==================== block 1
block_1/placement_by_type.png
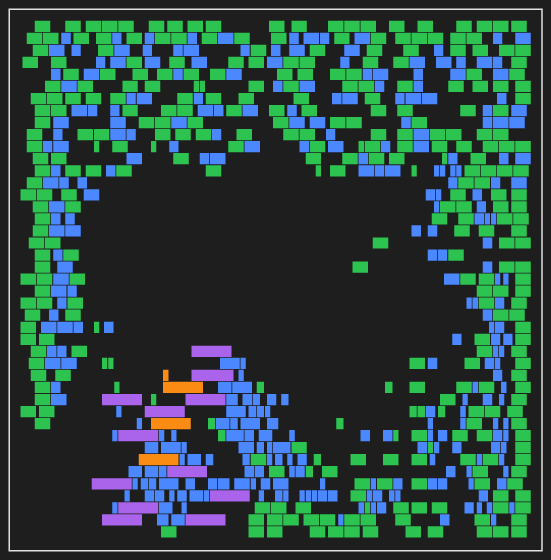
--- config.mk ---
export PLATFORM = sky130hd
export DESIGN_NAME = bbus_arbiter_2to1
export DESIGN_NICKNAME = d
export VERILOG_FILES = /design/src/rtl/bbus_arbiter_2to1.sv
export SDC_FILE = /design/constraint.sdc
export NUM_CORES = 1
export LEC_CHECK = 0
export CORE_AREA = 2 2 118 120
export CTS_BUF_LIST = sky130_fd_sc_hd__clkbuf_16
export CTS_CLUSTER_SIZE = 16
export DETAILED_ROUTE_END_ITERATION = 8
export DIE_AREA = 0 0 120 122
export GPL_ROUTABILITY_DRIVEN = 0
export GPL_TIMING_DRIVEN = 0
export HOLD_SLACK_MARGIN = 0.12
export PLACE_DENSITY = 0.68
export SYNTH_ARGS = -nofsm -noshare
export SYNTH_HDL_FRONTEND = slang
export SYNTH_SLANG_ARGS = --single-unit
--- constraint.sdc ---
create_clock -name clk -period 4.8 [get_ports clk]
set_input_delay 0.96 -clock clk [delete_from_list [all_inputs] [get_ports clk]]
set_output_delay 0.96 -clock clk [all_outputs]
set_load 0.02 [all_outputs]
--- src/rtl/bbus_arbiter_2to1.sv ---
// Two-master, one-slave BBUS arbiter with round-robin grant and an ack watchdog.
// The granted master's request is mirrored to the slave; acks and rdata route back to it only.
module bbus_arbiter_2to1 #(
  parameter int                    ADDR_WIDTH = 32,
  parameter int                    DATA_WIDTH = 32,
  parameter int                    TIMEOUT    = 256,
  parameter logic [DATA_WIDTH-1:0] ERR_DATA   = 32'hDEAD_BEEF
) (
  input  logic                  clk,
  input  logic                  rst_n,
  input  logic                  m0_read_en,
  input  logic                  m0_write_en,
  input  logic [ADDR_WIDTH-1:0] m0_addr,
  input  logic [DATA_WIDTH-1:0] m0_wdata,
  output logic                  m0_read_ack,
  output logic                  m0_write_ack,
  output logic [DATA_WIDTH-1:0] m0_rdata,
  input  logic                  m1_read_en,
  input  logic                  m1_write_en,
  input  logic [ADDR_WIDTH-1:0] m1_addr,
  input  logic [DATA_WIDTH-1:0] m1_wdata,
  output logic                  m1_read_ack,
  output logic                  m1_write_ack,
  output logic [DATA_WIDTH-1:0] m1_rdata,
  output logic                  s_read_en,
  output logic                  s_write_en,
  output logic [ADDR_WIDTH-1:0] s_addr,
  output logic [DATA_WIDTH-1:0] s_wdata,
  input  logic                  s_read_ack,
  input  logic                  s_write_ack,
  input  logic [DATA_WIDTH-1:0] s_rdata,
  output logic                  timeout_pulse
);

  localparam int CNT_W = (TIMEOUT > 0) ? $clog2(TIMEOUT + 1) : 1;

  typedef enum logic [1:0] {IDLE, GNT0, GNT1} state_t;

  state_t             r_state;
  state_t             w_state_nxt;
  logic               r_last_grant;
  logic [CNT_W-1:0]   r_wdog;

  logic                  w_m0_req;
  logic                  w_m1_req;
  logic                  w_gnt0;
  logic                  w_gnt1;
  logic                  w_granted;
  logic                  w_sel_rd;
  logic                  w_sel_wr;
  logic                  w_sel_req;
  logic [ADDR_WIDTH-1:0] w_sel_addr;
  logic [DATA_WIDTH-1:0] w_sel_wdata;
  logic                  w_s_ack;
  logic                  w_timeout;
  logic                  w_rd_ack;
  logic                  w_wr_ack;
  logic [DATA_WIDTH-1:0] w_rdata;

  assign w_m0_req    = m0_read_en | m0_write_en;
  assign w_m1_req    = m1_read_en | m1_write_en;
  assign w_gnt0      = (r_state == GNT0);
  assign w_gnt1      = (r_state == GNT1);
  assign w_granted   = w_gnt0 | w_gnt1;
  assign w_sel_rd    = w_gnt0 ? m0_read_en  : m1_read_en;
  assign w_sel_wr    = w_gnt0 ? m0_write_en : m1_write_en;
  assign w_sel_req   = w_sel_rd | w_sel_wr;
  assign w_sel_addr  = w_gnt0 ? m0_addr  : m1_addr;
  assign w_sel_wdata = w_gnt0 ? m0_wdata : m1_wdata;
  assign w_s_ack     = s_read_ack | s_write_ack;

  // A real slave ack in the expiry cycle beats the watchdog; an abandoned request never times out.
  assign w_timeout = (TIMEOUT != 0) && w_granted && (r_wdog == CNT_W'(TIMEOUT))
                     && !w_s_ack && w_sel_req;

  // NOTE: every always_comb output gets a default first so no path leaves it unassigned (no latch).
  always_comb begin
    w_state_nxt = r_state;
    s_read_en   = 1'b0;
    s_write_en  = 1'b0;
    s_addr      = '0;
    s_wdata     = '0;
    w_rd_ack    = 1'b0;
    w_wr_ack    = 1'b0;
    w_rdata     = '0;
    case (r_state)
      IDLE: begin
        if (w_m0_req && w_m1_req) w_state_nxt = r_last_grant ? GNT0 : GNT1;
        else if (w_m0_req)        w_state_nxt = GNT0;
        else if (w_m1_req)        w_state_nxt = GNT1;
      end
      GNT0, GNT1: begin
        s_read_en  = w_sel_rd & ~w_timeout;
        s_write_en = w_sel_wr & ~w_timeout;
        s_addr     = w_sel_addr;
        s_wdata    = w_sel_wdata;
        w_rd_ack   = s_read_ack  | (w_timeout & w_sel_rd);
        w_wr_ack   = s_write_ack | (w_timeout & w_sel_wr);
        if (s_read_ack)                w_rdata = s_rdata;
        else if (w_timeout && w_sel_rd) w_rdata = ERR_DATA;
        if (w_s_ack || w_timeout || !w_sel_req) w_state_nxt = IDLE;
      end
      default: w_state_nxt = IDLE;
    endcase
  end

  assign m0_read_ack   = w_gnt0 & w_rd_ack;
  assign m0_write_ack  = w_gnt0 & w_wr_ack;
  assign m0_rdata      = w_gnt0 ? w_rdata : '0;
  assign m1_read_ack   = w_gnt1 & w_rd_ack;
  assign m1_write_ack  = w_gnt1 & w_wr_ack;
  assign m1_rdata      = w_gnt1 ? w_rdata : '0;
  assign timeout_pulse = w_timeout;

  // NOTE: sequential state uses non-blocking assignments so every register samples pre-edge values.
  always_ff @(posedge clk or negedge rst_n) begin
    if (!rst_n) begin
      r_state      <= IDLE;
      r_last_grant <= 1'b1;
      r_wdog       <= '0;
    end else begin
      r_state <= w_state_nxt;
      if (w_granted && (w_state_nxt == IDLE)) r_last_grant <= w_gnt1;
      r_wdog <= (w_granted && (w_state_nxt != IDLE)) ? r_wdog + 1'b1 : '0;
    end
  end

endmodule

==> flow_metrics.env <==
# physical design summary
export IMPL_largest_register_ffs=9
export IMPL_openroad_warnings=30
export IMPL_setup_viol=0
export IMPL_crit_family="buffers and inverters"
export IMPL_vias=3409
export IMPL_p_switching_w=0.00114
export IMPL_max_clock_path_buffers=2
export IMPL_wirelength_mm=12.6
export IMPL_track_usage=0.153
export IMPL_critical_path_endpoint="s_addr[25]"
export IMPL_worst_pin_slew_ns=0.863
export IMPL_p_leak_nw=2.13
export IMPL_netlist_area_mm2=0.00238
export IMPL_final_common_cell="clkdlybuf4s50_1"
export IMPL_powerDensity_mw_per_mm2=424
export IMPL_postPlaceCellArea_mm2=0.00562
export IMPL_signal_buffers=327
export IMPL_finalHoldViolations=0
export IMPL_min_period_over_period=0.903
export IMPL_status="completed"
export IMPL_dr_pass1_iters=4
export IMPL_antenna_found_initial=0
export IMPL_r2r_end="r_wdog[4]$_DFF_PN0_"
export IMPL_numPortBuffers=301
export IMPL_final_nets=813
export IMPL_die_x_um=120
export IMPL_clkCellAreaFrac=0.0138
export IMPL_inverters=7
export IMPL_seq_power_w=0.000139
export IMPL_fill_cells=1353
export IMPL_yosys_area_mm2=0.00238
export IMPL_drv_cap=0
export IMPL_reg_largest_list="r_wdog x9, r_state x2, r_last_grant x1"
export IMPL_drv_slew=0
export IMPL_comb_power_share=0.881
export IMPL_layout_cells_non_filler=818
About block_1/placement_by_type.png:
class	color	cells
other buffers and delay cells	green	327
flops	purple	12
combinational and other logic	blue	295
clock drivers and dummy loads	orange	4
core area: 0.0135 mm²
num rows: 43
Seq/total area: 0.0529
Final Util: 0.422

==> logic make-up after synthesis <==
group / Yosys count / synth area share
compound gates: 12 / 0.0315
xor+xnor: 7 / 0.0257
fa+ha+maj: 6 / 0.0315
buf+inv: 33 / 0.0572
flops: 12 / 0.126
mux: 67 / 0.282
simple gates: 196 / 0.445
==> per-layer routing <==
layer  vias to the layer above  share of wire  track usage
met5                         -              0            0
met4                         0         0.0057       0.0206
met3                         6          0.087       0.0375
met2                       158           0.53        0.298
met1                      1545           0.37        0.171
li1                       1700              -            -

==================== block 2
block_2/sizes.png
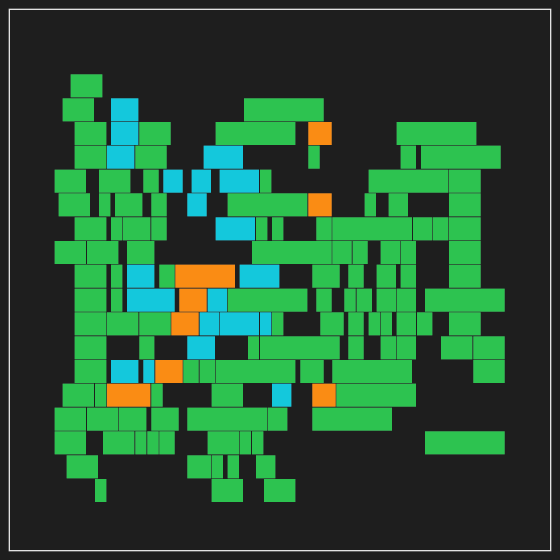
block_2/metal_density.png
The bar under the picture is 20 µm long. 12 x 12 tiles, from dark blue (low) to red (high), scaled to the fullest tile. Values are wire area over tile area, all layers added.
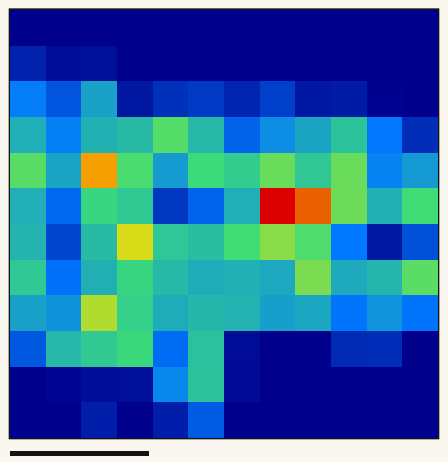
===== src/rtl/srff_arb_pkg.sv =====
// Shared types and the SR/T command conversion for the flip-flop bank arbiter.
package srff_arb_pkg;

   typedef enum logic [1:0] {
      CMD_HOLD   = 2'b00,
      CMD_SET    = 2'b01,
      CMD_RESET  = 2'b10,
      CMD_TOGGLE = 2'b11
   } cmd_e;

   typedef enum logic [1:0] {
      ST_IDLE  = 2'b00,
      ST_ISSUE = 2'b01,
      ST_ACK   = 2'b10
   } state_e;

   // The T input that moves a toggle cell from q_bit to the state the command asks for.
   function automatic logic cmd_to_t(input cmd_e c, input logic q_bit);
      case (c)
         CMD_SET:    return ~q_bit;
         CMD_RESET:  return q_bit;
         CMD_TOGGLE: return 1'b1;
         default:    return 1'b0;
      endcase
   endfunction

endpackage


===== src/rtl/srff_bank_arbiter_tff_cell.sv =====
// One toggle flip-flop of the shared bank; cleared asynchronously.
module tff_cell (
   input  logic clk,
   input  logic rst_n,
   input  logic t,
   output logic q
);

   always_ff @(posedge clk or negedge rst_n) begin
      if (!rst_n) q <= 1'b0;
      else        q <= q ^ t;
   end

endmodule


===== src/rtl/srff_bank_arbiter.sv =====
// Arbitrates SET/RESET/TOGGLE/HOLD requests onto a bank of toggle flip-flops.
// SRFF_ARB_RR_EN selects round-robin arbitration; otherwise fixed priority (requester 0 highest).
//
// state    | meaning
// ST_IDLE  | waiting for any req; winner, cmd and idx are latched on the grant edge
// ST_ISSUE | t vector driven for the latched bit; bank updates on the edge leaving this state
// ST_ACK   | ack to the latched winner, err if the latched idx was outside the bank
module srff_bank_arbiter
   import srff_arb_pkg::*;
#(
   parameter  int N_REQ = 4,
   parameter  int W     = 8,
   localparam int IW    = $clog2(W),
   localparam int NW    = $clog2(N_REQ)
) (
   input  logic                 clk,
   input  logic                 rst_n,
   input  logic [N_REQ-1:0]     req,
   input  logic [2*N_REQ-1:0]   cmd,
   input  logic [IW*N_REQ-1:0]  idx,
   output logic [N_REQ-1:0]     ack,
   output logic                 err,
   output logic                 busy,
   output logic [W-1:0]         q
);

   state_e          r_state;
   cmd_e            r_cmd;
   logic [IW-1:0]   r_idx;
   logic [NW-1:0]   r_win;

   logic [NW-1:0]   w_win;
   cmd_e            w_cmd_sel;
   logic [IW-1:0]   w_idx_sel;
   logic [W-1:0]    w_t;
   logic [W-1:0]    w_q;

`ifdef SRFF_ARB_RR_EN
   logic [NW-1:0]   r_ptr;
   logic [NW-1:0]   w_win_next;

   // Scan downward so the requester closest to the pointer is the last (winning) assignment.
   always_comb begin
      int c;
      c     = 0;
      w_win = '0;
      for (int k = N_REQ-1; k >= 0; k--) begin
         c = int'(r_ptr) + k;
         if (c >= N_REQ) c = c - N_REQ;
         if (req[c]) w_win = NW'(c);
      end
   end

   assign w_win_next = (int'(w_win) == N_REQ-1) ? '0 : w_win + 1'b1;

   always_ff @(posedge clk or negedge rst_n) begin
      if (!rst_n)                             r_ptr <= '0;
      else if (r_state == ST_IDLE && (|req))  r_ptr <= w_win_next;
   end
`else
   always_comb begin
      w_win = '0;
      for (int k = N_REQ-1; k >= 0; k--) begin
         if (req[k]) w_win = NW'(k);
      end
   end
`endif

   always_comb begin
      w_cmd_sel = CMD_HOLD;
      w_idx_sel = '0;
      for (int k = 0; k < N_REQ; k++) begin
         if (w_win == NW'(k)) begin
            w_cmd_sel = cmd_e'(cmd[2*k +: 2]);
            w_idx_sel = idx[IW*k +: IW];
         end
      end
   end

   always_ff @(posedge clk or negedge rst_n) begin
      if (!rst_n) begin
         r_state <= ST_IDLE;
         r_cmd   <= CMD_HOLD;
         r_idx   <= '0;
         r_win   <= '0;
      end else begin
         case (r_state)
            ST_IDLE: begin
               if (|req) begin
                  r_cmd   <= w_cmd_sel;
                  r_idx   <= w_idx_sel;
                  r_win   <= w_win;
                  r_state <= ST_ISSUE;
               end
            end
            ST_ISSUE: r_state <= ST_ACK;
            default:  r_state <= ST_IDLE;
         endcase
      end
   end

   // An out-of-range idx matches no cell, so the whole t vector stays 0.
   always_comb begin
      w_t = '0;
      if (r_state == ST_ISSUE) begin
         for (int b = 0; b < W; b++) begin
            if (r_idx == IW'(b)) w_t[b] = cmd_to_t(r_cmd, w_q[b]);
         end
      end
   end

   for (genvar b = 0; b < W; b++) begin : g_bank
      tff_cell u_cell (
         .clk   (clk),
         .rst_n (rst_n),
         .t     (w_t[b]),
         .q     (w_q[b])
      );
   end

   always_comb begin
      ack = '0;
      if (r_state == ST_ACK) begin
         for (int k = 0; k < N_REQ; k++) begin
            if (r_win == NW'(k)) ack[k] = 1'b1;
         end
      end
   end

   assign err  = (r_state == ST_ACK) && ({1'b0, r_idx} >= (IW+1)'(W));
   assign busy = (r_state != ST_IDLE);
   assign q    = w_q;

endmodule


===== config.mk =====
export PLATFORM = sky130hd
export DESIGN_NAME = srff_bank_arbiter
export DESIGN_NICKNAME = d
export VERILOG_FILES = /design/src/rtl/srff_arb_pkg.sv /design/src/rtl/srff_bank_arbiter_tff_cell.sv /design/src/rtl/srff_bank_arbiter.sv
export SDC_FILE = /design/constraint.sdc
export NUM_CORES = 1
export LEC_CHECK = 0
export ABC_CLOCK_PERIOD_IN_PS = 3900
export CAP_MARGIN = 25
export CORE_MARGIN = 5
export CORE_UTILIZATION = 40
export DETAILED_ROUTE_END_ITERATION = 10
export MAX_ROUTING_LAYER = met4
export PLACE_DENSITY = 0.84
export SYNTH_ARGS = -nofsm -noshare
export SYNTH_HDL_FRONTEND = slang
export SYNTH_SLANG_ARGS = --single-unit

===== constraint.sdc =====
create_clock -name clk -period 3.9 [get_ports clk]
set_clock_uncertainty 0.15 [all_clocks]
set_input_delay 0.585 -clock clk [delete_from_list [all_inputs] [get_ports clk]]
set_output_delay 0.585 -clock clk [all_outputs]
set_load 0.02 [all_outputs]

==> flow_metrics.env <==
# physical design summary
export IMPL_final_comb_area_um2=547
export IMPL_cts_setup_buffers=0
export IMPL_min_to="g_bank[3].u_cell.q$_DFF_PN0_"
export IMPL_drt_iter0_markers=19
export IMPL_largest_area_cell="dfrtp_1"
export IMPL_comb_power_share=0.509
export IMPL_grtUsageMet1=0.150
export IMPL_setup_viol=0
export IMPL_inverters=5
export IMPL_critical_path_endpoint="ack[0]"
export IMPL_htreeDepth=1
export IMPL_track_usage=0.135
export IMPL_pg_comb_w=0.000454
export IMPL_final_common_cell="clkdlybuf4s50_1"
export IMPL_min_period_ns=2.48
export IMPL_syn2layout_area_growth_pct=34.2
export IMPL_min_period_over_period=0.637
export IMPL_critPathKind="reg2out"
export IMPL_io_pins=40
export IMPL_n_antenna_cell=0
export IMPL_seq_cells=17
export IMPL_p_seq_frac=0.389
export IMPL_gr_usage_met2=0.235
export IMPL_p_int_w=0.000520
export IMPL_p_switching_w=0.000373
export IMPL_slew_headroom=0.514
export IMPL_largestClassByArea="logic gates"
export IMPL_via_per_inst=5.26
export IMPL_met1_length_um=990
export IMPL_status="completed"
export IMPL_grt_pass1_wl_mm=3.73
## Picture notes: block_2/sizes.png
size	color	cells	share
_0 and _1 cells	green	119	81%
_2 cells	cyan	20	14%
_3 and _4 cells	orange	8	5.4%

## Picture notes: block_2/metal_density.png
fullest tile	0.41
tiles over half the peak	12%
mean over tiles	0.098
nearly empty tiles	29%

## through the flow
| step | total power, W | std cells | cell area [µm²] | hold WS [ns] | util |
|---|---|---|---|---|---|
| 5_1_grt | 0.000963 | 177 | 1440 | 0.368 | 0.569 |
| 2_1_floorplan | 0.000685 | 115 | 1070 | 0.139 | - |
| 3_3_place_gp | 0.000792 | 173 | 1410 | 0.314 | 0.559 |
| 6_report | 0.000893 | 177 | 1440 | 0.332 | 0.569 |
| 3_5_place_dp | 0.000809 | 173 | 1410 | 0.317 | 0.559 |
| 4_1_cts | 0.000905 | 177 | 1440 | 0.334 | 0.569 |

==================== block 3
[src/rtl/clk_en_gen_pkg.sv]
// ============================================================================
// Package : clk_en_gen_pkg
// Brief   : Shared state encoding, mode constants and default widths.
// Rev     : 1.0
// ============================================================================
`default_nettype none

package clk_en_gen_pkg;

  localparam int DEF_DIV_W = 8;
  localparam int DEF_CNT_W = 8;

  typedef enum logic [1:0] {
    ST_IDLE = 2'd0,
    ST_RUN  = 2'd1,
    ST_DONE = 2'd2
  } state_t;

  localparam logic MODE_CONT  = 1'b0;
  localparam logic MODE_BURST = 1'b1;

endpackage

`default_nettype wire

[src/rtl/clk_en_gen_if.sv]
// ============================================================================
// Interface : clk_en_gen_if
// Brief     : Control strobes, configuration and status of the generator.
// Rev       : 1.0
// ============================================================================
`default_nettype none

interface clk_en_gen_if
  import clk_en_gen_pkg::*;
#(
  parameter int DIV_W = DEF_DIV_W,
  parameter int CNT_W = DEF_CNT_W
);

  logic             start;
  logic             stop;
  logic             mode;
  logic [DIV_W-1:0] div;
  logic [CNT_W-1:0] burst_len;
  logic             clk_en;
  logic             busy;
  logic             done;
  logic [CNT_W-1:0] pulse_cnt;

  modport master (
    output start, stop, mode, div, burst_len,
    input  clk_en, busy, done, pulse_cnt
  );

  modport slave (
    input  start, stop, mode, div, burst_len,
    output clk_en, busy, done, pulse_cnt
  );

endinterface

`default_nettype wire

[src/rtl/clk_en_gen_en_prescaler.sv]
// ============================================================================
// Module : en_prescaler
// Brief  : Divide counter; tick_o marks the cycle the count equals div_i.
// Rev    : 1.0
// ============================================================================
`default_nettype none

module en_prescaler #(
  parameter int DIV_W = 8
) (
  input  logic             clk,
  input  logic             rst,
  input  logic             clr_i,
  input  logic             en_i,
  input  logic [DIV_W-1:0] div_i,
  output logic             tick_o
);

  logic [DIV_W-1:0] cnt_q;
  logic [DIV_W-1:0] cnt_d;

  assign tick_o = en_i && (cnt_q == div_i);

  always_comb begin
    cnt_d = cnt_q;
    if (clr_i) begin
      cnt_d = '0;
    end else if (en_i) begin
      cnt_d = tick_o ? '0 : cnt_q + DIV_W'(1);
    end
  end

  always_ff @(posedge clk or posedge rst) begin
    if (rst) begin
      cnt_q <= '0;
    end else begin
      cnt_q <= cnt_d;
    end
  end

endmodule

`default_nettype wire

[src/rtl/clk_en_gen.sv]
// ============================================================================
// Module : clk_en_gen
// Brief  : Programmable clock-enable generator, continuous or burst mode.
//          Define CLK_EN_GEN_SYNC_IN_EN to synchronise asynchronous start/stop.
// Rev    : 1.0
// ============================================================================
`default_nettype none

module clk_en_gen
  import clk_en_gen_pkg::*;
#(
  parameter int DIV_W = DEF_DIV_W,
  parameter int CNT_W = DEF_CNT_W
) (
  input  logic           clk,
  input  logic           rst,
  clk_en_gen_if.slave    bus
);

  localparam logic [CNT_W-1:0] CNT_MAX = '1;

  logic start_s;
  logic stop_s;

`ifdef CLK_EN_GEN_SYNC_IN_EN
  logic [2:0] start_sync_q;
  logic [2:0] stop_sync_q;

  // Two synchroniser stages, the third holds the previous level for edge detect.
  always_ff @(posedge clk or posedge rst) begin
    if (rst) begin
      start_sync_q <= '0;
      stop_sync_q  <= '0;
    end else begin
      start_sync_q <= {start_sync_q[1:0], bus.start};
      stop_sync_q  <= {stop_sync_q[1:0], bus.stop};
    end
  end

  assign start_s = start_sync_q[1] & ~start_sync_q[2];
  assign stop_s  = stop_sync_q[1] & ~stop_sync_q[2];
`else
  assign start_s = bus.start;
  assign stop_s  = bus.stop;
`endif

  state_t           state_q, state_d;
  logic             mode_q, mode_d;
  logic [DIV_W-1:0] div_q, div_d;
  logic [CNT_W-1:0] len_q, len_d;
  logic [CNT_W-1:0] cnt_q, cnt_d;
  logic             clk_en_q, clk_en_d;

  logic run;
  logic burst_reached;
  logic accept_start;
  logic tick;

  assign run           = (state_q == ST_RUN);
  assign burst_reached = (mode_q == MODE_BURST) && (cnt_q == len_q);
  assign accept_start  = start_s && !stop_s && !run;

  en_prescaler #(
    .DIV_W (DIV_W)
  ) u_prescaler (
    .clk    (clk),
    .rst    (rst),
    .clr_i  (accept_start),
    .en_i   (run && !burst_reached),
    .div_i  (div_q),
    .tick_o (tick)
  );

  always_comb begin
    state_d  = state_q;
    mode_d   = mode_q;
    div_d    = div_q;
    len_d    = len_q;
    cnt_d    = cnt_q;
    clk_en_d = 1'b0;
    case (state_q)
      ST_IDLE, ST_DONE: begin
        state_d = ST_IDLE;
        if (accept_start) begin
          mode_d = bus.mode;
          div_d  = bus.div;
          len_d  = bus.burst_len;
          cnt_d  = '0;
          // An empty burst completes without ever entering RUN.
          if ((bus.mode == MODE_BURST) && (bus.burst_len == '0)) begin
            state_d = ST_DONE;
          end else begin
            state_d = ST_RUN;
          end
        end
      end
      ST_RUN: begin
        if (stop_s) begin
          state_d = ST_IDLE;
        end else if (burst_reached) begin
          state_d = ST_DONE;
        end else if (tick) begin
          clk_en_d = 1'b1;
          if (cnt_q != CNT_MAX) begin
            cnt_d = cnt_q + CNT_W'(1);
          end
        end
      end
      default: begin
        state_d = ST_IDLE;
      end
    endcase
  end

  always_ff @(posedge clk or posedge rst) begin
    if (rst) begin
      state_q  <= ST_IDLE;
      mode_q   <= MODE_CONT;
      div_q    <= '0;
      len_q    <= '0;
      cnt_q    <= '0;
      clk_en_q <= 1'b0;
    end else begin
      state_q  <= state_d;
      mode_q   <= mode_d;
      div_q    <= div_d;
      len_q    <= len_d;
      cnt_q    <= cnt_d;
      clk_en_q <= clk_en_d;
    end
  end

  assign bus.clk_en    = clk_en_q;
  assign bus.busy      = (state_q == ST_RUN);
  assign bus.done      = (state_q == ST_DONE);
  assign bus.pulse_cnt = cnt_q;

endmodule

`default_nettype wire

[src/flat_wrapper.sv]
// flat-port wrapper written by rule: the top's interface ports become plain ports
module clk_en_gen_flat import clk_en_gen_pkg::*;
#(
  parameter int DIV_W = DEF_DIV_W,
  parameter int CNT_W = DEF_CNT_W
)
  (clk, rst, bus_start, bus_stop, bus_mode, bus_div, bus_burst_len, bus_clk_en, bus_busy, bus_done, bus_pulse_cnt);
  clk_en_gen_if #(.DIV_W(DIV_W), .CNT_W(CNT_W)) bus_i ();
  input  logic clk;
  input  logic rst;
  input wire logic [$bits(bus_i.start)-1:0] bus_start;
  input wire logic [$bits(bus_i.stop)-1:0] bus_stop;
  input wire logic [$bits(bus_i.mode)-1:0] bus_mode;
  input wire logic [$bits(bus_i.div)-1:0] bus_div;
  input wire logic [$bits(bus_i.burst_len)-1:0] bus_burst_len;
  output wire logic [$bits(bus_i.clk_en)-1:0] bus_clk_en;
  output wire logic [$bits(bus_i.busy)-1:0] bus_busy;
  output wire logic [$bits(bus_i.done)-1:0] bus_done;
  output wire logic [$bits(bus_i.pulse_cnt)-1:0] bus_pulse_cnt;
  assign bus_i.start = bus_start;
  assign bus_i.stop = bus_stop;
  assign bus_i.mode = bus_mode;
  assign bus_i.div = bus_div;
  assign bus_i.burst_len = bus_burst_len;
  assign bus_clk_en = bus_i.clk_en;
  assign bus_busy = bus_i.busy;
  assign bus_done = bus_i.done;
  assign bus_pulse_cnt = bus_i.pulse_cnt;
  clk_en_gen #(.DIV_W(DIV_W), .CNT_W(CNT_W)) u_core (.clk(clk), .rst(rst), .bus(bus_i));
endmodule
[config.mk]
export PLATFORM = sky130hd
export DESIGN_NAME = clk_en_gen_flat
export DESIGN_NICKNAME = d
export VERILOG_FILES = /design/src/rtl/clk_en_gen_pkg.sv /design/src/rtl/clk_en_gen_if.sv /design/src/rtl/clk_en_gen_en_prescaler.sv /design/src/rtl/clk_en_gen.sv /design/src/flat_wrapper.sv
export SDC_FILE = /design/constraint.sdc
export NUM_CORES = 1
export LEC_CHECK = 0
export CORE_AREA = 5 5 66 68
export CTS_CLUSTER_DIAMETER = 50
export CTS_CLUSTER_SIZE = 20
export DETAILED_ROUTE_END_ITERATION = 7
export DIE_AREA = 0 0 71 73
export DONT_BUFFER_PORTS = 1
export PLACE_DENSITY = 0.72
export SLEW_MARGIN = 15
export SYNTH_ARGS = -nofsm -noshare
export SYNTH_HDL_FRONTEND = slang
export SYNTH_SLANG_ARGS = --single-unit
[constraint.sdc]
create_clock -name clk -period 1.72 [get_ports clk]
set_input_delay 0.516 -clock clk [delete_from_list [all_inputs] [get_ports clk]]
set_output_delay 0.516 -clock clk [all_outputs]
set_load 0.01 [all_outputs]
block_3/cell_density.png
The bar under the picture is 20 µm long. 7 x 7 tiles, from dark blue (low) to red (high), 0 to 100% covered.
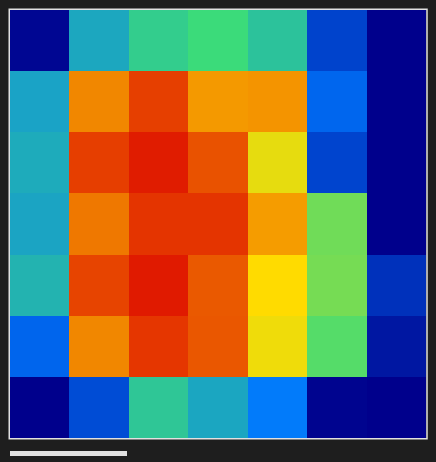
tiles over 75% full	37%
densest ninth of the die	center
nearly empty tiles	16%
fullest tile	97%

==> flow_metrics.env <==
# physical design summary
export IMPL_status="finished, violations left"
export IMPL_violations="negative setup slack"
export IMPL_dpl_hpwl_mm=3.43
export IMPL_final_layout_top_logic_cells="nand2_1, buf_4, dfrtp_1"
export IMPL_hold_ws_ns=0.190
export IMPL_fin_ws_ns=-0.179
export IMPL_max_stage_delay_ns=0.40
export IMPL_p_sw_frac=0.377
export IMPL_grt_max_degree=37
export IMPL_dieArea_mm2=0.00518
export IMPL_largestClassByArea="logic gates"
export IMPL_worstPathRequired_ns=1.90
export IMPL_rsz0062_at_grt="yes"
export IMPL_grt_pass1_wl_mm=8.56
export IMPL_p_seq_frac=0.387
export IMPL_fmax_mhz=527
export IMPL_powerDensity_mw_per_mm2=1190
export IMPL_setup_viol=20
export IMPL_final_common_cell="nand2_1"
export IMPL_drv_cap=0
export IMPL_wl_met3_um=414
export IMPL_muxShareOfSynthArea=0.0203
export IMPL_fin_total_pwr_w=0.00316
export IMPL_wirelength_mm=5.62
export IMPL_yosys_area_mm2=0.00198
export IMPL_comb_power_share=0.401
export IMPL_fp_util=0.520
export IMPL_drt_iter0_markers=188
export IMPL_finalHoldViolations=0
export IMPL_r2r_end="u_core.bus.pulse_cnt[2]$_DFFE_PP0P_"
export IMPL_topCellsByArea="dfrtp_1, nand2_1, nand3_1, o211ai_1, xor2_1"
export IMPL_p_int_w=0.00197
export IMPL_ir_drop_uv=761
export IMPL_tns_ns=-2.20
export IMPL_final_core_util=0.699
export IMPL_ff2ff_path_depth=8
export IMPL_xor_share=0.0753
export IMPL_largest_area_cell="dfrtp_1"
-- power by group through the flow --
stage | Combinational (W) | Sequential [W] | Clock [W]
6_report | 0.00127 | 0.00122 | 0.000668
5_1_grt | 0.00137 | 0.00125 | 0.000702
3_5_place_dp | 0.00103 | 0.00123 | 0
2_1_floorplan | 0.000571 | 0.00126 | 0
3_3_place_gp | 0.00100 | 0.00122 | 0
4_1_cts | 0.00113 | 0.00122 | 0.000656

==================== block 4
**config.mk**
```make
export PLATFORM = sky130hd
export DESIGN_NAME = multiplier_seq_ctrl
export DESIGN_NICKNAME = d
export VERILOG_FILES = /design/src/rtl/multiplier_seq_ctrl.sv
export SDC_FILE = /design/constraint.sdc
export NUM_CORES = 1
export LEC_CHECK = 0
export CAP_MARGIN = 20
export CELL_PAD_IN_SITES_DETAIL_PLACEMENT = 1
export CELL_PAD_IN_SITES_GLOBAL_PLACEMENT = 1
export CORE_ASPECT_RATIO = 1.2
export CORE_MARGIN = 8
export CORE_UTILIZATION = 41
export DETAILED_ROUTE_END_ITERATION = 16
export GPL_ROUTABILITY_DRIVEN = 0
export PLACE_DENSITY = 0.92
export SKIP_LAST_GASP = 1
export SLEW_MARGIN = 20
export SYNTH_ARGS = -nofsm -noshare
export SYNTH_HDL_FRONTEND = slang
export SYNTH_SLANG_ARGS = --single-unit
```
**constraint.sdc**
```tcl
create_clock -name clk -period 3.8 [get_ports clk]
set_clock_uncertainty 0.2 [all_clocks]
set_input_delay 1.14 -clock clk [delete_from_list [all_inputs] [get_ports clk]]
set_output_delay 1.14 -clock clk [all_outputs]
set_load 0.02 [all_outputs]
```
**src/rtl/multiplier_seq_ctrl.sv**
```systemverilog
// Iterative unsigned N x N shift-and-add multiplier controller.
// One N-bit adder row is reused each cycle, consuming one multiplier bit
// (LSB first) per clock. The product is registered and held until the sink
// accepts it.
module multiplier_seq_ctrl #(
  parameter int N = 4
) (
  input  logic           clk,
  input  logic           rst,
  input  logic           in_valid,
  output logic           in_ready,
  input  logic [N-1:0]   a,
  input  logic [N-1:0]   b,
  output logic           out_valid,
  input  logic           out_ready,
  output logic [2*N-1:0] p,
  output logic           busy
);

  localparam int CNT_W = (N > 1) ? $clog2(N) : 1;
  localparam logic [CNT_W-1:0] CNT_LAST = CNT_W'(N - 1);

  typedef enum logic [1:0] {
    S_IDLE = 2'd0,
    S_RUN  = 2'd1,
    S_DONE = 2'd2
  } state_t;

  state_t           state_q, state_d;
  logic [N-1:0]     mplr_q, mplr_d;
  logic [N-1:0]     mcand_q, mcand_d;
  logic [N-1:0]     acc_hi_q, acc_hi_d;
  logic [N-1:0]     acc_lo_q, acc_lo_d;
  logic [CNT_W-1:0] cnt_q, cnt_d;
  logic             out_valid_q, out_valid_d;
  logic             busy_q, busy_d;
  logic [2*N-1:0]   p_q, p_d;
  logic [N:0]       sum;

  // Next-state and datapath: one partial-product row per RUN cycle.
  always_comb begin
    sum         = {1'b0, acc_hi_q} + (mplr_q[0] ? {1'b0, mcand_q} : {(N+1){1'b0}});
    state_d     = state_q;
    mplr_d      = mplr_q;
    mcand_d     = mcand_q;
    acc_hi_d    = acc_hi_q;
    acc_lo_d    = acc_lo_q;
    cnt_d       = cnt_q;
    out_valid_d = out_valid_q;
    busy_d      = busy_q;
    p_d         = p_q;
    case (state_q)
      S_IDLE: begin
        if (in_valid) begin
          mplr_d   = a;
          mcand_d  = b;
          acc_hi_d = '0;
          acc_lo_d = '0;
          cnt_d    = '0;
          busy_d   = 1'b1;
          state_d  = S_RUN;
        end
      end
      S_RUN: begin
        acc_hi_d = sum[N:1];
        acc_lo_d = {sum[0], acc_lo_q[N-1:1]};
        mplr_d   = mplr_q >> 1;
        cnt_d    = cnt_q + CNT_W'(1);
        if (cnt_q == CNT_LAST) begin
          // Capture the final shifted accumulator straight into the output register.
          p_d         = {sum[N:1], sum[0], acc_lo_q[N-1:1]};
          out_valid_d = 1'b1;
          state_d     = S_DONE;
        end
      end
      S_DONE: begin
        // New operands are never taken here; only the sink handshake matters.
        if (out_ready) begin
          out_valid_d = 1'b0;
          busy_d      = 1'b0;
          state_d     = S_IDLE;
        end
      end
      default: begin
        state_d     = S_IDLE;
        out_valid_d = 1'b0;
        busy_d      = 1'b0;
      end
    endcase
  end

  // State register; reset discards any partial result and clears the product.
  always_ff @(posedge clk) begin
    if (rst) begin
      state_q     <= S_IDLE;
      mplr_q      <= '0;
      mcand_q     <= '0;
      acc_hi_q    <= '0;
      acc_lo_q    <= '0;
      cnt_q       <= '0;
      out_valid_q <= 1'b0;
      busy_q      <= 1'b0;
      p_q         <= '0;
    end else begin
      state_q     <= state_d;
      mplr_q      <= mplr_d;
      mcand_q     <= mcand_d;
      acc_hi_q    <= acc_hi_d;
      acc_lo_q    <= acc_lo_d;
      cnt_q       <= cnt_d;
      out_valid_q <= out_valid_d;
      busy_q      <= busy_d;
      p_q         <= p_d;
    end
  end

  assign in_ready  = (state_q == S_IDLE);
  assign out_valid = out_valid_q;
  assign busy      = busy_q;
  assign p         = p_q;

endmodule

```
block_4/placement_by_type.png
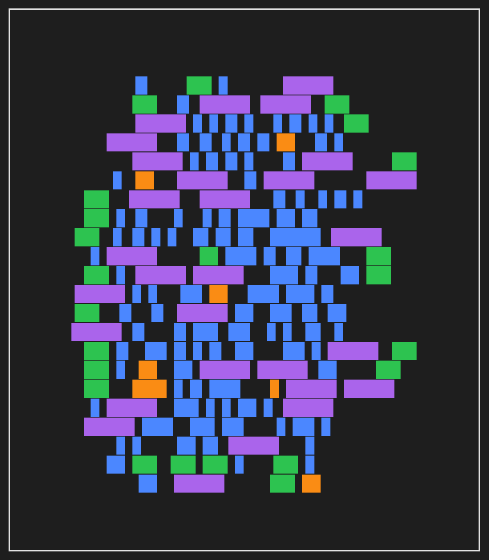
class	color	cells
flops	purple	29
other buffers and delay cells	green	23
clock drivers and dummy loads	orange	7
combinational and other logic	blue	110

==> flow_metrics.env <==
# physical design summary
export IMPL_min_to="mcand_q[2]$_SDFFE_PP0P_"
export IMPL_critical_path_endpoint="in_ready"
export IMPL_crit_path_end_kind="output pin"
export IMPL_openroad_warnings=26
export IMPL_dieArea_mm2=0.00521
export IMPL_synthTopCellsByCount="dfxtp_1, nand2_1, a21oi_1"
export IMPL_r2r_end="p[7]$_SDFFE_PP0P_"
export IMPL_htreeDepth=2
export IMPL_final_core_util=0.514
export IMPL_crit_family="flip-flops"
export IMPL_final_layout_top_logic_cells="nand2_1, dfxtp_1, clkdlybuf4s50_1"
export IMPL_crit_cells=2
export IMPL_synthFlopType="dfxtp_1"
export IMPL_status="completed"
export IMPL_core_mm2=0.00303
export IMPL_min_period_ns=2.86
export IMPL_muxShareOfSynthArea=0.0155
export IMPL_p_leak_nw=0.586
export IMPL_drt_iter0_markers=23
export IMPL_wirelength_mm=3.18
export IMPL_p_sw_frac=0.245
export IMPL_setup_viol=0
export IMPL_grt_max_degree=22
export IMPL_synthArstFlopShare=0
export IMPL_dr_pass1_iters=4
export IMPL_crit_buf_inv=1
export IMPL_reg2reg_slack_ns=1.77
export IMPL_drive_above_1_share=0.0533
export IMPL_grt_pass1_wl_mm=5.30
export IMPL_syn2layout_area_growth_pct=20.5
export IMPL_crit_path_top_delay_cell="dfxtp_1"
export IMPL_pg_clk_w=0.000188
export IMPL_grtUsageMet1=0.138
export IMPL_ys_seq_frac=0.450
export IMPL_comb_power_share=0.100
export IMPL_worst_pin_slew_ns=0.719
export IMPL_top_area_frac=0.450
export IMPL_rsz0062_at_grt="no"
block_4/metal_density.png
The bar under the picture is 20 µm long. 13 x 15 tiles, from dark blue (low) to red (high), scaled to the fullest tile. Values are wire area over tile area, all layers added.
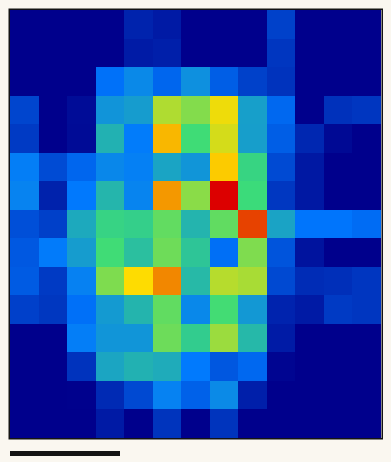
tiles over half the peak	13%
emptiest ninth of the die	lower right
densest ninth of the die	center

-- metrics by stage --
stage	hold WS, ns	setup WS [ns]	total power (W)
3_3_place_gp	0.244	0.927	0.000381
6_report	0.260	0.936	0.000565
2_1_floorplan	0.232	1.71	0.000362
5_1_grt	0.292	0.837	0.000593
3_5_place_dp	0.249	0.876	0.000384
4_1_cts	0.262	0.908	0.000575
-- layout make-up --
cell class	count	area, µm²	area share
flip-flops and latches	29	581	0.373
well taps	36	45.0	0.0289
repair buffers	23	228	0.146
multi-input cells	109	644	0.414
inverters	1	3.75	0.00241
clock buffers	7	55.1	0.0354

==================== block 5
==> src/rtl/breath_ctrl.sv <==
// Breathing-light sequencer: ramps a PWM duty up, holds, ramps down, holds,
// then steps the colour index. Single clock, async active-low reset.
module breath_ctrl #(
    parameter int PWM_BITS     = 8,
    parameter int STEP_PERIODS = 4,
    parameter int HOLD_PERIODS = 64
) (
    input  logic                clk_i,
    input  logic                rst_n_i,
    input  logic                en_i,
    input  logic                next_i,
    output logic                pwm_o,
    output logic [PWM_BITS-1:0] duty_o,
    output logic [2:0]          color_o,
    output logic                color_adv_o
);
    localparam logic [PWM_BITS-1:0] MAX = '1;
    localparam int SW = $clog2(STEP_PERIODS + 1);
    localparam int HW = $clog2(HOLD_PERIODS + 1);
    localparam logic [SW-1:0] STEP_LAST = SW'(STEP_PERIODS - 1);
    localparam logic [HW-1:0] HOLD_LAST = HW'(HOLD_PERIODS - 1);

    typedef enum logic [2:0] {IDLE, RISE, HOLD_HI, FALL, HOLD_LO} state_t;

    state_t              state, state_nx;
    logic [PWM_BITS-1:0] pwm_cnt, pwm_cnt_nx, duty_nx;
    logic [SW-1:0]       step_cnt, step_nx;
    logic [HW-1:0]       hold_cnt, hold_nx;
    logic [2:0]          color_nx;
    logic                pwm_nx, adv_nx;
    logic                period_end, step_evt;

    assign period_end = (pwm_cnt == MAX);
    assign step_evt   = period_end && (step_cnt == STEP_LAST);

    always_comb begin
        state_nx   = state;
        pwm_cnt_nx = pwm_cnt + 1'b1;
        duty_nx    = duty_o;
        step_nx    = step_cnt;
        hold_nx    = hold_cnt;
        color_nx   = color_o;
        adv_nx     = 1'b0;
        pwm_nx     = (pwm_cnt < duty_o);

        case (state)
            IDLE: begin
                pwm_cnt_nx = '0;
                duty_nx    = '0;
                pwm_nx     = 1'b0;
                state_nx   = RISE;
            end
            RISE: begin
                if (next_i) begin
                    state_nx = FALL;
                end else if (period_end) begin
                    step_nx = step_evt ? '0 : step_cnt + 1'b1;
                    if (step_evt) begin
                        if (duty_o >= MAX - 1'b1) begin
                            duty_nx  = MAX;
                            state_nx = HOLD_HI;
                        end else begin
                            duty_nx = duty_o + 1'b1;
                        end
                    end
                end
            end
            HOLD_HI: begin
                if (next_i) begin
                    state_nx = FALL;
                end else if (period_end) begin
                    if (hold_cnt == HOLD_LAST) state_nx = FALL;
                    else                       hold_nx  = hold_cnt + 1'b1;
                end
            end
            FALL: begin
                if (period_end) begin
                    step_nx = step_evt ? '0 : step_cnt + 1'b1;
                    // <= 1 also covers an early abort out of RISE at duty 0
                    if (step_evt) begin
                        if (duty_o <= PWM_BITS'(1)) begin
                            duty_nx  = '0;
                            state_nx = HOLD_LO;
                        end else begin
                            duty_nx = duty_o - 1'b1;
                        end
                    end
                end
            end
            HOLD_LO: begin
                if (period_end) begin
                    if (hold_cnt == HOLD_LAST) begin
                        state_nx = RISE;
                        color_nx = (color_o == 3'd5) ? 3'd0 : color_o + 3'd1;
                        adv_nx   = 1'b1;
                    end else begin
                        hold_nx = hold_cnt + 1'b1;
                    end
                end
            end
            default: state_nx = IDLE;
        endcase

        if (state_nx != state) begin
            step_nx = '0;
            hold_nx = '0;
        end

        // disable wins over everything; colour is kept for the next enable
        if (!en_i) begin
            state_nx   = IDLE;
            pwm_cnt_nx = '0;
            duty_nx    = '0;
            step_nx    = '0;
            hold_nx    = '0;
            pwm_nx     = 1'b0;
            color_nx   = color_o;
            adv_nx     = 1'b0;
        end
    end

    always_ff @(posedge clk_i or negedge rst_n_i) begin
        if (!rst_n_i) begin
            state       <= IDLE;
            pwm_cnt     <= '0;
            step_cnt    <= '0;
            hold_cnt    <= '0;
            duty_o      <= '0;
            pwm_o       <= 1'b0;
            color_o     <= 3'd0;
            color_adv_o <= 1'b0;
        end else begin
            state       <= state_nx;
            pwm_cnt     <= pwm_cnt_nx;
            step_cnt    <= step_nx;
            hold_cnt    <= hold_nx;
            duty_o      <= duty_nx;
            pwm_o       <= pwm_nx;
            color_o     <= color_nx;
            color_adv_o <= adv_nx;
        end
    end
endmodule
==> config.mk <==
export PLATFORM = sky130hd
export DESIGN_NAME = breath_ctrl
export DESIGN_NICKNAME = d
export VERILOG_FILES = /design/src/rtl/breath_ctrl.sv
export SDC_FILE = /design/constraint.sdc
export NUM_CORES = 1
export LEC_CHECK = 0
export CELL_PAD_IN_SITES_DETAIL_PLACEMENT = 0
export CELL_PAD_IN_SITES_GLOBAL_PLACEMENT = 1
export CORE_UTILIZATION = 30
export CTS_CLUSTER_DIAMETER = 60
export DETAILED_ROUTE_END_ITERATION = 7
export PLACE_DENSITY = 0.55
export SLEW_MARGIN = 30
export SYNTH_ARGS = -nofsm -noshare
export SYNTH_HDL_FRONTEND = slang
export SYNTH_SLANG_ARGS = --single-unit
==> constraint.sdc <==
create_clock -name clk_i -period 2 [get_ports clk_i]
set_input_delay 0.6 -clock clk_i [delete_from_list [all_inputs] [get_ports clk_i]]
set_output_delay 0.6 -clock clk_i [all_outputs]
set_load 0.05 [all_outputs]
block_5/cell_density.png
The bar under the picture is 20 µm long. 9 x 9 tiles, from dark blue (low) to red (high), 0 to 100% covered.
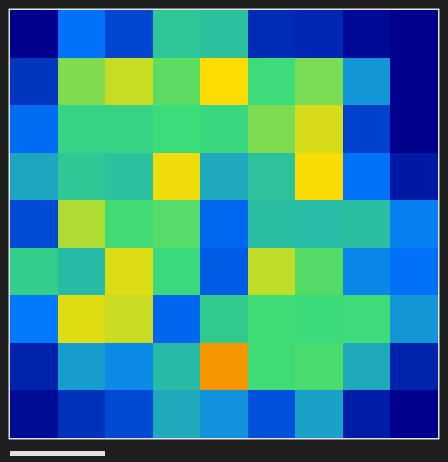
mean over tiles	37%
nearly empty tiles	7.4%
tiles over 75% full	1.2%
fullest tile	83%

block_5/metal_density.png
The bar under the picture is 20 µm long. 18 x 18 tiles, from dark blue (low) to red (high), scaled to the fullest tile. Values are wire area over tile area, all layers added.
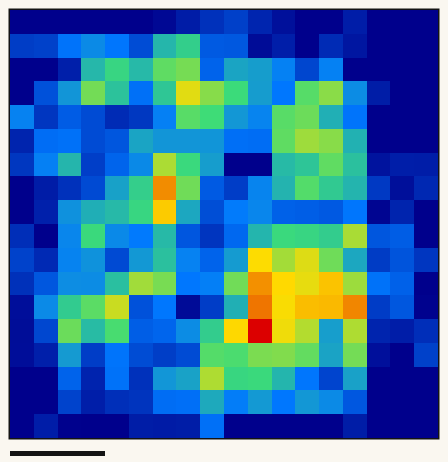
fullest tile	0.45
nearly empty tiles	20%
mean over tiles	0.11
tiles over half the peak	17%
emptiest ninth of the die	upper right

==> flow_metrics.env <==
# physical design summary
export IMPL_yosys_cells=253
export IMPL_cts_tree="yes"
export IMPL_topCellsByArea="dfrtp_1, ha_1, nor2_1, xor2_1, nand2_1"
export IMPL_seq_power_w=0.000796
export IMPL_ys_warn_count=0
export IMPL_openroad_warnings=30
export IMPL_die_x_um=90.2
export IMPL_post_route_drc_count=0
export IMPL_via_per_inst=4.93
export IMPL_post_place_ws_ns=-0.458
export IMPL_muxShareOfSynthArea=0.00858
export IMPL_pg_comb_w=0.00110
export IMPL_wl_per_cell_um=14.9
export IMPL_die_h_um=90.2
export IMPL_logic_family="simple AND/OR/NAND/NOR gates"
export IMPL_ctsHoldBuffers=0
export IMPL_final_nets=333
export IMPL_gr_usage_met2=0.249
export IMPL_drv_slew=0
export IMPL_fin_total_pwr_w=0.00244
export IMPL_fmax_mhz=520
export IMPL_finalHoldViolations=0
export IMPL_clkbuf_count=7
export IMPL_largestClassByArea="logic gates"
export IMPL_timing_rr_start="state[0]$_DFF_PN0_"
export IMPL_vias=2048
export IMPL_path_max_fanout=3
export IMPL_inverters=12
export IMPL_netlist_area_mm2=0.00233
export IMPL_tns_ns=0
export IMPL_numPortBuffers=16
export IMPL_fin_ws_ns=0.0759
export IMPL_synth_flops=34
export IMPL_final_layout_top_logic_cells="buf_4, dfrtp_1, nor2_1"
export IMPL_nonClkBufAreaFrac=0.180
export IMPL_row_count=31
export IMPL_netlist_instances=253
export IMPL_yosys_area_mm2=0.00233
export IMPL_pg_clk_w=0.000544
export IMPL_status="completed"
export IMPL_setup_viol=0
export IMPL_p_switching_w=0.000950
-- final timing paths --
path | cells after the start | end | slack, ns
worst min register to register | 1 | color_o[0]$_DFFE_PN0P_ | 0.51
worst max-delay path | 7 | hold_cnt[4]$_DFFE_PN0P_ | 0.08
worst min-delay path | 2 | pwm_cnt[0]$_DFF_PN0_ | 0.34
min in group clk_i | 1 | color_o[0]$_DFFE_PN0P_ | 0.51
max in group asynchronous | 2 | duty_o[1]$_DFFE_PN0P_ | 1.32
worst max register to register | 6 | hold_cnt[4]$_DFFE_PN0P_ | 0.08

==================== block 6
block_6/metal_density.png
The bar under the picture is 20 µm long. 18 x 18 tiles, from dark blue (low) to red (high), scaled to the fullest tile. Values are wire area over tile area, all layers added.
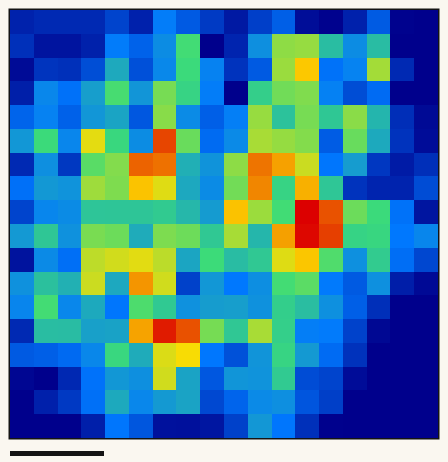
block_6/cell_density.png
The bar under the picture is 20 µm long. 9 x 9 tiles, from dark blue (low) to red (high), 0 to 100% covered.
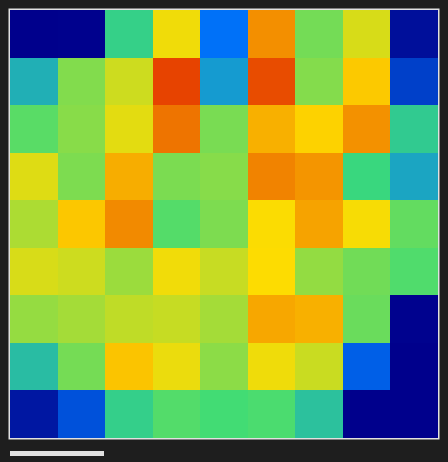
block_6/congestion.png
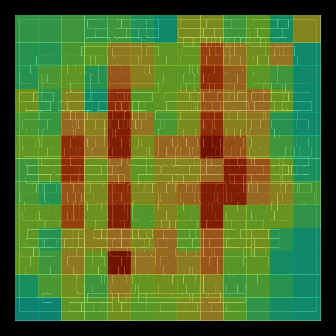
--- src/rtl/ss2bcd_capture.sv ---
// Display-bus monitor: samples the active-low segment/strobe bus, waits for each digit to
// settle, decodes it back to BCD and publishes complete 4-digit frames with dot and error status.
module ss2bcd_capture #(
    parameter int STABLE_CYCLES  = 4,
    parameter int TIMEOUT_CYCLES = 65535
) (
    input  logic        clk,
    input  logic        rst,
    input  logic [7:0]  seg,
    input  logic [3:0]  an,
    output logic [15:0] digits,
    output logic [1:0]  dot_pos,
    output logic        dot_valid,
    output logic        code_err,
    output logic        frame_valid,
    output logic        timeout
);
    localparam int SW = $clog2(STABLE_CYCLES) + 1;
    localparam int TW = $clog2(TIMEOUT_CYCLES) + 1;
    localparam logic [SW-1:0] STABLE_MATCH = SW'(STABLE_CYCLES);
    localparam logic [TW-1:0] TIMEOUT_LAST = TW'(TIMEOUT_CYCLES - 1);

    typedef enum logic {COLLECT, PUBLISH} state_t;

    function automatic logic [3:0] decode_seg(input logic [6:0] code);
        logic [3:0] bcd;
        case (code)
            7'b1000000: bcd = 4'd0;
            7'b1001111: bcd = 4'd1;
            7'b0100100: bcd = 4'd2;
            7'b0000110: bcd = 4'd3;
            7'b0001011: bcd = 4'd4;
            7'b0010010: bcd = 4'd5;
            7'b0010000: bcd = 4'd6;
            7'b1000111: bcd = 4'd7;
            7'b0000000: bcd = 4'd8;
            7'b0000010: bcd = 4'd9;
            default:    bcd = 4'hF;
        endcase
        return bcd;
    endfunction

    function automatic logic [1:0] encode_onehot(input logic [3:0] oh);
        logic [1:0] idx;
        idx = 2'd0;
        for (int i = 0; i < 4; i++) begin
            if (oh[i]) begin
                idx = 2'(i);
            end
        end
        return idx;
    endfunction

    logic [7:0]    seg_q;
    logic [7:0]    seg_prev;
    logic [3:0]    an_q;
    logic [3:0]    an_prev;
    logic [SW-1:0] stab_cnt;
    logic [SW-1:0] stab_next;

    // Input registers reset to the idle bus so that reset never looks like a strobed digit.
    always_ff @(posedge clk) begin
        if (rst) begin
            seg_q    <= '1;
            an_q     <= '1;
            seg_prev <= '1;
            an_prev  <= '1;
            stab_cnt <= '0;
        end else begin
            seg_q    <= seg;
            an_q     <= an;
            seg_prev <= seg_q;
            an_prev  <= an_q;
            stab_cnt <= stab_next;
        end
    end

    logic       sample_changed;
    logic       capture;
    logic       strobe_blank;
    logic       strobe_single;
    logic       cap_valid;
    logic       cap_illegal;
    logic [1:0] cap_slot;
    logic [3:0] cap_bit;
    logic [3:0] cap_code;
    logic       cap_bad;
    logic       cap_dot;

    always_comb begin
        sample_changed = ({seg_q, an_q} != {seg_prev, an_prev});
        if (sample_changed) begin
            stab_next = SW'(1);
        end else if (stab_cnt == '1) begin
            stab_next = stab_cnt;
        end else begin
            stab_next = stab_cnt + SW'(1);
        end
        // The counter width exceeds STABLE_CYCLES, so each stable run passes the match exactly once.
        capture       = (stab_next == STABLE_MATCH);
        strobe_blank  = (an_q == 4'hF);
        strobe_single = $onehot(~an_q);
        cap_valid     = capture && strobe_single;
        cap_illegal   = capture && !strobe_blank && !strobe_single;
        cap_bit       = ~an_q;
        cap_slot      = encode_onehot(~an_q);
        cap_code      = decode_seg(seg_q[6:0]);
        cap_bad       = (cap_code == 4'hF);
        cap_dot       = !seg_q[7];
    end

    state_t        state;
    state_t        state_n;
    logic [3:0]    mask;
    logic [3:0]    mask_n;
    logic [15:0]   stage;
    logic [15:0]   stage_n;
    logic [3:0]    dot_set;
    logic [3:0]    dot_n;
    logic          err_acc;
    logic          err_n;
    logic [TW-1:0] tmo_cnt;
    logic [TW-1:0] tmo_n;
    logic [15:0]   digits_n;
    logic [1:0]    dot_pos_n;
    logic          dot_valid_n;
    logic          code_err_n;
    logic          frame_valid_n;
    logic          timeout_n;
    logic          expire;
    logic          complete;

    always_ff @(posedge clk) begin
        if (rst) begin
            state <= COLLECT;
        end else begin
            state <= state_n;
        end
    end

    always_comb begin
        state_n       = state;
        mask_n        = mask;
        stage_n       = stage;
        dot_n         = dot_set;
        err_n         = err_acc;
        tmo_n         = tmo_cnt;
        digits_n      = digits;
        dot_pos_n     = dot_pos;
        dot_valid_n   = dot_valid;
        code_err_n    = code_err;
        frame_valid_n = 1'b0;
        timeout_n     = 1'b0;
        expire        = 1'b0;
        complete      = 1'b0;

        if (state == PUBLISH) begin
            digits_n      = stage;
            dot_valid_n   = $onehot(dot_set);
            dot_pos_n     = $onehot(dot_set) ? encode_onehot(dot_set) : 2'd0;
            code_err_n    = err_acc;
            frame_valid_n = 1'b1;
            mask_n        = 4'h0;
            dot_n         = 4'h0;
            err_n         = 1'b0;
            tmo_n         = '0;
            state_n       = COLLECT;
        end else if (mask != 4'h0 && mask != 4'hF) begin
            tmo_n  = tmo_cnt + TW'(1);
            expire = (tmo_cnt == TIMEOUT_LAST);
        end

        // A capture that finishes the frame wins over an expiring timeout.
        complete = cap_valid && ((mask_n | cap_bit) == 4'hF);
        if (expire && !complete) begin
            timeout_n = 1'b1;
            mask_n    = 4'h0;
            dot_n     = 4'h0;
            err_n     = 1'b0;
            tmo_n     = '0;
        end

        if (cap_valid) begin
            stage_n[{cap_slot, 2'b00} +: 4] = cap_code;
            if (cap_bad) begin
                err_n = 1'b1;
            end
            if (cap_dot && ((dot_n & ~cap_bit) != 4'h0)) begin
                err_n = 1'b1;
            end
            dot_n  = cap_dot ? (dot_n | cap_bit) : (dot_n & ~cap_bit);
            mask_n = mask_n | cap_bit;
        end
        if (cap_illegal) begin
            err_n = 1'b1;
        end
        if (complete) begin
            state_n = PUBLISH;
        end
    end

    always_ff @(posedge clk) begin
        if (rst) begin
            mask        <= 4'h0;
            stage       <= 16'h0;
            dot_set     <= 4'h0;
            err_acc     <= 1'b0;
            tmo_cnt     <= '0;
            digits      <= 16'h0;
            dot_pos     <= 2'd0;
            dot_valid   <= 1'b0;
            code_err    <= 1'b0;
            frame_valid <= 1'b0;
            timeout     <= 1'b0;
        end else begin
            mask        <= mask_n;
            stage       <= stage_n;
            dot_set     <= dot_n;
            err_acc     <= err_n;
            tmo_cnt     <= tmo_n;
            digits      <= digits_n;
            dot_pos     <= dot_pos_n;
            dot_valid   <= dot_valid_n;
            code_err    <= code_err_n;
            frame_valid <= frame_valid_n;
            timeout     <= timeout_n;
        end
    end
endmodule
--- config.mk ---
export PLATFORM = sky130hd
export DESIGN_NAME = ss2bcd_capture
export DESIGN_NICKNAME = d
export VERILOG_FILES = /design/src/rtl/ss2bcd_capture.sv
export SDC_FILE = /design/constraint.sdc
export NUM_CORES = 1
export LEC_CHECK = 0
export CORE_UTILIZATION = 52
export DETAILED_ROUTE_END_ITERATION = 12
export HOLD_SLACK_MARGIN = 0.12
export PLACE_DENSITY = 0.76
export SKIP_LAST_GASP = 1
export SLEW_MARGIN = 25
export SYNTH_ARGS = -nofsm -noshare
export SYNTH_HDL_FRONTEND = slang
export SYNTH_SLANG_ARGS = --single-unit
--- constraint.sdc ---
create_clock -name clk -period 2.8 [get_ports clk]
set_input_delay 0.56 -clock clk [delete_from_list [all_inputs] [get_ports clk]]
set_output_delay 0.56 -clock clk [all_outputs]
set_load 0.02 [all_outputs]
==> flow_metrics.env <==
# physical design summary
export IMPL_crit_cells=9
export IMPL_io_pins=36
export IMPL_synth_flops=92
export IMPL_die_x_um=91.0
export IMPL_min_period_over_period=0.916
export IMPL_comb_power_share=0.064
export IMPL_reg_largest_list="tmo_cnt x17, digits x16, stage x16"
export IMPL_grt_pass1_wl_mm=13.7
export IMPL_critical_path_endpoint="dot_set[1]$_SDFF_PP0_"
export IMPL_synthFlopType="dfxtp_1"
export IMPL_status="completed"
export IMPL_met1_length_mm=3.71
export IMPL_netlist_instances=450
export IMPL_holdCritPathClass="reg2reg"
export IMPL_wl_met3_um=277
export IMPL_ir_drop_uv=326
export IMPL_power_group_top="sequential cells"
export IMPL_crit_path_frequent_cell="ha_1"
export IMPL_ant_nets=0
export IMPL_ys_sh_adder=0.0431
export IMPL_drt_iter0_markers=98
export IMPL_largest_area_cell="dfxtp_1"
export IMPL_htreeDepth=3
export IMPL_xor_share=0.0656
export IMPL_hold_ws_ns=0.447
export IMPL_largestClassByArea="logic gates"
export IMPL_numPortBuffers=35
export IMPL_signal_buffers=47
export IMPL_overflow=0
export IMPL_crit_buf_inv=1
export IMPL_yosys_area_share_simple=0.256
export IMPL_p_switching_w=0.000587
export IMPL_top_area_frac=0.447
export IMPL_inverters=19
export IMPL_fmax_mhz=390
export IMPL_openroad_warnings=30
export IMPL_powerDensity_mw_per_mm2=519
export IMPL_topCellsByArea="dfxtp_1, mux2i_1, nor2_1, xor2_1, or2_2"
export IMPL_setup_viol=0
export IMPL_yosys_cells=450
export IMPL_hold_path_depth=2
export IMPL_dpl_hpwl_mm=5.60
export IMPL_via_per_inst=5.25
## Picture notes: block_6/metal_density.png
fullest tile	0.47
tiles over half the peak	22%
nearly empty tiles	11%

## Picture notes: block_6/cell_density.png
emptiest ninth of the die	lower right
fullest tile	92%
mean over tiles	56%
tiles over 75% full	21%
nearly empty tiles	7.4%

## Picture notes: block_6/congestion.png
Final Util: 0.625
GRT met2 Usage: 0.347
WL per Instance: 13.5 µm
grt met1 use: 0.257
met3 Use GR: 0.0327

through the flow:
step	area, µm²	power, W	util	setup slack, ns	instances
finish	4810	0.00249	0.625	0.236	592
global placement	4580	0.00153	0.596	0.267	576
global route	4810	0.00258	0.625	0.0470	592
floorplan	4120	0.00148	-	0.174	450
detailed placement	4580	0.00154	0.596	0.180	576
CTS	4800	0.00252	0.625	0.152	592
repair_timing:
item,in CTS,in global routing
setup endpoints to repair,0,3
resized,0,1
buffers inserted,0,0

==================== block 7
[src/rtl/bmc_pkg.sv]
// Shared types and rotation geometry for the bubble-memory field sequencer.
package bmc_pkg;

  typedef enum logic [1:0] {
    OP_ROTATE = 2'b00,
    OP_READ   = 2'b01,
    OP_WRITE  = 2'b10,
    OP_SWAP   = 2'b11
  } op_e;

  typedef enum logic [1:0] {
    ST_IDLE,
    ST_START,
    ST_RUN,
    ST_STOP
  } state_e;

  // One field rotation spans ROT_LEN pcen cycles; the timing generator acts at these positions.
  localparam int ROT_LEN  = 120;
  localparam int POS_W    = 7;
  localparam int GEN_POS  = 30;
  localparam int REP_POS  = 33;
  localparam int SWAP_POS = 72;

endpackage

[src/rtl/bmc_rot_counter.sv]
// Position within the current field rotation, 0..ROT_LEN-1, with a clear and a boundary flag.
module bmc_rot_counter
  import bmc_pkg::*;
(
  input  logic             i_EMUCLK,
  input  logic             i_RST_n,
  input  logic             en,
  input  logic             clr,
  output logic [POS_W-1:0] pos,
  output logic             boundary
);

  assign boundary = (pos == POS_W'(ROT_LEN - 1));

  // NOTE: sequential state uses non-blocking assignments so every flop samples pre-edge values.
  always_ff @(posedge i_EMUCLK) begin
    if (!i_RST_n)
      pos <= '0;
    else if (en) begin
      if (clr || boundary)
        pos <= '0;
      else
        pos <= pos + POS_W'(1);
    end
  end

endmodule

[src/rtl/bmc_field_sequencer.sv]
// Controller side of the MB14506 rotation interface: one control decision per field rotation,
// sense-amp sampling for reads and bit streaming for writes.
module bmc_field_sequencer
  import bmc_pkg::*;
#(
  parameter int LENW       = 12,
  parameter int RD_LAT     = 2,
  parameter int SAMPLE_POS = 100
) (
  input  logic            i_EMUCLK,
  input  logic            i_RST_n,
  input  logic            i_CLK12M_PCEN,
  input  logic            i_CMD_VALID,
  output logic            o_CMD_READY,
  input  logic [1:0]      i_CMD_OP,
  input  logic [LENW-1:0] i_CMD_LEN,
  input  logic            i_ABORT,
  input  logic            i_WR_DATA,
  input  logic            i_WR_VALID,
  output logic            o_WR_READY,
  input  logic            i_SENSE,
  output logic            o_RD_DATA,
  output logic            o_RD_VALID,
  output logic            o_BSS_n,
  output logic            o_BSEN_n,
  output logic            o_REPEN_n,
  output logic            o_SWAPEN_n,
  output logic            o_WRDATA_n,
  output logic            o_BUSY,
  output logic            o_DONE,
  output logic            o_UNDERRUN
);

  localparam int KW = LENW + 1;  // rotation index must reach N + RD_LAT - 1

  typedef struct packed {
    state_e          state;
    op_e             op;
    logic [LENW-1:0] len;
    logic [KW-1:0]   k;
    logic            abort_pend;
    logic            stop_rot;
    logic            bss_n;
    logic            bsen_n;
    logic            repen_n;
    logic            swapen_n;
    logic            wrdata_n;
    logic            rd_data;
    logic            rd_valid;
    logic            wr_ready;
    logic            done;
    logic            underrun;
    logic            cmd_ready;
    logic            busy;
  } regs_t;

  regs_t             cur, nxt;
  logic [POS_W-1:0]  pos;
  logic              boundary;
  logic              take;
  logic              enter_rot;
  logic [KW-1:0]     enter_k;
  op_e               enter_op;
  logic [LENW-1:0]   enter_len;
  logic [KW-1:0]     last_k;

  // The accepting pcen clears the position, so the BSS cycle is position 0 of rotation 0.
  bmc_rot_counter u_rot (
    .i_EMUCLK (i_EMUCLK),
    .i_RST_n  (i_RST_n),
    .en       (i_CLK12M_PCEN),
    .clr      (take),
    .pos      (pos),
    .boundary (boundary)
  );

  always_comb begin
    if (cur.op == OP_READ)
      last_k = {1'b0, cur.len} + KW'(RD_LAT - 1);
    else
      last_k = {1'b0, cur.len} - KW'(1);
  end

  // NOTE: every signal written here gets a default first, so no path can infer a latch.
  always_comb begin
    nxt          = cur;
    nxt.bss_n    = 1'b1;
    nxt.rd_valid = 1'b0;
    nxt.wr_ready = 1'b0;
    nxt.done     = 1'b0;
    take         = 1'b0;
    enter_rot    = 1'b0;
    enter_k      = '0;
    enter_op     = cur.op;
    enter_len    = cur.len;

    unique case (cur.state)
      ST_IDLE: begin
        if (i_CMD_VALID) begin
          take           = 1'b1;
          nxt.op         = op_e'(i_CMD_OP);
          nxt.len        = i_CMD_LEN;
          nxt.k          = '0;
          nxt.abort_pend = 1'b0;
          nxt.underrun   = 1'b0;
          if (i_CMD_LEN == '0) begin
            nxt.done = 1'b1;
          end else begin
            nxt.state  = ST_START;
            nxt.bss_n  = 1'b0;
            nxt.bsen_n = 1'b0;
            enter_rot  = 1'b1;
            enter_op   = op_e'(i_CMD_OP);
            enter_len  = i_CMD_LEN;
          end
        end
      end

      ST_START: nxt.state = ST_RUN;

      ST_RUN: begin
        if (i_ABORT)
          nxt.abort_pend = 1'b1;
        if (pos == POS_W'(SAMPLE_POS) && cur.op == OP_READ && cur.k >= KW'(RD_LAT)) begin
          nxt.rd_valid = 1'b1;
          nxt.rd_data  = i_SENSE;
        end
        if (boundary) begin
          if (cur.k == last_k || cur.abort_pend || i_ABORT) begin
            nxt.state    = ST_STOP;
            nxt.stop_rot = 1'b0;
            nxt.bsen_n   = 1'b1;
            nxt.repen_n  = 1'b1;
            nxt.swapen_n = 1'b1;
            nxt.wrdata_n = 1'b1;
          end else begin
            nxt.k     = cur.k + KW'(1);
            enter_rot = 1'b1;
            enter_k   = cur.k + KW'(1);
          end
        end
      end

      ST_STOP: begin
        // Two idle rotations let the coil pipeline drain before the next command.
        if (boundary) begin
          if (cur.stop_rot) begin
            nxt.state = ST_IDLE;
            nxt.done  = 1'b1;
          end else begin
            nxt.stop_rot = 1'b1;
          end
        end
      end

      default: nxt.state = ST_IDLE;
    endcase

    // Per-rotation controls are decided on the pcen that starts the rotation and held throughout.
    if (enter_rot) begin
      nxt.repen_n  = !(enter_op == OP_READ && enter_k < {1'b0, enter_len});
      nxt.swapen_n = !(enter_op == OP_SWAP && enter_k == '0);
      nxt.wrdata_n = 1'b1;
      if (enter_op == OP_WRITE && enter_k < {1'b0, enter_len}) begin
        nxt.wr_ready = 1'b1;
        if (i_WR_VALID)
          nxt.wrdata_n = !i_WR_DATA;
        else
          nxt.underrun = 1'b1;
      end
    end

    nxt.cmd_ready = (nxt.state == ST_IDLE);
    nxt.busy      = (nxt.state != ST_IDLE);
  end

  // NOTE: reset is synchronous and not pcen-qualified, so it abandons an operation on the next clock.
  always_ff @(posedge i_EMUCLK) begin
    if (!i_RST_n) begin
      cur           <= '0;
      cur.bss_n     <= 1'b1;
      cur.bsen_n    <= 1'b1;
      cur.repen_n   <= 1'b1;
      cur.swapen_n  <= 1'b1;
      cur.wrdata_n  <= 1'b1;
      cur.cmd_ready <= 1'b1;
    end else if (i_CLK12M_PCEN) begin
      cur <= nxt;
    end
  end

  assign o_CMD_READY = cur.cmd_ready;
  assign o_BUSY      = cur.busy;
  assign o_DONE      = cur.done;
  assign o_UNDERRUN  = cur.underrun;
  assign o_WR_READY  = cur.wr_ready;
  assign o_RD_DATA   = cur.rd_data;
  assign o_RD_VALID  = cur.rd_valid;
  assign o_BSS_n     = cur.bss_n;
  assign o_BSEN_n    = cur.bsen_n;
  assign o_REPEN_n   = cur.repen_n;
  assign o_SWAPEN_n  = cur.swapen_n;
  assign o_WRDATA_n  = cur.wrdata_n;

endmodule
[config.mk]
export PLATFORM = sky130hd
export DESIGN_NAME = bmc_field_sequencer
export DESIGN_NICKNAME = d
export VERILOG_FILES = /design/src/rtl/bmc_pkg.sv /design/src/rtl/bmc_rot_counter.sv /design/src/rtl/bmc_field_sequencer.sv
export SDC_FILE = /design/constraint.sdc
export NUM_CORES = 1
export LEC_CHECK = 0
export ABC_AREA = 1
export CAP_MARGIN = 20
export CORE_ASPECT_RATIO = 0.5
export CORE_MARGIN = 1
export CORE_UTILIZATION = 25
export CTS_CLUSTER_SIZE = 20
export DETAILED_ROUTE_END_ITERATION = 10
export PLACE_DENSITY = 0.38
export SYNTH_ARGS = -nofsm -noshare
export SYNTH_HDL_FRONTEND = slang
export SYNTH_HIERARCHICAL = 1
export SYNTH_SLANG_ARGS = --single-unit
[constraint.sdc]
create_clock -name i_EMUCLK -period 4 [get_ports i_EMUCLK]
set_input_delay 0.4 -clock i_EMUCLK [delete_from_list [all_inputs] [get_ports i_EMUCLK]]
set_output_delay 0.4 -clock i_EMUCLK [all_outputs]
set_load 0.02 [all_outputs]
block_7/sizes.png
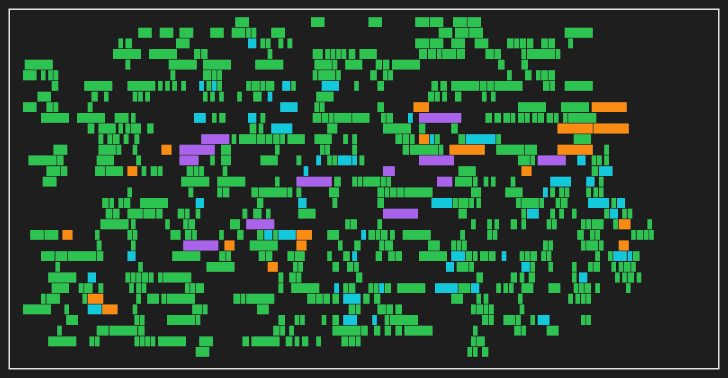
size	color	cells	share
_2 cells	cyan	51	7.6%
_6 and larger	purple	12	1.8%
_3 and _4 cells	orange	19	2.8%
_0 and _1 cells	green	586	88%
final instance area: 0.00495 mm²
Area Growth Syn to Fin: 23.5%
Final WS setup: 0.252 ns

block_7/cell_density.png
The bar under the picture is 50 µm long. 18 x 9 tiles, from dark blue (low) to red (high), 0 to 100% covered.
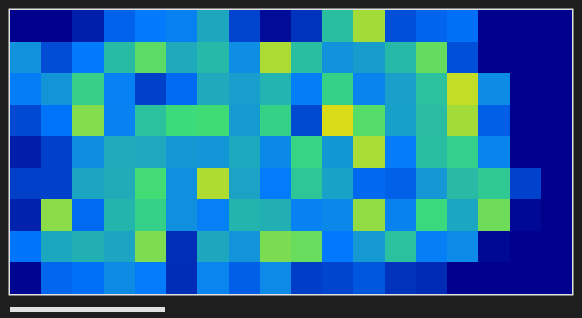
nearly empty tiles	15%
fullest tile	70%
emptiest ninth of the die	lower right
densest ninth of the die	center
Final Util: 0.318
Init Core Util: 0.258
core area: 0.0155 mm²

==> flow_metrics.env <==
# physical design summary
export IMPL_p_leak_nw=2.26
export IMPL_clkCellAreaFrac=0.0359
export IMPL_post_route_drc_count=0
export IMPL_powerDensity_mw_per_mm2=318
export IMPL_comb_power_share=0.314
export IMPL_top_area_frac=0.250
export IMPL_hp_start="o_RD_DATA$_SDFFE_PN0P_"
export IMPL_grt_pass1_vias=3675
export IMPL_inverters=104
export IMPL_drive_above_1_share=0.123
export IMPL_synth_flops=50
export IMPL_cts_tree="yes"
export IMPL_status="completed"
export IMPL_seq_power_w=0.000552
export IMPL_hold_ws_ns=0.461
export IMPL_die_x_um=181
export IMPL_dpl_hpwl_mm=10.2
export IMPL_ir_drop_uv=155
export IMPL_worst_ep_arrival_time_ns=3.93
export IMPL_ys_seq_frac=0.250
export IMPL_grt_pass1_wl_mm=20.0
export IMPL_ys_sh_adder=0.102
export IMPL_start_kind="flip-flop"
export IMPL_fin_total_pwr_w=0.00157
export IMPL_synthTopCellsByCount="nand2_1, inv_1, nor2_1"
export IMPL_ys_types=52
export IMPL_root_buffer="clkbuf_16"
export IMPL_gr_usage_met2=0.239
export IMPL_yosys_area_mm2=0.00400
export IMPL_r2r_end="o_REPEN_n$_SDFFE_PN1P_"
export IMPL_path_max_fanout=9
export IMPL_tapCellCount=204
export IMPL_signal_buffers=44
export IMPL_clkbuf_count=6
flip-flops by register name, indices dropped and copies added (netlist names):
signal	cells
o_CMD_READY	1
o_BSS_n	1
o_WR_READY	1
o_DONE	1
u_rot/pos	7
o_BSEN_n	1
o_SWAPEN_n	1
o_REPEN_n	1
o_RD_DATA	1
o_RD_VALID	1
o_WRDATA_n	1
o_BUSY	1
o_UNDERRUN	1
cur	31

==================== block 8
block_8/congestion.png
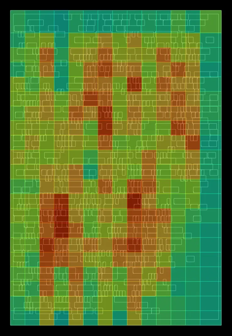
block_8/sizes.png
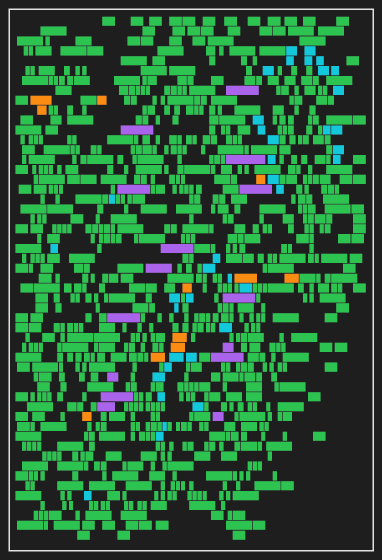
block_8/placement_by_type.png
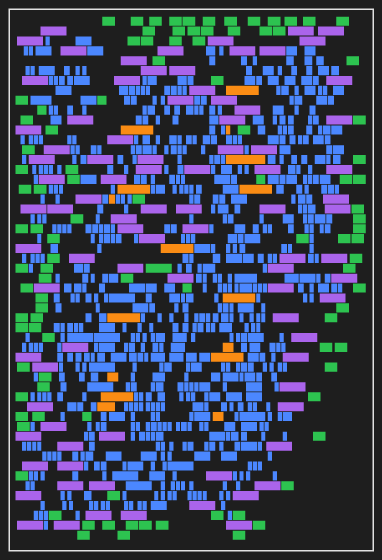
==> config.mk <==
export PLATFORM = sky130hd
export DESIGN_NAME = add8_err_sweep_ctrl
export DESIGN_NICKNAME = d
export VERILOG_FILES = /design/src/rtl/add8_err_sweep_ctrl.sv
export SDC_FILE = /design/constraint.sdc
export NUM_CORES = 1
export LEC_CHECK = 0
export ABC_AREA = 1
export CAP_MARGIN = 20
export CORE_ASPECT_RATIO = 1.5
export CORE_UTILIZATION = 39
export CTS_CLUSTER_SIZE = 40
export DETAILED_ROUTE_END_ITERATION = 10
export REMOVE_ABC_BUFFERS = 1
export SLEW_MARGIN = 20
export SYNTH_ARGS = -nofsm -noshare
export SYNTH_HDL_FRONTEND = slang
export SYNTH_SLANG_ARGS = --single-unit
==> constraint.sdc <==
create_clock -name clk -period 5.7 [get_ports clk]
set_input_delay 0.57 -clock clk [delete_from_list [all_inputs] [get_ports clk]]
set_output_delay 0.57 -clock clk [all_outputs]
set_load 0.01 [all_outputs]
==> src/rtl/add8_err_sweep_ctrl.sv <==
// Purpose: exhaustively sweeps an external WIDTH-bit approximate adder and accumulates SAE, error count and WCE.
// Latency: one operand pair per cycle; adder result expected LAT cycles after operands; stats final on the done pulse.
// Backpressure: none; start is ignored while busy, and the adder under test must keep pace at one pair per cycle.
module add8_err_sweep_ctrl #(
  parameter int WIDTH = 8,
  parameter int LAT   = 0
) (
  input  logic               clk,
  input  logic               rst,
  input  logic               start,
  output logic [WIDTH-1:0]   dut_a,
  output logic [WIDTH-1:0]   dut_b,
  input  logic [WIDTH:0]     dut_o,
  output logic               busy,
  output logic               done,
  output logic [3*WIDTH:0]   sae,
  output logic [2*WIDTH:0]   err_cnt,
  output logic [WIDTH:0]     wce,
  output logic [WIDTH-1:0]   wce_a,
  output logic [WIDTH-1:0]   wce_b
);

  typedef enum logic [1:0] {IDLE, SWEEP, DRAIN, FIN} state_t;

  // Last drain cycle index; unused when LAT=0 because SWEEP goes straight to FIN.
  localparam logic [2:0] DRAIN_LAST = 3'(LAT - 1);

  state_t              state_q, state_d;
  logic [2*WIDTH-1:0]  idx_q;
  logic [2:0]          drain_cnt;
  logic                start_acc;
  logic                last_pair;

  logic                cmp_vld;
  logic [WIDTH-1:0]    cmp_a, cmp_b;
  logic [WIDTH:0]      exact;
  logic [WIDTH+1:0]    diff, diff_neg;
  logic [WIDTH:0]      err_mag;

  // Operands come straight from the sweep index register: a is the outer loop, b the inner.
  assign dut_a     = idx_q[2*WIDTH-1:WIDTH];
  assign dut_b     = idx_q[WIDTH-1:0];
  assign last_pair = (idx_q == {(2*WIDTH){1'b1}});

  // State register.
  always_ff @(posedge clk) begin
    if (rst) state_q <= IDLE;
    else     state_q <= state_d;
  end

  // Next-state logic and status outputs; start is only honoured from IDLE.
  always_comb begin
    state_d   = state_q;
    start_acc = 1'b0;
    busy      = (state_q != IDLE);
    done      = (state_q == FIN);
    case (state_q)
      IDLE: begin
        if (start) begin
          state_d   = SWEEP;
          start_acc = 1'b1;
        end
      end
      SWEEP: begin
        if (last_pair) state_d = (LAT == 0) ? FIN : DRAIN;
      end
      DRAIN: begin
        if (drain_cnt == DRAIN_LAST) state_d = FIN;
      end
      FIN: begin
        state_d = IDLE;
      end
      default: state_d = IDLE;
    endcase
  end

  // Sweep index: cleared on an accepted start, steps once per SWEEP cycle, holds on the last pair.
  always_ff @(posedge clk) begin
    if (rst)                                idx_q <= '0;
    else if (start_acc)                     idx_q <= '0;
    else if (state_q == SWEEP && !last_pair) idx_q <= idx_q + {{(2*WIDTH-1){1'b0}}, 1'b1};
  end

  // Drain counter: number of cycles spent waiting for the adder pipeline to empty.
  always_ff @(posedge clk) begin
    if (rst)                    drain_cnt <= 3'd0;
    else if (state_q == DRAIN)  drain_cnt <= drain_cnt + 3'd1;
    else                        drain_cnt <= 3'd0;
  end

  // Delay the issued pair by LAT cycles so it lines up with the adder result it produced.
  generate
    if (LAT == 0) begin : g_nodelay
      assign cmp_vld = (state_q == SWEEP);
      assign cmp_a   = dut_a;
      assign cmp_b   = dut_b;
    end else begin : g_delay
      logic             vld_pipe [LAT];
      logic [WIDTH-1:0] a_pipe   [LAT];
      logic [WIDTH-1:0] b_pipe   [LAT];

      // Valid tags are reset so an aborted sweep leaves nothing in flight.
      always_ff @(posedge clk) begin
        if (rst) begin
          for (int i = 0; i < LAT; i++) vld_pipe[i] <= 1'b0;
        end else begin
          vld_pipe[0] <= (state_q == SWEEP);
          for (int i = 1; i < LAT; i++) vld_pipe[i] <= vld_pipe[i-1];
        end
      end

      // Operand copies travel alongside the valid tags.
      always_ff @(posedge clk) begin
        a_pipe[0] <= dut_a;
        b_pipe[0] <= dut_b;
        for (int i = 1; i < LAT; i++) begin
          a_pipe[i] <= a_pipe[i-1];
          b_pipe[i] <= b_pipe[i-1];
        end
      end

      assign cmp_vld = vld_pipe[LAT-1];
      assign cmp_a   = a_pipe[LAT-1];
      assign cmp_b   = b_pipe[LAT-1];
    end
  endgenerate

  // Absolute error: difference taken one bit wider than the sum so the sign is never lost.
  always_comb begin
    exact    = {1'b0, cmp_a} + {1'b0, cmp_b};
    diff     = {1'b0, dut_o} - {1'b0, exact};
    diff_neg = '0 - diff;
    err_mag  = diff[WIDTH+1] ? diff_neg[WIDTH:0] : diff[WIDTH:0];
  end

  // Statistics: cleared on start, updated once per compare; strict > keeps the first pair on WCE ties.
  always_ff @(posedge clk) begin
    if (rst || start_acc) begin
      sae     <= '0;
      err_cnt <= '0;
      wce     <= '0;
      wce_a   <= '0;
      wce_b   <= '0;
    end else if (cmp_vld) begin
      sae <= sae + {{(2*WIDTH){1'b0}}, err_mag};
      if (err_mag != '0) err_cnt <= err_cnt + {{(2*WIDTH){1'b0}}, 1'b1};
      if (err_mag > wce) begin
        wce   <= err_mag;
        wce_a <= cmp_a;
        wce_b <= cmp_b;
      end
    end
  end

endmodule

==> flow_metrics.env <==
# physical design summary
export IMPL_n_antenna_cell=0
export IMPL_fp_util=0.399
export IMPL_grt_busiest_layer="met2"
export IMPL_largest_register_ffs=25
export IMPL_via_per_inst=4.74
export IMPL_dp_cells=1075
export IMPL_post_cts_resized=0
export IMPL_muxShareOfSynthArea=0
export IMPL_compound_area_frac=0.115
export IMPL_hold_ws_ns=0.423
export IMPL_grt_max_degree=51
export IMPL_yosys_cells=799
export IMPL_worstPathRequired_ns=5.92
export IMPL_p_sw_frac=0.395
export IMPL_status="completed"
export IMPL_crit_start="dut_o[3]"
export IMPL_p_int_w=0.00150
export IMPL_layout_cells_non_filler=1091
export IMPL_grt_pass1_vias=4968
export IMPL_netlist_instances=799
export IMPL_netlist_area_mm2=0.00559
export IMPL_crit_family="simple AND/OR/NAND/NOR gates"
export IMPL_cts_buffers_inserted=9
export IMPL_synthFlopType="dfxtp_1"
export IMPL_track_usage=0.198
export IMPL_final_core_util=0.503
export IMPL_synthArstFlopShare=0
export IMPL_postPlaceCellArea_mm2=0.00674
export IMPL_antenna_found_initial=0
export IMPL_postSynthAreaPerCell_um2=6.99
export IMPL_rsz0062_at_grt="no"
export IMPL_ir_drop_uv=190
export IMPL_cts_setup_buffers=0
export IMPL_drv_cap=0
export IMPL_finalHoldViolations=0
export IMPL_numPortBuffers=96
export IMPL_final_layout_top_logic_cells="nand2_1, inv_1, nor2_1"
export IMPL_wirelength_mm=14.0
export IMPL_die_h_um=149
export IMPL_synthTopCellsByCount="nand2_1, inv_1, nor2_1"
export IMPL_largest_area_cell="dfxtp_1"
export IMPL_vias=5174
export IMPL_xor_share=0.0439
export IMPL_cts_tree="yes"
export IMPL_met2_length_mm=7.56
Notes on block_8/congestion.png above:
grt met1 use: 0.216
GRT met2 Usage: 0.381

Notes on block_8/sizes.png above:
size	color	cells	share
_3 and _4 cells	orange	11	1.2%
_0 and _1 cells	green	835	93%
_6 and larger	purple	15	1.7%
_2 cells	cyan	38	4.2%
Area Growth Syn to Fin: 26.0%
nonclk buf count: 102

Notes on block_8/placement_by_type.png above:
class	color	cells
other buffers and delay cells	green	102
combinational and other logic	blue	693
clock drivers and dummy loads	orange	16
flops	purple	88
Seq/total area: 0.250
num rows: 53

==> path summary, 6_finish.rpt <==
kind,cells after the start,end,slack [ns]
worst max-delay path,24,sae[21]$_SDFFE_PP0P_,0.63
worst min-delay path,1,drain_cnt[0]$_SDFF_PP0_,0.42
worst max register to register,24,sae[21]$_SDFFE_PP0P_,0.69
worst min register to register,1,drain_cnt[0]$_SDFF_PP0_,0.42
==> final cells by class <==
cell class	count	area (µm²)
fillers	1459	6950
multi-input cells	557	3210
flip-flops and latches	88	1760
repair buffers	102	1020
inverters	136	510
clock buffers	11	243
well taps	192	240
clock inverters	5	61.3

==================== block 9
==> src/rtl/fir_decim_pkg.sv <==
// ---------------------------------------------------------------------------
// fir_decim_pkg
//   Shared types and helpers for the FIR output stage (fir_decim_round) and
//   its FIFO (fir_sync_fifo).
//   - in_t / out_t : default-width signed sample types (26-bit in, 16-bit out)
//   - ptr_width()  : FIFO pointer width rule, log2(depth)+1 (extra wrap bit)
//   - round_shift(): round-half-up and arithmetic shift right
//   - sat_to_width(): clamp to a signed width, returns {clip, value}
//   The helpers work on a 64-bit signed carrier so that any module width up
//   to 63 bits can use them. The caller size-casts the result.
// ---------------------------------------------------------------------------
package fir_decim_pkg;

    localparam int IN_W  = 26;
    localparam int OUT_W = 16;
    localparam int WIDE  = 64;

    typedef logic signed [IN_W-1:0]  in_t;
    typedef logic signed [OUT_W-1:0] out_t;
    typedef logic signed [WIDE-1:0]  wide_t;

    // Pointer carries one extra MSB so full and empty can be told apart.
    function automatic int ptr_width(input int depth);
        return $clog2(depth) + 1;
    endfunction

    // Adds half an LSB of the result, then floors: ties go toward +inf.
    function automatic wide_t round_shift(input wide_t x, input int shift);
        wide_t half;
        half = wide_t'(1) <<< (shift - 1);
        return (x + half) >>> shift;
    endfunction

    // Result layout: bit [width] is the clip flag, bits [width-1:0] hold the
    // clamped value; all bits above are zero.
    function automatic logic [WIDE:0] sat_to_width(input wide_t x, input int width);
        wide_t         hi;
        wide_t         lo;
        wide_t         v;
        logic          clip;
        logic [WIDE:0] res;
        hi   = (wide_t'(1) <<< (width - 1)) - wide_t'(1);
        lo   = -hi - wide_t'(1);
        v    = x;
        clip = 1'b0;
        if (x > hi) begin
            v    = hi;
            clip = 1'b1;
        end else if (x < lo) begin
            v    = lo;
            clip = 1'b1;
        end
        res        = {1'b0, v & ((wide_t'(1) <<< width) - wide_t'(1))};
        res[width] = clip;
        return res;
    endfunction

endpackage

==> src/rtl/fir_sync_fifo.sv <==
// ---------------------------------------------------------------------------
// fir_sync_fifo
//   Small synchronous FIFO with show-ahead head output.
//   Ports:
//     clk, rst (async active-low)
//     push, din   : write request and data; accepted when not full, or when
//                   full and a pop happens in the same cycle
//     pop         : read request; ignored when empty
//     head        : current oldest entry (valid while !empty)
//     full, empty : status
//   DEPTH must be a power of two, >= 2.
// ---------------------------------------------------------------------------
module fir_sync_fifo
    import fir_decim_pkg::*;
#(
    parameter int WIDTH = 16,
    parameter int DEPTH = 4
) (
    input  logic             clk,
    input  logic             rst,
    input  logic             push,
    input  logic [WIDTH-1:0] din,
    input  logic             pop,
    output logic [WIDTH-1:0] head,
    output logic             full,
    output logic             empty
);

    localparam int PTR_W = ptr_width(DEPTH);
    localparam int AW    = PTR_W - 1;

    logic [PTR_W-1:0] wr_ptr;
    logic [PTR_W-1:0] rd_ptr;
    logic [WIDTH-1:0] mem [DEPTH];
    logic             do_push;
    logic             do_pop;

    assign empty   = (wr_ptr == rd_ptr);
    assign full    = (wr_ptr[AW] != rd_ptr[AW]) && (wr_ptr[AW-1:0] == rd_ptr[AW-1:0]);
    assign do_pop  = pop && !empty;
    assign do_push = push && (!full || do_pop);
    assign head    = mem[rd_ptr[AW-1:0]];

    always_ff @(posedge clk or negedge rst) begin
        if (!rst) begin
            wr_ptr <= '0;
            rd_ptr <= '0;
        end else begin
            if (do_push) wr_ptr <= wr_ptr + PTR_W'(1);
            if (do_pop)  rd_ptr <= rd_ptr + PTR_W'(1);
        end
    end

    // NOTE: storage has no reset; pointers alone define which entries are
    // live, and a reset array would cost a mux per bit.
    always_ff @(posedge clk) begin
        if (do_push) mem[wr_ptr[AW-1:0]] <= din;
    end

endmodule

==> src/rtl/fir_decim_round.sv <==
// ---------------------------------------------------------------------------
// fir_decim_round
//   Output stage behind the FIR filter: keeps one sample in every DECIM,
//   rounds away SHIFT LSBs (half-up), saturates to OUTPUT_WIDTH and buffers
//   the result in a FIFO drained with valid/ready.
//   Ports:
//     clk, rst (async active-low)
//     valid_in, din  : filter stream, no backpressure
//     phase_clr      : restart decimation phase (sample in same cycle is ph 0)
//     valid_out, dout, ready_in : FIFO head handshake
//     sat            : pulse, a clipped sample reached the FIFO write point
//     overflow       : sticky, a kept sample was dropped on a full FIFO
//     clr_ovf        : clears overflow (a same-cycle drop wins)
//     sat_count      : clip event counter
//   Build option: define FIR_DECIM_SATCNT_EN to implement sat_count; when
//   undefined sat_count is tied to zero.
//   Latency: valid_in at cycle N -> FIFO write at end of N+2 -> valid_out
//   from N+3 when the FIFO was empty.
// ---------------------------------------------------------------------------
module fir_decim_round
    import fir_decim_pkg::*;
#(
    parameter int INPUT_WIDTH  = 26,
    parameter int OUTPUT_WIDTH = 16,
    parameter int SHIFT        = 10,
    parameter int DECIM        = 4,
    parameter int PHASE        = 0,
    parameter int FIFO_DEPTH   = 4
) (
    input  logic                           clk,
    input  logic                           rst,
    input  logic                           valid_in,
    input  logic signed [INPUT_WIDTH-1:0]  din,
    input  logic                           phase_clr,
    output logic                           valid_out,
    input  logic                           ready_in,
    output logic signed [OUTPUT_WIDTH-1:0] dout,
    output logic                           sat,
    output logic                           overflow,
    input  logic                           clr_ovf,
    output logic [15:0]                    sat_count
);

    localparam int RND_W = INPUT_WIDTH + 1 - SHIFT;
    localparam int PH_W  = (DECIM > 1) ? $clog2(DECIM) : 1;

    // ---------------- decimation phase ----------------
    logic [PH_W-1:0] ph;
    logic [PH_W-1:0] ph_cur;
    logic [PH_W-1:0] ph_nxt;
    logic            keep;

    // NOTE: every always_comb output gets a default first so no path leaves
    // it unassigned and no latch is inferred.
    always_comb begin
        ph_cur = phase_clr ? '0 : ph;
        keep   = valid_in && (ph_cur == PH_W'(PHASE));
        ph_nxt = ph_cur;
        if (valid_in) begin
            ph_nxt = (ph_cur == PH_W'(DECIM - 1)) ? '0 : ph_cur + PH_W'(1);
        end
    end

    // NOTE: state is updated with non-blocking assignments so every register
    // samples the pre-edge values regardless of block ordering.
    always_ff @(posedge clk or negedge rst) begin
        if (!rst) ph <= '0;
        else      ph <= ph_nxt;
    end

    // ---------------- stage 1: round ----------------
    logic                    s1_valid;
    logic signed [RND_W-1:0] s1_val;

    always_ff @(posedge clk or negedge rst) begin
        if (!rst) begin
            s1_valid <= 1'b0;
            s1_val   <= '0;
        end else begin
            s1_valid <= keep;
            if (keep) s1_val <= RND_W'(round_shift(wide_t'(din), SHIFT));
        end
    end

    // ---------------- stage 2: saturate ----------------
    logic                           s2_clip_d;
    logic signed [OUTPUT_WIDTH-1:0] s2_val_d;
    logic                           s2_valid;
    logic                           s2_clip;
    logic signed [OUTPUT_WIDTH-1:0] s2_val;

    generate
        if (RND_W > OUTPUT_WIDTH) begin : g_clip
            assign {s2_clip_d, s2_val_d} =
                (OUTPUT_WIDTH + 1)'(sat_to_width(wide_t'(s1_val), OUTPUT_WIDTH));
        end else begin : g_noclip
            // The rounded value always fits: nothing can clip.
            assign s2_clip_d = 1'b0;
            assign s2_val_d  = OUTPUT_WIDTH'(s1_val);
        end
    endgenerate

    always_ff @(posedge clk or negedge rst) begin
        if (!rst) begin
            s2_valid <= 1'b0;
            s2_clip  <= 1'b0;
            s2_val   <= '0;
        end else begin
            s2_valid <= s1_valid;
            if (s1_valid) begin
                s2_clip <= s2_clip_d;
                s2_val  <= s2_val_d;
            end
        end
    end

    // ---------------- output FIFO ----------------
    logic                    fifo_full;
    logic                    fifo_empty;
    logic                    pop;
    logic                    drop;
    logic [OUTPUT_WIDTH-1:0] fifo_head;
    logic [OUTPUT_WIDTH-1:0] last_q;

    assign valid_out = !fifo_empty;
    assign pop       = valid_out && ready_in;
    // A full FIFO still takes the push when the head leaves in the same cycle.
    assign drop      = s2_valid && fifo_full && !pop;

    fir_sync_fifo #(
        .WIDTH (OUTPUT_WIDTH),
        .DEPTH (FIFO_DEPTH)
    ) u_fifo (
        .clk   (clk),
        .rst   (rst),
        .push  (s2_valid),
        .din   (s2_val),
        .pop   (pop),
        .head  (fifo_head),
        .full  (fifo_full),
        .empty (fifo_empty)
    );

    // Once drained, dout keeps showing the last value handed downstream.
    always_ff @(posedge clk or negedge rst) begin
        if (!rst)     last_q <= '0;
        else if (pop) last_q <= fifo_head;
    end

    assign dout = valid_out ? $signed(fifo_head) : $signed(last_q);

    // ---------------- flags ----------------
    always_ff @(posedge clk or negedge rst) begin
        if (!rst) begin
            sat      <= 1'b0;
            overflow <= 1'b0;
        end else begin
            sat <= s2_valid && s2_clip;
            if (drop)         overflow <= 1'b1;
            else if (clr_ovf) overflow <= 1'b0;
        end
    end

`ifdef FIR_DECIM_SATCNT_EN
    always_ff @(posedge clk or negedge rst) begin
        if (!rst) begin
            sat_count <= '0;
        end else if (clr_ovf) begin
            sat_count <= '0;
        end else if (s2_valid && s2_clip && (sat_count != 16'hFFFF)) begin
            sat_count <= sat_count + 16'd1;
        end
    end
`else
    assign sat_count = '0;
`endif

endmodule

==> config.mk <==
export PLATFORM = sky130hd
export DESIGN_NAME = fir_decim_round
export DESIGN_NICKNAME = d
export VERILOG_FILES = /design/src/rtl/fir_decim_pkg.sv /design/src/rtl/fir_sync_fifo.sv /design/src/rtl/fir_decim_round.sv
export SDC_FILE = /design/constraint.sdc
export NUM_CORES = 1
export LEC_CHECK = 0
export CAP_MARGIN = 20
export CORE_ASPECT_RATIO = 1.5
export CORE_MARGIN = 3
export CORE_UTILIZATION = 31
export CTS_CLUSTER_SIZE = 30
export DETAILED_ROUTE_END_ITERATION = 16
export MAX_ROUTING_LAYER = met4
export PLACE_DENSITY = 0.52
export SLEW_MARGIN = 30
export SYNTH_ARGS = -nofsm -noshare
export SYNTH_HDL_FRONTEND = slang
export SYNTH_SLANG_ARGS = --single-unit
==> constraint.sdc <==
create_clock -name clk -period 4.83 [get_ports clk]
set_clock_uncertainty 0.15 [all_clocks]
set_input_delay 0.966 -clock clk [delete_from_list [all_inputs] [get_ports clk]]
set_output_delay 0.966 -clock clk [all_outputs]
set_load 0.03 [all_outputs]
block_9/cell_density.png
The bar under the picture is 20 µm long. 12 x 17 tiles, from dark blue (low) to red (high), 0 to 100% covered.
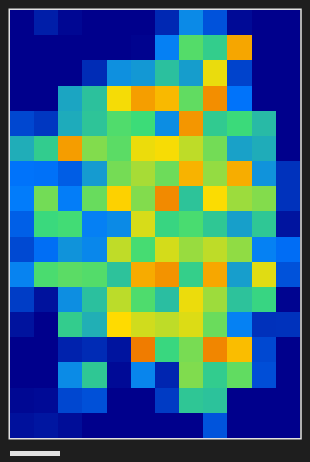
emptiest ninth of the die	lower left
nearly empty tiles	24%
mean over tiles	33%
tiles over 75% full	8.3%
densest ninth of the die	center
fullest tile	86%
Final Util: 0.383
core area: 0.0175 mm²
Init Core Util: 0.319

block_9/metal_density.png
The bar under the picture is 20 µm long. 23 x 34 tiles, from dark blue (low) to red (high), scaled to the fullest tile. Values are wire area over tile area, all layers added.
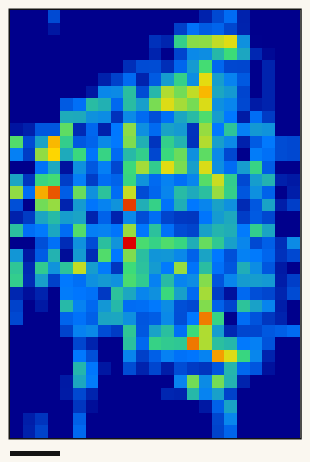
fullest tile	0.38
densest ninth of the die	center
mean over tiles	0.077
nearly empty tiles	31%
tiles over half the peak	8.3%
emptiest ninth of the die	lower left

block_9/congestion.png
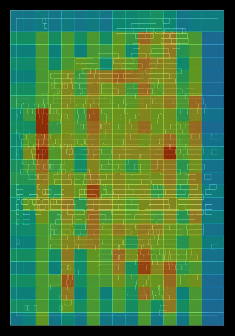
GR peak layer: met2
GRT met2 Usage: 0.188

[worst max-delay path by stage]
stage,slack [ns],start,to,cells after the start
after global placement,1.18,u_fifo.rd_ptr[0]$_DFFE_PN0P_,dout[11],4
after CTS,0.74,u_fifo.rd_ptr[0]$_DFFE_PN0P_,dout[11],4
after global routing,0.63,u_fifo.rd_ptr[0]$_DFFE_PN0P_,dout[11],5
final,0.77,u_fifo.rd_ptr[0]$_DFFE_PN0P_,dout[11],4
after detailed placement,1.17,u_fifo.rd_ptr[0]$_DFFE_PN0P_,dout[12],4
after floorplan,2.14,u_fifo.rd_ptr[0]$_DFFE_PN0P_,dout[10],4
==> flow_metrics.env <==
# physical design summary
export IMPL_status="completed"
export IMPL_drive_above_1_share=0.221
export IMPL_hp_start="s1_val[14]$_DFFE_PN0P_"
export IMPL_vias=2913
export IMPL_fill_cells=1589
export IMPL_openroad_warnings=38
export IMPL_dieArea_mm2=0.0197
export IMPL_worst_ep_arrival_time_ns=2.94
export IMPL_ff2ff_path_depth=3
export IMPL_reg2reg_slack_ns=2.23
export IMPL_routabilityCongestion=0.812
export IMPL_crit_path_top_delay_cell="dfrtp_1"
export IMPL_overflow=0
export IMPL_crit_buf_inv=2
export IMPL_crit_family="buffers and inverters"
export IMPL_grtUsageMet1=0.134
export IMPL_slew_headroom=0.464
export IMPL_cts_setup_buffers=0
export IMPL_numPortBuffers=41
export IMPL_grt_pass1_vias=3089
export IMPL_n_antenna_cell=0
export IMPL_cts_sinks=126
export IMPL_seq_cells=126
export IMPL_dpl_hpwl_mm=6.67
export IMPL_yosys_area_share_simple=0.0550
export IMPL_use_met3=0.0281
export IMPL_p_sw_frac=0.314
export IMPL_post_cts_resized=0
export IMPL_grt_pass1_wl_mm=16.6
export IMPL_ys_types=31
export IMPL_logic_gates=207
export IMPL_via_per_inst=4.60
export IMPL_tapCellCount=213
export IMPL_row_count=59
export IMPL_seq_power_w=0.00171
export IMPL_timing_rr_start="u_fifo.rd_ptr[0]$_DFFE_PN0P_"
export IMPL_fmax_mhz=246
export IMPL_stdcell_area_mm2=0.00671
export IMPL_clk_pin_slew_ns=0.05

==================== block 10
`config.mk`:
```
export PLATFORM = sky130hd
export DESIGN_NAME = clock_display_set
export DESIGN_NICKNAME = d
export VERILOG_FILES = /design/src/rtl/clock_display_set.sv
export SDC_FILE = /design/constraint.sdc
export NUM_CORES = 1
export LEC_CHECK = 0
export CORE_MARGIN = 4
export CORE_UTILIZATION = 30
export DETAILED_ROUTE_END_ITERATION = 10
export PLACE_DENSITY_LB_ADDON = 0.2
export SLEW_MARGIN = 0
export SYNTH_ARGS = -nofsm -noshare
export SYNTH_HDL_FRONTEND = slang
export SYNTH_SLANG_ARGS = --single-unit
```
`constraint.sdc`:
```
create_clock -name clk -period 3.9 [get_ports clk]
set_input_delay 0.78 -clock clk [delete_from_list [all_inputs] [get_ports clk]]
set_output_delay 0.78 -clock clk [all_outputs]
set_load 0.02 [all_outputs]
```
`src/rtl/clock_display_set.sv`:
```
// clock_display_set: settable HH:MM:SS wall clock with a three-state set-mode FSM
// and a four-digit multiplexed, active-low seven-segment driver.
//
// Ports:
//   clk          - system clock, rising edge
//   rst          - asynchronous active-high reset
//   btn_mode     - debounced single-cycle pulse, RUN -> SET_HR -> SET_MIN -> RUN
//   btn_inc      - debounced single-cycle pulse, increment selected field
//   btn_dec      - debounced single-cycle pulse, decrement selected field
//   segments     - a..g, active-low, registered
//   anode_active - active-low digit enables ([3]=hour tens .. [0]=min units), registered
//   dp           - active-low colon on digit 2, registered
//   setting      - high while in a set state, registered
module clock_display_set #(
  parameter int unsigned TICK_DIV    = 100_000_000,
  parameter int unsigned REFRESH_DIV = 25_000,
  parameter int unsigned HOUR_MODE   = 24
) (
  input  logic       clk,
  input  logic       rst,
  input  logic       btn_mode,
  input  logic       btn_inc,
  input  logic       btn_dec,
  output logic [0:6] segments,
  output logic [3:0] anode_active,
  output logic       dp,
  output logic       setting
);

  localparam int unsigned PRE_W = $clog2(TICK_DIV);
  localparam int unsigned REF_W = (REFRESH_DIV > 1) ? $clog2(REFRESH_DIV) : 1;

  localparam logic [PRE_W-1:0] PRE_MAX  = PRE_W'(TICK_DIV - 1);
  localparam logic [PRE_W-1:0] PRE_HALF = PRE_W'(TICK_DIV / 2);
  localparam logic [REF_W-1:0] REF_MAX  = REF_W'(REFRESH_DIV - 1);

  typedef enum logic [1:0] {
    ST_RUN,
    ST_SET_HR,
    ST_SET_MIN
  } state_e;

  state_e           state_q, state_d;
  logic [4:0]       hr_q, hr_d;
  logic [5:0]       min_q, min_d;
  logic [5:0]       sec_q, sec_d;
  logic [PRE_W-1:0] pre_q, pre_d;
  logic [REF_W-1:0] ref_q, ref_d;
  logic [1:0]       scan_q, scan_d;
  logic [6:0]       seg_q, seg_d;
  logic [3:0]       an_q, an_d;
  logic             dp_q, dp_d;
  logic             setting_q, setting_d;

  logic       tick;
  logic       blink;
  logic       inc_only;
  logic       dec_only;
  logic [4:0] hr_disp;
  logic [3:0] digit;

  // Active-low a..g pattern, a in bit 6.
  function automatic logic [6:0] seg_enc(input logic [3:0] d);
    case (d)
      4'd0:    seg_enc = 7'b0000001;
      4'd1:    seg_enc = 7'b1001111;
      4'd2:    seg_enc = 7'b0010010;
      4'd3:    seg_enc = 7'b0000110;
      4'd4:    seg_enc = 7'b1001100;
      4'd5:    seg_enc = 7'b0100100;
      4'd6:    seg_enc = 7'b0100000;
      4'd7:    seg_enc = 7'b0001111;
      4'd8:    seg_enc = 7'b0000000;
      4'd9:    seg_enc = 7'b0000100;
      default: seg_enc = 7'b1111111;
    endcase
  endfunction

  // Next-state: timekeeping, set FSM, display scan and registered outputs.
  always_comb begin
    state_d   = state_q;
    hr_d      = hr_q;
    min_d     = min_q;
    sec_d     = sec_q;
    pre_d     = pre_q;
    ref_d     = ref_q;
    scan_d    = scan_q;
    seg_d     = seg_q;
    an_d      = an_q;
    dp_d      = dp_q;
    setting_d = setting_q;
    hr_disp   = hr_q;
    digit     = 4'd0;

    tick     = (pre_q == PRE_MAX);
    blink    = (pre_q >= PRE_HALF);
    inc_only = btn_inc & ~btn_dec;
    dec_only = btn_dec & ~btn_inc;

    // Prescaler free-runs in every state; in set states it only drives blink.
    pre_d = tick ? '0 : pre_q + 1'b1;

    if (ref_q == REF_MAX) begin
      ref_d  = '0;
      scan_d = scan_q + 2'd1;
    end else begin
      ref_d = ref_q + 1'b1;
    end

    if (state_q == ST_RUN && tick) begin
      if (sec_q == 6'd59) begin
        sec_d = '0;
        if (min_q == 6'd59) begin
          min_d = '0;
          hr_d  = (hr_q == 5'd23) ? '0 : hr_q + 5'd1;
        end else begin
          min_d = min_q + 6'd1;
        end
      end else begin
        sec_d = sec_q + 6'd1;
      end
    end

    // Mode wins over inc/dec in the same cycle.
    if (btn_mode) begin
      case (state_q)
        ST_RUN:    state_d = ST_SET_HR;
        ST_SET_HR: state_d = ST_SET_MIN;
        ST_SET_MIN: begin
          state_d = ST_RUN;
          sec_d   = '0;
          pre_d   = '0;
        end
        default:   state_d = ST_RUN;
      endcase
    end else begin
      case (state_q)
        ST_SET_HR: begin
          if (inc_only) hr_d = (hr_q == 5'd23) ? '0 : hr_q + 5'd1;
          if (dec_only) hr_d = (hr_q == 5'd0) ? 5'd23 : hr_q - 5'd1;
        end
        ST_SET_MIN: begin
          if (inc_only) min_d = (min_q == 6'd59) ? '0 : min_q + 6'd1;
          if (dec_only) min_d = (min_q == 6'd0) ? 6'd59 : min_q - 6'd1;
        end
        default: ;
      endcase
    end

    // 12-hour view folds 0..23 onto 12,1..11.
    if (HOUR_MODE == 12) begin
      hr_disp = (hr_q >= 5'd12) ? hr_q - 5'd12 : hr_q;
      if (hr_disp == 5'd0) hr_disp = 5'd12;
    end

    case (scan_q)
      2'd0:    digit = 4'(min_q % 6'd10);
      2'd1:    digit = 4'(min_q / 6'd10);
      2'd2:    digit = 4'(hr_disp % 5'd10);
      default: digit = 4'(hr_disp / 5'd10);
    endcase

    seg_d = seg_enc(digit);
    an_d  = ~(4'b0001 << scan_q);
    if (blink && ((state_q == ST_SET_HR && scan_q[1]) ||
                  (state_q == ST_SET_MIN && !scan_q[1]))) begin
      an_d = 4'b1111;
    end

    // Colon blinks with the second in RUN, steady while setting.
    dp_d      = ~((scan_q == 2'd2) && ((state_q != ST_RUN) || !blink));
    setting_d = (state_q != ST_RUN);
  end

  // State and output registers.
  always_ff @(posedge clk or posedge rst) begin
    if (rst) begin
      state_q   <= ST_RUN;
      hr_q      <= '0;
      min_q     <= '0;
      sec_q     <= '0;
      pre_q     <= '0;
      ref_q     <= '0;
      scan_q    <= '0;
      seg_q     <= 7'b0000001;
      an_q      <= 4'b1110;
      dp_q      <= 1'b1;
      setting_q <= 1'b0;
    end else begin
      state_q   <= state_d;
      hr_q      <= hr_d;
      min_q     <= min_d;
      sec_q     <= sec_d;
      pre_q     <= pre_d;
      ref_q     <= ref_d;
      scan_q    <= scan_d;
      seg_q     <= seg_d;
      an_q      <= an_d;
      dp_q      <= dp_d;
      setting_q <= setting_d;
    end
  end

  assign segments     = seg_q;
  assign anode_active = an_q;
  assign dp           = dp_q;
  assign setting      = setting_q;

endmodule

```
block_10/congestion.png
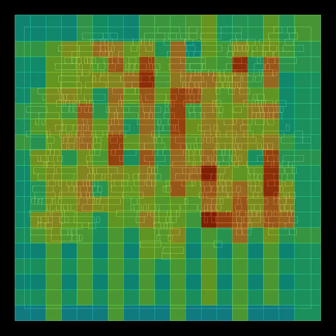
met3 Use GR: 0.0400
GR peak layer: met2
WL per Instance: 14.6 µm

==> kinds of logic after synthesis <==
kind of cell / Yosys count / synth area share
compound gates: 110 / 0.161
xor+xnor: 45 / 0.0804
fa+ha+maj: 24 / 0.0607
buf+inv: 47 / 0.0393
flops: 76 / 0.389
mux: 13 / 0.0306
simple gates: 231 / 0.239
==> power by group <==
group | leakage (nW) | internal, W | switching [W]
Clock | 0.162 | 0.000639 | 0.000328
Sequential | 0.976 | 0.000934 | 0.000192
Combinational | 1.26 | 0.000715 | 0.000906
==> flow_metrics.env <==
# physical design summary
export IMPL_topCellsByArea="dfrtp_1, ha_1, nor2_1, xor2_1, xnor2_1"
export IMPL_ff2ff_path_depth=14
export IMPL_numPortBuffers=17
export IMPL_hold_ws_ns=0.465
export IMPL_crit_family="simple AND/OR/NAND/NOR gates"
export IMPL_synthTopCellsByCount="nor2_1, dfrtp_1, nand2_1"
export IMPL_wirelength_mm=11.5
export IMPL_dieArea_mm2=0.0185
export IMPL_routabilityCongestion=0.834
export IMPL_post_place_ws_ns=0.0434
export IMPL_p_leak_nw=2.40
export IMPL_status="completed"
export IMPL_path_cells="inv_2 -> ha_4 -> mux2_2 -> inv_2 -> ha_1 -> inv_1 -> nor2_1 -> o31a_1 -> or2_2 -> ha_1 -> or4_1 -> o211ai_1 -> nand2_1 -> a32o_1"
export IMPL_seq_cells=76
export IMPL_ant_nets=0
export IMPL_syn2layout_area_growth_pct=15.9
export IMPL_overflow=0
export IMPL_final_layout_top_logic_cells="nor2_1, dfrtp_1, nand2_1"
export IMPL_synthFlopType="dfrtp_1"
export IMPL_netlist_instances=546
export IMPL_row_count=46
export IMPL_hp_start="ref_q[0]$_DFF_PP0_"
export IMPL_grt_max_degree=39
export IMPL_start_kind="flip-flop"
export IMPL_path_max_fanout=5
export IMPL_top_area_frac=0.362
export IMPL_postSynthAreaPerCell_um2=8.98
export IMPL_crit_path_top_delay_cell="or4_1"
export IMPL_min_period_over_period=0.932
export IMPL_postPlaceCellArea_mm2=0.00532
export IMPL_ir_drop_uv=356
export IMPL_yosys_area_mm2=0.00490
export IMPL_layout_cells_non_filler=785
export IMPL_grt_pass1_vias=3811
export IMPL_root_buffer="clkbuf_16"
export IMPL_powerDensity_mw_per_mm2=653
export IMPL_regArea_mm2=0.00191
export IMPL_via_per_inst=5.14

==================== block 11
block_11/cell_density.png
The bar under the picture is 20 µm long. 12 x 12 tiles, from dark blue (low) to red (high), 0 to 100% covered.
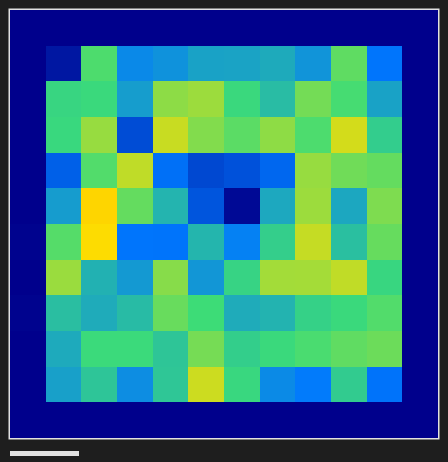
block_11/sizes.png
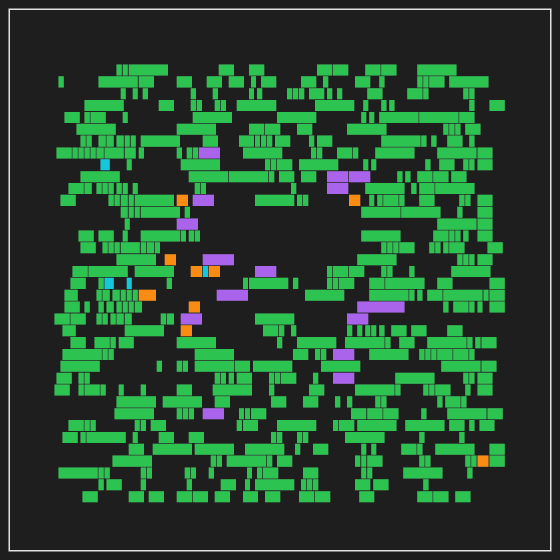
===== src/rtl/register_dump_pkg.sv =====
// Shared sizes for the register dump engine: word width, register count and
// the beat index used by the checksum beat.
package register_dump_pkg;

  localparam int WORD        = 64;
  localparam int REG_COUNT   = 32;
  localparam int REG_ADDR_W  = 5;
  localparam int OUT_INDEX_W = 6;

  localparam logic [OUT_INDEX_W-1:0] CSUM_INDEX = 6'd32;

endpackage : register_dump_pkg


===== src/rtl/register_dump.sv =====
// Walks every architectural register through one synchronous read port and
// streams each value on a valid/ready interface. Optional XOR checksum beat
// is built in when REGDUMP_CHECKSUM_EN is defined.
module register_dump
  import register_dump_pkg::*;
#(
  parameter int NREGS = REG_COUNT,
  parameter int DW    = WORD
) (
  input  logic                   clk,
  input  logic                   rst_n,
  input  logic                   start,
  output logic                   busy,
  output logic                   done,
  output logic [REG_ADDR_W-1:0]  rd_reg,
  input  logic [DW-1:0]          rd_data,
  output logic                   out_valid,
  input  logic                   out_ready,
  output logic [DW-1:0]          out_data,
  output logic [OUT_INDEX_W-1:0] out_index,
  output logic                   out_last
);

  typedef enum logic [2:0] {
    IDLE    = 3'd0,
    ISSUE   = 3'd1,
    CAPTURE = 3'd2,
    SEND    = 3'd3,
`ifdef REGDUMP_CHECKSUM_EN
    CSUM    = 3'd4,
`endif
    DONE    = 3'd5
  } state_t;

`ifdef REGDUMP_CHECKSUM_EN
  localparam bit CSUM_EN = 1'b1;
`else
  localparam bit CSUM_EN = 1'b0;
`endif

  localparam logic [REG_ADDR_W-1:0] LAST_IDX = REG_ADDR_W'(NREGS - 1);

  state_t                state_reg;
  state_t                state_next;
  logic [REG_ADDR_W-1:0] idx_reg;
  logic                  fire;
  logic                  at_last;

  assign fire    = out_valid && out_ready;
  assign at_last = (idx_reg == LAST_IDX);
  assign rd_reg  = idx_reg;
  assign busy    = (state_reg != IDLE);
  assign done    = (state_reg == DONE);

  always_ff @(posedge clk or negedge rst_n) begin
    if (!rst_n) begin
      state_reg <= IDLE;
    end else begin
      state_reg <= state_next;
    end
  end

  always_comb begin
    state_next = state_reg;
    case (state_reg)
      IDLE:    if (start) state_next = ISSUE;
      ISSUE:   state_next = CAPTURE;
      CAPTURE: state_next = SEND;
      SEND: begin
        if (fire) begin
          if (!at_last) begin
            state_next = ISSUE;
          end else begin
`ifdef REGDUMP_CHECKSUM_EN
            state_next = CSUM;
`else
            state_next = DONE;
`endif
          end
        end
      end
`ifdef REGDUMP_CHECKSUM_EN
      CSUM:    if (fire) state_next = DONE;
`endif
      DONE:    state_next = IDLE;
      default: state_next = IDLE;
    endcase
  end

`ifdef REGDUMP_CHECKSUM_EN
  logic [DW-1:0] csum_reg;

  always_ff @(posedge clk or negedge rst_n) begin
    if (!rst_n) begin
      csum_reg <= '0;
    end else if (state_reg == IDLE && start) begin
      csum_reg <= '0;
    end else if (state_reg == CAPTURE) begin
      csum_reg <= csum_reg ^ rd_data;
    end
  end
`endif

  // The beat is latched in CAPTURE so later read-port changes cannot disturb it.
  always_ff @(posedge clk or negedge rst_n) begin
    if (!rst_n) begin
      idx_reg   <= '0;
      out_data  <= '0;
      out_index <= '0;
      out_valid <= 1'b0;
      out_last  <= 1'b0;
    end else begin
      case (state_reg)
        IDLE: begin
          if (start) idx_reg <= '0;
        end
        CAPTURE: begin
          out_data  <= rd_data;
          out_index <= {1'b0, idx_reg};
          out_valid <= 1'b1;
          out_last  <= at_last && !CSUM_EN;
        end
        SEND: begin
          if (fire) begin
            out_valid <= 1'b0;
            out_last  <= 1'b0;
            if (!at_last) idx_reg <= idx_reg + 1'b1;
          end
        end
`ifdef REGDUMP_CHECKSUM_EN
        // First CSUM cycle loads the beat; afterwards hold until accepted.
        CSUM: begin
          if (!out_valid) begin
            out_data  <= csum_reg;
            out_index <= CSUM_INDEX;
            out_last  <= 1'b1;
            out_valid <= 1'b1;
          end else if (out_ready) begin
            out_valid <= 1'b0;
            out_last  <= 1'b0;
          end
        end
`endif
        default: begin
        end
      endcase
    end
  end

endmodule : register_dump


===== config.mk =====
export PLATFORM = sky130hd
export DESIGN_NAME = register_dump
export DESIGN_NICKNAME = d
export VERILOG_FILES = /design/src/rtl/register_dump_pkg.sv /design/src/rtl/register_dump.sv
export SDC_FILE = /design/constraint.sdc
export NUM_CORES = 1
export LEC_CHECK = 0
export ABC_AREA = 1
export ABC_CLOCK_PERIOD_IN_PS = 2000
export CELL_PAD_IN_SITES_DETAIL_PLACEMENT = 0
export CELL_PAD_IN_SITES_GLOBAL_PLACEMENT = 1
export CORE_MARGIN = 10
export CORE_UTILIZATION = 29
export CTS_CLUSTER_DIAMETER = 100
export DETAILED_ROUTE_END_ITERATION = 7
export HOLD_SLACK_MARGIN = 0.05
export PLACE_DENSITY_LB_ADDON = 0.1
export REMOVE_ABC_BUFFERS = 1
export SKIP_LAST_GASP = 1
export SLEW_MARGIN = 20
export SYNTH_ARGS = -nofsm -noshare
export SYNTH_HDL_FRONTEND = slang
export SYNTH_SLANG_ARGS = --single-unit

===== constraint.sdc =====
create_clock -name clk -period 2 [get_ports clk]
set_input_delay 0.4 -clock clk [delete_from_list [all_inputs] [get_ports clk]]
set_output_delay 0.4 -clock clk [all_outputs]
set_load 0.03 [all_outputs]

==> flow_metrics.env <==
# physical design summary
export IMPL_status="completed"
export IMPL_fmax_mhz=529
export IMPL_rsz0062_at_grt="no"
export IMPL_ctsHoldBuffers=1
export IMPL_final_layout_top_logic_cells="nand2_1, clkdlybuf4s50_1, dfrtp_1"
export IMPL_die_x_um=124
export IMPL_ys_warn_count=0
export IMPL_drt_iter0_markers=216
export IMPL_ff2ff_path_depth=9
export IMPL_start_kind="flip-flop"
export IMPL_final_comb_area_mm2=0.00104
export IMPL_edf_count=0
export IMPL_skew_ns=0.0119
export IMPL_tapCellCount=136
export IMPL_overflow=0
export IMPL_post_route_drc_count=0
export IMPL_ys_types=16
export IMPL_largestClassByArea="sequential cells"
export IMPL_ys_seq_frac=0.631
export IMPL_final_common_cell="nand2_1"
export IMPL_largest_area_cell="dfrtp_1"
export IMPL_dr_pass1_iters=4
export IMPL_synthFlopType="dfrtp_1"
export IMPL_setup_viol=0
export IMPL_path_cells="clkdlybuf4s50_1"
export IMPL_root_buffer="clkbuf_8"
export IMPL_timing_rr_start="rd_reg[0]$_DFFE_PN0P_"
export IMPL_grt_pass1_vias=2818
export IMPL_crit_family="buffers and inverters"
export IMPL_r2r_end="rd_reg[3]$_DFFE_PN0P_"
export IMPL_drv_cap=0
export IMPL_dp_cells=637
export IMPL_postSynthAreaPerCell_um2=8.56
export IMPL_regArea_mm2=0.00198
export IMPL_track_usage=0.127
export IMPL_worstPathRequired_ns=1.60
export IMPL_synthTopCellsByCount="nand2_1, dfrtp_1, buf_2"
export IMPL_sh_comb_area=0.209
export IMPL_ys_sh_adder=0.00799
export IMPL_worst_ep_arrival_time_ns=1.49
Notes on block_11/cell_density.png above:
nearly empty tiles	31%
fullest tile	76%
tiles over 75% full	0.70%
densest ninth of the die	middle right
mean over tiles	31%
Final Util: 0.476
core area: 0.0104 mm²

Notes on block_11/sizes.png above:
size	color	cells	share
_0 and _1 cells	green	490	95%
_2 cells	cyan	4	0.77%
_6 and larger	purple	15	2.9%
_3 and _4 cells	orange	9	1.7%
Final WS setup: 0.111 ns
nonclk buf count: 152
final instance area: 0.00496 mm²

[power breakdown]
part	internal (W)	switching, W	total (W)
logic	0.00173	0.00285	0.00459
clock network	0.000679	0.000587	0.00127
registers	0.00231	0.000380	0.00269
total	0.00472	0.00382	0.00854
[per-layer routing]
metal / track usage / share of wire / up-vias
li1: - / - / 1399
met1: 0.166 / 0.45 / 1246
met2: 0.195 / 0.45 / 87
met3: 0.0452 / 0.087 / 9
met4: 0.0396 / 0.011 / 0
met5: 0 / 0 / -

==================== block 12
block_12/sizes.png
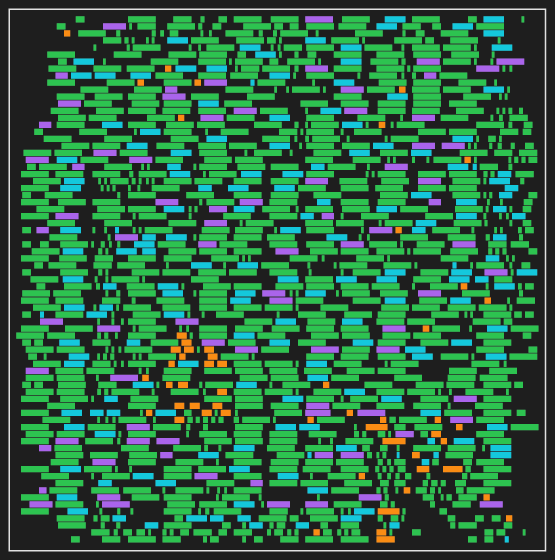
block_12/placement_by_type.png
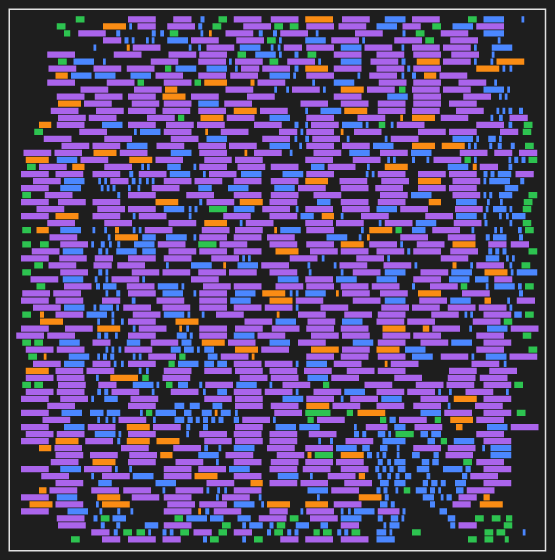
block_12/congestion.png
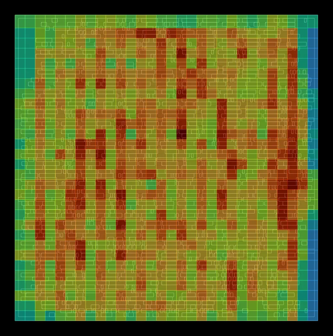
## config.mk

```make
export PLATFORM = sky130hd
export DESIGN_NAME = data_stack_flat
export DESIGN_NICKNAME = d
export VERILOG_FILES = /design/src/rtl/sc_pkg.sv /design/src/rtl/data_stack_if.sv /design/src/rtl/stack_ram.sv /design/src/rtl/data_stack.sv /design/src/flat_wrapper.sv
export SDC_FILE = /design/constraint.sdc
export NUM_CORES = 1
export LEC_CHECK = 0
export CELL_PAD_IN_SITES_DETAIL_PLACEMENT = 1
export CELL_PAD_IN_SITES_GLOBAL_PLACEMENT = 1
export CORE_AREA = 2 2 205 207
export DETAILED_ROUTE_END_ITERATION = 7
export DIE_AREA = 0 0 207 209
export PLACE_DENSITY_LB_ADDON = 0.1
export SLEW_MARGIN = 20
export SYNTH_ARGS = -nofsm -noshare
export SYNTH_HDL_FRONTEND = slang
export SYNTH_SLANG_ARGS = --single-unit
export TNS_END_PERCENT = 30
```

## constraint.sdc

```tcl
create_clock -name clk -period 5.4 [get_ports clk]
set_input_delay 0.54 -clock clk [delete_from_list [all_inputs] [get_ports clk]]
set_output_delay 0.54 -clock clk [all_outputs]
set_load 0.03 [all_outputs]
```

## src/rtl/sc_pkg.sv

```systemverilog
// Shared stack-computer package: default widths, decoder opcodes, ALU op
// codes and the data-stack operation decode used by data_stack.
package sc_pkg;

    localparam int SC_DATA_WIDTH = 32;
    localparam int SC_DEPTH_LOG2 = 4;

    // Instruction opcodes seen by the decoder.
    typedef enum logic [3:0] {
        OP_NOP  = 4'd0,
        OP_LDI  = 4'd1,
        OP_PUSH = 4'd2,
        OP_POP  = 4'd3,
        OP_SADD = 4'd4,
        OP_SMLT = 4'd5
    } opcode_e;

    // ALU operation select.
    typedef enum logic [2:0] {
        ALU_PASS = 3'd0,
        ALU_LOAD = 3'd1,
        ALU_ADD  = 3'd2,
        ALU_MUL  = 3'd3
    } alu_op_e;

    // Effective stack operation after legality checks.
    typedef enum logic [2:0] {
        ST_IDLE,
        ST_PUSH,
        ST_POP,
        ST_REPLACE,
        ST_OVF,
        ST_UNF
    } stack_op_e;

    // Push & pop on an empty stack is a plain push; illegal requests map to
    // the OVF/UNF events so the caller only has to act on legal ones.
    function automatic stack_op_e decode_stack_op(input logic push, input logic pop,
                                                  input logic empty, input logic full);
        if (push && pop) return empty ? ST_PUSH : ST_REPLACE;
        if (push)        return full  ? ST_OVF  : ST_PUSH;
        if (pop)         return empty ? ST_UNF  : ST_POP;
        return ST_IDLE;
    endfunction

endpackage

```

## src/rtl/data_stack_if.sv

```systemverilog
// Decoder <-> data stack interface. The decoder side is the master.
interface data_stack_if
    import sc_pkg::*;
#(
    parameter int DATA_WIDTH = SC_DATA_WIDTH,
    parameter int DEPTH_LOG2 = SC_DEPTH_LOG2
);
    logic                  push;
    logic                  pop;
    logic [DATA_WIDTH-1:0] din;
    logic [DATA_WIDTH-1:0] dout;
    logic [DEPTH_LOG2:0]   count;
    logic                  empty;
    logic                  full;
    logic                  err_ovf;
    logic                  err_unf;

    modport master (
        output push, pop, din,
        input  dout, count, empty, full, err_ovf, err_unf
    );

    modport slave (
        input  push, pop, din,
        output dout, count, empty, full, err_ovf, err_unf
    );
endinterface

```

## src/rtl/stack_ram.sv

```systemverilog
// Stack storage: one synchronous write port, one asynchronous read port.
module stack_ram
    import sc_pkg::*;
#(
    parameter int DATA_WIDTH = SC_DATA_WIDTH,
    parameter int ADDR_WIDTH = SC_DEPTH_LOG2
) (
    input  logic                  clk,
    input  logic                  wr_en,
    input  logic [ADDR_WIDTH-1:0] wr_addr,
    input  logic [DATA_WIDTH-1:0] wr_data,
    input  logic [ADDR_WIDTH-1:0] rd_addr,
    output logic [DATA_WIDTH-1:0] rd_data
);
    logic [DATA_WIDTH-1:0] mem [1 << ADDR_WIDTH];

    // Write the addressed entry on the clock edge.
    // NOTE: storage has no reset; only valid entries (below count) are ever read.
    always_ff @(posedge clk) begin
        if (wr_en) mem[wr_addr] <= wr_data;
    end

    assign rd_data = mem[rd_addr];
endmodule

```

## src/rtl/data_stack.sv

```systemverilog
// LIFO data stack beside the ALU. Top-of-stack is kept in dout_q so the ALU
// operand mux sees it with no read latency; the RAM holds every entry and is
// read asynchronously at count-2 to refill the top register on a pop.
// Optional feature: define DATA_STACK_ERR_EN to build sticky err_ovf/err_unf.
module data_stack
    import sc_pkg::*;
#(
    parameter int DATA_WIDTH = SC_DATA_WIDTH,
    parameter int DEPTH_LOG2 = SC_DEPTH_LOG2
) (
    input  logic         clk,
    input  logic         rst_n,
    data_stack_if.slave  bus
);
    localparam int                  DEPTH    = 1 << DEPTH_LOG2;
    localparam logic [DEPTH_LOG2:0] CNT_ONE  = (DEPTH_LOG2+1)'(1);
    localparam logic [DEPTH_LOG2:0] CNT_TWO  = (DEPTH_LOG2+1)'(2);
    localparam logic [DEPTH_LOG2:0] CNT_FULL = (DEPTH_LOG2+1)'(DEPTH);

    logic [DEPTH_LOG2:0]   count_q, count_d, count_m1, count_m2;
    logic [DATA_WIDTH-1:0] dout_q, dout_d, rd_data;
    logic [DEPTH_LOG2-1:0] wr_addr, rd_addr;
    logic                  wr_en, empty, full;
    stack_op_e             op;

    assign empty    = (count_q == '0);
    assign full     = (count_q == CNT_FULL);
    assign count_m1 = count_q - CNT_ONE;
    assign count_m2 = count_q - CNT_TWO;
    assign rd_addr  = count_m2[DEPTH_LOG2-1:0];
    assign op       = decode_stack_op(bus.push, bus.pop, empty, full);

    // Next count, next top-of-stack and RAM write for the decoded operation.
    // NOTE: every output gets a default first so no latch is inferred.
    always_comb begin
        count_d = count_q;
        dout_d  = dout_q;
        wr_en   = 1'b0;
        wr_addr = count_q[DEPTH_LOG2-1:0];
        case (op)
            ST_PUSH: begin
                wr_en   = 1'b1;
                dout_d  = bus.din;
                count_d = count_q + CNT_ONE;
            end
            ST_REPLACE: begin
                wr_en   = 1'b1;
                wr_addr = count_m1[DEPTH_LOG2-1:0];
                dout_d  = bus.din;
            end
            ST_POP: begin
                count_d = count_m1;
                dout_d  = (count_q >= CNT_TWO) ? rd_data : '0;
            end
            default: ;
        endcase
    end

    stack_ram #(
        .DATA_WIDTH (DATA_WIDTH),
        .ADDR_WIDTH (DEPTH_LOG2)
    ) u_ram (
        .clk     (clk),
        .wr_en   (wr_en && rst_n),   // a push concurrent with reset is discarded
        .wr_addr (wr_addr),
        .wr_data (bus.din),
        .rd_addr (rd_addr),
        .rd_data (rd_data)
    );

    // Count and top-of-stack registers with synchronous reset.
    // NOTE: sequential state uses non-blocking assignments only.
    always_ff @(posedge clk) begin
        if (!rst_n) begin
            count_q <= '0;
            dout_q  <= '0;
        end else begin
            count_q <= count_d;
            dout_q  <= dout_d;
        end
    end

`ifdef DATA_STACK_ERR_EN
    logic err_ovf_q, err_unf_q;

    // Sticky error flags, cleared only by reset.
    always_ff @(posedge clk) begin
        if (!rst_n) begin
            err_ovf_q <= 1'b0;
            err_unf_q <= 1'b0;
        end else begin
            err_ovf_q <= err_ovf_q | (op == ST_OVF);
            err_unf_q <= err_unf_q | (op == ST_UNF);
        end
    end

    assign bus.err_ovf = err_ovf_q;
    assign bus.err_unf = err_unf_q;
`else
    assign bus.err_ovf = 1'b0;
    assign bus.err_unf = 1'b0;
`endif

    assign bus.dout  = dout_q;
    assign bus.count = count_q;
    assign bus.empty = empty;
    assign bus.full  = full;
endmodule

```

## src/flat_wrapper.sv

```systemverilog
// flat-port wrapper written by rule: the top's interface ports become plain ports
module data_stack_flat import sc_pkg::*;
#(
    parameter int DATA_WIDTH = SC_DATA_WIDTH,
    parameter int DEPTH_LOG2 = SC_DEPTH_LOG2
)
  (clk, rst_n, bus_push, bus_pop, bus_din, bus_dout, bus_count, bus_empty, bus_full, bus_err_ovf, bus_err_unf);
  data_stack_if #(.DATA_WIDTH(DATA_WIDTH), .DEPTH_LOG2(DEPTH_LOG2)) bus_i ();
  input  logic clk;
  input  logic rst_n;
  input wire logic [$bits(bus_i.push)-1:0] bus_push;
  input wire logic [$bits(bus_i.pop)-1:0] bus_pop;
  input wire logic [$bits(bus_i.din)-1:0] bus_din;
  output wire logic [$bits(bus_i.dout)-1:0] bus_dout;
  output wire logic [$bits(bus_i.count)-1:0] bus_count;
  output wire logic [$bits(bus_i.empty)-1:0] bus_empty;
  output wire logic [$bits(bus_i.full)-1:0] bus_full;
  output wire logic [$bits(bus_i.err_ovf)-1:0] bus_err_ovf;
  output wire logic [$bits(bus_i.err_unf)-1:0] bus_err_unf;
  assign bus_i.push = bus_push;
  assign bus_i.pop = bus_pop;
  assign bus_i.din = bus_din;
  assign bus_dout = bus_i.dout;
  assign bus_count = bus_i.count;
  assign bus_empty = bus_i.empty;
  assign bus_full = bus_i.full;
  assign bus_err_ovf = bus_i.err_ovf;
  assign bus_err_unf = bus_i.err_unf;
  data_stack #(.DATA_WIDTH(DATA_WIDTH), .DEPTH_LOG2(DEPTH_LOG2)) u_core (.clk(clk), .rst_n(rst_n), .bus(bus_i));
endmodule
```

==> flow_metrics.env <==
# physical design summary
export IMPL_status="completed"
export IMPL_path_max_fanout=26
export IMPL_ys_warn_count=0
export IMPL_numPortBuffers=74
export IMPL_root_buffer="clkbuf_16"
export IMPL_worst_ep_arrival_time_ns=4.04
export IMPL_met1_length_mm=23.6
export IMPL_ff2ff_path_depth=8
export IMPL_crit_start="u_core.bus.count[1]$_SDFFE_PN0P_"
export IMPL_largest_area_cell="edfxtp_1"
export IMPL_post_place_ws_ns=1.42
export IMPL_clk_pin_slew_ns=0.06
export IMPL_post_cts_resized=0
export IMPL_powerDensity_mw_per_mm2=497
export IMPL_clkPwrFrac=0.318
export IMPL_worstPathRequired_ns=5.69
About block_12/sizes.png:
size	color	cells	share
_2 cells	cyan	169	13%
_3 and _4 cells	orange	54	4.1%
_6 and larger	purple	80	6.1%
_0 and _1 cells	green	1000	77%

About block_12/placement_by_type.png:
class	color	cells
combinational and other logic	blue	548
other buffers and delay cells	green	103
flops	purple	549
clock drivers and dummy loads	orange	103

About block_12/congestion.png:
grt met1 use: 0.377
met3 Use GR: 0.0497
WL per Instance: 30.4 µm
GRT Total Usage: 0.264

stage by stage:
stage	instances	power, W
after floorplan	1170	0.00734
after detailed placement	1736	0.00857
after global placement	1735	0.00850
after global routing	1842	0.0129
final	1842	0.0124
after CTS	1839	0.0125
cell families (layout without fill, tap and decap cells):
kind of cell	count (synthesis)	in the layout	synth area share
muxes	130	130	0.134
adders and majority gates	7	7	0.00405
AOI/OAI and AO/OA	118	118	0.0429
buffers and inverters	78	211	0.0186
and+or+nand+nor	279	279	0.0520
other	1	2	0.000173
DFF	549	549	0.745
xor gates and xnor gates	7	7	0.00284

==================== block 13
==> src/rtl/protocol_resp_tx.sv <==
// Response frame transmitter: header, status, address, command, data (MSB byte first),
// optional XOR checksum (enabled by PROTOCOL_RESP_TX_CHECKSUM_EN), footer; valid/ready byte output.
module protocol_resp_tx #(
  parameter int         DATA_BYTES  = 2,
  parameter logic [7:0] HEADER_BYTE = 8'hFF,
  parameter logic [7:0] FOOTER_BYTE = 8'h7F
) (
  input  logic                    clk,
  input  logic                    reset,
  input  logic                    start,
  input  logic [7:0]              status,
  input  logic [7:0]              sensor_address,
  input  logic [7:0]              command,
  input  logic [8*DATA_BYTES-1:0] data,
  output logic [7:0]              out,
  output logic                    out_valid,
  input  logic                    out_ready,
  output logic                    busy,
  output logic                    done
);

  localparam logic [2:0] IDLE   = 3'd0;
  localparam logic [2:0] HEADER = 3'd1;
  localparam logic [2:0] STATUS = 3'd2;
  localparam logic [2:0] ADDR   = 3'd3;
  localparam logic [2:0] CMD    = 3'd4;
  localparam logic [2:0] DATA   = 3'd5;
`ifdef PROTOCOL_RESP_TX_CHECKSUM_EN
  localparam logic [2:0] CHK    = 3'd6;
`endif
  localparam logic [2:0] FOOTER = 3'd7;

  localparam logic [1:0] LAST_IDX = 2'(DATA_BYTES - 1);

  logic [2:0]              state;
  logic [1:0]              idx;
  logic [7:0]              status_q;
  logic [7:0]              addr_q;
  logic [7:0]              cmd_q;
  logic [8*DATA_BYTES-1:0] data_q;
  logic [7:0]              data_byte;
  logic [2:0]              after_data;
  logic                    transfer;

  // NOTE: every variable written in an always_comb gets a default first; a path that
  // leaves it unassigned would infer a latch.
  always_comb begin
    data_byte = 8'h00;
    for (int i = 0; i < DATA_BYTES; i++) begin
      if (idx == 2'(i)) data_byte = data_q[8*(DATA_BYTES-1-i) +: 8];
    end
  end

`ifdef PROTOCOL_RESP_TX_CHECKSUM_EN
  logic [7:0] chk_byte;

  always_comb begin
    chk_byte = status_q ^ addr_q ^ cmd_q;
    for (int i = 0; i < DATA_BYTES; i++) begin
      chk_byte = chk_byte ^ data_q[8*i +: 8];
    end
  end

  assign after_data = CHK;
`else
  assign after_data = FOOTER;
`endif

  // Outputs decode straight from state, so an asynchronous reset clears them at once.
  always_comb begin
    out       = 8'h00;
    out_valid = 1'b1;
    case (state)
      HEADER:  out = HEADER_BYTE;
      STATUS:  out = status_q;
      ADDR:    out = addr_q;
      CMD:     out = cmd_q;
      DATA:    out = data_byte;
`ifdef PROTOCOL_RESP_TX_CHECKSUM_EN
      CHK:     out = chk_byte;
`endif
      FOOTER:  out = FOOTER_BYTE;
      default: out_valid = 1'b0;
    endcase
  end

  assign busy     = (state != IDLE);
  assign transfer = out_valid && out_ready;

  // NOTE: the field registers are few flops, not a memory, so they are reset with the rest
  // of the state and the frame fields read back as zero after reset.
  always_ff @(posedge clk or posedge reset) begin
    if (reset) begin
      state    <= IDLE;
      idx      <= 2'd0;
      status_q <= 8'h00;
      addr_q   <= 8'h00;
      cmd_q    <= 8'h00;
      data_q   <= '0;
      done     <= 1'b0;
    end else begin
      // NOTE: sequential state uses non-blocking assignments so every register samples
      // pre-edge values regardless of statement order.
      done <= 1'b0;
      case (state)
        IDLE: begin
          if (start) begin
            status_q <= status;
            addr_q   <= sensor_address;
            cmd_q    <= command;
            data_q   <= data;
            state    <= HEADER;
          end
        end
        HEADER: if (transfer) state <= STATUS;
        STATUS: if (transfer) state <= ADDR;
        ADDR:   if (transfer) state <= CMD;
        CMD:    if (transfer) state <= DATA;
        DATA: begin
          if (transfer) begin
            if (idx == LAST_IDX) begin
              idx   <= 2'd0;
              state <= after_data;
            end else begin
              idx <= idx + 2'd1;
            end
          end
        end
`ifdef PROTOCOL_RESP_TX_CHECKSUM_EN
        CHK:    if (transfer) state <= FOOTER;
`endif
        FOOTER: begin
          if (transfer) begin
            state <= IDLE;
            done  <= 1'b1;
          end
        end
        default: state <= IDLE;
      endcase
    end
  end

endmodule
==> config.mk <==
export PLATFORM = sky130hd
export DESIGN_NAME = protocol_resp_tx
export DESIGN_NICKNAME = d
export VERILOG_FILES = /design/src/rtl/protocol_resp_tx.sv
export SDC_FILE = /design/constraint.sdc
export NUM_CORES = 1
export LEC_CHECK = 0
export ABC_AREA = 0
export CORE_MARGIN = 2
export CORE_UTILIZATION = 42
export DETAILED_ROUTE_END_ITERATION = 8
export GPL_TIMING_DRIVEN = 0
export PLACE_DENSITY = 0.69
export SLEW_MARGIN = 40
export SYNTH_ARGS = -nofsm -noshare
export SYNTH_HDL_FRONTEND = slang
export SYNTH_SLANG_ARGS = --single-unit
==> constraint.sdc <==
create_clock -name clk -period 2.3 [get_ports clk]
set_input_delay 0.46 -clock clk [delete_from_list [all_inputs] [get_ports clk]]
set_output_delay 0.46 -clock clk [all_outputs]
set_load 0.1 [all_outputs]
block_13/sizes.png
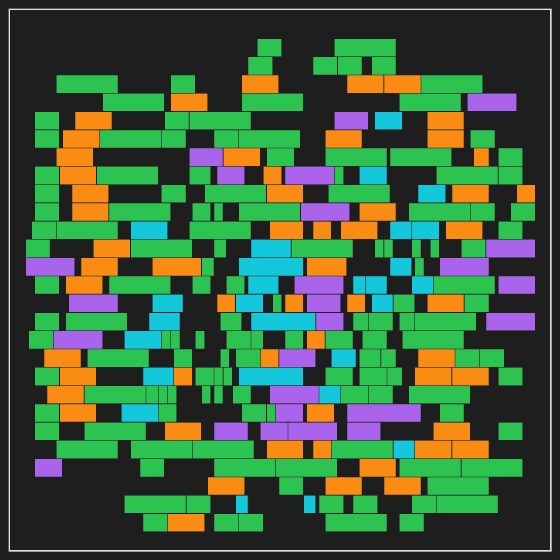
size	color	cells	share
_2 cells	cyan	27	11%
_0 and _1 cells	green	139	57%
_3 and _4 cells	orange	55	22%
_6 and larger	purple	25	10%
Area Growth Syn to Fin: 41.0%
nonclk buf count: 74
final instance area: 0.00346 mm²

block_13/congestion.png
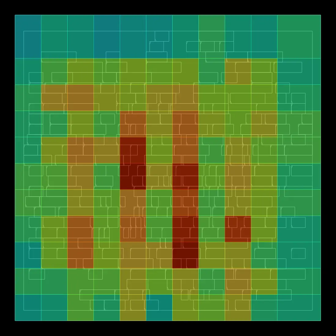
GR peak layer: met2
GRT met2 Usage: 0.266

block_13/metal_density.png
The bar under the picture is 20 µm long. 16 x 16 tiles, from dark blue (low) to red (high), scaled to the fullest tile. Values are wire area over tile area, all layers added.
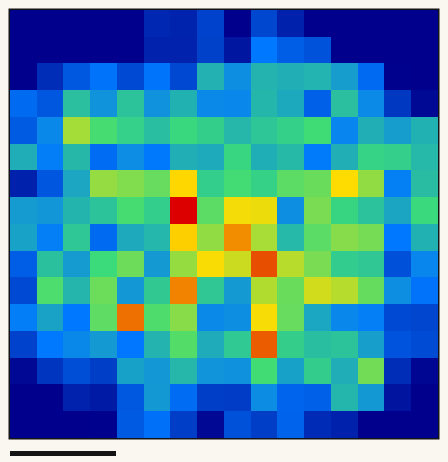
fullest tile	0.39
nearly empty tiles	14%
mean over tiles	0.13
densest ninth of the die	center
tiles over half the peak	20%
GRT Total Usage: 0.170
final WL: 5.18 mm
routed via count: 1629
WL per Instance: 16.3 µm

==> flow_metrics.env <==
# physical design summary
export IMPL_status="completed"
export IMPL_drive_above_1_share=0.435
export IMPL_max_stage_delay_ns=0.64
export IMPL_rsz0062_at_grt="yes"
export IMPL_fmax_mhz=444
export IMPL_final_nets=289
export IMPL_topCellsByArea="dfrtp_1, mux2_4, buf_12, mux2i_1, mux2_2"
export IMPL_syn_nets=220
export IMPL_synthFlopType="dfrtp_1"
export IMPL_tns_ns=0
export IMPL_reg2reg_slack_ns=0.62
export IMPL_crit_start="state[0]$_DFFE_PP0P_"
export IMPL_cts_tree="yes"
export IMPL_postSynthAreaPerCell_um2=13.9
export IMPL_layout_cells_non_filler=318
layout by cell type (no fill, tap or decap), drive strengths merged, types with 2 or more instances in the layout:
cell type,count
nand4,4
inv,4
a221oi,3
nor2b,2
nor2,8
o21a,4
mux2i,6
or4b,4
clkbuf,7
or3b,4
or4bb,4
o31ai,2
a21oi,5
o21ai,2
dfrtp,46
o22ai,3
nand2,7
mux2,46
buf,31
clkdlybuf4s50,43
nand3b,2

==================== block 14
==> config.mk <==
export PLATFORM = sky130hd
export DESIGN_NAME = frame_pingpong_ctrl_flat
export DESIGN_NICKNAME = d
export VERILOG_FILES = /design/src/rtl/frame_pp_pkg.sv /design/src/rtl/frame_pingpong_ctrl_if.sv /design/src/rtl/rise_detect.sv /design/src/rtl/frame_pingpong_ctrl.sv /design/src/flat_wrapper.sv
export SDC_FILE = /design/constraint.sdc
export NUM_CORES = 1
export LEC_CHECK = 0
export ABC_AREA = 1
export CORE_ASPECT_RATIO = 0.75
export CORE_MARGIN = 1
export CORE_UTILIZATION = 35
export CTS_CLUSTER_SIZE = 28
export DETAILED_ROUTE_END_ITERATION = 6
export PLACE_DENSITY = 0.65
export SYNTH_ARGS = -nofsm -noshare
export SYNTH_HDL_FRONTEND = slang
export SYNTH_HIERARCHICAL = 1
export SYNTH_SLANG_ARGS = --single-unit
export TNS_END_PERCENT = 10
==> constraint.sdc <==
create_clock -name aclk -period 3.16 [get_ports aclk]
set_clock_uncertainty 0.05 [all_clocks]
set_input_delay 0.948 -clock aclk [delete_from_list [all_inputs] [get_ports aclk]]
set_output_delay 0.948 -clock aclk [all_outputs]
set_load 0.01 [all_outputs]
==> src/rtl/frame_pp_pkg.sv <==
`default_nettype none
// ============================================================================
//  Module   : frame_pp_pkg
//  Purpose  : Shared types and widths for the packet-BRAM ping-pong scheduler.
//  Revision : 1.0  initial release
// ============================================================================
package frame_pp_pkg;

    localparam int LEN_W  = 16;
    localparam int ADDR_W = 15;
    localparam int DATA_W = 32;

    typedef enum logic [1:0] {
        FREE    = 2'd0,
        FILLING = 2'd1,
        READY   = 2'd2,
        READING = 2'd3
    } bank_state_t;

    typedef enum logic [1:0] {
        R_IDLE  = 2'd0,
        R_OFFER = 2'd1,
        R_BUSY  = 2'd2
    } rd_state_t;

endpackage
`default_nettype wire

==> src/rtl/frame_pingpong_ctrl_if.sv <==
`default_nettype none
// ============================================================================
//  Module   : frame_pingpong_ctrl_if
//  Purpose  : Producer, BRAM-write and reader handshake bundle for the
//             ping-pong scheduler; master = producer/reader side.
//  Revision : 1.0  initial release
// ============================================================================
interface frame_pingpong_ctrl_if
    import frame_pp_pkg::*;
#(
    parameter int DROP_W = 8
);
    logic              wr_start;
    logic [ADDR_W-1:0] wr_addr;
    logic [DATA_W-1:0] wr_data;
    logic              frame_done;
    logic              bram_we;
    logic [ADDR_W:0]   bram_addr;
    logic [DATA_W-1:0] bram_din;
    logic              rd_req;
    logic              rd_bank;
    logic [LEN_W-1:0]  rd_len;
    logic              rd_ack;
    logic              rd_done;
    logic              overflow;
    logic [DROP_W-1:0] drop_cnt;

    modport master (
        output wr_start, wr_addr, wr_data, frame_done, rd_ack, rd_done,
        input  bram_we, bram_addr, bram_din, rd_req, rd_bank, rd_len,
               overflow, drop_cnt
    );

    modport slave (
        input  wr_start, wr_addr, wr_data, frame_done, rd_ack, rd_done,
        output bram_we, bram_addr, bram_din, rd_req, rd_bank, rd_len,
               overflow, drop_cnt
    );

endinterface
`default_nettype wire

==> src/rtl/rise_detect.sv <==
`default_nettype none
// ============================================================================
//  Module   : rise_detect
//  Purpose  : Registered rising-edge detector; one-cycle pulse per 0->1.
//  Revision : 1.0  initial release
// ============================================================================
module rise_detect (
    input  wire logic aclk,
    input  wire logic rst,
    input  wire logic i_din,
    output logic      o_rise
);
    logic r_prev;
    logic r_rise;

    always_ff @(posedge aclk or negedge rst) begin
        if (!rst) begin
            r_prev <= 1'b0;
            r_rise <= 1'b0;
        end else begin
            r_prev <= i_din;
            r_rise <= i_din & ~r_prev;
        end
    end

    assign o_rise = r_rise;

endmodule
`default_nettype wire

==> src/rtl/frame_pingpong_ctrl.sv <==
`default_nettype none
// ============================================================================
//  Module   : frame_pingpong_ctrl
//  Purpose  : Two-bank ping-pong scheduler: steers producer writes, swaps on
//             frame completion, offers finished banks to the reader.
//  Revision : 1.0  initial release
// ============================================================================
module frame_pingpong_ctrl
    import frame_pp_pkg::*;
#(
    parameter int DROP_W = 8
) (
    input wire logic             aclk,
    input wire logic             rst,
    frame_pingpong_ctrl_if.slave bus
);
    localparam logic [LEN_W-1:0] c_WORD_BYTES = LEN_W'(4);

    bank_state_t [1:0] r_bank_st,   w_bank_st;
    rd_state_t         r_rd_state,  w_rd_state;
    logic              r_wr_bank,   w_wr_bank;
    logic [ADDR_W-1:0] r_max_addr,  w_max_addr;
    logic              r_any_wr,    w_any_wr;
    logic [LEN_W-1:0]  r_ready_len, w_ready_len;
    logic              r_rd_bank,   w_rd_bank;
    logic [LEN_W-1:0]  r_rd_len,    w_rd_len;
    logic [DROP_W-1:0] r_drop_cnt,  w_drop_cnt;
    logic              r_overflow,  w_drop;
    logic              r_bram_we;
    logic [ADDR_W:0]   r_bram_addr;
    logic [DATA_W-1:0] r_bram_din;
    logic              w_fd_rise;
    logic              w_other;

    rise_detect u_fd_rise (
        .aclk   (aclk),
        .rst    (rst),
        .i_din  (bus.frame_done),
        .o_rise (w_fd_rise)
    );

    assign w_other = ~r_wr_bank;

    // Reader transitions are resolved first so a same-cycle release lets the swap succeed.
    always_comb begin
        w_bank_st   = r_bank_st;
        w_rd_state  = r_rd_state;
        w_rd_bank   = r_rd_bank;
        w_rd_len    = r_rd_len;
        w_wr_bank   = r_wr_bank;
        w_max_addr  = r_max_addr;
        w_any_wr    = r_any_wr;
        w_ready_len = r_ready_len;
        w_drop_cnt  = r_drop_cnt;
        w_drop      = 1'b0;

        case (r_rd_state)
            R_IDLE: begin
                if (r_bank_st[w_other] == READY) begin
                    w_rd_bank  = w_other;
                    w_rd_len   = r_ready_len;
                    w_rd_state = R_OFFER;
                end
            end
            R_OFFER: begin
                if (bus.rd_ack) begin
                    w_bank_st[r_rd_bank] = READING;
                    w_rd_state           = R_BUSY;
                end
            end
            R_BUSY: begin
                if (bus.rd_done) begin
                    w_bank_st[r_rd_bank] = FREE;
                    w_rd_state           = R_IDLE;
                end
            end
            default: w_rd_state = R_IDLE;
        endcase

        if (bus.wr_start) begin
            w_any_wr = 1'b1;
            if (bus.wr_addr > r_max_addr) begin
                w_max_addr = bus.wr_addr;
            end
        end

        // Empty frames are ignored entirely; otherwise swap or drop.
        if (w_fd_rise && w_any_wr) begin
            if (w_bank_st[w_other] == FREE) begin
                w_bank_st[r_wr_bank] = READY;
                w_bank_st[w_other]   = FILLING;
                w_ready_len          = LEN_W'(w_max_addr) + c_WORD_BYTES;
                w_wr_bank            = w_other;
            end else begin
                w_drop = 1'b1;
                if (r_drop_cnt != {DROP_W{1'b1}}) begin
                    w_drop_cnt = r_drop_cnt + 1'b1;
                end
            end
            w_max_addr = '0;
            w_any_wr   = 1'b0;
        end
    end

    always_ff @(posedge aclk or negedge rst) begin
        if (!rst) begin
            r_bank_st[0] <= FILLING;
            r_bank_st[1] <= FREE;
            r_rd_state   <= R_IDLE;
            r_wr_bank    <= 1'b0;
            r_max_addr   <= '0;
            r_any_wr     <= 1'b0;
            r_ready_len  <= '0;
            r_rd_bank    <= 1'b0;
            r_rd_len     <= '0;
            r_drop_cnt   <= '0;
            r_overflow   <= 1'b0;
            r_bram_we    <= 1'b0;
            r_bram_addr  <= '0;
            r_bram_din   <= '0;
        end else begin
            r_bank_st   <= w_bank_st;
            r_rd_state  <= w_rd_state;
            r_wr_bank   <= w_wr_bank;
            r_max_addr  <= w_max_addr;
            r_any_wr    <= w_any_wr;
            r_ready_len <= w_ready_len;
            r_rd_bank   <= w_rd_bank;
            r_rd_len    <= w_rd_len;
            r_drop_cnt  <= w_drop_cnt;
            r_overflow  <= w_drop;
            r_bram_we   <= bus.wr_start;
            if (bus.wr_start) begin
                r_bram_addr <= {r_wr_bank, bus.wr_addr};
                r_bram_din  <= bus.wr_data;
            end
        end
    end

    assign bus.bram_we   = r_bram_we;
    assign bus.bram_addr = r_bram_addr;
    assign bus.bram_din  = r_bram_din;
    assign bus.rd_req    = (r_rd_state == R_OFFER);
    assign bus.rd_bank   = r_rd_bank;
    assign bus.rd_len    = r_rd_len;
    assign bus.overflow  = r_overflow;
    assign bus.drop_cnt  = r_drop_cnt;

endmodule
`default_nettype wire

==> src/flat_wrapper.sv <==
// flat-port wrapper written by rule: the top's interface ports become plain ports
module frame_pingpong_ctrl_flat import frame_pp_pkg::*;
#(
    parameter int DROP_W = 8
)
  (aclk, rst, bus_wr_start, bus_wr_addr, bus_wr_data, bus_frame_done, bus_rd_ack, bus_rd_done, bus_bram_we, bus_bram_addr, bus_bram_din, bus_rd_req, bus_rd_bank, bus_rd_len, bus_overflow, bus_drop_cnt);
  frame_pingpong_ctrl_if #(.DROP_W(DROP_W)) bus_i ();
  input wire logic aclk;
  input wire logic rst;
  input wire logic [$bits(bus_i.wr_start)-1:0] bus_wr_start;
  input wire logic [$bits(bus_i.wr_addr)-1:0] bus_wr_addr;
  input wire logic [$bits(bus_i.wr_data)-1:0] bus_wr_data;
  input wire logic [$bits(bus_i.frame_done)-1:0] bus_frame_done;
  input wire logic [$bits(bus_i.rd_ack)-1:0] bus_rd_ack;
  input wire logic [$bits(bus_i.rd_done)-1:0] bus_rd_done;
  output wire logic [$bits(bus_i.bram_we)-1:0] bus_bram_we;
  output wire logic [$bits(bus_i.bram_addr)-1:0] bus_bram_addr;
  output wire logic [$bits(bus_i.bram_din)-1:0] bus_bram_din;
  output wire logic [$bits(bus_i.rd_req)-1:0] bus_rd_req;
  output wire logic [$bits(bus_i.rd_bank)-1:0] bus_rd_bank;
  output wire logic [$bits(bus_i.rd_len)-1:0] bus_rd_len;
  output wire logic [$bits(bus_i.overflow)-1:0] bus_overflow;
  output wire logic [$bits(bus_i.drop_cnt)-1:0] bus_drop_cnt;
  assign bus_i.wr_start = bus_wr_start;
  assign bus_i.wr_addr = bus_wr_addr;
  assign bus_i.wr_data = bus_wr_data;
  assign bus_i.frame_done = bus_frame_done;
  assign bus_i.rd_ack = bus_rd_ack;
  assign bus_i.rd_done = bus_rd_done;
  assign bus_bram_we = bus_i.bram_we;
  assign bus_bram_addr = bus_i.bram_addr;
  assign bus_bram_din = bus_i.bram_din;
  assign bus_rd_req = bus_i.rd_req;
  assign bus_rd_bank = bus_i.rd_bank;
  assign bus_rd_len = bus_i.rd_len;
  assign bus_overflow = bus_i.overflow;
  assign bus_drop_cnt = bus_i.drop_cnt;
  frame_pingpong_ctrl #(.DROP_W(DROP_W)) u_core (.aclk(aclk), .rst(rst), .bus(bus_i));
endmodule
block_14/congestion.png
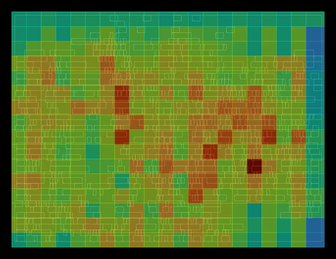
met3 Use GR: 0.0690
GRT met2 Usage: 0.265
GR peak layer: met2

block_14/metal_density.png
The bar under the picture is 50 µm long. 29 x 22 tiles, from dark blue (low) to red (high), scaled to the fullest tile. Values are wire area over tile area, all layers added.
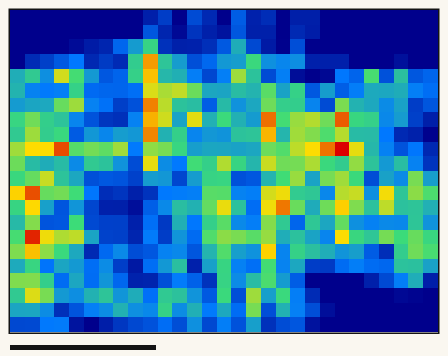
fullest tile	0.42
tiles over half the peak	19%
mean over tiles	0.13
nearly empty tiles	14%
emptiest ninth of the die	upper right

per-layer routing:
metal  wire length (µm)  vias to the layer above  GRT usage  part of all wire
met2               5660                      109      0.265              0.43
met3                950                       11     0.0690             0.073
met5                  0                        -          0                 0
met4                144                        0     0.0549             0.011
li1                   -                     2301          -                 -
met1               6310                     2063      0.228              0.48
where the power goes:
group / leakage [nW] / internal, W / total (W) / switching [W]
sequential: 1.45 / 0.00186 / 0.00207 / 0.000205
combinational: 2.19 / 0.00105 / 0.00227 / 0.00122
clock: 0.287 / 0.00121 / 0.00196 / 0.000746
==> flow_metrics.env <==
# physical design summary
export IMPL_path_max_fanout=5
export IMPL_stdcell_area_mm2=0.00798
export IMPL_yosys_area_share_simple=0.285
export IMPL_drive_above_1_share=0.171
export IMPL_timing_rr_start="u_core/r_max_addr[10]$_DFF_PN0_"
export IMPL_min_period_ns=2.99
export IMPL_ctsHoldBuffers=0
export IMPL_crit_path_end_kind="flip-flop"
export IMPL_largestClassByArea="sequential cells"
export IMPL_cts_tree="yes"
export IMPL_sh_seq_area=0.364
export IMPL_fin_total_pwr_w=0.00629
export IMPL_cts_setup_buffers=0
export IMPL_yosys_cell_count_top_type="nand2_1"
export IMPL_ys_seq_frac=0.529
export IMPL_largest_register_ffs=32
export IMPL_antenna_found_initial=0
export IMPL_synth_flops=116
export IMPL_crit_start="bus_wr_addr[14]"
export IMPL_max_stage_delay_ns=0.42
export IMPL_hold_ws_ns=0.356
export IMPL_syn2layout_area_growth_pct=45.3
export IMPL_clk_pin_slew_ns=0.06
export IMPL_crit_path_top_delay_cell="clkdlybuf4s50_1"
export IMPL_final_common_cell="nand2_1"
export IMPL_final_nets=874
export IMPL_final_layout_top_logic_cells="nand2_1, clkdlybuf4s50_1, dfrtp_1"
export IMPL_ys_sh_adder=0.0456
export IMPL_htreeDepth=4
export IMPL_status="completed"
export IMPL_wirelength_mm=13.1
export IMPL_drt_iter0_markers=167
export IMPL_compound_area_frac=0.0504
export IMPL_netlist_instances=627
export IMPL_yosys_area_mm2=0.00549
export IMPL_final_core_util=0.522
export IMPL_cts_buffers_inserted=17
export IMPL_post_place_ws_ns=-0.372
export IMPL_min_period_over_period=0.947
export IMPL_topCellsByArea="dfrtp_1, nand2_1, ha_1, inv_1, o21ai_0"
export IMPL_postPlaceCellArea_mm2=0.00728
export IMPL_ir_drop_uv=466

==================== block 15
block_15/metal_density.png
The bar under the picture is 50 µm long. 24 x 24 tiles, from dark blue (low) to red (high), scaled to the fullest tile. Values are wire area over tile area, all layers added.
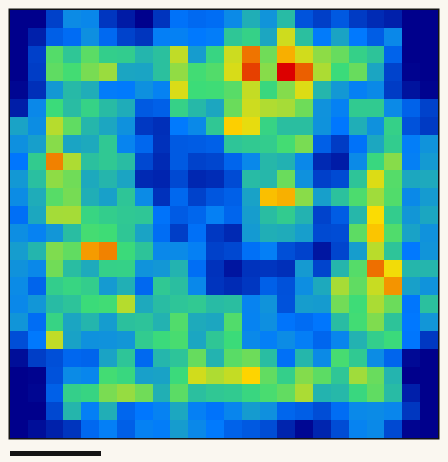
block_15/congestion.png
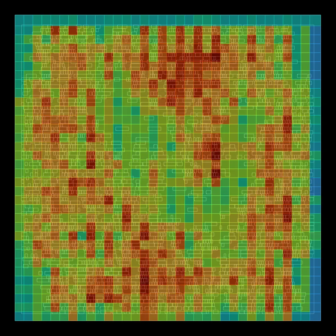
block_15/cell_density.png
The bar under the picture is 50 µm long. 24 x 24 tiles, from dark blue (low) to red (high), 0 to 100% covered.
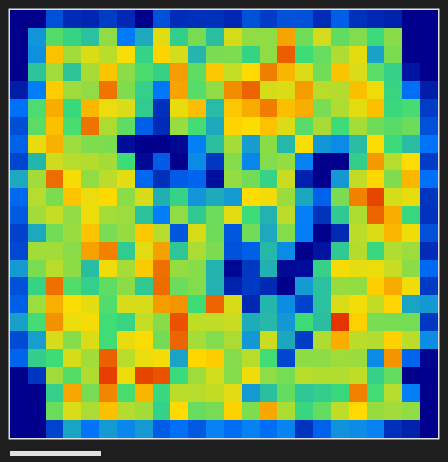
### src/rtl/pipe_stage_skid.sv
// Parametrised pipeline stage register with valid/ready handshake, optional skid
// entry, flush and a saturating stall counter.
module pipe_stage_skid #(
    parameter int unsigned DATA_W = 197,
    parameter int unsigned SKID   = 1,
    parameter int unsigned CNT_W  = 16
) (
    input  logic              clk,
    input  logic              reset,
    input  logic              flush,
    input  logic              in_valid,
    output logic              in_ready,
    input  logic [DATA_W-1:0] in_data,
    output logic              out_valid,
    input  logic              out_ready,
    output logic [DATA_W-1:0] out_data,
    output logic [1:0]        occupancy,
    output logic [CNT_W-1:0]  stall_cnt
);

    typedef enum logic [1:0] {
        S_EMPTY = 2'd0,
        S_FULL  = 2'd1,
        S_SKID  = 2'd2
    } state_t;

    state_t             state_q, state_d;
    logic [DATA_W-1:0]  main_q, main_d;
    logic [DATA_W-1:0]  skid_q, skid_d;
    logic               accept, consume;

    assign out_valid = (state_q != S_EMPTY);
    assign out_data  = main_q;
    assign accept    = in_valid && in_ready;
    assign consume   = out_valid && out_ready;

    // Single-entry mode never reaches S_SKID: in_ready is low whenever full and
    // not draining, so the shared state machine covers both variants.
    if (SKID != 0) begin : g_skid
        assign in_ready = (state_q != S_SKID);
    end else begin : g_noskid
        assign in_ready = !out_valid || out_ready;
    end

    always_comb begin
        unique case (state_q)
            S_EMPTY: occupancy = 2'd0;
            S_FULL:  occupancy = 2'd1;
            S_SKID:  occupancy = 2'd2;
            default: occupancy = 2'd0;
        endcase
    end

    always_comb begin
        state_d = state_q;
        main_d  = main_q;
        skid_d  = skid_q;
        if (flush) begin
            state_d = S_EMPTY;
            main_d  = '0;
            skid_d  = '0;
        end else begin
            unique case (state_q)
                S_EMPTY: begin
                    if (accept) begin
                        main_d  = in_data;
                        state_d = S_FULL;
                    end
                end
                S_FULL: begin
                    if (accept && consume) begin
                        main_d = in_data;
                    end else if (accept) begin
                        skid_d  = in_data;
                        state_d = S_SKID;
                    end else if (consume) begin
                        main_d  = '0;
                        state_d = S_EMPTY;
                    end
                end
                S_SKID: begin
                    if (consume) begin
                        main_d  = skid_q;
                        skid_d  = '0;
                        state_d = S_FULL;
                    end
                end
                default: begin
                    state_d = S_EMPTY;
                    main_d  = '0;
                    skid_d  = '0;
                end
            endcase
        end
    end

    always_ff @(posedge clk) begin
        if (reset) begin
            state_q <= S_EMPTY;
            main_q  <= '0;
            skid_q  <= '0;
        end else begin
            state_q <= state_d;
            main_q  <= main_d;
            skid_q  <= skid_d;
        end
    end

    always_ff @(posedge clk) begin
        if (reset) begin
            stall_cnt <= '0;
        end else if (out_valid && !out_ready && (stall_cnt != '1)) begin
            stall_cnt <= stall_cnt + CNT_W'(1);
        end
    end

endmodule
### config.mk
export PLATFORM = sky130hd
export DESIGN_NAME = pipe_stage_skid
export DESIGN_NICKNAME = d
export VERILOG_FILES = /design/src/rtl/pipe_stage_skid.sv
export SDC_FILE = /design/constraint.sdc
export NUM_CORES = 1
export LEC_CHECK = 0
export ABC_AREA = 1
export CORE_MARGIN = 5
export CORE_UTILIZATION = 35
export CTS_CLUSTER_SIZE = 30
export DETAILED_ROUTE_END_ITERATION = 7
export SLEW_MARGIN = 20
export SYNTH_ARGS = -nofsm -noshare
export SYNTH_HDL_FRONTEND = slang
export SYNTH_SLANG_ARGS = --single-unit
### constraint.sdc
create_clock -name clk -period 1.5 [get_ports clk]
set_clock_uncertainty 0.15 [all_clocks]
set_input_delay 0.3 -clock clk [delete_from_list [all_inputs] [get_ports clk]]
set_output_delay 0.3 -clock clk [all_outputs]
set_load 0.005 [all_outputs]
==> flow_metrics.env <==
# physical design summary
export IMPL_status="finished, violations left"
export IMPL_violations="negative setup slack"
export IMPL_routabilityCongestion=0.841
export IMPL_max_clock_path_buffers=3
export IMPL_ctsHoldBuffers=0
export IMPL_syn2layout_area_growth_pct=57.6
export IMPL_fin_ws_ns=-0.363
export IMPL_post_route_drc_count=0
export IMPL_ys_warn_count=0
export IMPL_setup_viol=434
export IMPL_ff2ff_path_depth=9
export IMPL_logic_gates=1895
export IMPL_p_leak_nw=11.5
export IMPL_die_h_um=236
export IMPL_r2r_end="out_data[78]$_SDFFE_PP0P_"
export IMPL_min_period_over_period=1.24
export IMPL_critPathKind="reg2out"
export IMPL_edf_count=0
export IMPL_holdCritPathClass="in2reg"
export IMPL_cts_buffers_inserted=46
export IMPL_grt_pass1_vias=19389
export IMPL_final_nets=3337
export IMPL_wl_met3_mm=6.14
export IMPL_powerDensity_mw_per_mm2=953
export IMPL_top_area_frac=0.461
## Picture notes: block_15/metal_density.png
mean over tiles	0.23
tiles over half the peak	20%
nearly empty tiles	5.6%

## Picture notes: block_15/congestion.png
met3 Use GR: 0.0440
grt met1 use: 0.325
GRT met2 Usage: 0.408
Final Util: 0.560

## Picture notes: block_15/cell_density.png
fullest tile	94%
tiles over 75% full	14%
mean over tiles	49%
Init Core Util: 0.355
core area: 0.0504 mm²

[cells by family (layout without fill, tap and decap cells)]
kind of cell    after synthesis  after routing  synth area share
compound gates              482            482             0.141
xor+xnor                      6              6           0.00294
fa+ha+maj                     1              1          0.000699
buf+inv                     287            863            0.0743
flops                       412            412             0.461
other cells                   0              6                 0
simple gates               1406           1406             0.320
[power by group]
part           internal, W  switching (W)  total, W
clock              0.00690        0.00476    0.0117
sequential          0.0112       0.000141    0.0113
combinational      0.00192        0.00195   0.00387

==================== block 16
<file path="config.mk">
export PLATFORM = sky130hd
export DESIGN_NAME = pic_irr
export DESIGN_NICKNAME = d
export VERILOG_FILES = /design/src/rtl/pic_irr.sv
export SDC_FILE = /design/constraint.sdc
export NUM_CORES = 1
export LEC_CHECK = 0
export ABC_AREA = 0
export CORE_ASPECT_RATIO = 1.2
export CORE_MARGIN = 4
export CORE_UTILIZATION = 35
export DETAILED_ROUTE_END_ITERATION = 10
export PLACE_DENSITY = 0.67
export SYNTH_ARGS = -nofsm -noshare
export SYNTH_HDL_FRONTEND = slang
export SYNTH_SLANG_ARGS = --single-unit
</file>
<file path="constraint.sdc">
create_clock -name clk -period 2.6 [get_ports clk]
set_clock_uncertainty 0.2 [all_clocks]
set_input_delay 0.39 -clock clk [delete_from_list [all_inputs] [get_ports clk]]
set_output_delay 0.39 -clock clk [all_outputs]
set_load 0.005 [all_outputs]
</file>
<file path="src/rtl/pic_irr.sv">
// Interrupt request register for an 8259-style PIC: synchronizes the IR lines, qualifies them
// as level- or edge-triggered, applies the mask and presents the pending-request vector.
module pic_irr #(
   parameter int unsigned N_IR        = 8,
   parameter int unsigned SYNC_STAGES = 2
) (
   input  logic            clk,
   input  logic            rst_n,
   input  logic            Level_Edge_flag,
   input  logic [N_IR-1:0] Mask,
   input  logic [N_IR-1:0] I_WIRES,
   input  logic [N_IR-1:0] Clear,
   output logic [N_IR-1:0] IRR
);

   logic [N_IR-1:0] sync_q [SYNC_STAGES];
   logic [N_IR-1:0] ir_s;
   logic [N_IR-1:0] ir_d_q;
   logic [N_IR-1:0] rise;
   logic [N_IR-1:0] latch_q, latch_d;
   logic [N_IR-1:0] irr_q, irr_d;

   always_ff @(posedge clk or negedge rst_n) begin
      if (!rst_n) begin
         for (int i = 0; i < SYNC_STAGES; i++) begin
            sync_q[i] <= '0;
         end
      end else begin
         sync_q[0] <= I_WIRES;
         for (int i = 1; i < SYNC_STAGES; i++) begin
            sync_q[i] <= sync_q[i-1];
         end
      end
   end

   assign ir_s = sync_q[SYNC_STAGES-1];

   always_comb begin
      rise    = ir_s & ~ir_d_q;
      latch_d = '0;
      irr_d   = '0;
      if (Level_Edge_flag) begin
         // Latches are held clear in level mode so a switch to edge mode needs a fresh rise.
         irr_d = ir_s & ~Mask;
      end else begin
         // A rise coincident with Clear wins; masking never touches the latch.
         latch_d = (latch_q | rise) & ~(Clear & ~rise);
         irr_d   = latch_d & ir_s & ~Mask;
      end
   end

   always_ff @(posedge clk or negedge rst_n) begin
      if (!rst_n) begin
         ir_d_q  <= '0;
         latch_q <= '0;
         irr_q   <= '0;
      end else begin
         ir_d_q  <= ir_s;
         latch_q <= latch_d;
         irr_q   <= irr_d;
      end
   end

   assign IRR = irr_q;

endmodule

</file>
==> flow_metrics.env <==
# physical design summary
export IMPL_status="completed"
export IMPL_drv_cap=0
export IMPL_yosys_cell_count_top_type="dfrtp_1"
export IMPL_synthFlopType="dfrtp_1"
export IMPL_min_period_ns=1.73
export IMPL_hold_ws_ns=0.0162
export IMPL_top_area_frac=0.763
export IMPL_die_h_um=75.1
export IMPL_muxShareOfSynthArea=0
export IMPL_ys_types=7
export IMPL_powerDensity_mw_per_mm2=652
export IMPL_post_place_ws_ns=0.942
export IMPL_vias=754
export IMPL_gr_usage_met2=0.207
export IMPL_fmax_mhz=578
export IMPL_synthTopCellsByCount="dfrtp_1, nand2b_1, a21oi_1, a311oi_2, inv_1"
export IMPL_ir_drop_uv=412
export IMPL_path_max_fanout=1
export IMPL_grtUsageMet1=0.125
export IMPL_fill_cells=316
export IMPL_compound_area_frac=0.122
export IMPL_postSynthAreaPerCell_um2=16.0
export IMPL_worst_ep_arrival_time_ns=1.14
export IMPL_n_antenna_cell=0
export IMPL_topCellsByArea="dfrtp_1, a311oi_2, nand2b_1, a21oi_1, inv_1"
export IMPL_synth_flops=40
export IMPL_drt_iter0_markers=21
export IMPL_yosys_cells=82
export IMPL_r2r_end="IRR[6]$_DFF_PN0_"
-- layout make-up --
type,count,area [µm²],area share
Multi-Input combinational cell,32,260,0.145
Sequential cell,40,1000,0.556
Clock inverter,2,10.0,0.00556
Timing Repair Buffer,35,343,0.190
Inverter,9,38.8,0.0215
Clock buffer,6,82.6,0.0459
Tap cell,52,65.1,0.0361
-- power by group --
part	total (W)	internal (W)	switching, W
registers	0.000669	0.000654	0.0000147
logic	0.0000982	0.0000603	0.0000380
clock network	0.000408	0.000211	0.000196
block_16/placement_by_type.png
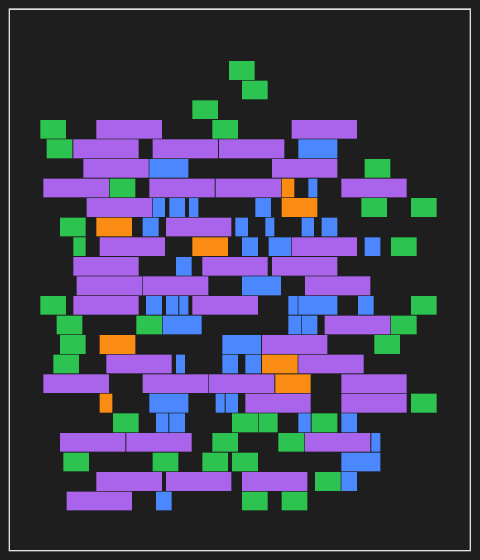
class	color	cells
other buffers and delay cells	green	35
flops	purple	40
clock drivers and dummy loads	orange	8
combinational and other logic	blue	41
Final Util: 0.496
final instance area: 0.00180 mm²
Seq/total area: 0.556
core area: 0.00363 mm²
num rows: 24


==================== block 17
block_17/cell_density.png
The bar under the picture is 50 µm long. 13 x 13 tiles, from dark blue (low) to red (high), 0 to 100% covered.
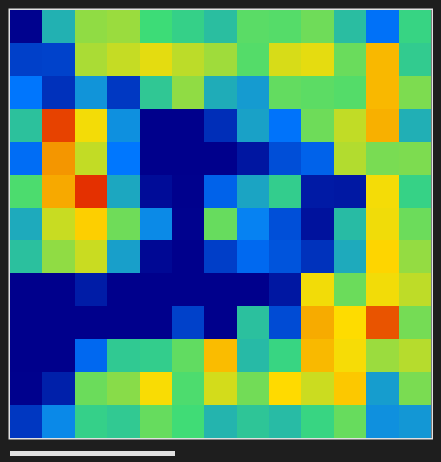
block_17/placement_by_type.png
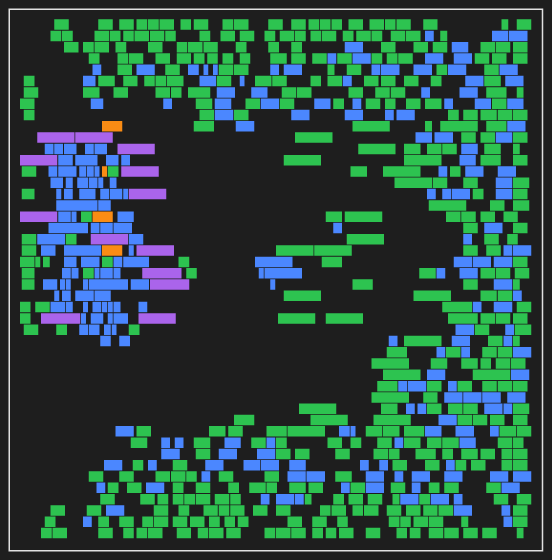
$ cat src/rtl/wb_sram_arb2_pkg.sv
// Shared definitions for the two-master Wishbone SRAM arbiter.
// Holds the arbiter state encoding and one-hot grant codes so a future
// N-master variant can reuse the same names.
package wb_sram_arb2_pkg;

    typedef enum logic [1:0] {
        ST_IDLE   = 2'd0,
        ST_OWN0   = 2'd1,
        ST_OWN1   = 2'd2,
        ST_SWITCH = 2'd3
    } arb_state_e;

    localparam logic [1:0] GNT_NONE = 2'b00;
    localparam logic [1:0] GNT_M0   = 2'b01;
    localparam logic [1:0] GNT_M1   = 2'b10;

    // One-hot grant presented while in a given state.
    function automatic logic [1:0] gnt_of(arb_state_e s);
        case (s)
            ST_OWN0: return GNT_M0;
            ST_OWN1: return GNT_M1;
            default: return GNT_NONE;
        endcase
    endfunction

endpackage

$ cat src/rtl/wb_sram_arb2.sv
// wb_sram_arb2 -- two-master round-robin Wishbone arbiter in front of the
// single 32-bit SRAM slave. Grants are whole-cycle; optional beat-count
// preemption bounds how long the waiting master stalls.
//
// Ports
//   clk, reset_n           clock (rising edge), asynchronous active-low reset
//   m0_* / m1_*            Wishbone master ports (adr/dat/sel/we/cyc/stb/lock in,
//                          dat/ack/err out); m0 wins the first tie after reset
//   s_*                    Wishbone port toward the SRAM slave
//   gnt_o                  registered one-hot owner (01 = m0, 10 = m1, 00 = none)
module wb_sram_arb2
    import wb_sram_arb2_pkg::*;
#(
    parameter int adr_width = 32,
    parameter int max_beats = 16,
    parameter int cnt_width = 8
) (
    input  logic                 clk,
    input  logic                 reset_n,

    input  logic [adr_width-1:0] m0_adr_i,
    input  logic [31:0]          m0_dat_i,
    output logic [31:0]          m0_dat_o,
    input  logic [3:0]           m0_sel_i,
    input  logic                 m0_we_i,
    input  logic                 m0_cyc_i,
    input  logic                 m0_stb_i,
    input  logic                 m0_lock_i,
    output logic                 m0_ack_o,
    output logic                 m0_err_o,

    input  logic [adr_width-1:0] m1_adr_i,
    input  logic [31:0]          m1_dat_i,
    output logic [31:0]          m1_dat_o,
    input  logic [3:0]           m1_sel_i,
    input  logic                 m1_we_i,
    input  logic                 m1_cyc_i,
    input  logic                 m1_stb_i,
    input  logic                 m1_lock_i,
    output logic                 m1_ack_o,
    output logic                 m1_err_o,

    output logic [adr_width-1:0] s_adr_o,
    output logic [31:0]          s_dat_o,
    input  logic [31:0]          s_dat_i,
    output logic [3:0]           s_sel_o,
    output logic                 s_we_o,
    output logic                 s_cyc_o,
    output logic                 s_stb_o,
    input  logic                 s_ack_i,
    input  logic                 s_err_i,

    output logic [1:0]           gnt_o
);

    localparam bit PREEMPT_EN = (max_beats != 0);
    // Preempt on the ack that completes beat number max_beats: the counter
    // holds the acks already taken before this one.
    localparam logic [cnt_width-1:0] PREEMPT_AT =
        cnt_width'(PREEMPT_EN ? max_beats - 1 : 0);

    arb_state_e           state_q, state_d;
    logic [1:0]           gnt_q, gnt_d;
    logic                 last_q, last_d;
    logic [cnt_width-1:0] beat_cnt_q, beat_cnt_d;

    logic own_is_m1;
    logic own_cyc;
    logic own_lock;
    logic oth_cyc;
    logic preempt;

    assign own_is_m1 = (state_q == ST_OWN1);
    assign own_cyc   = own_is_m1 ? m1_cyc_i  : m0_cyc_i;
    assign own_lock  = own_is_m1 ? m1_lock_i : m0_lock_i;
    assign oth_cyc   = own_is_m1 ? m0_cyc_i  : m1_cyc_i;

    assign preempt = PREEMPT_EN && (beat_cnt_q >= PREEMPT_AT) && s_ack_i
                     && oth_cyc && !own_lock;

    always_comb begin
        state_d    = state_q;
        last_d     = last_q;
        beat_cnt_d = beat_cnt_q;

        case (state_q)
            ST_IDLE: begin
                beat_cnt_d = '0;
                if (m0_cyc_i && m1_cyc_i) begin
                    // Tie goes to whichever master did not own the bus last.
                    state_d = last_q ? ST_OWN0 : ST_OWN1;
                end else if (m0_cyc_i) begin
                    state_d = ST_OWN0;
                end else if (m1_cyc_i) begin
                    state_d = ST_OWN1;
                end
            end

            ST_OWN0, ST_OWN1: begin
                // A voluntary release takes precedence over a simultaneous
                // preemption, and hands straight over without a dead cycle.
                if (!own_cyc) begin
                    last_d     = own_is_m1;
                    beat_cnt_d = '0;
                    if (oth_cyc) begin
                        state_d = own_is_m1 ? ST_OWN0 : ST_OWN1;
                    end else begin
                        state_d = ST_IDLE;
                    end
                end else if (preempt) begin
                    last_d     = own_is_m1;
                    beat_cnt_d = '0;
                    state_d    = ST_SWITCH;
                end else if ((s_ack_i || s_err_i) && (beat_cnt_q != '1)) begin
                    beat_cnt_d = beat_cnt_q + 1'b1;
                end
            end

            ST_SWITCH: begin
                // Hand to the master that was waiting; if it gave up in the
                // meantime fall back to IDLE, which re-grants the preempted one.
                beat_cnt_d = '0;
                if (last_q ? m0_cyc_i : m1_cyc_i) begin
                    state_d = last_q ? ST_OWN0 : ST_OWN1;
                end else begin
                    state_d = ST_IDLE;
                end
            end

            default: begin
                state_d = ST_IDLE;
            end
        endcase

        gnt_d = gnt_of(state_d);
    end

    always_ff @(posedge clk or negedge reset_n) begin
        if (!reset_n) begin
            state_q    <= ST_IDLE;
            gnt_q      <= GNT_NONE;
            last_q     <= 1'b1;
            beat_cnt_q <= '0;
        end else begin
            state_q    <= state_d;
            gnt_q      <= gnt_d;
            last_q     <= last_d;
            beat_cnt_q <= beat_cnt_d;
        end
    end

    assign gnt_o = gnt_q;

    // Bus mux keyed on the registered grant, so reset silences the slave
    // side and the acks immediately.
    always_comb begin
        s_adr_o  = '0;
        s_dat_o  = '0;
        s_sel_o  = '0;
        s_we_o   = 1'b0;
        s_cyc_o  = 1'b0;
        s_stb_o  = 1'b0;
        m0_ack_o = 1'b0;
        m0_err_o = 1'b0;
        m1_ack_o = 1'b0;
        m1_err_o = 1'b0;
        m0_dat_o = s_dat_i;
        m1_dat_o = s_dat_i;

        case (gnt_q)
            GNT_M0: begin
                s_adr_o  = m0_adr_i;
                s_dat_o  = m0_dat_i;
                s_sel_o  = m0_sel_i;
                s_we_o   = m0_we_i;
                s_cyc_o  = m0_cyc_i;
                s_stb_o  = m0_stb_i;
                m0_ack_o = s_ack_i;
                m0_err_o = s_err_i;
            end
            GNT_M1: begin
                s_adr_o  = m1_adr_i;
                s_dat_o  = m1_dat_i;
                s_sel_o  = m1_sel_i;
                s_we_o   = m1_we_i;
                s_cyc_o  = m1_cyc_i;
                s_stb_o  = m1_stb_i;
                m1_ack_o = s_ack_i;
                m1_err_o = s_err_i;
            end
            default: begin
            end
        endcase
    end

endmodule

$ cat config.mk
export PLATFORM = sky130hd
export DESIGN_NAME = wb_sram_arb2
export DESIGN_NICKNAME = d
export VERILOG_FILES = /design/src/rtl/wb_sram_arb2_pkg.sv /design/src/rtl/wb_sram_arb2.sv
export SDC_FILE = /design/constraint.sdc
export NUM_CORES = 1
export LEC_CHECK = 0
export CAP_MARGIN = 25
export CORE_AREA = 2 2 126 128
export CTS_BUF_LIST = sky130_fd_sc_hd__clkbuf_8
export CTS_CLUSTER_DIAMETER = 50
export DETAILED_ROUTE_END_ITERATION = 16
export DIE_AREA = 0 0 128 130
export GPL_TIMING_DRIVEN = 0
export PLACE_DENSITY = 0.67
export SETUP_SLACK_MARGIN = 0.15
export SYNTH_ARGS = -nofsm -noshare
export SYNTH_HDL_FRONTEND = slang
export SYNTH_SLANG_ARGS = --single-unit
$ cat constraint.sdc
create_clock -name clk -period 1.75 [get_ports clk]
set_input_delay 0.35 -clock clk [delete_from_list [all_inputs] [get_ports clk]]
set_output_delay 0.35 -clock clk [all_outputs]
set_load 0.02 [all_outputs]
==> flow_metrics.env <==
# physical design summary
export IMPL_setup_viol=76
export IMPL_highest_layer="met4"
export IMPL_synthArstFlopShare=1.00
export IMPL_clk_pin_slew_ns=0.06
export IMPL_grt_pass1_wl_mm=19.7
export IMPL_topCellsByArea="a22oi_1, buf_4, nor2_1, dfrtp_1, clkbuf_1"
export IMPL_dpl_hpwl_mm=10.5
export IMPL_htreeDepth=1
export IMPL_cts_setup_buffers=8
export IMPL_stdcell_area_mm2=0.00696
export IMPL_status="finished, violations left"
export IMPL_cts_tree="yes"
export IMPL_p_seq_frac=0.058
export IMPL_fin_ws_ns=-0.231
export IMPL_violations="negative setup slack"
export IMPL_grt_busiest_layer="met2"
Notes on block_17/cell_density.png above:
mean over tiles	40%
emptiest ninth of the die	center
densest ninth of the die	lower right
tiles over 75% full	8.9%
fullest tile	95%
nearly empty tiles	15%
Init Core Util: 0.148
Final Util: 0.451

Notes on block_17/placement_by_type.png above:
class	color	cells
flops	purple	13
other buffers and delay cells	green	403
clock drivers and dummy loads	orange	4
combinational and other logic	blue	227

## registers in the layout, indices dropped and copies added, names as in the netlist
register,flops
beat_cnt_q,8
gnt_o,2
state_q,2
last_q,1
## worst max-delay path, stage by stage, from the launching register on
cell and delay [ns]:
dfrtp_2 0.41, inv_2 0.06, ha_4 0.17, clkbuf_16 0.17, buf_12 0.15, a22oi_2 0.23
nor2_2 0.06, buf_6 0.13
## kinds of logic after synthesis
family          synth area share
fa+ha+maj                 0.0329
xor+xnor                  0.0269
compound gates             0.314
buf+inv                    0.269
simple gates               0.206
flops                      0.143
mux                      0.00878

==================== block 18
File: src/rtl/nocpe_pkg.sv
`default_nettype none
// ============================================================================
//  Module      : nocpe_pkg
//  Description : Shared constants and the saturating/wrapping accumulate
//                helper used by every PE of the nocpe_row chain.
//  Revision    : 1.0 - initial release
// ============================================================================
package nocpe_pkg;

    localparam int c_dw_default = 16;
    localparam int c_aw_default = 32;
    // Widest accumulator the helper can handle; AW of any instance must not exceed it.
    localparam int c_max_aw     = 64;

    typedef struct packed {
        logic                ovf;
        logic [c_max_aw-1:0] sum;
    } sat_res_t;

    // Adds two values that are each below 2^aw at (aw+1)-bit precision.
    // On carry-out the result clamps to 2^aw-1 (sat=1) or wraps (sat=0),
    // and ovf reports the carry in both cases.
    function automatic sat_res_t sat_add(
        input logic [c_max_aw-1:0] acc,
        input logic [c_max_aw-1:0] addend,
        input int                  aw,
        input logic                sat
    );
        logic [c_max_aw:0] sum;
        logic [c_max_aw:0] mask;
        sat_res_t          r;
        sum   = {1'b0, acc} + {1'b0, addend};
        mask  = ~({(c_max_aw + 1){1'b1}} << aw);
        r.ovf = |(sum & ~mask);
        if (r.ovf && sat) begin
            sum = mask;
        end else begin
            sum = sum & mask;
        end
        r.sum = sum[c_max_aw-1:0];
        return r;
    endfunction

endpackage : nocpe_pkg
`default_nettype wire

File: src/rtl/nocpe_row_if.sv
`default_nettype none
// ============================================================================
//  Module      : nocpe_row_if
//  Description : Beat input (in_valid/clr/b), local operands and the per-PE
//                accumulator / strobe / overflow outputs of a nocpe_row.
//  Revision    : 1.0 - initial release
// ============================================================================
interface nocpe_row_if
    import nocpe_pkg::*;
#(
    parameter int N  = 4,
    parameter int DW = c_dw_default,
    parameter int AW = c_aw_default
) ();

    logic            in_valid;
    logic            clr;
    logic [DW-1:0]   b;
    logic [N*DW-1:0] a;
    logic [N*AW-1:0] c;
    logic [N-1:0]    c_valid;
    logic [N-1:0]    ovf;

    modport master (
        output in_valid, clr, b, a,
        input  c, c_valid, ovf
    );

    modport slave (
        input  in_valid, clr, b, a,
        output c, c_valid, ovf
    );

endinterface : nocpe_row_if
`default_nettype wire

File: src/rtl/nocpe_cell.sv
`default_nettype none
// ============================================================================
//  Module      : nocpe_cell
//  Description : One processing element: multiply-accumulate of the passing
//                operand b with the local operand a, sticky overflow, output
//                strobe, and the registers that forward b/valid/clr to the
//                next PE one cycle later.
//  Revision    : 1.0 - initial release
// ============================================================================
module nocpe_cell
    import nocpe_pkg::*;
#(
    parameter int DW  = c_dw_default,
    parameter int AW  = c_aw_default,
    parameter bit SAT = 1'b1
) (
    input  wire logic          clk,
    input  wire logic          rst,
    input  wire logic          v_i,
    input  wire logic          clr_i,
    input  wire logic [DW-1:0] b_i,
    input  wire logic [DW-1:0] a_i,
    output logic               v_o,
    output logic               clr_o,
    output logic [DW-1:0]      b_o,
    output logic [AW-1:0]      c_o,
    output logic               c_valid_o,
    output logic               ovf_o
);

    logic                v_q;
    logic                clr_q;
    logic [DW-1:0]       b_q;
    logic [AW-1:0]       acc_q;
    logic [AW-1:0]       acc_d;
    logic                ovf_q;
    logic                ovf_d;
    logic                cv_q;
    logic [2*DW-1:0]     w_prod;
    logic [c_max_aw-1:0] w_base;
    sat_res_t            w_res;

    // Next accumulator/overflow: a clr beat restarts from zero and drops the old flag.
    always_comb begin
        w_prod = (2*DW)'(a_i) * (2*DW)'(b_i);
        w_base = '0;
        if (!clr_i) begin
            w_base[AW-1:0] = acc_q;
        end
        w_res = sat_add(w_base, c_max_aw'(w_prod), AW, SAT);
        acc_d = acc_q;
        ovf_d = ovf_q;
        if (v_i) begin
            acc_d = w_res.sum[AW-1:0];
            ovf_d = (ovf_q & ~clr_i) | w_res.ovf;
        end
    end

    // Upper helper bits above AW are always zero after masking.
    if (AW < c_max_aw) begin : g_hi
        logic w_unused_hi;
        assign w_unused_hi = ^w_res.sum[c_max_aw-1:AW];
    end

    // State and forwarding registers; reset discards any beat in flight.
    always_ff @(posedge clk or posedge rst) begin
        if (rst) begin
            v_q   <= 1'b0;
            clr_q <= 1'b0;
            b_q   <= '0;
            acc_q <= '0;
            ovf_q <= 1'b0;
            cv_q  <= 1'b0;
        end else begin
            v_q   <= v_i;
            clr_q <= v_i & clr_i;
            b_q   <= b_i;
            acc_q <= acc_d;
            ovf_q <= ovf_d;
            cv_q  <= v_i;
        end
    end

    assign v_o       = v_q;
    assign clr_o     = clr_q;
    assign b_o       = b_q;
    assign c_o       = acc_q;
    assign c_valid_o = cv_q;
    assign ovf_o     = ovf_q;

endmodule : nocpe_cell
`default_nettype wire

File: src/rtl/nocpe_row.sv
`default_nettype none
// ============================================================================
//  Module      : nocpe_row
//  Description : 1xN chain of nocpe_cell PEs. The shared operand b with its
//                valid/clr tags enters PE 0 and moves one PE per cycle.
//  Revision    : 1.0 - initial release
// ============================================================================
module nocpe_row
    import nocpe_pkg::*;
#(
    parameter int N   = 4,
    parameter int DW  = c_dw_default,
    parameter int AW  = c_aw_default,
    parameter bit SAT = 1'b1
) (
    input  wire logic  clk,
    input  wire logic  rst,
    nocpe_row_if.slave bus
);

    logic            w_v   [0:N];
    logic            w_clr [0:N];
    logic [DW-1:0]   w_b   [0:N];
    logic [N*AW-1:0] w_c;
    logic [N-1:0]    w_cv;
    logic [N-1:0]    w_ovf;

    assign w_v[0]      = bus.in_valid;
    assign w_clr[0]    = bus.clr;
    assign w_b[0]      = bus.b;
    assign bus.c       = w_c;
    assign bus.c_valid = w_cv;
    assign bus.ovf     = w_ovf;

    for (genvar i = 0; i < N; i++) begin : g_pe
        nocpe_cell #(
            .DW  (DW),
            .AW  (AW),
            .SAT (SAT)
        ) u_cell (
            .clk       (clk),
            .rst       (rst),
            .v_i       (w_v[i]),
            .clr_i     (w_clr[i]),
            .b_i       (w_b[i]),
            .a_i       (bus.a[i*DW +: DW]),
            .v_o       (w_v[i+1]),
            .clr_o     (w_clr[i+1]),
            .b_o       (w_b[i+1]),
            .c_o       (w_c[i*AW +: AW]),
            .c_valid_o (w_cv[i]),
            .ovf_o     (w_ovf[i])
        );
    end

    // The last PE's forwarded copies have no consumer.
    logic w_unused_tail;
    assign w_unused_tail = w_v[N] ^ w_clr[N] ^ (^w_b[N]);

endmodule : nocpe_row
`default_nettype wire

File: src/flat_wrapper.sv
// flat-port wrapper written by rule: the top's interface ports become plain ports
module nocpe_row_flat import nocpe_pkg::*;
#(
    parameter int N   = 4,
    parameter int DW  = c_dw_default,
    parameter int AW  = c_aw_default,
    parameter bit SAT = 1'b1
)
  (clk, rst, bus_in_valid, bus_clr, bus_b, bus_a, bus_c, bus_c_valid, bus_ovf);
  nocpe_row_if #(.N(N), .DW(DW), .AW(AW)) bus_i ();
  input  wire logic clk;
  input  wire logic rst;
  input wire logic [$bits(bus_i.in_valid)-1:0] bus_in_valid;
  input wire logic [$bits(bus_i.clr)-1:0] bus_clr;
  input wire logic [$bits(bus_i.b)-1:0] bus_b;
  input wire logic [$bits(bus_i.a)-1:0] bus_a;
  output wire logic [$bits(bus_i.c)-1:0] bus_c;
  output wire logic [$bits(bus_i.c_valid)-1:0] bus_c_valid;
  output wire logic [$bits(bus_i.ovf)-1:0] bus_ovf;
  assign bus_i.in_valid = bus_in_valid;
  assign bus_i.clr = bus_clr;
  assign bus_i.b = bus_b;
  assign bus_i.a = bus_a;
  assign bus_c = bus_i.c;
  assign bus_c_valid = bus_i.c_valid;
  assign bus_ovf = bus_i.ovf;
  nocpe_row #(.N(N), .DW(DW), .AW(AW), .SAT(SAT)) u_core (.clk(clk), .rst(rst), .bus(bus_i));
endmodule
File: config.mk
export PLATFORM = sky130hd
export DESIGN_NAME = nocpe_row_flat
export DESIGN_NICKNAME = d
export VERILOG_FILES = /design/src/rtl/nocpe_pkg.sv /design/src/rtl/nocpe_row_if.sv /design/src/rtl/nocpe_cell.sv /design/src/rtl/nocpe_row.sv /design/src/flat_wrapper.sv
export SDC_FILE = /design/constraint.sdc
export NUM_CORES = 2
export LEC_CHECK = 0
export ABC_AREA = 1
export CELL_PAD_IN_SITES_DETAIL_PLACEMENT = 0
export CELL_PAD_IN_SITES_GLOBAL_PLACEMENT = 1
export CORE_MARGIN = 1.5
export CORE_UTILIZATION = 35
export CTS_CLUSTER_DIAMETER = 50
export DETAILED_ROUTE_END_ITERATION = 10
export GPL_TIMING_DRIVEN = 0
export PLACE_DENSITY_LB_ADDON = 0.1
export RECOVER_POWER = 100
export SLEW_MARGIN = 0
export SYNTH_ARGS = -nofsm -noshare
export SYNTH_HDL_FRONTEND = slang
export SYNTH_SLANG_ARGS = --single-unit
File: constraint.sdc
create_clock -name clk -period 8.1 [get_ports clk]
set_input_delay 0.81 -clock clk [delete_from_list [all_inputs] [get_ports clk]]
set_output_delay 0.81 -clock clk [all_outputs]
set_load 0.05 [all_outputs]
==> flow_metrics.env <==
# physical design summary
export IMPL_compound_area_frac=0.0213
export IMPL_cts_setup_buffers=0
export IMPL_muxShareOfSynthArea=0
export IMPL_ys_types=42
export IMPL_largest_area_cell="fa_1"
export IMPL_drv_slew=190
export IMPL_drive_above_1_share=0.0219
export IMPL_violations="max-capacitance violations, max-slew violations"
export IMPL_clk_pin_slew_ns=0.10
export IMPL_min_period_ns=7.54
export IMPL_worst_ep_arrival_time_ns=7.99
export IMPL_ys_sh_adder=0.472
export IMPL_hp_start="u_core.g_pe[0].u_cell.b_o[11]$_DFF_PP0_"
export IMPL_wirelength_mm=163
export IMPL_sh_seq_area=0.0872
export IMPL_numPortBuffers=155
export IMPL_row_count=137
export IMPL_grtUsageMet1=0.323
export IMPL_start_kind="input pin"
export IMPL_synthArstFlopShare=1.00
export IMPL_yosys_cells=6802
export IMPL_use_met3=0.0299
export IMPL_root_buffer="clkbuf_16"
export IMPL_track_usage=0.238
export IMPL_synthTopCellsByCount="inv_1, nand2_1, fa_1"
export IMPL_fill_cells=15223
export IMPL_status="finished, violations left"
export IMPL_postPlaceCellArea_mm2=0.0533
export IMPL_met1_length_mm=74.6
export IMPL_synth_flops=187
export IMPL_clock_insertion_delay_worst_skew_ns=0.55
export IMPL_drv_cap=2
## stage by stage
stage,setup TNS [ns]
2_1_floorplan,0
4_1_cts,0
3_3_place_gp,-314.40
3_5_place_dp,0
6_report,0
5_1_grt,0
block_18/placement_by_type.png
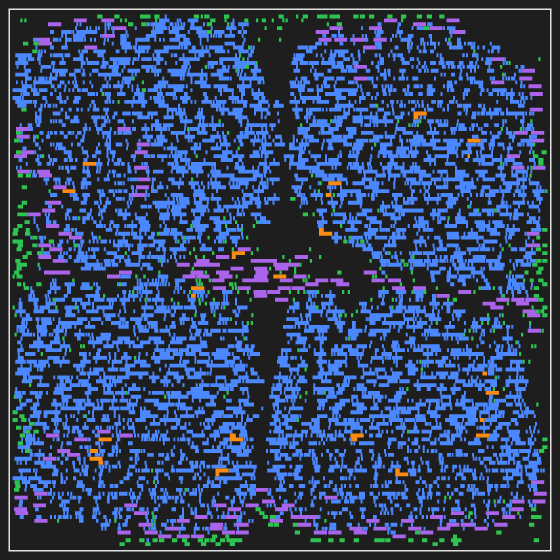
class	color	cells
combinational and other logic	blue	6311
flops	purple	187
clock drivers and dummy loads	orange	31
other buffers and delay cells	green	460


==================== block 19
block_19/placement_by_type.png
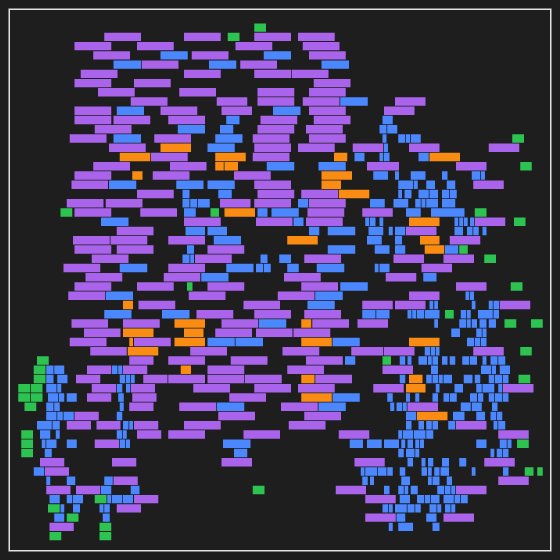
block_19/cell_density.png
The bar under the picture is 50 µm long. 16 x 16 tiles, from dark blue (low) to red (high), 0 to 100% covered.
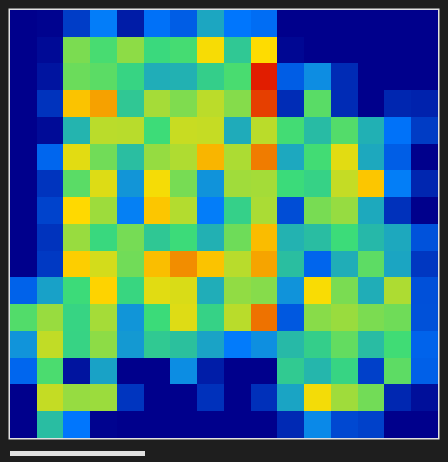
===== config.mk =====
export PLATFORM = sky130hd
export DESIGN_NAME = conv_stream_tx
export DESIGN_NICKNAME = d
export VERILOG_FILES = /design/src/rtl/conv_stream_tx.sv
export SDC_FILE = /design/constraint.sdc
export NUM_CORES = 1
export LEC_CHECK = 0
export CAP_MARGIN = 20
export CORE_MARGIN = 2
export CORE_UTILIZATION = 35
export DETAILED_ROUTE_END_ITERATION = 6
export PLACE_DENSITY = 0.5
export SLEW_MARGIN = 15
export SYNTH_ARGS = -nofsm -noshare
export SYNTH_HDL_FRONTEND = slang
export SYNTH_SLANG_ARGS = --single-unit

===== constraint.sdc =====
create_clock -name axi_clk -period 7.2 [get_ports axi_clk]
set_input_delay 0.72 -clock axi_clk [delete_from_list [all_inputs] [get_ports axi_clk]]
set_output_delay 0.72 -clock axi_clk [all_outputs]
set_load 0.02 [all_outputs]

===== src/rtl/conv_stream_tx.sv =====
// conv_stream_tx
//   Transmit end of the convolution datapath. Each convolution result from the
//   MAC pipeline is rounded (half-up), shifted and clamped to an unsigned pixel.
//   It is then buffered in a small FIFO and sent out as an AXI4-Stream image
//   with row (tlast) and frame (tuser) framing. The MAC pipeline cannot be
//   stalled: results arriving while the FIFO is full are dropped, and the
//   sticky overflow flag is raised.
// Ports
//   axi_clk, axi_rstn     clock, asynchronous active-low reset
//   conv_data/conv_valid  signed result stream in (no ready)
//   m_axis_t*             AXI4-Stream master out (tuser = first pixel of frame)
//   frame_done            1-cycle pulse after the last pixel of a frame is accepted
//   overflow              sticky drop indicator, cleared only by reset
module conv_stream_tx #(
  parameter int IMAGE_COLUMN     = 512,
  parameter int IMAGE_ROW        = 512,
  parameter int RESULT_WIDTH     = 24,
  parameter int IMAGE_DATA_WIDTH = 8,
  parameter int RESULT_SHIFT     = 8,
  parameter int FIFO_DEPTH       = 16
) (
  input  logic                           axi_clk,
  input  logic                           axi_rstn,
  input  logic signed [RESULT_WIDTH-1:0] conv_data,
  input  logic                           conv_valid,
  output logic [IMAGE_DATA_WIDTH-1:0]    m_axis_tdata,
  output logic                           m_axis_tvalid,
  output logic                           m_axis_tlast,
  output logic                           m_axis_tuser,
  input  logic                           m_axis_tready,
  output logic                           frame_done,
  output logic                           overflow
);

  localparam int TW     = RESULT_WIDTH + 1;
  localparam int W      = IMAGE_DATA_WIDTH;
  localparam int AW     = $clog2(FIFO_DEPTH);
  localparam int CW     = (IMAGE_COLUMN > 1) ? $clog2(IMAGE_COLUMN) : 1;
  localparam int RWD    = (IMAGE_ROW > 1) ? $clog2(IMAGE_ROW) : 1;
  localparam int RSH_M1 = (RESULT_SHIFT > 0) ? RESULT_SHIFT - 1 : 0;
  localparam logic signed [TW-1:0] RND  = (RESULT_SHIFT > 0) ? (TW'(1) << RSH_M1) : '0;
  localparam logic signed [TW-1:0] PMAX = TW'((1 << IMAGE_DATA_WIDTH) - 1);

  // One extra bit of headroom means the rounding add can never wrap.
  function automatic logic signed [TW-1:0] round_add(input logic signed [RESULT_WIDTH-1:0] d);
    return $signed({d[RESULT_WIDTH-1], d}) + RND;
  endfunction

  function automatic logic [W-1:0] sat_pixel(input logic signed [TW-1:0] t);
    logic signed [TW-1:0] u;
    u = t >>> RESULT_SHIFT;
    if (u[TW-1])
      return '0;
    else if (u > PMAX)
      return '1;
    else
      return u[W-1:0];
  endfunction

  typedef enum logic {OUT_EMPTY, OUT_FULL} out_state_t;

  logic signed [TW-1:0] t_p1;
  logic                 vld_p1;
  logic [W-1:0]         pix_p2;
  logic                 vld_p2;

  logic [W-1:0] fifo_mem [FIFO_DEPTH];
  logic [AW:0]  wr_ptr, rd_ptr, fifo_cnt;
  logic         fifo_empty, fifo_full, fifo_rd, fifo_wr, drop;

  out_state_t     state;
  logic [CW-1:0]  col, col_nx, tag_col;
  logic [RWD-1:0] row, row_nx, tag_row;
  logic           col_last, row_last, hs;

  // ---- stage p1: sign-extend and add rounding constant
  always_ff @(posedge axi_clk or negedge axi_rstn) begin
    if (!axi_rstn) begin
      vld_p1 <= 1'b0;
      vld_p2 <= 1'b0;
    end else begin
      vld_p1 <= conv_valid;
      vld_p2 <= vld_p1;
    end
  end

  // ---- stage p2: arithmetic shift and clamp to pixel range
  always_ff @(posedge axi_clk) begin
    t_p1   <= round_add(conv_data);
    pix_p2 <= sat_pixel(t_p1);
  end

  // ---- FIFO: pointers carry one wrap bit so full and empty are distinct
  assign fifo_cnt   = wr_ptr - rd_ptr;
  assign fifo_empty = (wr_ptr == rd_ptr);
  assign fifo_full  = (fifo_cnt == (AW+1)'(FIFO_DEPTH));
  assign fifo_rd    = !fifo_empty && (!m_axis_tvalid || m_axis_tready);
  // A read in the same cycle frees a slot, so writing into a full FIFO is legal then.
  assign fifo_wr    = vld_p2 && (!fifo_full || fifo_rd);
  assign drop       = vld_p2 && fifo_full && !fifo_rd;

  always_ff @(posedge axi_clk) begin
    if (fifo_wr)
      fifo_mem[wr_ptr[AW-1:0]] <= pix_p2;
  end

  always_ff @(posedge axi_clk or negedge axi_rstn) begin
    if (!axi_rstn) begin
      wr_ptr   <= '0;
      rd_ptr   <= '0;
      overflow <= 1'b0;
    end else begin
      if (fifo_wr) wr_ptr <= wr_ptr + 1'b1;
      if (fifo_rd) rd_ptr <= rd_ptr + 1'b1;
      if (drop)    overflow <= 1'b1;
    end
  end

  // ---- output register and framing counters
  // col/row hold the position of the pixel in (or next into) the output register.
  // A reload during a handshake takes the position after the one being accepted.
  assign hs       = m_axis_tvalid && m_axis_tready;
  assign col_last = (col == CW'(IMAGE_COLUMN - 1));
  assign row_last = (row == RWD'(IMAGE_ROW - 1));
  assign col_nx   = col_last ? '0 : col + 1'b1;
  assign row_nx   = col_last ? (row_last ? '0 : row + 1'b1) : row;
  assign tag_col  = (state == OUT_FULL) ? col_nx : col;
  assign tag_row  = (state == OUT_FULL) ? row_nx : row;

  always_ff @(posedge axi_clk or negedge axi_rstn) begin
    if (!axi_rstn) begin
      state         <= OUT_EMPTY;
      m_axis_tvalid <= 1'b0;
      m_axis_tdata  <= '0;
      m_axis_tlast  <= 1'b0;
      m_axis_tuser  <= 1'b0;
      col           <= '0;
      row           <= '0;
      frame_done    <= 1'b0;
    end else begin
      frame_done <= hs && col_last && row_last;
      if (hs) begin
        col <= col_nx;
        row <= row_nx;
      end
      case (state)
        OUT_EMPTY: begin
          if (!fifo_empty) begin
            state         <= OUT_FULL;
            m_axis_tvalid <= 1'b1;
          end
        end
        OUT_FULL: begin
          if (m_axis_tready && fifo_empty) begin
            state         <= OUT_EMPTY;
            m_axis_tvalid <= 1'b0;
          end
        end
        default: begin
          state         <= OUT_EMPTY;
          m_axis_tvalid <= 1'b0;
        end
      endcase
      if (fifo_rd) begin
        m_axis_tdata <= fifo_mem[rd_ptr[AW-1:0]];
        m_axis_tlast <= (tag_col == CW'(IMAGE_COLUMN - 1));
        m_axis_tuser <= (tag_col == '0) && (tag_row == '0);
      end
    end
  end

endmodule

==> flow_metrics.env <==
# physical design summary
export IMPL_met2_length_mm=8.94
export IMPL_cts_setup_buffers=0
export IMPL_wirelength_mm=17.6
export IMPL_die_h_um=159
export IMPL_drive_above_1_share=0.155
export IMPL_grt_max_degree=45
export IMPL_hold_ws_ns=0.372
export IMPL_clkPwrFrac=0.263
export IMPL_stdcell_area_mm2=0.00965
export IMPL_crit_path_top_delay_cell="dfrtp_2"
export IMPL_cts_sinks=197
export IMPL_status="completed"
export IMPL_post_route_drc_count=0
export IMPL_powerDensity_mw_per_mm2=375
export IMPL_crit_family="AND-OR/OR-AND gates"
export IMPL_post_cts_resized=0
export IMPL_synthTopCellsByCount="edfxtp_1, dfrtp_1, nand2_1"
export IMPL_layout_cells_non_filler=927
export IMPL_ant_nets=0
export IMPL_dr_pass1_iters=4
export IMPL_n_antenna_cell=0
export IMPL_start_kind="flip-flop"
export IMPL_pg_clk_w=0.000950
export IMPL_topCellsByArea="edfxtp_1, dfrtp_1, mux4_2, dfxtp_1, ha_1"
export IMPL_crit_start="rd_ptr[1]$_DFFE_PN0P_"
export IMPL_ys_seq_frac=0.649
export IMPL_compound_area_frac=0.0571
export IMPL_rsz0062_at_grt="no"
export IMPL_syn_nets=609
export IMPL_min_period_over_period=0.567
About block_19/placement_by_type.png:
class	color	cells
combinational and other logic	blue	340
other buffers and delay cells	green	39
flops	purple	197
clock drivers and dummy loads	orange	32

About block_19/cell_density.png:
fullest tile	97%
emptiest ninth of the die	upper right
nearly empty tiles	18%
densest ninth of the die	center
mean over tiles	37%

## final cells by class
cell class	count	area (µm²)	share of cell area
clock buffers	18	429	0.0445
clock inverters	14	169	0.0175
inverters	16	60.1	0.00622
multi-input cells	324	2780	0.288
flip-flops and latches	197	5450	0.564
well taps	319	399	0.0414
repair buffers	39	368	0.0381
## flip-flops by register name, summed over array words and instances, names as in the netlist, 5 cells and up
name and flops:
wr_ptr 5, m_axis_tdata 8, t_p1 17, pix_p2 8, col 9, row 9, fifo_mem 128, rd_ptr 5

==================== block 20
block_20/cell_density.png
The bar under the picture is 20 µm long. 7 x 7 tiles, from dark blue (low) to red (high), 0 to 100% covered.
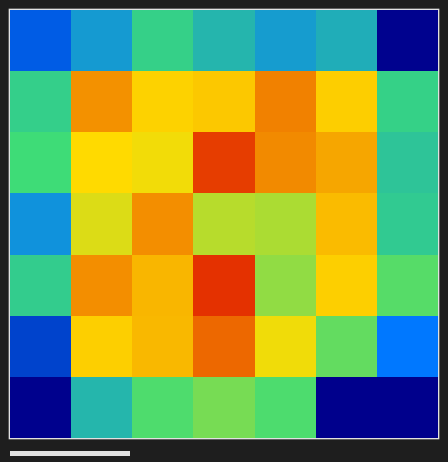
block_20/metal_density.png
The bar under the picture is 20 µm long. 14 x 14 tiles, from dark blue (low) to red (high), scaled to the fullest tile. Values are wire area over tile area, all layers added.
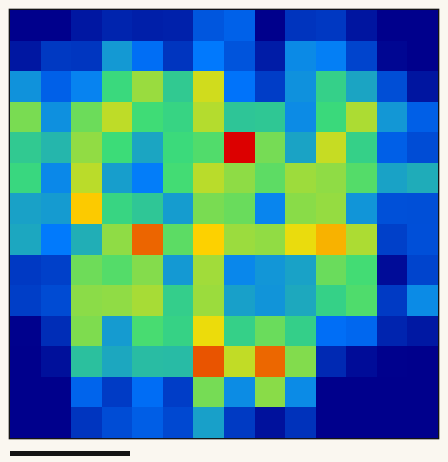
==> src/rtl/register_norm.sv <==
// Shift register with parallel load, serial shifts and multi-cycle auto-normalize.
// Optional sticky tracking of bits lost by right shifts: define REGISTER_NORM_STICKY_EN.
module register_norm #(
  parameter int unsigned WIDTH = 24,
  parameter int unsigned CNT_W = 5
) (
  input  logic             clk,
  input  logic             rst,
  input  logic             ld,
  input  logic [WIDTH-1:0] in,
  input  logic             sld,
  input  logic             srd,
  input  logic             sin,
  input  logic             norm,
  output logic [WIDTH-1:0] out,
  output logic             busy,
  output logic             done,
  output logic [CNT_W-1:0] cnt,
  output logic             zero,
  output logic             sticky
);

  typedef enum logic [1:0] {StIdle, StNorm, StDone} state_e;

  state_e           state_q, state_d;
  logic [WIDTH-1:0] out_q, out_d;
  logic [CNT_W-1:0] cnt_q, cnt_d;
  logic             zero_q, zero_d;
  logic             busy_q, done_q;

  always_comb begin
    state_d = state_q;
    out_d   = out_q;
    cnt_d   = cnt_q;
    zero_d  = zero_q;
    unique case (state_q)
      StNorm: begin
        out_d = {out_q[WIDTH-2:0], 1'b0};
        cnt_d = cnt_q + CNT_W'(1);
        // Bit WIDTH-2 becomes the MSB after this shift, so normalization ends here.
        if (out_q[WIDTH-2]) state_d = StDone;
      end
      default: begin
        state_d = StIdle;
        if (ld) begin
          out_d = in;
        end else if (norm) begin
          cnt_d  = '0;
          zero_d = 1'b0;
          if (out_q == '0) begin
            zero_d  = 1'b1;
            state_d = StDone;
          end else if (out_q[WIDTH-1]) begin
            state_d = StDone;
          end else begin
            state_d = StNorm;
          end
        end else if (sld) begin
          out_d = {out_q[WIDTH-2:0], sin};
        end else if (srd) begin
          out_d = {sin, out_q[WIDTH-1:1]};
        end
      end
    endcase
  end

  always_ff @(posedge clk) begin
    if (rst) begin
      state_q <= StIdle;
      out_q   <= '0;
      cnt_q   <= '0;
      zero_q  <= 1'b0;
      busy_q  <= 1'b0;
      done_q  <= 1'b0;
    end else begin
      state_q <= state_d;
      out_q   <= out_d;
      cnt_q   <= cnt_d;
      zero_q  <= zero_d;
      busy_q  <= (state_d == StNorm);
      done_q  <= (state_d == StDone);
    end
  end

`ifdef REGISTER_NORM_STICKY_EN
  logic sticky_q;
  logic ld_acc, srd_acc;

  assign ld_acc  = (state_q != StNorm) && ld;
  assign srd_acc = (state_q != StNorm) && !ld && !norm && !sld && srd;

  always_ff @(posedge clk) begin
    if (rst) begin
      sticky_q <= 1'b0;
    end else if (ld_acc) begin
      sticky_q <= 1'b0;
    end else if (srd_acc) begin
      sticky_q <= sticky_q | out_q[0];
    end
  end

  assign sticky = sticky_q;
`else
  assign sticky = 1'b0;
`endif

  assign out  = out_q;
  assign cnt  = cnt_q;
  assign zero = zero_q;
  assign busy = busy_q;
  assign done = done_q;

endmodule

==> config.mk <==
export PLATFORM = sky130hd
export DESIGN_NAME = register_norm
export DESIGN_NICKNAME = d
export VERILOG_FILES = /design/src/rtl/register_norm.sv
export SDC_FILE = /design/constraint.sdc
export NUM_CORES = 1
export LEC_CHECK = 0
export CAP_MARGIN = 10
export CORE_MARGIN = 2
export CORE_UTILIZATION = 41
export DETAILED_ROUTE_END_ITERATION = 8
export PLACE_DENSITY_LB_ADDON = 0.2
export SYNTH_ARGS = -nofsm -noshare
export SYNTH_HDL_FRONTEND = slang
export SYNTH_SLANG_ARGS = --single-unit
==> constraint.sdc <==
create_clock -name clk -period 1.5 [get_ports clk]
set_input_delay 0.45 -clock clk [delete_from_list [all_inputs] [get_ports clk]]
set_output_delay 0.45 -clock clk [all_outputs]
set_load 0.01 [all_outputs]
==> flow_metrics.env <==
# physical design summary
export IMPL_inverters=2
export IMPL_drv_cap=0
export IMPL_path_cells="dlygate4sd2_1 -> o21ba_4 -> nor4_4 -> bufbuf_16 -> nand2_1 -> o21ai_1"
export IMPL_finalHoldViolations=0
export IMPL_tns_ns=0
export IMPL_clkPwrFrac=0.271
export IMPL_ff2ff_path_depth=4
export IMPL_wl_met3_um=279
export IMPL_max_stage_delay_ns=0.32
export IMPL_status="completed"
export IMPL_met2_length_mm=2.68
export IMPL_holdCritPathClass="reg2reg"
export IMPL_row_count=24
export IMPL_met1_length_mm=2.34
export IMPL_ys_sh_adder=0.00676
export IMPL_post_cts_resized=80
export IMPL_skew_ns=0.0113
export IMPL_crit_buf_inv=2
export IMPL_worst_ep_arrival_time_ns=1.66
export IMPL_die_x_um=71.2
export IMPL_tapCellCount=52
export IMPL_ctsHoldBuffers=0
export IMPL_timing_rr_start="out[0]$_SDFFE_PP0P_"
export IMPL_cts_sinks=34
export IMPL_clkCellAreaFrac=0.0313
export IMPL_dp_cells=325
export IMPL_seq_cells=34
export IMPL_edf_count=0
export IMPL_drt_iter0_markers=58
export IMPL_clock_insertion_delay_worst_skew_ns=0.28
export IMPL_signal_buffers=93
export IMPL_setup_viol=0
export IMPL_start_kind="input pin"
export IMPL_synthArstFlopShare=0
export IMPL_layout_cells_non_filler=340
## Picture notes: block_20/cell_density.png
mean over tiles	56%
emptiest ninth of the die	lower right
densest ninth of the die	center

## Picture notes: block_20/metal_density.png
nearly empty tiles	12%
densest ninth of the die	center
mean over tiles	0.16
fullest tile	0.49
tiles over half the peak	29%
emptiest ninth of the die	lower right
routed via count: 1801
final WL: 5.33 mm
WL per Instance: 15.7 µm

[sequential cells by signal, indices dropped and copies added (netlist names)]
register and cells:
busy 1, state_q 2, done 1, out 24
zero 1, cnt 5
[metrics by stage]
| step | worst slack, ns | util |
|---|---|---|
| global placement | -0.429 | 0.614 |
| CTS | 0.00424 | 0.674 |
| floorplan | 0.0380 | - |
| detailed placement | -0.495 | 0.614 |
| global route | -0.0325 | 0.670 |
| finish | 0.0424 | 0.670 |

==================== block 21
block_21/cell_density.png
The bar under the picture is 20 µm long. 8 x 8 tiles, from dark blue (low) to red (high), 0 to 100% covered.
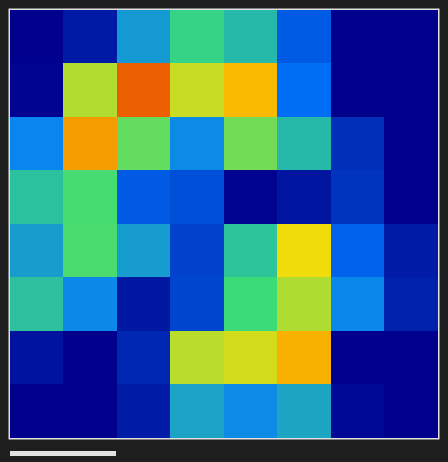
block_21/sizes.png
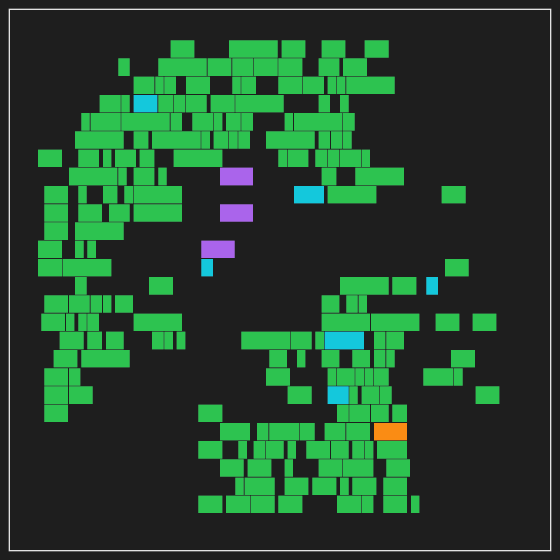
### src/rtl/router_pkg.sv
// rtl/router_pkg.sv - flit encodings, port indices and west-first route function
package router_pkg;

    typedef enum logic [1:0] {
        FLIT_BODY      = 2'b00,
        FLIT_TAIL      = 2'b01,
        FLIT_HEAD      = 2'b10,
        FLIT_HEAD_TAIL = 2'b11
    } flit_type_t;

    localparam int NUM_PORTS = 5;

    localparam logic [2:0] PORT_LOCAL = 3'd0;
    localparam logic [2:0] PORT_NORTH = 3'd1;
    localparam logic [2:0] PORT_EAST  = 3'd2;
    localparam logic [2:0] PORT_SOUTH = 3'd3;
    localparam logic [2:0] PORT_WEST  = 3'd4;

    // Field positions counted down from the flit MSB; dest_y follows dest_x.
    localparam int TYPE_WIDTH    = 2;
    localparam int DEST_X_OFFSET = TYPE_WIDTH;

    // Coordinates are zero-extended to this width before routing.
    localparam int MAX_COORD_WIDTH = 8;

    function automatic logic [NUM_PORTS-1:0] west_first_route(
        input logic [MAX_COORD_WIDTH-1:0] cx,
        input logic [MAX_COORD_WIDTH-1:0] cy,
        input logic [MAX_COORD_WIDTH-1:0] dx,
        input logic [MAX_COORD_WIDTH-1:0] dy,
        input logic [NUM_PORTS-1:0]       congested
    );
        logic [NUM_PORTS-1:0] r;
        logic [2:0]           ydir;
        r    = '0;
        ydir = (dy > cy) ? PORT_NORTH : PORT_SOUTH;
        if (dx < cx) begin
            r[PORT_WEST] = 1'b1;
        end else if (dx == cx) begin
            if (dy == cy)     r[PORT_LOCAL] = 1'b1;
            else              r[ydir]       = 1'b1;
        end else if (dy == cy) begin
            r[PORT_EAST] = 1'b1;
        end else if (!congested[PORT_EAST]) begin
            r[PORT_EAST] = 1'b1;
        end else if (!congested[ydir]) begin
            r[ydir] = 1'b1;
        end else begin
            // Both productive ports busy: stay on the X leg.
            r[PORT_EAST] = 1'b1;
        end
        return r;
    endfunction

endpackage

### src/rtl/route_compute.sv
// rtl/route_compute.sv - per-input route computation with wormhole lock
module route_compute
    import router_pkg::*;
#(
    parameter int DATA_WIDTH  = 64,
    parameter int COORD_WIDTH = 3,
    parameter int CNT_WIDTH   = 16
) (
    input  logic                   clk,
    input  logic                   reset,
    input  logic [COORD_WIDTH-1:0] cur_x,
    input  logic [COORD_WIDTH-1:0] cur_y,
    input  logic                   fifo_empty,
    input  logic [DATA_WIDTH-1:0]  fifo_dout,
    output logic                   fifo_pop,
    input  logic [NUM_PORTS-1:0]   congested,
    output logic                   out_valid,
    input  logic                   out_ready,
    output logic [DATA_WIDTH-1:0]  out_flit,
    output logic [NUM_PORTS-1:0]   out_port,
    output logic                   err,
    output logic [CNT_WIDTH-1:0]   pkt_count
);

    typedef enum logic {IDLE, SEND} state_t;

    state_t                 state_q, state_d;
    logic [NUM_PORTS-1:0]   route_q, route_d;
    logic                   err_q, err_d;
    logic [CNT_WIDTH-1:0]   pkt_count_q, pkt_count_d;

    flit_type_t             head_type;
    logic [COORD_WIDTH-1:0] dest_x, dest_y;
    logic                   is_head, is_tail;

    assign head_type = flit_type_t'(fifo_dout[DATA_WIDTH-1 -: TYPE_WIDTH]);
    assign dest_x    = fifo_dout[DATA_WIDTH-1-DEST_X_OFFSET -: COORD_WIDTH];
    assign dest_y    = fifo_dout[DATA_WIDTH-1-DEST_X_OFFSET-COORD_WIDTH -: COORD_WIDTH];
    assign is_head   = (head_type == FLIT_HEAD) || (head_type == FLIT_HEAD_TAIL);
    assign is_tail   = (head_type == FLIT_TAIL) || (head_type == FLIT_HEAD_TAIL);

    always_ff @(posedge clk) begin
        if (reset) begin
            state_q     <= IDLE;
            route_q     <= '0;
            err_q       <= 1'b0;
            pkt_count_q <= '0;
        end else begin
            state_q     <= state_d;
            route_q     <= route_d;
            err_q       <= err_d;
            pkt_count_q <= pkt_count_d;
        end
    end

    always_comb begin
        state_d     = state_q;
        route_d     = route_q;
        err_d       = err_q;
        pkt_count_d = pkt_count_q;
        out_valid   = 1'b0;
        fifo_pop    = 1'b0;
        case (state_q)
            IDLE: begin
                if (!fifo_empty) begin
                    if (is_head) begin
                        route_d = west_first_route(MAX_COORD_WIDTH'(cur_x), MAX_COORD_WIDTH'(cur_y),
                                                   MAX_COORD_WIDTH'(dest_x), MAX_COORD_WIDTH'(dest_y),
                                                   congested);
                        state_d = SEND;
                    end else begin
                        // Orphan body/tail: discard it so the fifo cannot wedge.
                        fifo_pop = 1'b1;
                        err_d    = 1'b1;
                    end
                end
            end
            SEND: begin
                out_valid = !fifo_empty;
                fifo_pop  = out_valid && out_ready;
                if (fifo_pop && is_tail) begin
                    pkt_count_d = pkt_count_q + CNT_WIDTH'(1);
                    state_d     = IDLE;
                end
            end
            default: state_d = IDLE;
        endcase
    end

    assign out_flit  = fifo_dout;
    assign out_port  = route_q;
    assign err       = err_q;
    assign pkt_count = pkt_count_q;

endmodule

### config.mk
export PLATFORM = sky130hd
export DESIGN_NAME = route_compute
export DESIGN_NICKNAME = d
export VERILOG_FILES = /design/src/rtl/router_pkg.sv /design/src/rtl/route_compute.sv
export SDC_FILE = /design/constraint.sdc
export NUM_CORES = 1
export LEC_CHECK = 0
export ABC_CLOCK_PERIOD_IN_PS = 3700
export CORE_MARGIN = 4
export CORE_UTILIZATION = 33
export CTS_CLUSTER_DIAMETER = 50
export DETAILED_ROUTE_END_ITERATION = 6
export PLACE_DENSITY = 0.87
export SLEW_MARGIN = 30
export SYNTH_ARGS = -nofsm -noshare
export SYNTH_HDL_FRONTEND = slang
export SYNTH_SLANG_ARGS = --single-unit
### constraint.sdc
create_clock -name clk -period 3.7 [get_ports clk]
set_input_delay 0.37 -clock clk [delete_from_list [all_inputs] [get_ports clk]]
set_output_delay 0.37 -clock clk [all_outputs]
set_load 0.005 [all_outputs]
==> flow_metrics.env <==
# physical design summary
export IMPL_status="completed"
export IMPL_hold_path_depth=2
export IMPL_p_switching_w=0.000125
export IMPL_r2r_end="pkt_count[15]$_SDFFE_PP0P_"
export IMPL_timing_rr_start="state_q$_SDFF_PP0_"
export IMPL_post_route_drc_count=0
export IMPL_critPathKind="in2reg"
export IMPL_clkbuf_count=3
export IMPL_grtUsageMet1=0.120
export IMPL_via_per_inst=4.76
export IMPL_rsz0062_at_grt="no"
export IMPL_met1_length_mm=1.38
export IMPL_logic_family="buffers and inverters"
export IMPL_ctsHoldBuffers=0
export IMPL_largestClassByArea="logic gates"
export IMPL_post_place_ws_ns=1.15
export IMPL_ys_warn_count=0
export IMPL_min_period_over_period=0.619
export IMPL_gr_usage_met2=0.177
export IMPL_drv_cap=0
Notes on block_21/cell_density.png above:
fullest tile	89%
nearly empty tiles	25%
emptiest ninth of the die	upper right
mean over tiles	28%
densest ninth of the die	top center

Notes on block_21/sizes.png above:
size	color	cells	share
_2 cells	cyan	6	3.0%
_0 and _1 cells	green	193	95%
_6 and larger	purple	3	1.5%
_3 and _4 cells	orange	1	0.49%
nonclk buf count: 52
final instance area: 0.00189 mm²
Final WS setup: 1.41 ns

[through the flow]
step / util / power, W / area (µm²)
after floorplan: - / 0.000360 / 1740
after global placement: 0.362 / 0.000353 / 1850
after detailed placement: 0.362 / 0.000355 / 1850
after CTS: 0.371 / 0.000512 / 1900
after global routing: 0.370 / 0.000529 / 1890
final: 0.370 / 0.000504 / 1890
[kinds of logic (layout without fill, tap and decap cells)]
group,count (synthesis),count (layout)
buffers and inverters,79,67
AND/OR/NAND/NOR,66,66
AND-OR/OR-AND,27,27
flip-flops,23,23
XOR/XNOR,12,12
adder cells (fa/ha/maj),7,7
multiplexers,1,1

==================== block 22
[config.mk]
export PLATFORM = sky130hd
export DESIGN_NAME = ray_stage_fifo_flat
export DESIGN_NICKNAME = d
export VERILOG_FILES = /design/src/rtl/ray_stage_fifo_if.sv /design/src/rtl/ray_stage_fifo.sv /design/src/flat_wrapper.sv
export SDC_FILE = /design/constraint.sdc
export NUM_CORES = 1
export LEC_CHECK = 0
export ABC_AREA = 1
export CAP_MARGIN = 20
export CORE_MARGIN = 5
export CORE_UTILIZATION = 48
export CTS_CLUSTER_DIAMETER = 50
export DETAILED_ROUTE_END_ITERATION = 10
export GPL_ROUTABILITY_DRIVEN = 0
export PLACE_DENSITY = 0.64
export SETUP_SLACK_MARGIN = 0.15
export SYNTH_ARGS = -nofsm -noshare
export SYNTH_HDL_FRONTEND = slang
export SYNTH_SLANG_ARGS = --single-unit
export TNS_END_PERCENT = 1
[constraint.sdc]
create_clock -name clk -period 21.3 [get_ports clk]
set_input_delay 4.26 -clock clk [delete_from_list [all_inputs] [get_ports clk]]
set_output_delay 4.26 -clock clk [all_outputs]
set_load 0.01 [all_outputs]
[src/rtl/ray_stage_fifo_if.sv]
`default_nettype none
// ============================================================================
// Module   : ray_stage_fifo_if
// Purpose  : Valid/ready handshake bundle between two RayCore pipeline stages.
// Revision : 1.0 - initial release
// ============================================================================
interface ray_stage_fifo_if #(
  parameter int DATA_WIDTH = 128
);
  logic                  i_valid;
  logic [DATA_WIDTH-1:0] i_data;
  logic                  o_ready;
  logic                  o_valid;
  logic [DATA_WIDTH-1:0] o_data;
  logic                  i_ready;

  // FIFO side
  modport slave (
    input  i_valid, i_data, i_ready,
    output o_ready, o_valid, o_data
  );

  // Producer/consumer side
  modport master (
    output i_valid, i_data, i_ready,
    input  o_ready, o_valid, o_data
  );
endinterface
`default_nettype wire

[src/rtl/ray_stage_fifo.sv]
`default_nettype none
// ============================================================================
// Module   : ray_stage_fifo
// Purpose  : Show-ahead ring-buffer FIFO decoupling two RayCore stages.
// Revision : 1.0 - initial release
// ============================================================================
`ifndef STAGE_FIFO_SIZE_WIDTH
`define STAGE_FIFO_SIZE_WIDTH 4
`endif

module ray_stage_fifo #(
  parameter int DATA_WIDTH        = 128,
  parameter int WIDTH             = `STAGE_FIFO_SIZE_WIDTH,
  parameter int SIZE              = 2**WIDTH,
  parameter int ALMOST_FULL_LEVEL = SIZE-3
) (
  input  wire logic             clk,
  input  wire logic             resetn,
  input  wire logic             i_flush,
  ray_stage_fifo_if.slave       s,
  output logic [WIDTH-1:0]      o_count,
  output logic                  o_almost_full
);

  localparam logic [WIDTH-1:0] c_one = WIDTH'(1);
  localparam logic [WIDTH-1:0] c_af  = WIDTH'(ALMOST_FULL_LEVEL);

  logic [DATA_WIDTH-1:0] r_mem [SIZE];
  logic [WIDTH-1:0]      r_top;
  logic [WIDTH-1:0]      r_bottom;
  logic [WIDTH-1:0]      r_count;
  logic                  r_almost_full;

  logic                  w_empty;
  logic                  w_full;
  logic                  w_push;
  logic                  w_pop;
  logic [WIDTH-1:0]      w_count_next;

  // One slot stays unused so that top==bottom always means empty.
  assign w_empty = (r_top == r_bottom);
  assign w_full  = ((r_bottom + c_one) == r_top);

  assign s.o_ready = resetn & ~w_full;
  assign s.o_valid = ~w_empty;
  assign s.o_data  = r_mem[r_top];

  assign w_push = s.i_valid & s.o_ready;
  assign w_pop  = s.o_valid & s.i_ready;

  always_comb begin
    w_count_next = r_count;
    if (i_flush) begin
      w_count_next = '0;
    end else if (w_push && !w_pop) begin
      w_count_next = r_count + c_one;
    end else if (w_pop && !w_push) begin
      w_count_next = r_count - c_one;
    end
  end

  always_ff @(posedge clk or negedge resetn) begin
    if (!resetn) begin
      r_top         <= '0;
      r_bottom      <= '0;
      r_count       <= '0;
      r_almost_full <= 1'b0;
    end else begin
      if (i_flush) begin
        r_top    <= '0;
        r_bottom <= '0;
      end else begin
        if (w_push) r_bottom <= r_bottom + c_one;
        if (w_pop)  r_top    <= r_top + c_one;
      end
      r_count       <= w_count_next;
      r_almost_full <= (w_count_next >= c_af);
    end
  end

  // Storage is intentionally not reset; a flushed push never lands.
  always_ff @(posedge clk) begin
    if (w_push && !i_flush) begin
      r_mem[r_bottom] <= s.i_data;
    end
  end

  assign o_count       = r_count;
  assign o_almost_full = r_almost_full;

endmodule
`default_nettype wire

[src/flat_wrapper.sv]
// flat-port wrapper written by rule: the top's interface ports become plain ports
module ray_stage_fifo_flat 
#(
  parameter int DATA_WIDTH        = 128,
  parameter int WIDTH             = `STAGE_FIFO_SIZE_WIDTH,
  parameter int SIZE              = 2**WIDTH,
  parameter int ALMOST_FULL_LEVEL = SIZE-3
)
  (clk, resetn, i_flush, o_count, o_almost_full, s_i_valid, s_i_data, s_i_ready, s_o_ready, s_o_valid, s_o_data);
  ray_stage_fifo_if #(.DATA_WIDTH(DATA_WIDTH)) s_i ();
  input  wire logic clk;
  input  wire logic resetn;
  input  wire logic i_flush;
  output logic [WIDTH-1:0] o_count;
  output logic o_almost_full;
  input wire logic [$bits(s_i.i_valid)-1:0] s_i_valid;
  input wire logic [$bits(s_i.i_data)-1:0] s_i_data;
  input wire logic [$bits(s_i.i_ready)-1:0] s_i_ready;
  output wire logic [$bits(s_i.o_ready)-1:0] s_o_ready;
  output wire logic [$bits(s_i.o_valid)-1:0] s_o_valid;
  output wire logic [$bits(s_i.o_data)-1:0] s_o_data;
  assign s_i.i_valid = s_i_valid;
  assign s_i.i_data = s_i_data;
  assign s_i.i_ready = s_i_ready;
  assign s_o_ready = s_i.o_ready;
  assign s_o_valid = s_i.o_valid;
  assign s_o_data = s_i.o_data;
  ray_stage_fifo #(.DATA_WIDTH(DATA_WIDTH), .WIDTH(WIDTH), .SIZE(SIZE), .ALMOST_FULL_LEVEL(ALMOST_FULL_LEVEL)) u_core (.clk(clk), .resetn(resetn), .i_flush(i_flush), .s(s_i), .o_count(o_count), .o_almost_full(o_almost_full));
endmodule
block_22/metal_density.png
The bar under the picture is 100 µm long. 21 x 21 tiles, from dark blue (low) to red (high), scaled to the fullest tile. Values are wire area over tile area, all layers added.
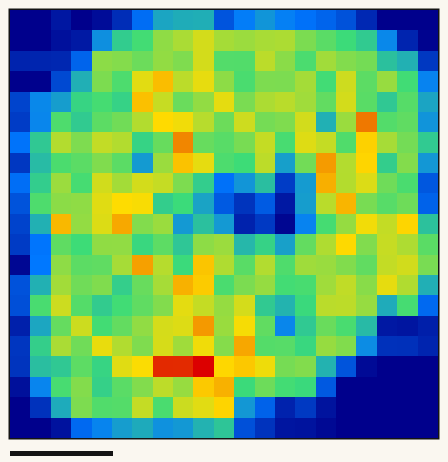
tiles over half the peak	58%
nearly empty tiles	7.9%
mean over tiles	0.19

block_22/cell_density.png
The bar under the picture is 100 µm long. 21 x 21 tiles, from dark blue (low) to red (high), 0 to 100% covered.
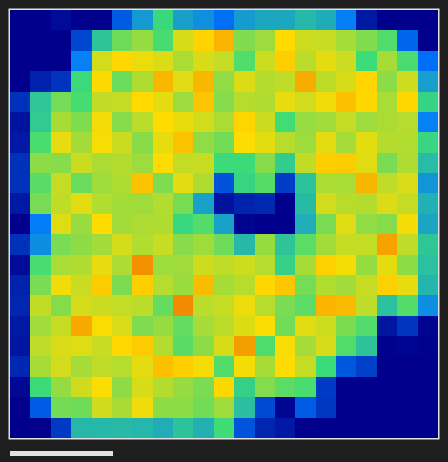
fullest tile	84%
mean over tiles	51%
tiles over 75% full	9.5%
emptiest ninth of the die	lower right
nearly empty tiles	11%
Init Core Util: 0.482
core area: 0.165 mm²
Final Util: 0.551

block_22/placement_by_type.png
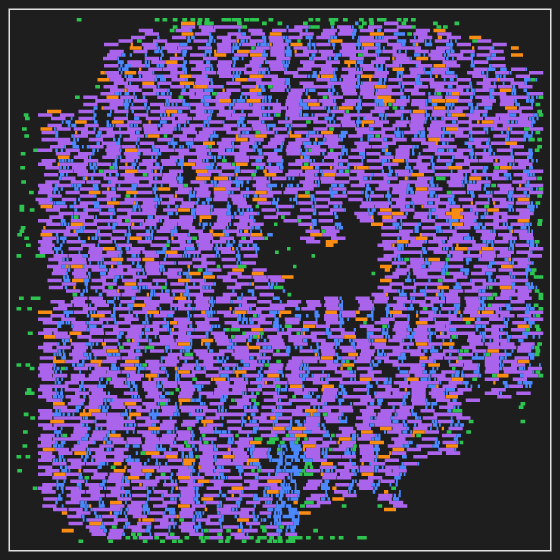
class	color	cells
other buffers and delay cells	green	347
combinational and other logic	blue	3191
clock drivers and dummy loads	orange	386
flops	purple	2061
Seq/total area: 0.682
num rows: 149
final instance area: 0.0907 mm²

==> flow_metrics.env <==
# physical design summary
export IMPL_status="completed"
export IMPL_layout_cells_non_filler=8186
export IMPL_xor_share=0.000551
export IMPL_die_h_um=417
export IMPL_powerDensity_mw_per_mm2=105
export IMPL_start_kind="flip-flop"
export IMPL_max_stage_delay_ns=0.81
export IMPL_ir_drop_uv=79.7
export IMPL_min_period_ns=10.43
export IMPL_netlist_instances=5678
export IMPL_min_period_over_period=0.490
export IMPL_ys_types=33
export IMPL_ff2ff_path_depth=11
export IMPL_synth_flops=2061
export IMPL_grt_max_degree=273
export IMPL_hold_path_depth=3
export IMPL_holdCritPathClass="reg2reg"
export IMPL_dieArea_mm2=0.174
export IMPL_worst_ep_arrival_time_ns=6.17
export IMPL_topCellsByArea="edfxtp_1, o21ai_0, nor2_1, o221ai_1, o22ai_1"
export IMPL_clk_pin_slew_ns=0.06
export IMPL_post_place_ws_ns=10.99
export IMPL_p_leak_nw=28.7
export IMPL_top_area_frac=0.774
export IMPL_highest_layer="met5"
export IMPL_crit_path_end_kind="output pin"
export IMPL_synthArstFlopShare=0.00631
export IMPL_fin_ws_ns=10.87
export IMPL_fin_total_pwr_w=0.00953
critical path: cells and delay by family (launching register included):
| family | cells | cell delay (ns) |
|---|---|---|
| AND/OR/NAND/NOR | 1 | 0.07 |
| flip-flops | 1 | 0.73 |
| AND-OR/OR-AND | 3 | 1.13 |
| buffers and inverters | 4 | 2.90 |
registers in the layout, summed over array words and instances, names as in the netlist:
signal                count
u_core.o_almost_full      1
u_core.o_count            4
u_core.r_bottom           4
u_core.r_mem           2048
u_core.r_top              4

==================== block 23
[config.mk]
export PLATFORM = sky130hd
export DESIGN_NAME = mem_access_unit
export DESIGN_NICKNAME = d
export VERILOG_FILES = /design/src/rtl/mem_access_unit.sv
export SDC_FILE = /design/constraint.sdc
export NUM_CORES = 1
export LEC_CHECK = 0
export ABC_AREA = 0
export CORE_MARGIN = 8
export CORE_UTILIZATION = 29
export CTS_CLUSTER_SIZE = 12
export DETAILED_ROUTE_END_ITERATION = 12
export GPL_TIMING_DRIVEN = 0
export PLACE_DENSITY_LB_ADDON = 0.08
export SYNTH_ARGS = -nofsm -noshare
export SYNTH_HDL_FRONTEND = slang
export SYNTH_SLANG_ARGS = --single-unit
[constraint.sdc]
create_clock -name clk -period 2.7 [get_ports clk]
set_clock_uncertainty 0.15 [all_clocks]
set_input_delay 0.54 -clock clk [delete_from_list [all_inputs] [get_ports clk]]
set_output_delay 0.54 -clock clk [all_outputs]
set_load 0.005 [all_outputs]
[src/rtl/mem_access_unit.sv]
// mem_access_unit: RV32I load/store unit in front of a word-wide memory
// with combinational read and synchronous write. Sub-word stores are done
// as read-modify-write. Faulting requests go straight to the response
// state and leave memory untouched.
module mem_access_unit #(
    parameter int unsigned MEM_WORDS = 32'd255
) (
    input  logic        clk,
    input  logic        rst,
    input  logic        req_valid,
    output logic        req_ready,
    input  logic        req_we,
    input  logic [2:0]  req_funct3,
    input  logic [31:0] req_addr,
    input  logic [31:0] req_wdata,
    output logic        resp_valid,
    output logic [31:0] resp_rdata,
    output logic        resp_fault,
    output logic [31:0] mem_address,
    output logic [31:0] mem_write_data,
    output logic        mem_write_enable,
    input  logic [31:0] mem_read_data
);

    typedef enum logic [1:0] {
        S_IDLE  = 2'd0,
        S_READ  = 2'd1,
        S_WRITE = 2'd2,
        S_RESP  = 2'd3
    } state_t;

    state_t      state_q, state_d;
    logic        we_q, we_d;
    logic [2:0]  funct3_q, funct3_d;
    logic [1:0]  offs_q, offs_d;
    logic [31:0] addr_q, addr_d;
    logic [31:0] data_q, data_d;
    logic        fault_q, fault_d;

    // A request faults on an illegal funct3, a misaligned half/word or a
    // word index beyond the populated memory.
    function automatic logic req_faults(input logic we, input logic [2:0] f3,
                                        input logic [31:0] addr);
        logic legal;
        case (f3)
            3'b000:  legal = 1'b1;
            3'b001:  legal = (addr[0] == 1'b0);
            3'b010:  legal = (addr[1:0] == 2'b00);
            3'b100:  legal = !we;
            3'b101:  legal = !we && (addr[0] == 1'b0);
            default: legal = 1'b0;
        endcase
        return !legal || ({2'b00, addr[31:2]} >= MEM_WORDS);
    endfunction

    // Pick the addressed byte/half out of a word and sign- or zero-extend.
    function automatic logic [31:0] load_extract(input logic [2:0] f3,
                                                 input logic [31:0] word,
                                                 input logic [1:0] offs);
        logic [31:0] shifted;
        shifted = word >> {offs, 3'b000};
        case (f3)
            3'b000:  return {{24{shifted[7]}}, shifted[7:0]};
            3'b001:  return {{16{shifted[15]}}, shifted[15:0]};
            3'b010:  return word;
            3'b100:  return {24'h000000, shifted[7:0]};
            3'b101:  return {16'h0000, shifted[15:0]};
            default: return 32'h0000_0000;
        endcase
    endfunction

    // Insert the low byte/half of the store data into its lane of the old word.
    function automatic logic [31:0] store_merge(input logic [2:0] f3,
                                                input logic [31:0] word,
                                                input logic [31:0] wdata,
                                                input logic [1:0] offs);
        logic [31:0] mask;
        case (f3)
            3'b000:  mask = 32'h0000_00FF << {offs, 3'b000};
            3'b001:  mask = 32'h0000_FFFF << {offs, 3'b000};
            default: mask = 32'hFFFF_FFFF;
        endcase
        return (word & ~mask) | ((wdata << {offs, 3'b000}) & mask);
    endfunction

    // State and request registers; reset drops any request in flight.
    always_ff @(posedge clk) begin
        if (rst) begin
            state_q  <= S_IDLE;
            we_q     <= 1'b0;
            funct3_q <= 3'b000;
            offs_q   <= 2'b00;
            addr_q   <= 32'h0000_0000;
            data_q   <= 32'h0000_0000;
            fault_q  <= 1'b0;
        end else begin
            state_q  <= state_d;
            we_q     <= we_d;
            funct3_q <= funct3_d;
            offs_q   <= offs_d;
            addr_q   <= addr_d;
            data_q   <= data_d;
            fault_q  <= fault_d;
        end
    end

    // Next-state logic: accept in IDLE, read/merge in READ, write, respond.
    always_comb begin
        state_d  = state_q;
        we_d     = we_q;
        funct3_d = funct3_q;
        offs_d   = offs_q;
        addr_d   = addr_q;
        data_d   = data_q;
        fault_d  = fault_q;
        case (state_q)
            S_IDLE: begin
                if (req_valid) begin
                    we_d     = req_we;
                    funct3_d = req_funct3;
                    offs_d   = req_addr[1:0];
                    data_d   = req_wdata;
                    if (req_faults(req_we, req_funct3, req_addr)) begin
                        fault_d = 1'b1;
                        state_d = S_RESP;
                    end else begin
                        fault_d = 1'b0;
                        // The memory address only moves for real accesses.
                        addr_d  = {req_addr[31:2], 2'b00};
                        if (req_we && (req_funct3 == 3'b010)) begin
                            state_d = S_WRITE;
                        end else begin
                            state_d = S_READ;
                        end
                    end
                end else begin
                    state_d = S_IDLE;
                end
            end
            S_READ: begin
                if (we_q) begin
                    data_d  = store_merge(funct3_q, mem_read_data, data_q, offs_q);
                    state_d = S_WRITE;
                end else begin
                    data_d  = load_extract(funct3_q, mem_read_data, offs_q);
                    state_d = S_RESP;
                end
            end
            S_WRITE: state_d = S_RESP;
            S_RESP:  state_d = S_IDLE;
            default: state_d = S_IDLE;
        endcase
    end

    assign req_ready        = (state_q == S_IDLE);
    assign resp_valid       = (state_q == S_RESP);
    assign resp_fault       = (state_q == S_RESP) && fault_q;
    assign resp_rdata       = ((state_q == S_RESP) && !fault_q && !we_q) ? data_q : 32'h0000_0000;
    assign mem_address      = addr_q;
    assign mem_write_data   = (state_q == S_WRITE) ? data_q : 32'h0000_0000;
    // Reset blocks the write even if it arrives during the WRITE cycle.
    assign mem_write_enable = (state_q == S_WRITE) && !rst;

endmodule

==> flow_metrics.env <==
# physical design summary
export IMPL_power_group_top="combinational cells"
export IMPL_final_nets=997
export IMPL_htreeDepth=3
export IMPL_synthArstFlopShare=0
export IMPL_postPlaceCellArea_mm2=0.00774
export IMPL_track_usage=0.214
export IMPL_synth_flops=71
export IMPL_p_int_w=0.00248
export IMPL_ir_drop_uv=303
export IMPL_ctsHoldBuffers=0
export IMPL_nonClkBufAreaFrac=0.299
export IMPL_inverters=16
export IMPL_cts_tree="yes"
export IMPL_final_core_util=0.441
export IMPL_timing_rr_start="state_q[1]$_SDFF_PP0_"
export IMPL_start_kind="input pin"
export IMPL_dr_pass1_iters=5
export IMPL_max_clock_path_buffers=2
export IMPL_powerDensity_mw_per_mm2=477
export IMPL_crit_family="buffers and inverters"
export IMPL_drv_slew=0
export IMPL_reg2reg_slack_ns=0.16
export IMPL_worstPathRequired_ns=2.01
export IMPL_numPortBuffers=200
export IMPL_dieArea_mm2=0.0234
export IMPL_crit_path_end_kind="output pin"
export IMPL_status="completed"
export IMPL_wirelength_mm=25.8
export IMPL_root_buffer="clkbuf_16"
export IMPL_clkCellAreaFrac=0.0379
stage by stage:
stage	hold slack (ns)	std cells
after floorplan	0.301	672
after global placement	0.292	1106
after detailed placement	0.294	1106
after CTS	0.313	1127
after global routing	0.330	1129
final	0.307	1129
metal layers:
layer  part of all wire  track usage  up-vias
li1                   -            -     2931
met1               0.44        0.269     2986
met2               0.45        0.342      360
met3              0.081       0.0541       61
met4              0.031       0.0895        0
met5                  0            0        -
block_23/sizes.png
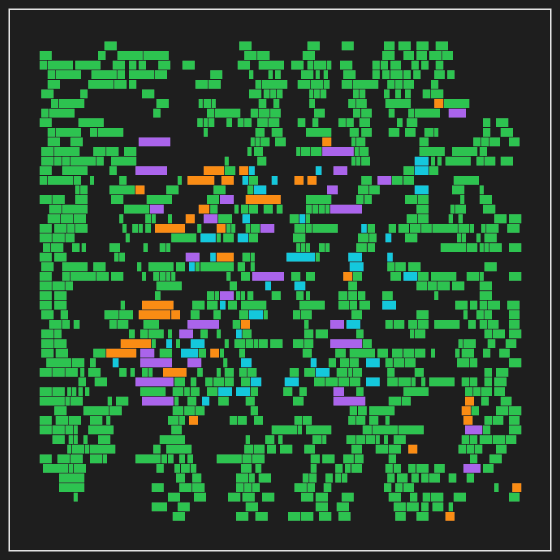
size	color	cells	share
_0 and _1 cells	green	794	89%
_3 and _4 cells	orange	31	3.5%
_2 cells	cyan	42	4.7%
_6 and larger	purple	28	3.1%
nonclk buf count: 272
Final WS setup: 0.0599 ns
Area Growth Syn to Fin: 50.7%


==================== block 24
<file path="config.mk">
export PLATFORM = sky130hd
export DESIGN_NAME = spi_serial_tx
export DESIGN_NICKNAME = d
export VERILOG_FILES = /design/src/rtl/spi_serial_tx_pkg.sv /design/src/rtl/spi_serial_tx_tick_gen.sv /design/src/rtl/spi_serial_tx.sv
export SDC_FILE = /design/constraint.sdc
export NUM_CORES = 1
export LEC_CHECK = 0
export CAP_MARGIN = 20
export CORE_MARGIN = 2
export CORE_UTILIZATION = 40
export DETAILED_ROUTE_END_ITERATION = 7
export PLACE_DENSITY = 0.71
export SYNTH_ARGS = -nofsm -noshare
export SYNTH_HDL_FRONTEND = slang
export SYNTH_HIERARCHICAL = 1
export SYNTH_SLANG_ARGS = --single-unit
</file>
<file path="constraint.sdc">
create_clock -name clk -period 2.65 [get_ports clk]
set_input_delay 0.3975 -clock clk [delete_from_list [all_inputs] [get_ports clk]]
set_output_delay 0.3975 -clock clk [all_outputs]
set_load 0.02 [all_outputs]
</file>
<file path="src/rtl/spi_serial_tx_pkg.sv">
// Shared definitions for the SPI master transmitter: frame defaults, FSM encoding
// and a counter-width helper used by the top and the tick generator.
package spi_serial_tx_pkg;

    localparam int FRAME_W_DEF = 48;
    localparam int CLK_DIV_DEF = 4;
    localparam int CS_GAP_DEF  = 8;

    // Encodings match those used by SPI_Serial users.
    typedef enum logic [2:0] {
        ST_IDLE  = 3'd0,
        ST_SETUP = 3'd1,
        ST_SHIFT = 3'd2,
        ST_HOLD  = 3'd3,
        ST_GAP   = 3'd4
    } tx_state_e;

    function automatic int cnt_width(input int n);
        return (n > 1) ? $clog2(n) : 1;
    endfunction

endpackage

</file>
<file path="src/rtl/spi_serial_tx_tick_gen.sv">
// Half-period tick generator: down-counter that fires one tick every CLK_DIV
// clk cycles while enabled, with the first tick CLK_DIV cycles after enable rises.
module spi_serial_tx_tick_gen
    import spi_serial_tx_pkg::*;
#(
    parameter int CLK_DIV = CLK_DIV_DEF
) (
    input  logic clk,
    input  logic rst,
    input  logic en,
    output logic tick
);

    localparam int CW = cnt_width(CLK_DIV);
    localparam logic [CW-1:0] RELOAD = CW'(CLK_DIV - 1);

    logic [CW-1:0] cnt;

    always_ff @(posedge clk or posedge rst) begin
        if (rst) begin
            cnt <= RELOAD;
        end else if (!en || cnt == '0) begin
            cnt <= RELOAD;
        end else begin
            cnt <= cnt - 1'b1;
        end
    end

    assign tick = en && (cnt == '0);

endmodule

</file>
<file path="src/rtl/spi_serial_tx.sv">
// SPI mode-0 master transmitter: sends one FRAME_W-bit word MSB-first per accept,
// framed by active-low spi_cs, all pin outputs registered.
//
// state | meaning
// IDLE  | waiting for tx_valid, tx_ready high
// SETUP | cs low, first bit on spi_out, waiting one half-period before first rise
// SHIFT | toggling spi_clk, new bit on every fall except the last
// HOLD  | last fall done, cs held low for one half-period
// GAP   | cs high for CS_GAP cycles before returning to IDLE
module spi_serial_tx
    import spi_serial_tx_pkg::*;
#(
    parameter int FRAME_W = FRAME_W_DEF,
    parameter int CLK_DIV = CLK_DIV_DEF,
    parameter int CS_GAP  = CS_GAP_DEF
) (
    input  logic               clk,
    input  logic               rst,
    input  logic [FRAME_W-1:0] tx_data,
    input  logic               tx_valid,
    output logic               tx_ready,
    output logic               busy,
    output logic               done,
    output logic               spi_clk,
    output logic               spi_cs,
    output logic               spi_out
);

    localparam int BW = cnt_width(FRAME_W);
    localparam int GW = cnt_width(CS_GAP);
    localparam logic [BW-1:0] LAST_BIT   = BW'(FRAME_W - 1);
    localparam logic [GW-1:0] GAP_RELOAD = GW'(CS_GAP - 1);

    tx_state_e          state;
    logic [FRAME_W-2:0] shift_reg;
    logic [BW-1:0]      bit_cnt;
    logic               last_bit;
    logic [GW-1:0]      gap_cnt;
    logic               tick;

    spi_serial_tx_tick_gen #(
        .CLK_DIV (CLK_DIV)
    ) u_tick_gen (
        .clk  (clk),
        .rst  (rst),
        .en   (state != ST_IDLE),
        .tick (tick)
    );

    always_ff @(posedge clk or posedge rst) begin
        if (rst) begin
            state     <= ST_IDLE;
            shift_reg <= '0;
            bit_cnt   <= '0;
            last_bit  <= 1'b0;
            gap_cnt   <= '0;
            spi_clk   <= 1'b0;
            spi_cs    <= 1'b1;
            spi_out   <= 1'b0;
            busy      <= 1'b0;
            done      <= 1'b0;
            tx_ready  <= 1'b1;
        end else begin
            done <= 1'b0;
            case (state)
                ST_IDLE: begin
                    if (tx_valid && tx_ready) begin
                        shift_reg <= tx_data[FRAME_W-2:0];
                        spi_out   <= tx_data[FRAME_W-1];
                        spi_cs    <= 1'b0;
                        busy      <= 1'b1;
                        tx_ready  <= 1'b0;
                        bit_cnt   <= '0;
                        last_bit  <= 1'b0;
                        state     <= ST_SETUP;
                    end
                end
                ST_SETUP: begin
                    if (tick) begin
                        spi_clk  <= 1'b1;
                        last_bit <= (bit_cnt == LAST_BIT);
                        if (bit_cnt != LAST_BIT) bit_cnt <= bit_cnt + 1'b1;
                        state    <= ST_SHIFT;
                    end
                end
                ST_SHIFT: begin
                    if (tick) begin
                        if (!spi_clk) begin
                            spi_clk  <= 1'b1;
                            last_bit <= (bit_cnt == LAST_BIT);
                            if (bit_cnt != LAST_BIT) bit_cnt <= bit_cnt + 1'b1;
                        end else begin
                            spi_clk <= 1'b0;
                            // last_bit marks that the final rise has already happened
                            if (last_bit) begin
                                spi_out <= 1'b0;
                                state   <= ST_HOLD;
                            end else begin
                                spi_out   <= shift_reg[FRAME_W-2];
                                shift_reg <= {shift_reg[FRAME_W-3:0], 1'b0};
                            end
                        end
                    end
                end
                ST_HOLD: begin
                    if (tick) begin
                        spi_cs  <= 1'b1;
                        gap_cnt <= GAP_RELOAD;
                        state   <= ST_GAP;
                    end
                end
                ST_GAP: begin
                    if (gap_cnt == '0) begin
                        done     <= 1'b1;
                        busy     <= 1'b0;
                        tx_ready <= 1'b1;
                        state    <= ST_IDLE;
                    end else begin
                        gap_cnt <= gap_cnt - 1'b1;
                    end
                end
                default: state <= ST_IDLE;
            endcase
        end
    end

endmodule
</file>
block_24/congestion.png
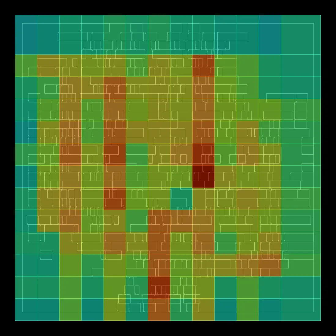
GRT met2 Usage: 0.260
GRT Total Usage: 0.162
GR peak layer: met2
WL per Instance: 12.9 µm
grt met1 use: 0.212

block_24/sizes.png
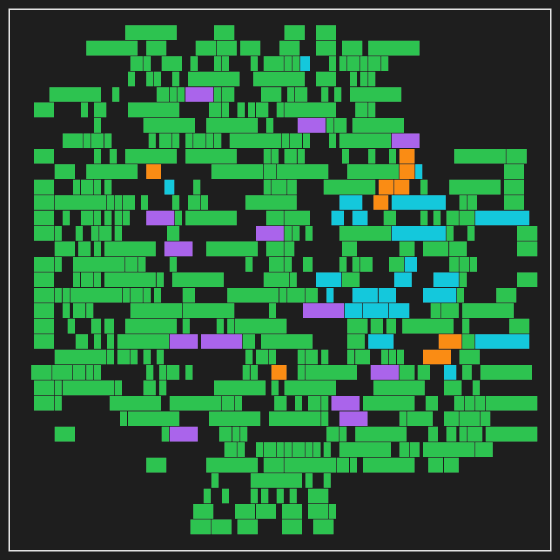
size	color	cells	share
_3 and _4 cells	orange	9	2.1%
_0 and _1 cells	green	388	90%
_2 cells	cyan	23	5.3%
_6 and larger	purple	13	3.0%
Area Growth Syn to Fin: 24.9%
final instance area: 0.00415 mm²
nonclk buf count: 65
Final WS setup: 0.405 ns

==> flow_metrics.env <==
# physical design summary
export IMPL_yosys_cell_count_top_type="nand2_1"
export IMPL_status="completed"
export IMPL_post_route_drc_count=0
export IMPL_use_met3=0.0379
export IMPL_die_x_um=95.1
export IMPL_vias=2766
export IMPL_fmax_mhz=445
export IMPL_grt_pass1_vias=2588
export IMPL_cts_sinks=68
export IMPL_ys_warn_count=6
export IMPL_synthTopCellsByCount="nand2_1, dfrtp_1, nor2_1"
export IMPL_ant_nets=0
export IMPL_synthFlopType="dfrtp_1"
export IMPL_crit_start="state[2]$_DFFE_PP0P_"
export IMPL_largestClassByArea="sequential cells"
export IMPL_netlist_area_mm2=0.00332
export IMPL_dpl_hpwl_mm=4.72
export IMPL_antenna_found_initial=0
export IMPL_dieArea_mm2=0.00905
export IMPL_top_area_frac=0.482
export IMPL_cts_buffers_inserted=9
export IMPL_p_switching_w=0.000411
export IMPL_wirelength_mm=6.92
export IMPL_core_mm2=0.00813
export IMPL_die_h_um=95.1
per-stage QoR:
step / worst slack, ns / hold WS [ns] / std cells / utilization / area, µm²
3_3_place_gp: 0.480 / 0.458 / 522 / 0.489 / 3970
4_1_cts: 0.405 / 0.442 / 538 / 0.510 / 4150
5_1_grt: 0.265 / 0.452 / 538 / 0.510 / 4150
3_5_place_dp: 0.417 / 0.464 / 522 / 0.489 / 3970
6_report: 0.405 / 0.449 / 538 / 0.510 / 4150
2_1_floorplan: 0.291 / 0.309 / 378 / - / 3320

==================== block 25
block_25/placement_by_type.png
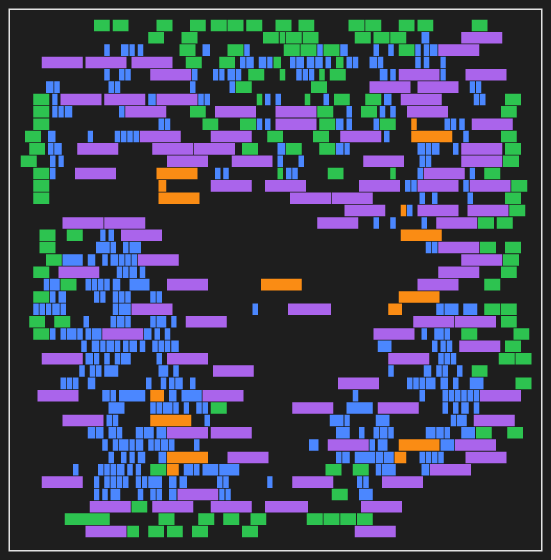
**src/rtl/video_frame_pipe.sv**
```systemverilog
// video_frame_pipe: sync/timing generator plus an N-layer priority compositor.
// It emits the raster position to external layer sources and registers their
// colour/enable returns through two stages. Sync, display-enable and RGB leave
// the block on the same clock, aligned to each other.
//
// Ports:
//   clk_i, rst_ni                 pixel clock, async active-low reset
//   hpos_o, vpos_o, active_o      stage-0 raster position and active flag (to layer sources)
//   layer_enable_i, layer_rgb_i   per-layer opaque flag and {r,g,b} colour for hpos_o/vpos_o
//   hsync_no, vsync_no            active-low syncs, pipeline-aligned
//   display_enable_o              active-area flag, pipeline-aligned
//   red_o, green_o, blue_o        output colour channels
//   frame_start_o                 one-clock pulse with output pixel (0,0)
//   frame_cnt_o                   completed-frame counter
module video_frame_pipe #(
    parameter int unsigned COLOR_BITS = 24,
    parameter int unsigned NUM_LAYERS = 2,
    parameter int unsigned POS_BITS   = 10,
    parameter int unsigned H_ACTIVE   = 640,
    parameter int unsigned H_FP       = 16,
    parameter int unsigned H_SYNC     = 96,
    parameter int unsigned H_BP       = 48,
    parameter int unsigned V_ACTIVE   = 480,
    parameter int unsigned V_FP       = 10,
    parameter int unsigned V_SYNC     = 2,
    parameter int unsigned V_BP       = 33,
    parameter logic [COLOR_BITS-1:0] BG_COLOR = '0
) (
    input  logic                             clk_i,
    input  logic                             rst_ni,
    output logic [POS_BITS-1:0]              hpos_o,
    output logic [POS_BITS-1:0]              vpos_o,
    output logic                             active_o,
    input  logic [NUM_LAYERS-1:0]            layer_enable_i,
    input  logic [NUM_LAYERS*COLOR_BITS-1:0] layer_rgb_i,
    output logic                             hsync_no,
    output logic                             vsync_no,
    output logic                             display_enable_o,
    output logic [COLOR_BITS/3-1:0]          red_o,
    output logic [COLOR_BITS/3-1:0]          green_o,
    output logic [COLOR_BITS/3-1:0]          blue_o,
    output logic                             frame_start_o,
    output logic [15:0]                      frame_cnt_o
);

    localparam int unsigned CH_BITS  = COLOR_BITS / 3;
    localparam int unsigned H_TOTAL  = H_ACTIVE + H_FP + H_SYNC + H_BP;
    localparam int unsigned V_TOTAL  = V_ACTIVE + V_FP + V_SYNC + V_BP;
    localparam int unsigned HS_START = H_ACTIVE + H_FP;
    localparam int unsigned HS_END   = H_ACTIVE + H_FP + H_SYNC;
    localparam int unsigned VS_START = V_ACTIVE + V_FP;
    localparam int unsigned VS_END   = V_ACTIVE + V_FP + V_SYNC;

    // Parameter legality checks at elaboration
    if (64'(H_TOTAL) > (64'(1) << POS_BITS)) begin : g_bad_h_total
        $fatal(1, "video_frame_pipe: H_TOTAL does not fit in POS_BITS");
    end
    if (64'(V_TOTAL) > (64'(1) << POS_BITS)) begin : g_bad_v_total
        $fatal(1, "video_frame_pipe: V_TOTAL does not fit in POS_BITS");
    end
    if ((COLOR_BITS % 3) != 0) begin : g_bad_color_bits
        $fatal(1, "video_frame_pipe: COLOR_BITS must be a multiple of 3");
    end

    // Stage 0: raster counters
    logic [POS_BITS-1:0] hpos_q, vpos_q;
    logic                h_last_c, v_last_c;

    assign h_last_c = (hpos_q == POS_BITS'(H_TOTAL - 1));
    assign v_last_c = (vpos_q == POS_BITS'(V_TOTAL - 1));

    always_ff @(posedge clk_i or negedge rst_ni) begin
        if (!rst_ni) begin
            hpos_q <= '0;
            vpos_q <= '0;
        end else begin
            if (h_last_c) begin
                hpos_q <= '0;
                vpos_q <= v_last_c ? '0 : vpos_q + POS_BITS'(1);
            end else begin
                hpos_q <= hpos_q + POS_BITS'(1);
            end
        end
    end

    // Stage 0 decode of the raw timing flags
    logic active_c, hsync_c, vsync_c, frame_first_c;

    assign active_c      = (hpos_q < POS_BITS'(H_ACTIVE)) && (vpos_q < POS_BITS'(V_ACTIVE));
    assign hsync_c       = (hpos_q >= POS_BITS'(HS_START)) && (hpos_q < POS_BITS'(HS_END));
    assign vsync_c       = (vpos_q >= POS_BITS'(VS_START)) && (vpos_q < POS_BITS'(VS_END));
    assign frame_first_c = (hpos_q == '0) && (vpos_q == '0);

    assign hpos_o   = hpos_q;
    assign vpos_o   = vpos_q;
    assign active_o = active_c;

    // Priority select: lowest enabled index wins, background otherwise
    logic [COLOR_BITS-1:0] layer_sel_c;

    always_comb begin
        layer_sel_c = BG_COLOR;
        for (int i = int'(NUM_LAYERS) - 1; i >= 0; i--) begin
            if (layer_enable_i[i]) begin
                layer_sel_c = layer_rgb_i[i*COLOR_BITS +: COLOR_BITS];
            end
        end
    end

    // Stage 1: composited colour and raw timing flags (syncs kept active-high here)
    logic [COLOR_BITS-1:0] s1_rgb_q;
    logic                  s1_active_q, s1_hsync_q, s1_vsync_q, s1_frame_q;

    always_ff @(posedge clk_i or negedge rst_ni) begin
        if (!rst_ni) begin
            s1_rgb_q    <= '0;
            s1_active_q <= 1'b0;
            s1_hsync_q  <= 1'b0;
            s1_vsync_q  <= 1'b0;
            s1_frame_q  <= 1'b0;
        end else begin
            s1_rgb_q    <= layer_sel_c;
            s1_active_q <= active_c;
            s1_hsync_q  <= hsync_c;
            s1_vsync_q  <= vsync_c;
            s1_frame_q  <= frame_first_c;
        end
    end

    // Stage 2: blanking forced outside the active area, syncs inverted to active-low
    logic [COLOR_BITS-1:0] s2_rgb_q;

    always_ff @(posedge clk_i or negedge rst_ni) begin
        if (!rst_ni) begin
            s2_rgb_q         <= '0;
            display_enable_o <= 1'b0;
            hsync_no         <= 1'b1;
            vsync_no         <= 1'b1;
            frame_start_o    <= 1'b0;
        end else begin
            s2_rgb_q         <= s1_active_q ? s1_rgb_q : '0;
            display_enable_o <= s1_active_q;
            hsync_no         <= ~s1_hsync_q;
            vsync_no         <= ~s1_vsync_q;
            frame_start_o    <= s1_frame_q;
        end
    end

    assign red_o   = s2_rgb_q[COLOR_BITS-1 -: CH_BITS];
    assign green_o = s2_rgb_q[2*CH_BITS-1 -: CH_BITS];
    assign blue_o  = s2_rgb_q[CH_BITS-1:0];

    // Frame counter steps on the same edge that raises frame_start_o; the first
    // frame start after reset only arms the counter.
    logic first_seen_q;

    always_ff @(posedge clk_i or negedge rst_ni) begin
        if (!rst_ni) begin
            first_seen_q <= 1'b0;
            frame_cnt_o  <= '0;
        end else if (s1_frame_q) begin
            first_seen_q <= 1'b1;
            if (first_seen_q) begin
                frame_cnt_o <= frame_cnt_o + 16'd1;
            end
        end
    end

endmodule

```
**config.mk**
```make
export PLATFORM = sky130hd
export DESIGN_NAME = video_frame_pipe
export DESIGN_NICKNAME = d
export VERILOG_FILES = /design/src/rtl/video_frame_pipe.sv
export SDC_FILE = /design/constraint.sdc
export NUM_CORES = 1
export LEC_CHECK = 0
export ABC_AREA = 1
export CORE_AREA = 2 2 115 117
export DETAILED_ROUTE_END_ITERATION = 12
export DIE_AREA = 0 0 117 119
export GPL_TIMING_DRIVEN = 0
export HOLD_SLACK_MARGIN = 0.02
export SYNTH_ARGS = -nofsm -noshare
export SYNTH_HDL_FRONTEND = slang
export SYNTH_SLANG_ARGS = --single-unit
```
**constraint.sdc**
```tcl
create_clock -name clk_i -period 4.1 [get_ports clk_i]
set_input_delay 0.615 -clock clk_i [delete_from_list [all_inputs] [get_ports clk_i]]
set_output_delay 0.615 -clock clk_i [all_outputs]
set_load 0.05 [all_outputs]
```
==> flow_metrics.env <==
# physical design summary
export IMPL_grt_busiest_layer="met2"
export IMPL_fin_total_pwr_w=0.00194
export IMPL_holdCritPathClass="in2async"
export IMPL_wl_per_cell_um=12.2
export IMPL_synthTopCellsByCount="nand2_1, dfrtp_1, inv_1"
export IMPL_post_cts_resized=0
export IMPL_final_layout_top_logic_cells="nand2_1, clkdlybuf4s50_1, dfrtp_1"
export IMPL_slew_headroom=0.616
export IMPL_p_int_w=0.00145
export IMPL_grt_pass1_vias=3228
export IMPL_compound_area_frac=0.0167
export IMPL_grt_max_degree=51
export IMPL_start_kind="flip-flop"
export IMPL_use_met3=0.0260
export IMPL_yosys_cell_count_top_type="nand2_1"
export IMPL_netlist_instances=456
export IMPL_r2r_end="vpos_o[1]$_DFFE_PN0N_"
export IMPL_highest_layer="met4"
export IMPL_ant_nets=0
export IMPL_crit_path_top_delay_cell="clkdlybuf4s50_1"
export IMPL_status="completed"
export IMPL_p_sw_frac=0.249
export IMPL_min_period_over_period=0.671
export IMPL_ys_seq_frac=0.586
export IMPL_netlist_area_mm2=0.00398
export IMPL_drv_slew=0
export IMPL_ys_types=26
export IMPL_power_group_top="sequential cells"
export IMPL_path_max_fanout=6
export IMPL_dpl_hpwl_mm=7.06
export IMPL_drive_above_1_share=0.0527
export IMPL_io_pins=117
export IMPL_dr_pass1_iters=4
export IMPL_setup_viol=0
export IMPL_topCellsByArea="dfrtp_1, nand2_1, inv_1, nand3_1, nor2_1"
## Picture notes: block_25/placement_by_type.png
class	color	cells
clock drivers and dummy loads	orange	16
flops	purple	93
combinational and other logic	blue	354
other buffers and delay cells	green	125
final instance area: 0.00565 mm²
num rows: 42
Final Util: 0.438

cell type report:
cell class              instances  area (µm²)  area share
plain buffers                   9        36.3     0.00643
clock buffers                  11         233      0.0412
clock inverters                 5        37.5     0.00665
inverters                      64         240      0.0426
multi-input cells             290        1370       0.243
flip-flops and latches         93        2330       0.413
well taps                     176         220      0.0390
repair buffers                116        1180       0.208
critical path, delay by kind of cell (launching register included):
| kind | cells | cell delay, ns |
|---|---|---|
| buffers and inverters | 2 | 0.90 |
| and+or+nand+nor | 3 | 0.43 |
| DFF | 1 | 0.45 |


==> notes/layouts.md <==
Pictures saved along the way, in no particular order.

Wiring heat map.
panel A
The bar under the picture is 20 µm long. 13 x 15 tiles, from dark blue (low) to red (high), scaled to the fullest tile. Values are wire area over tile area, all layers added.
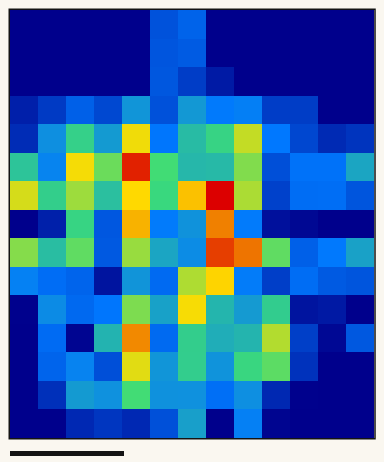
panel B
The bar under the picture is 100 µm long. 38 x 38 tiles, from dark blue (low) to red (high), scaled to the fullest tile. Values are wire area over tile area, all layers added.
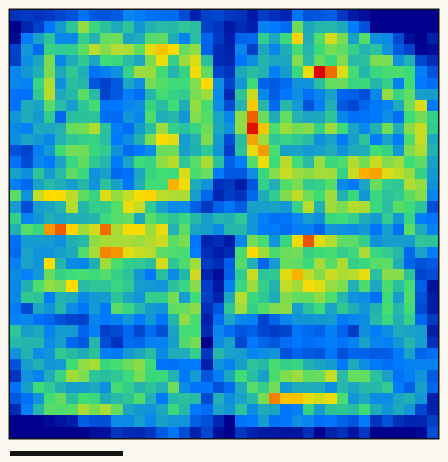
panel C
The bar under the picture is 50 µm long. 31 x 31 tiles, from dark blue (low) to red (high), scaled to the fullest tile. Values are wire area over tile area, all layers added.
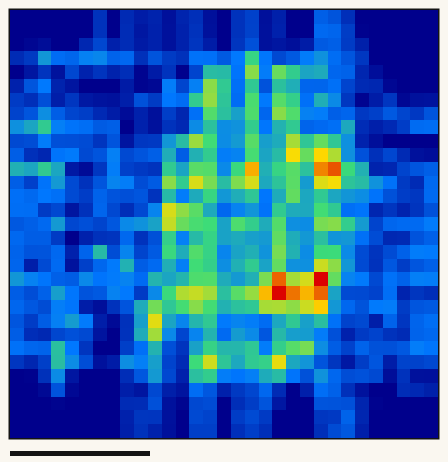
panel D
The bar under the picture is 20 µm long. 23 x 24 tiles, from dark blue (low) to red (high), scaled to the fullest tile. Values are wire area over tile area, all layers added.
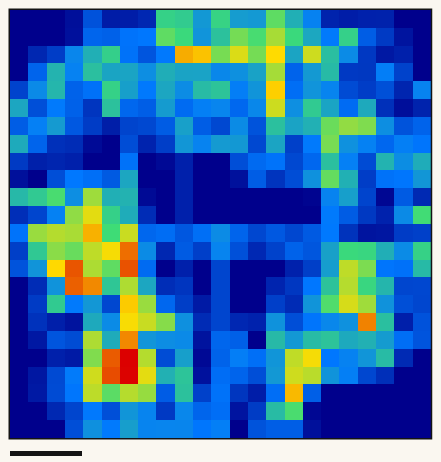
panel E
The bar under the picture is 20 µm long. 14 x 15 tiles, from dark blue (low) to red (high), scaled to the fullest tile. Values are wire area over tile area, all layers added.
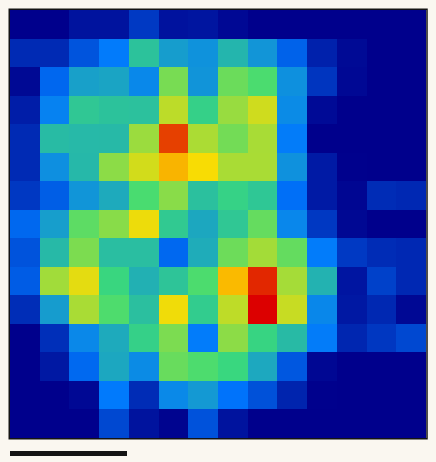
panel F
The bar under the picture is 20 µm long. 19 x 19 tiles, from dark blue (low) to red (high), scaled to the fullest tile. Values are wire area over tile area, all layers added.
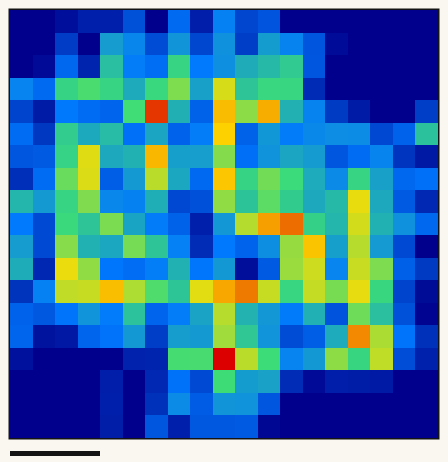
Of these, largest die: panel B
Block 18 is panel B.
Block 25 is panel D.
Block 16 is panel A.
Block 23 is panel C.
Block 3 is panel E.
Block 24 is panel F.

Key to panel B:
nearly empty tiles	2.4%
mean over tiles	0.18
fullest tile	0.47


==> screenshots <==
Cell sizes after repair.
(a)
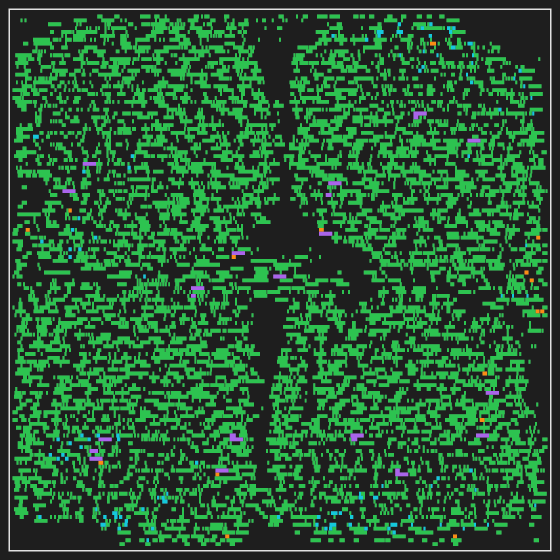
(b)
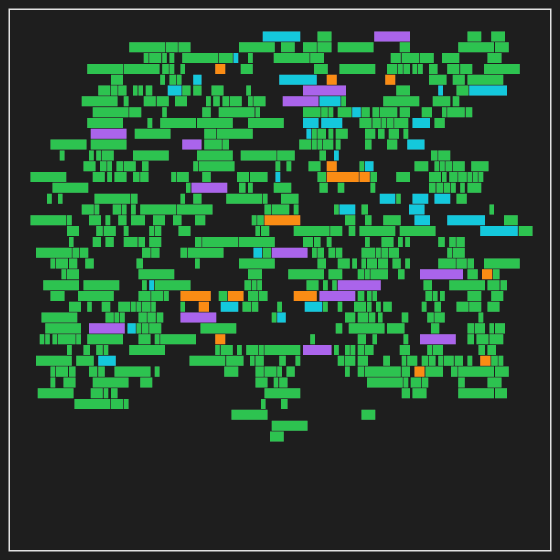
(c)
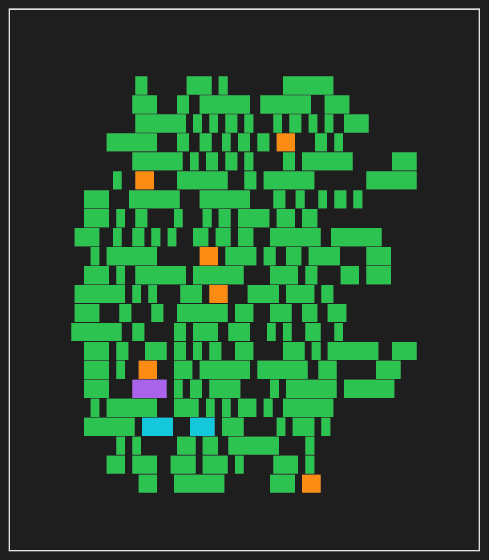
(d)
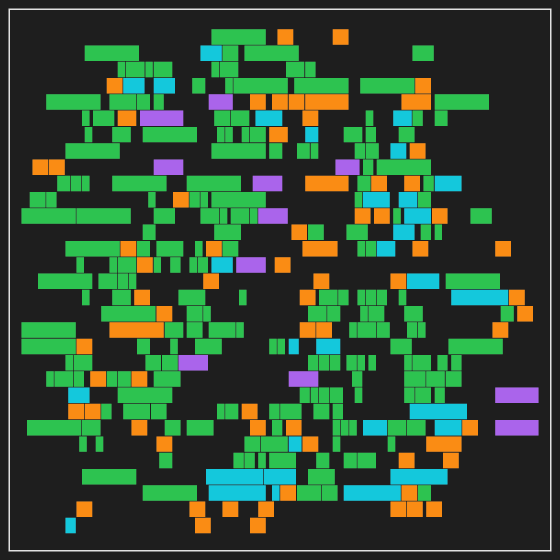
(e)
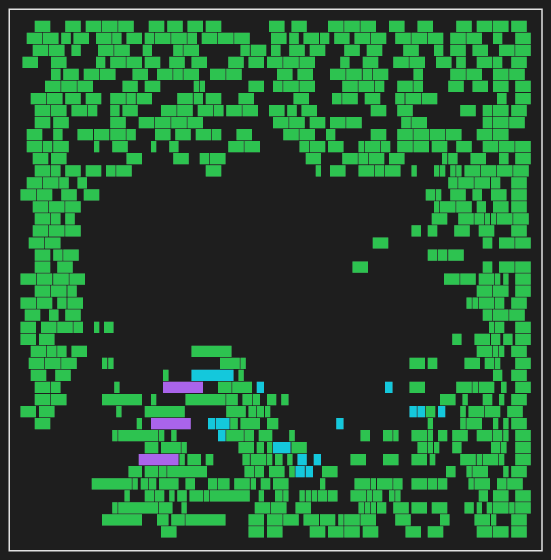
(f)
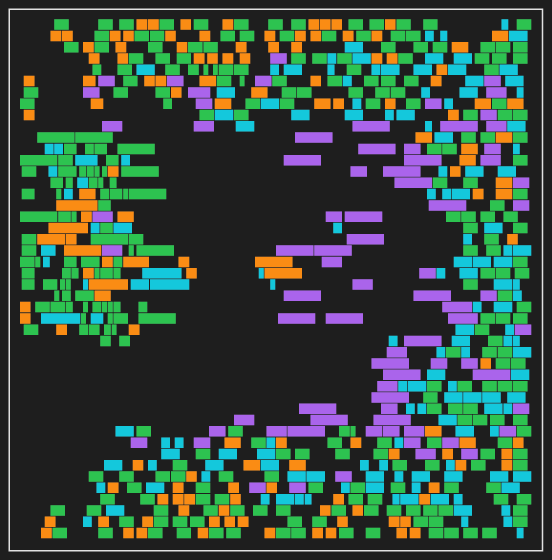
(a): block 18
(e): block 1
(f): block 17
(d): block 5
(c): block 4
(b): block 10
Of these, most cells: (a)
Of these, fewest cells: (c)

Power and IR drop assume default switching activity.
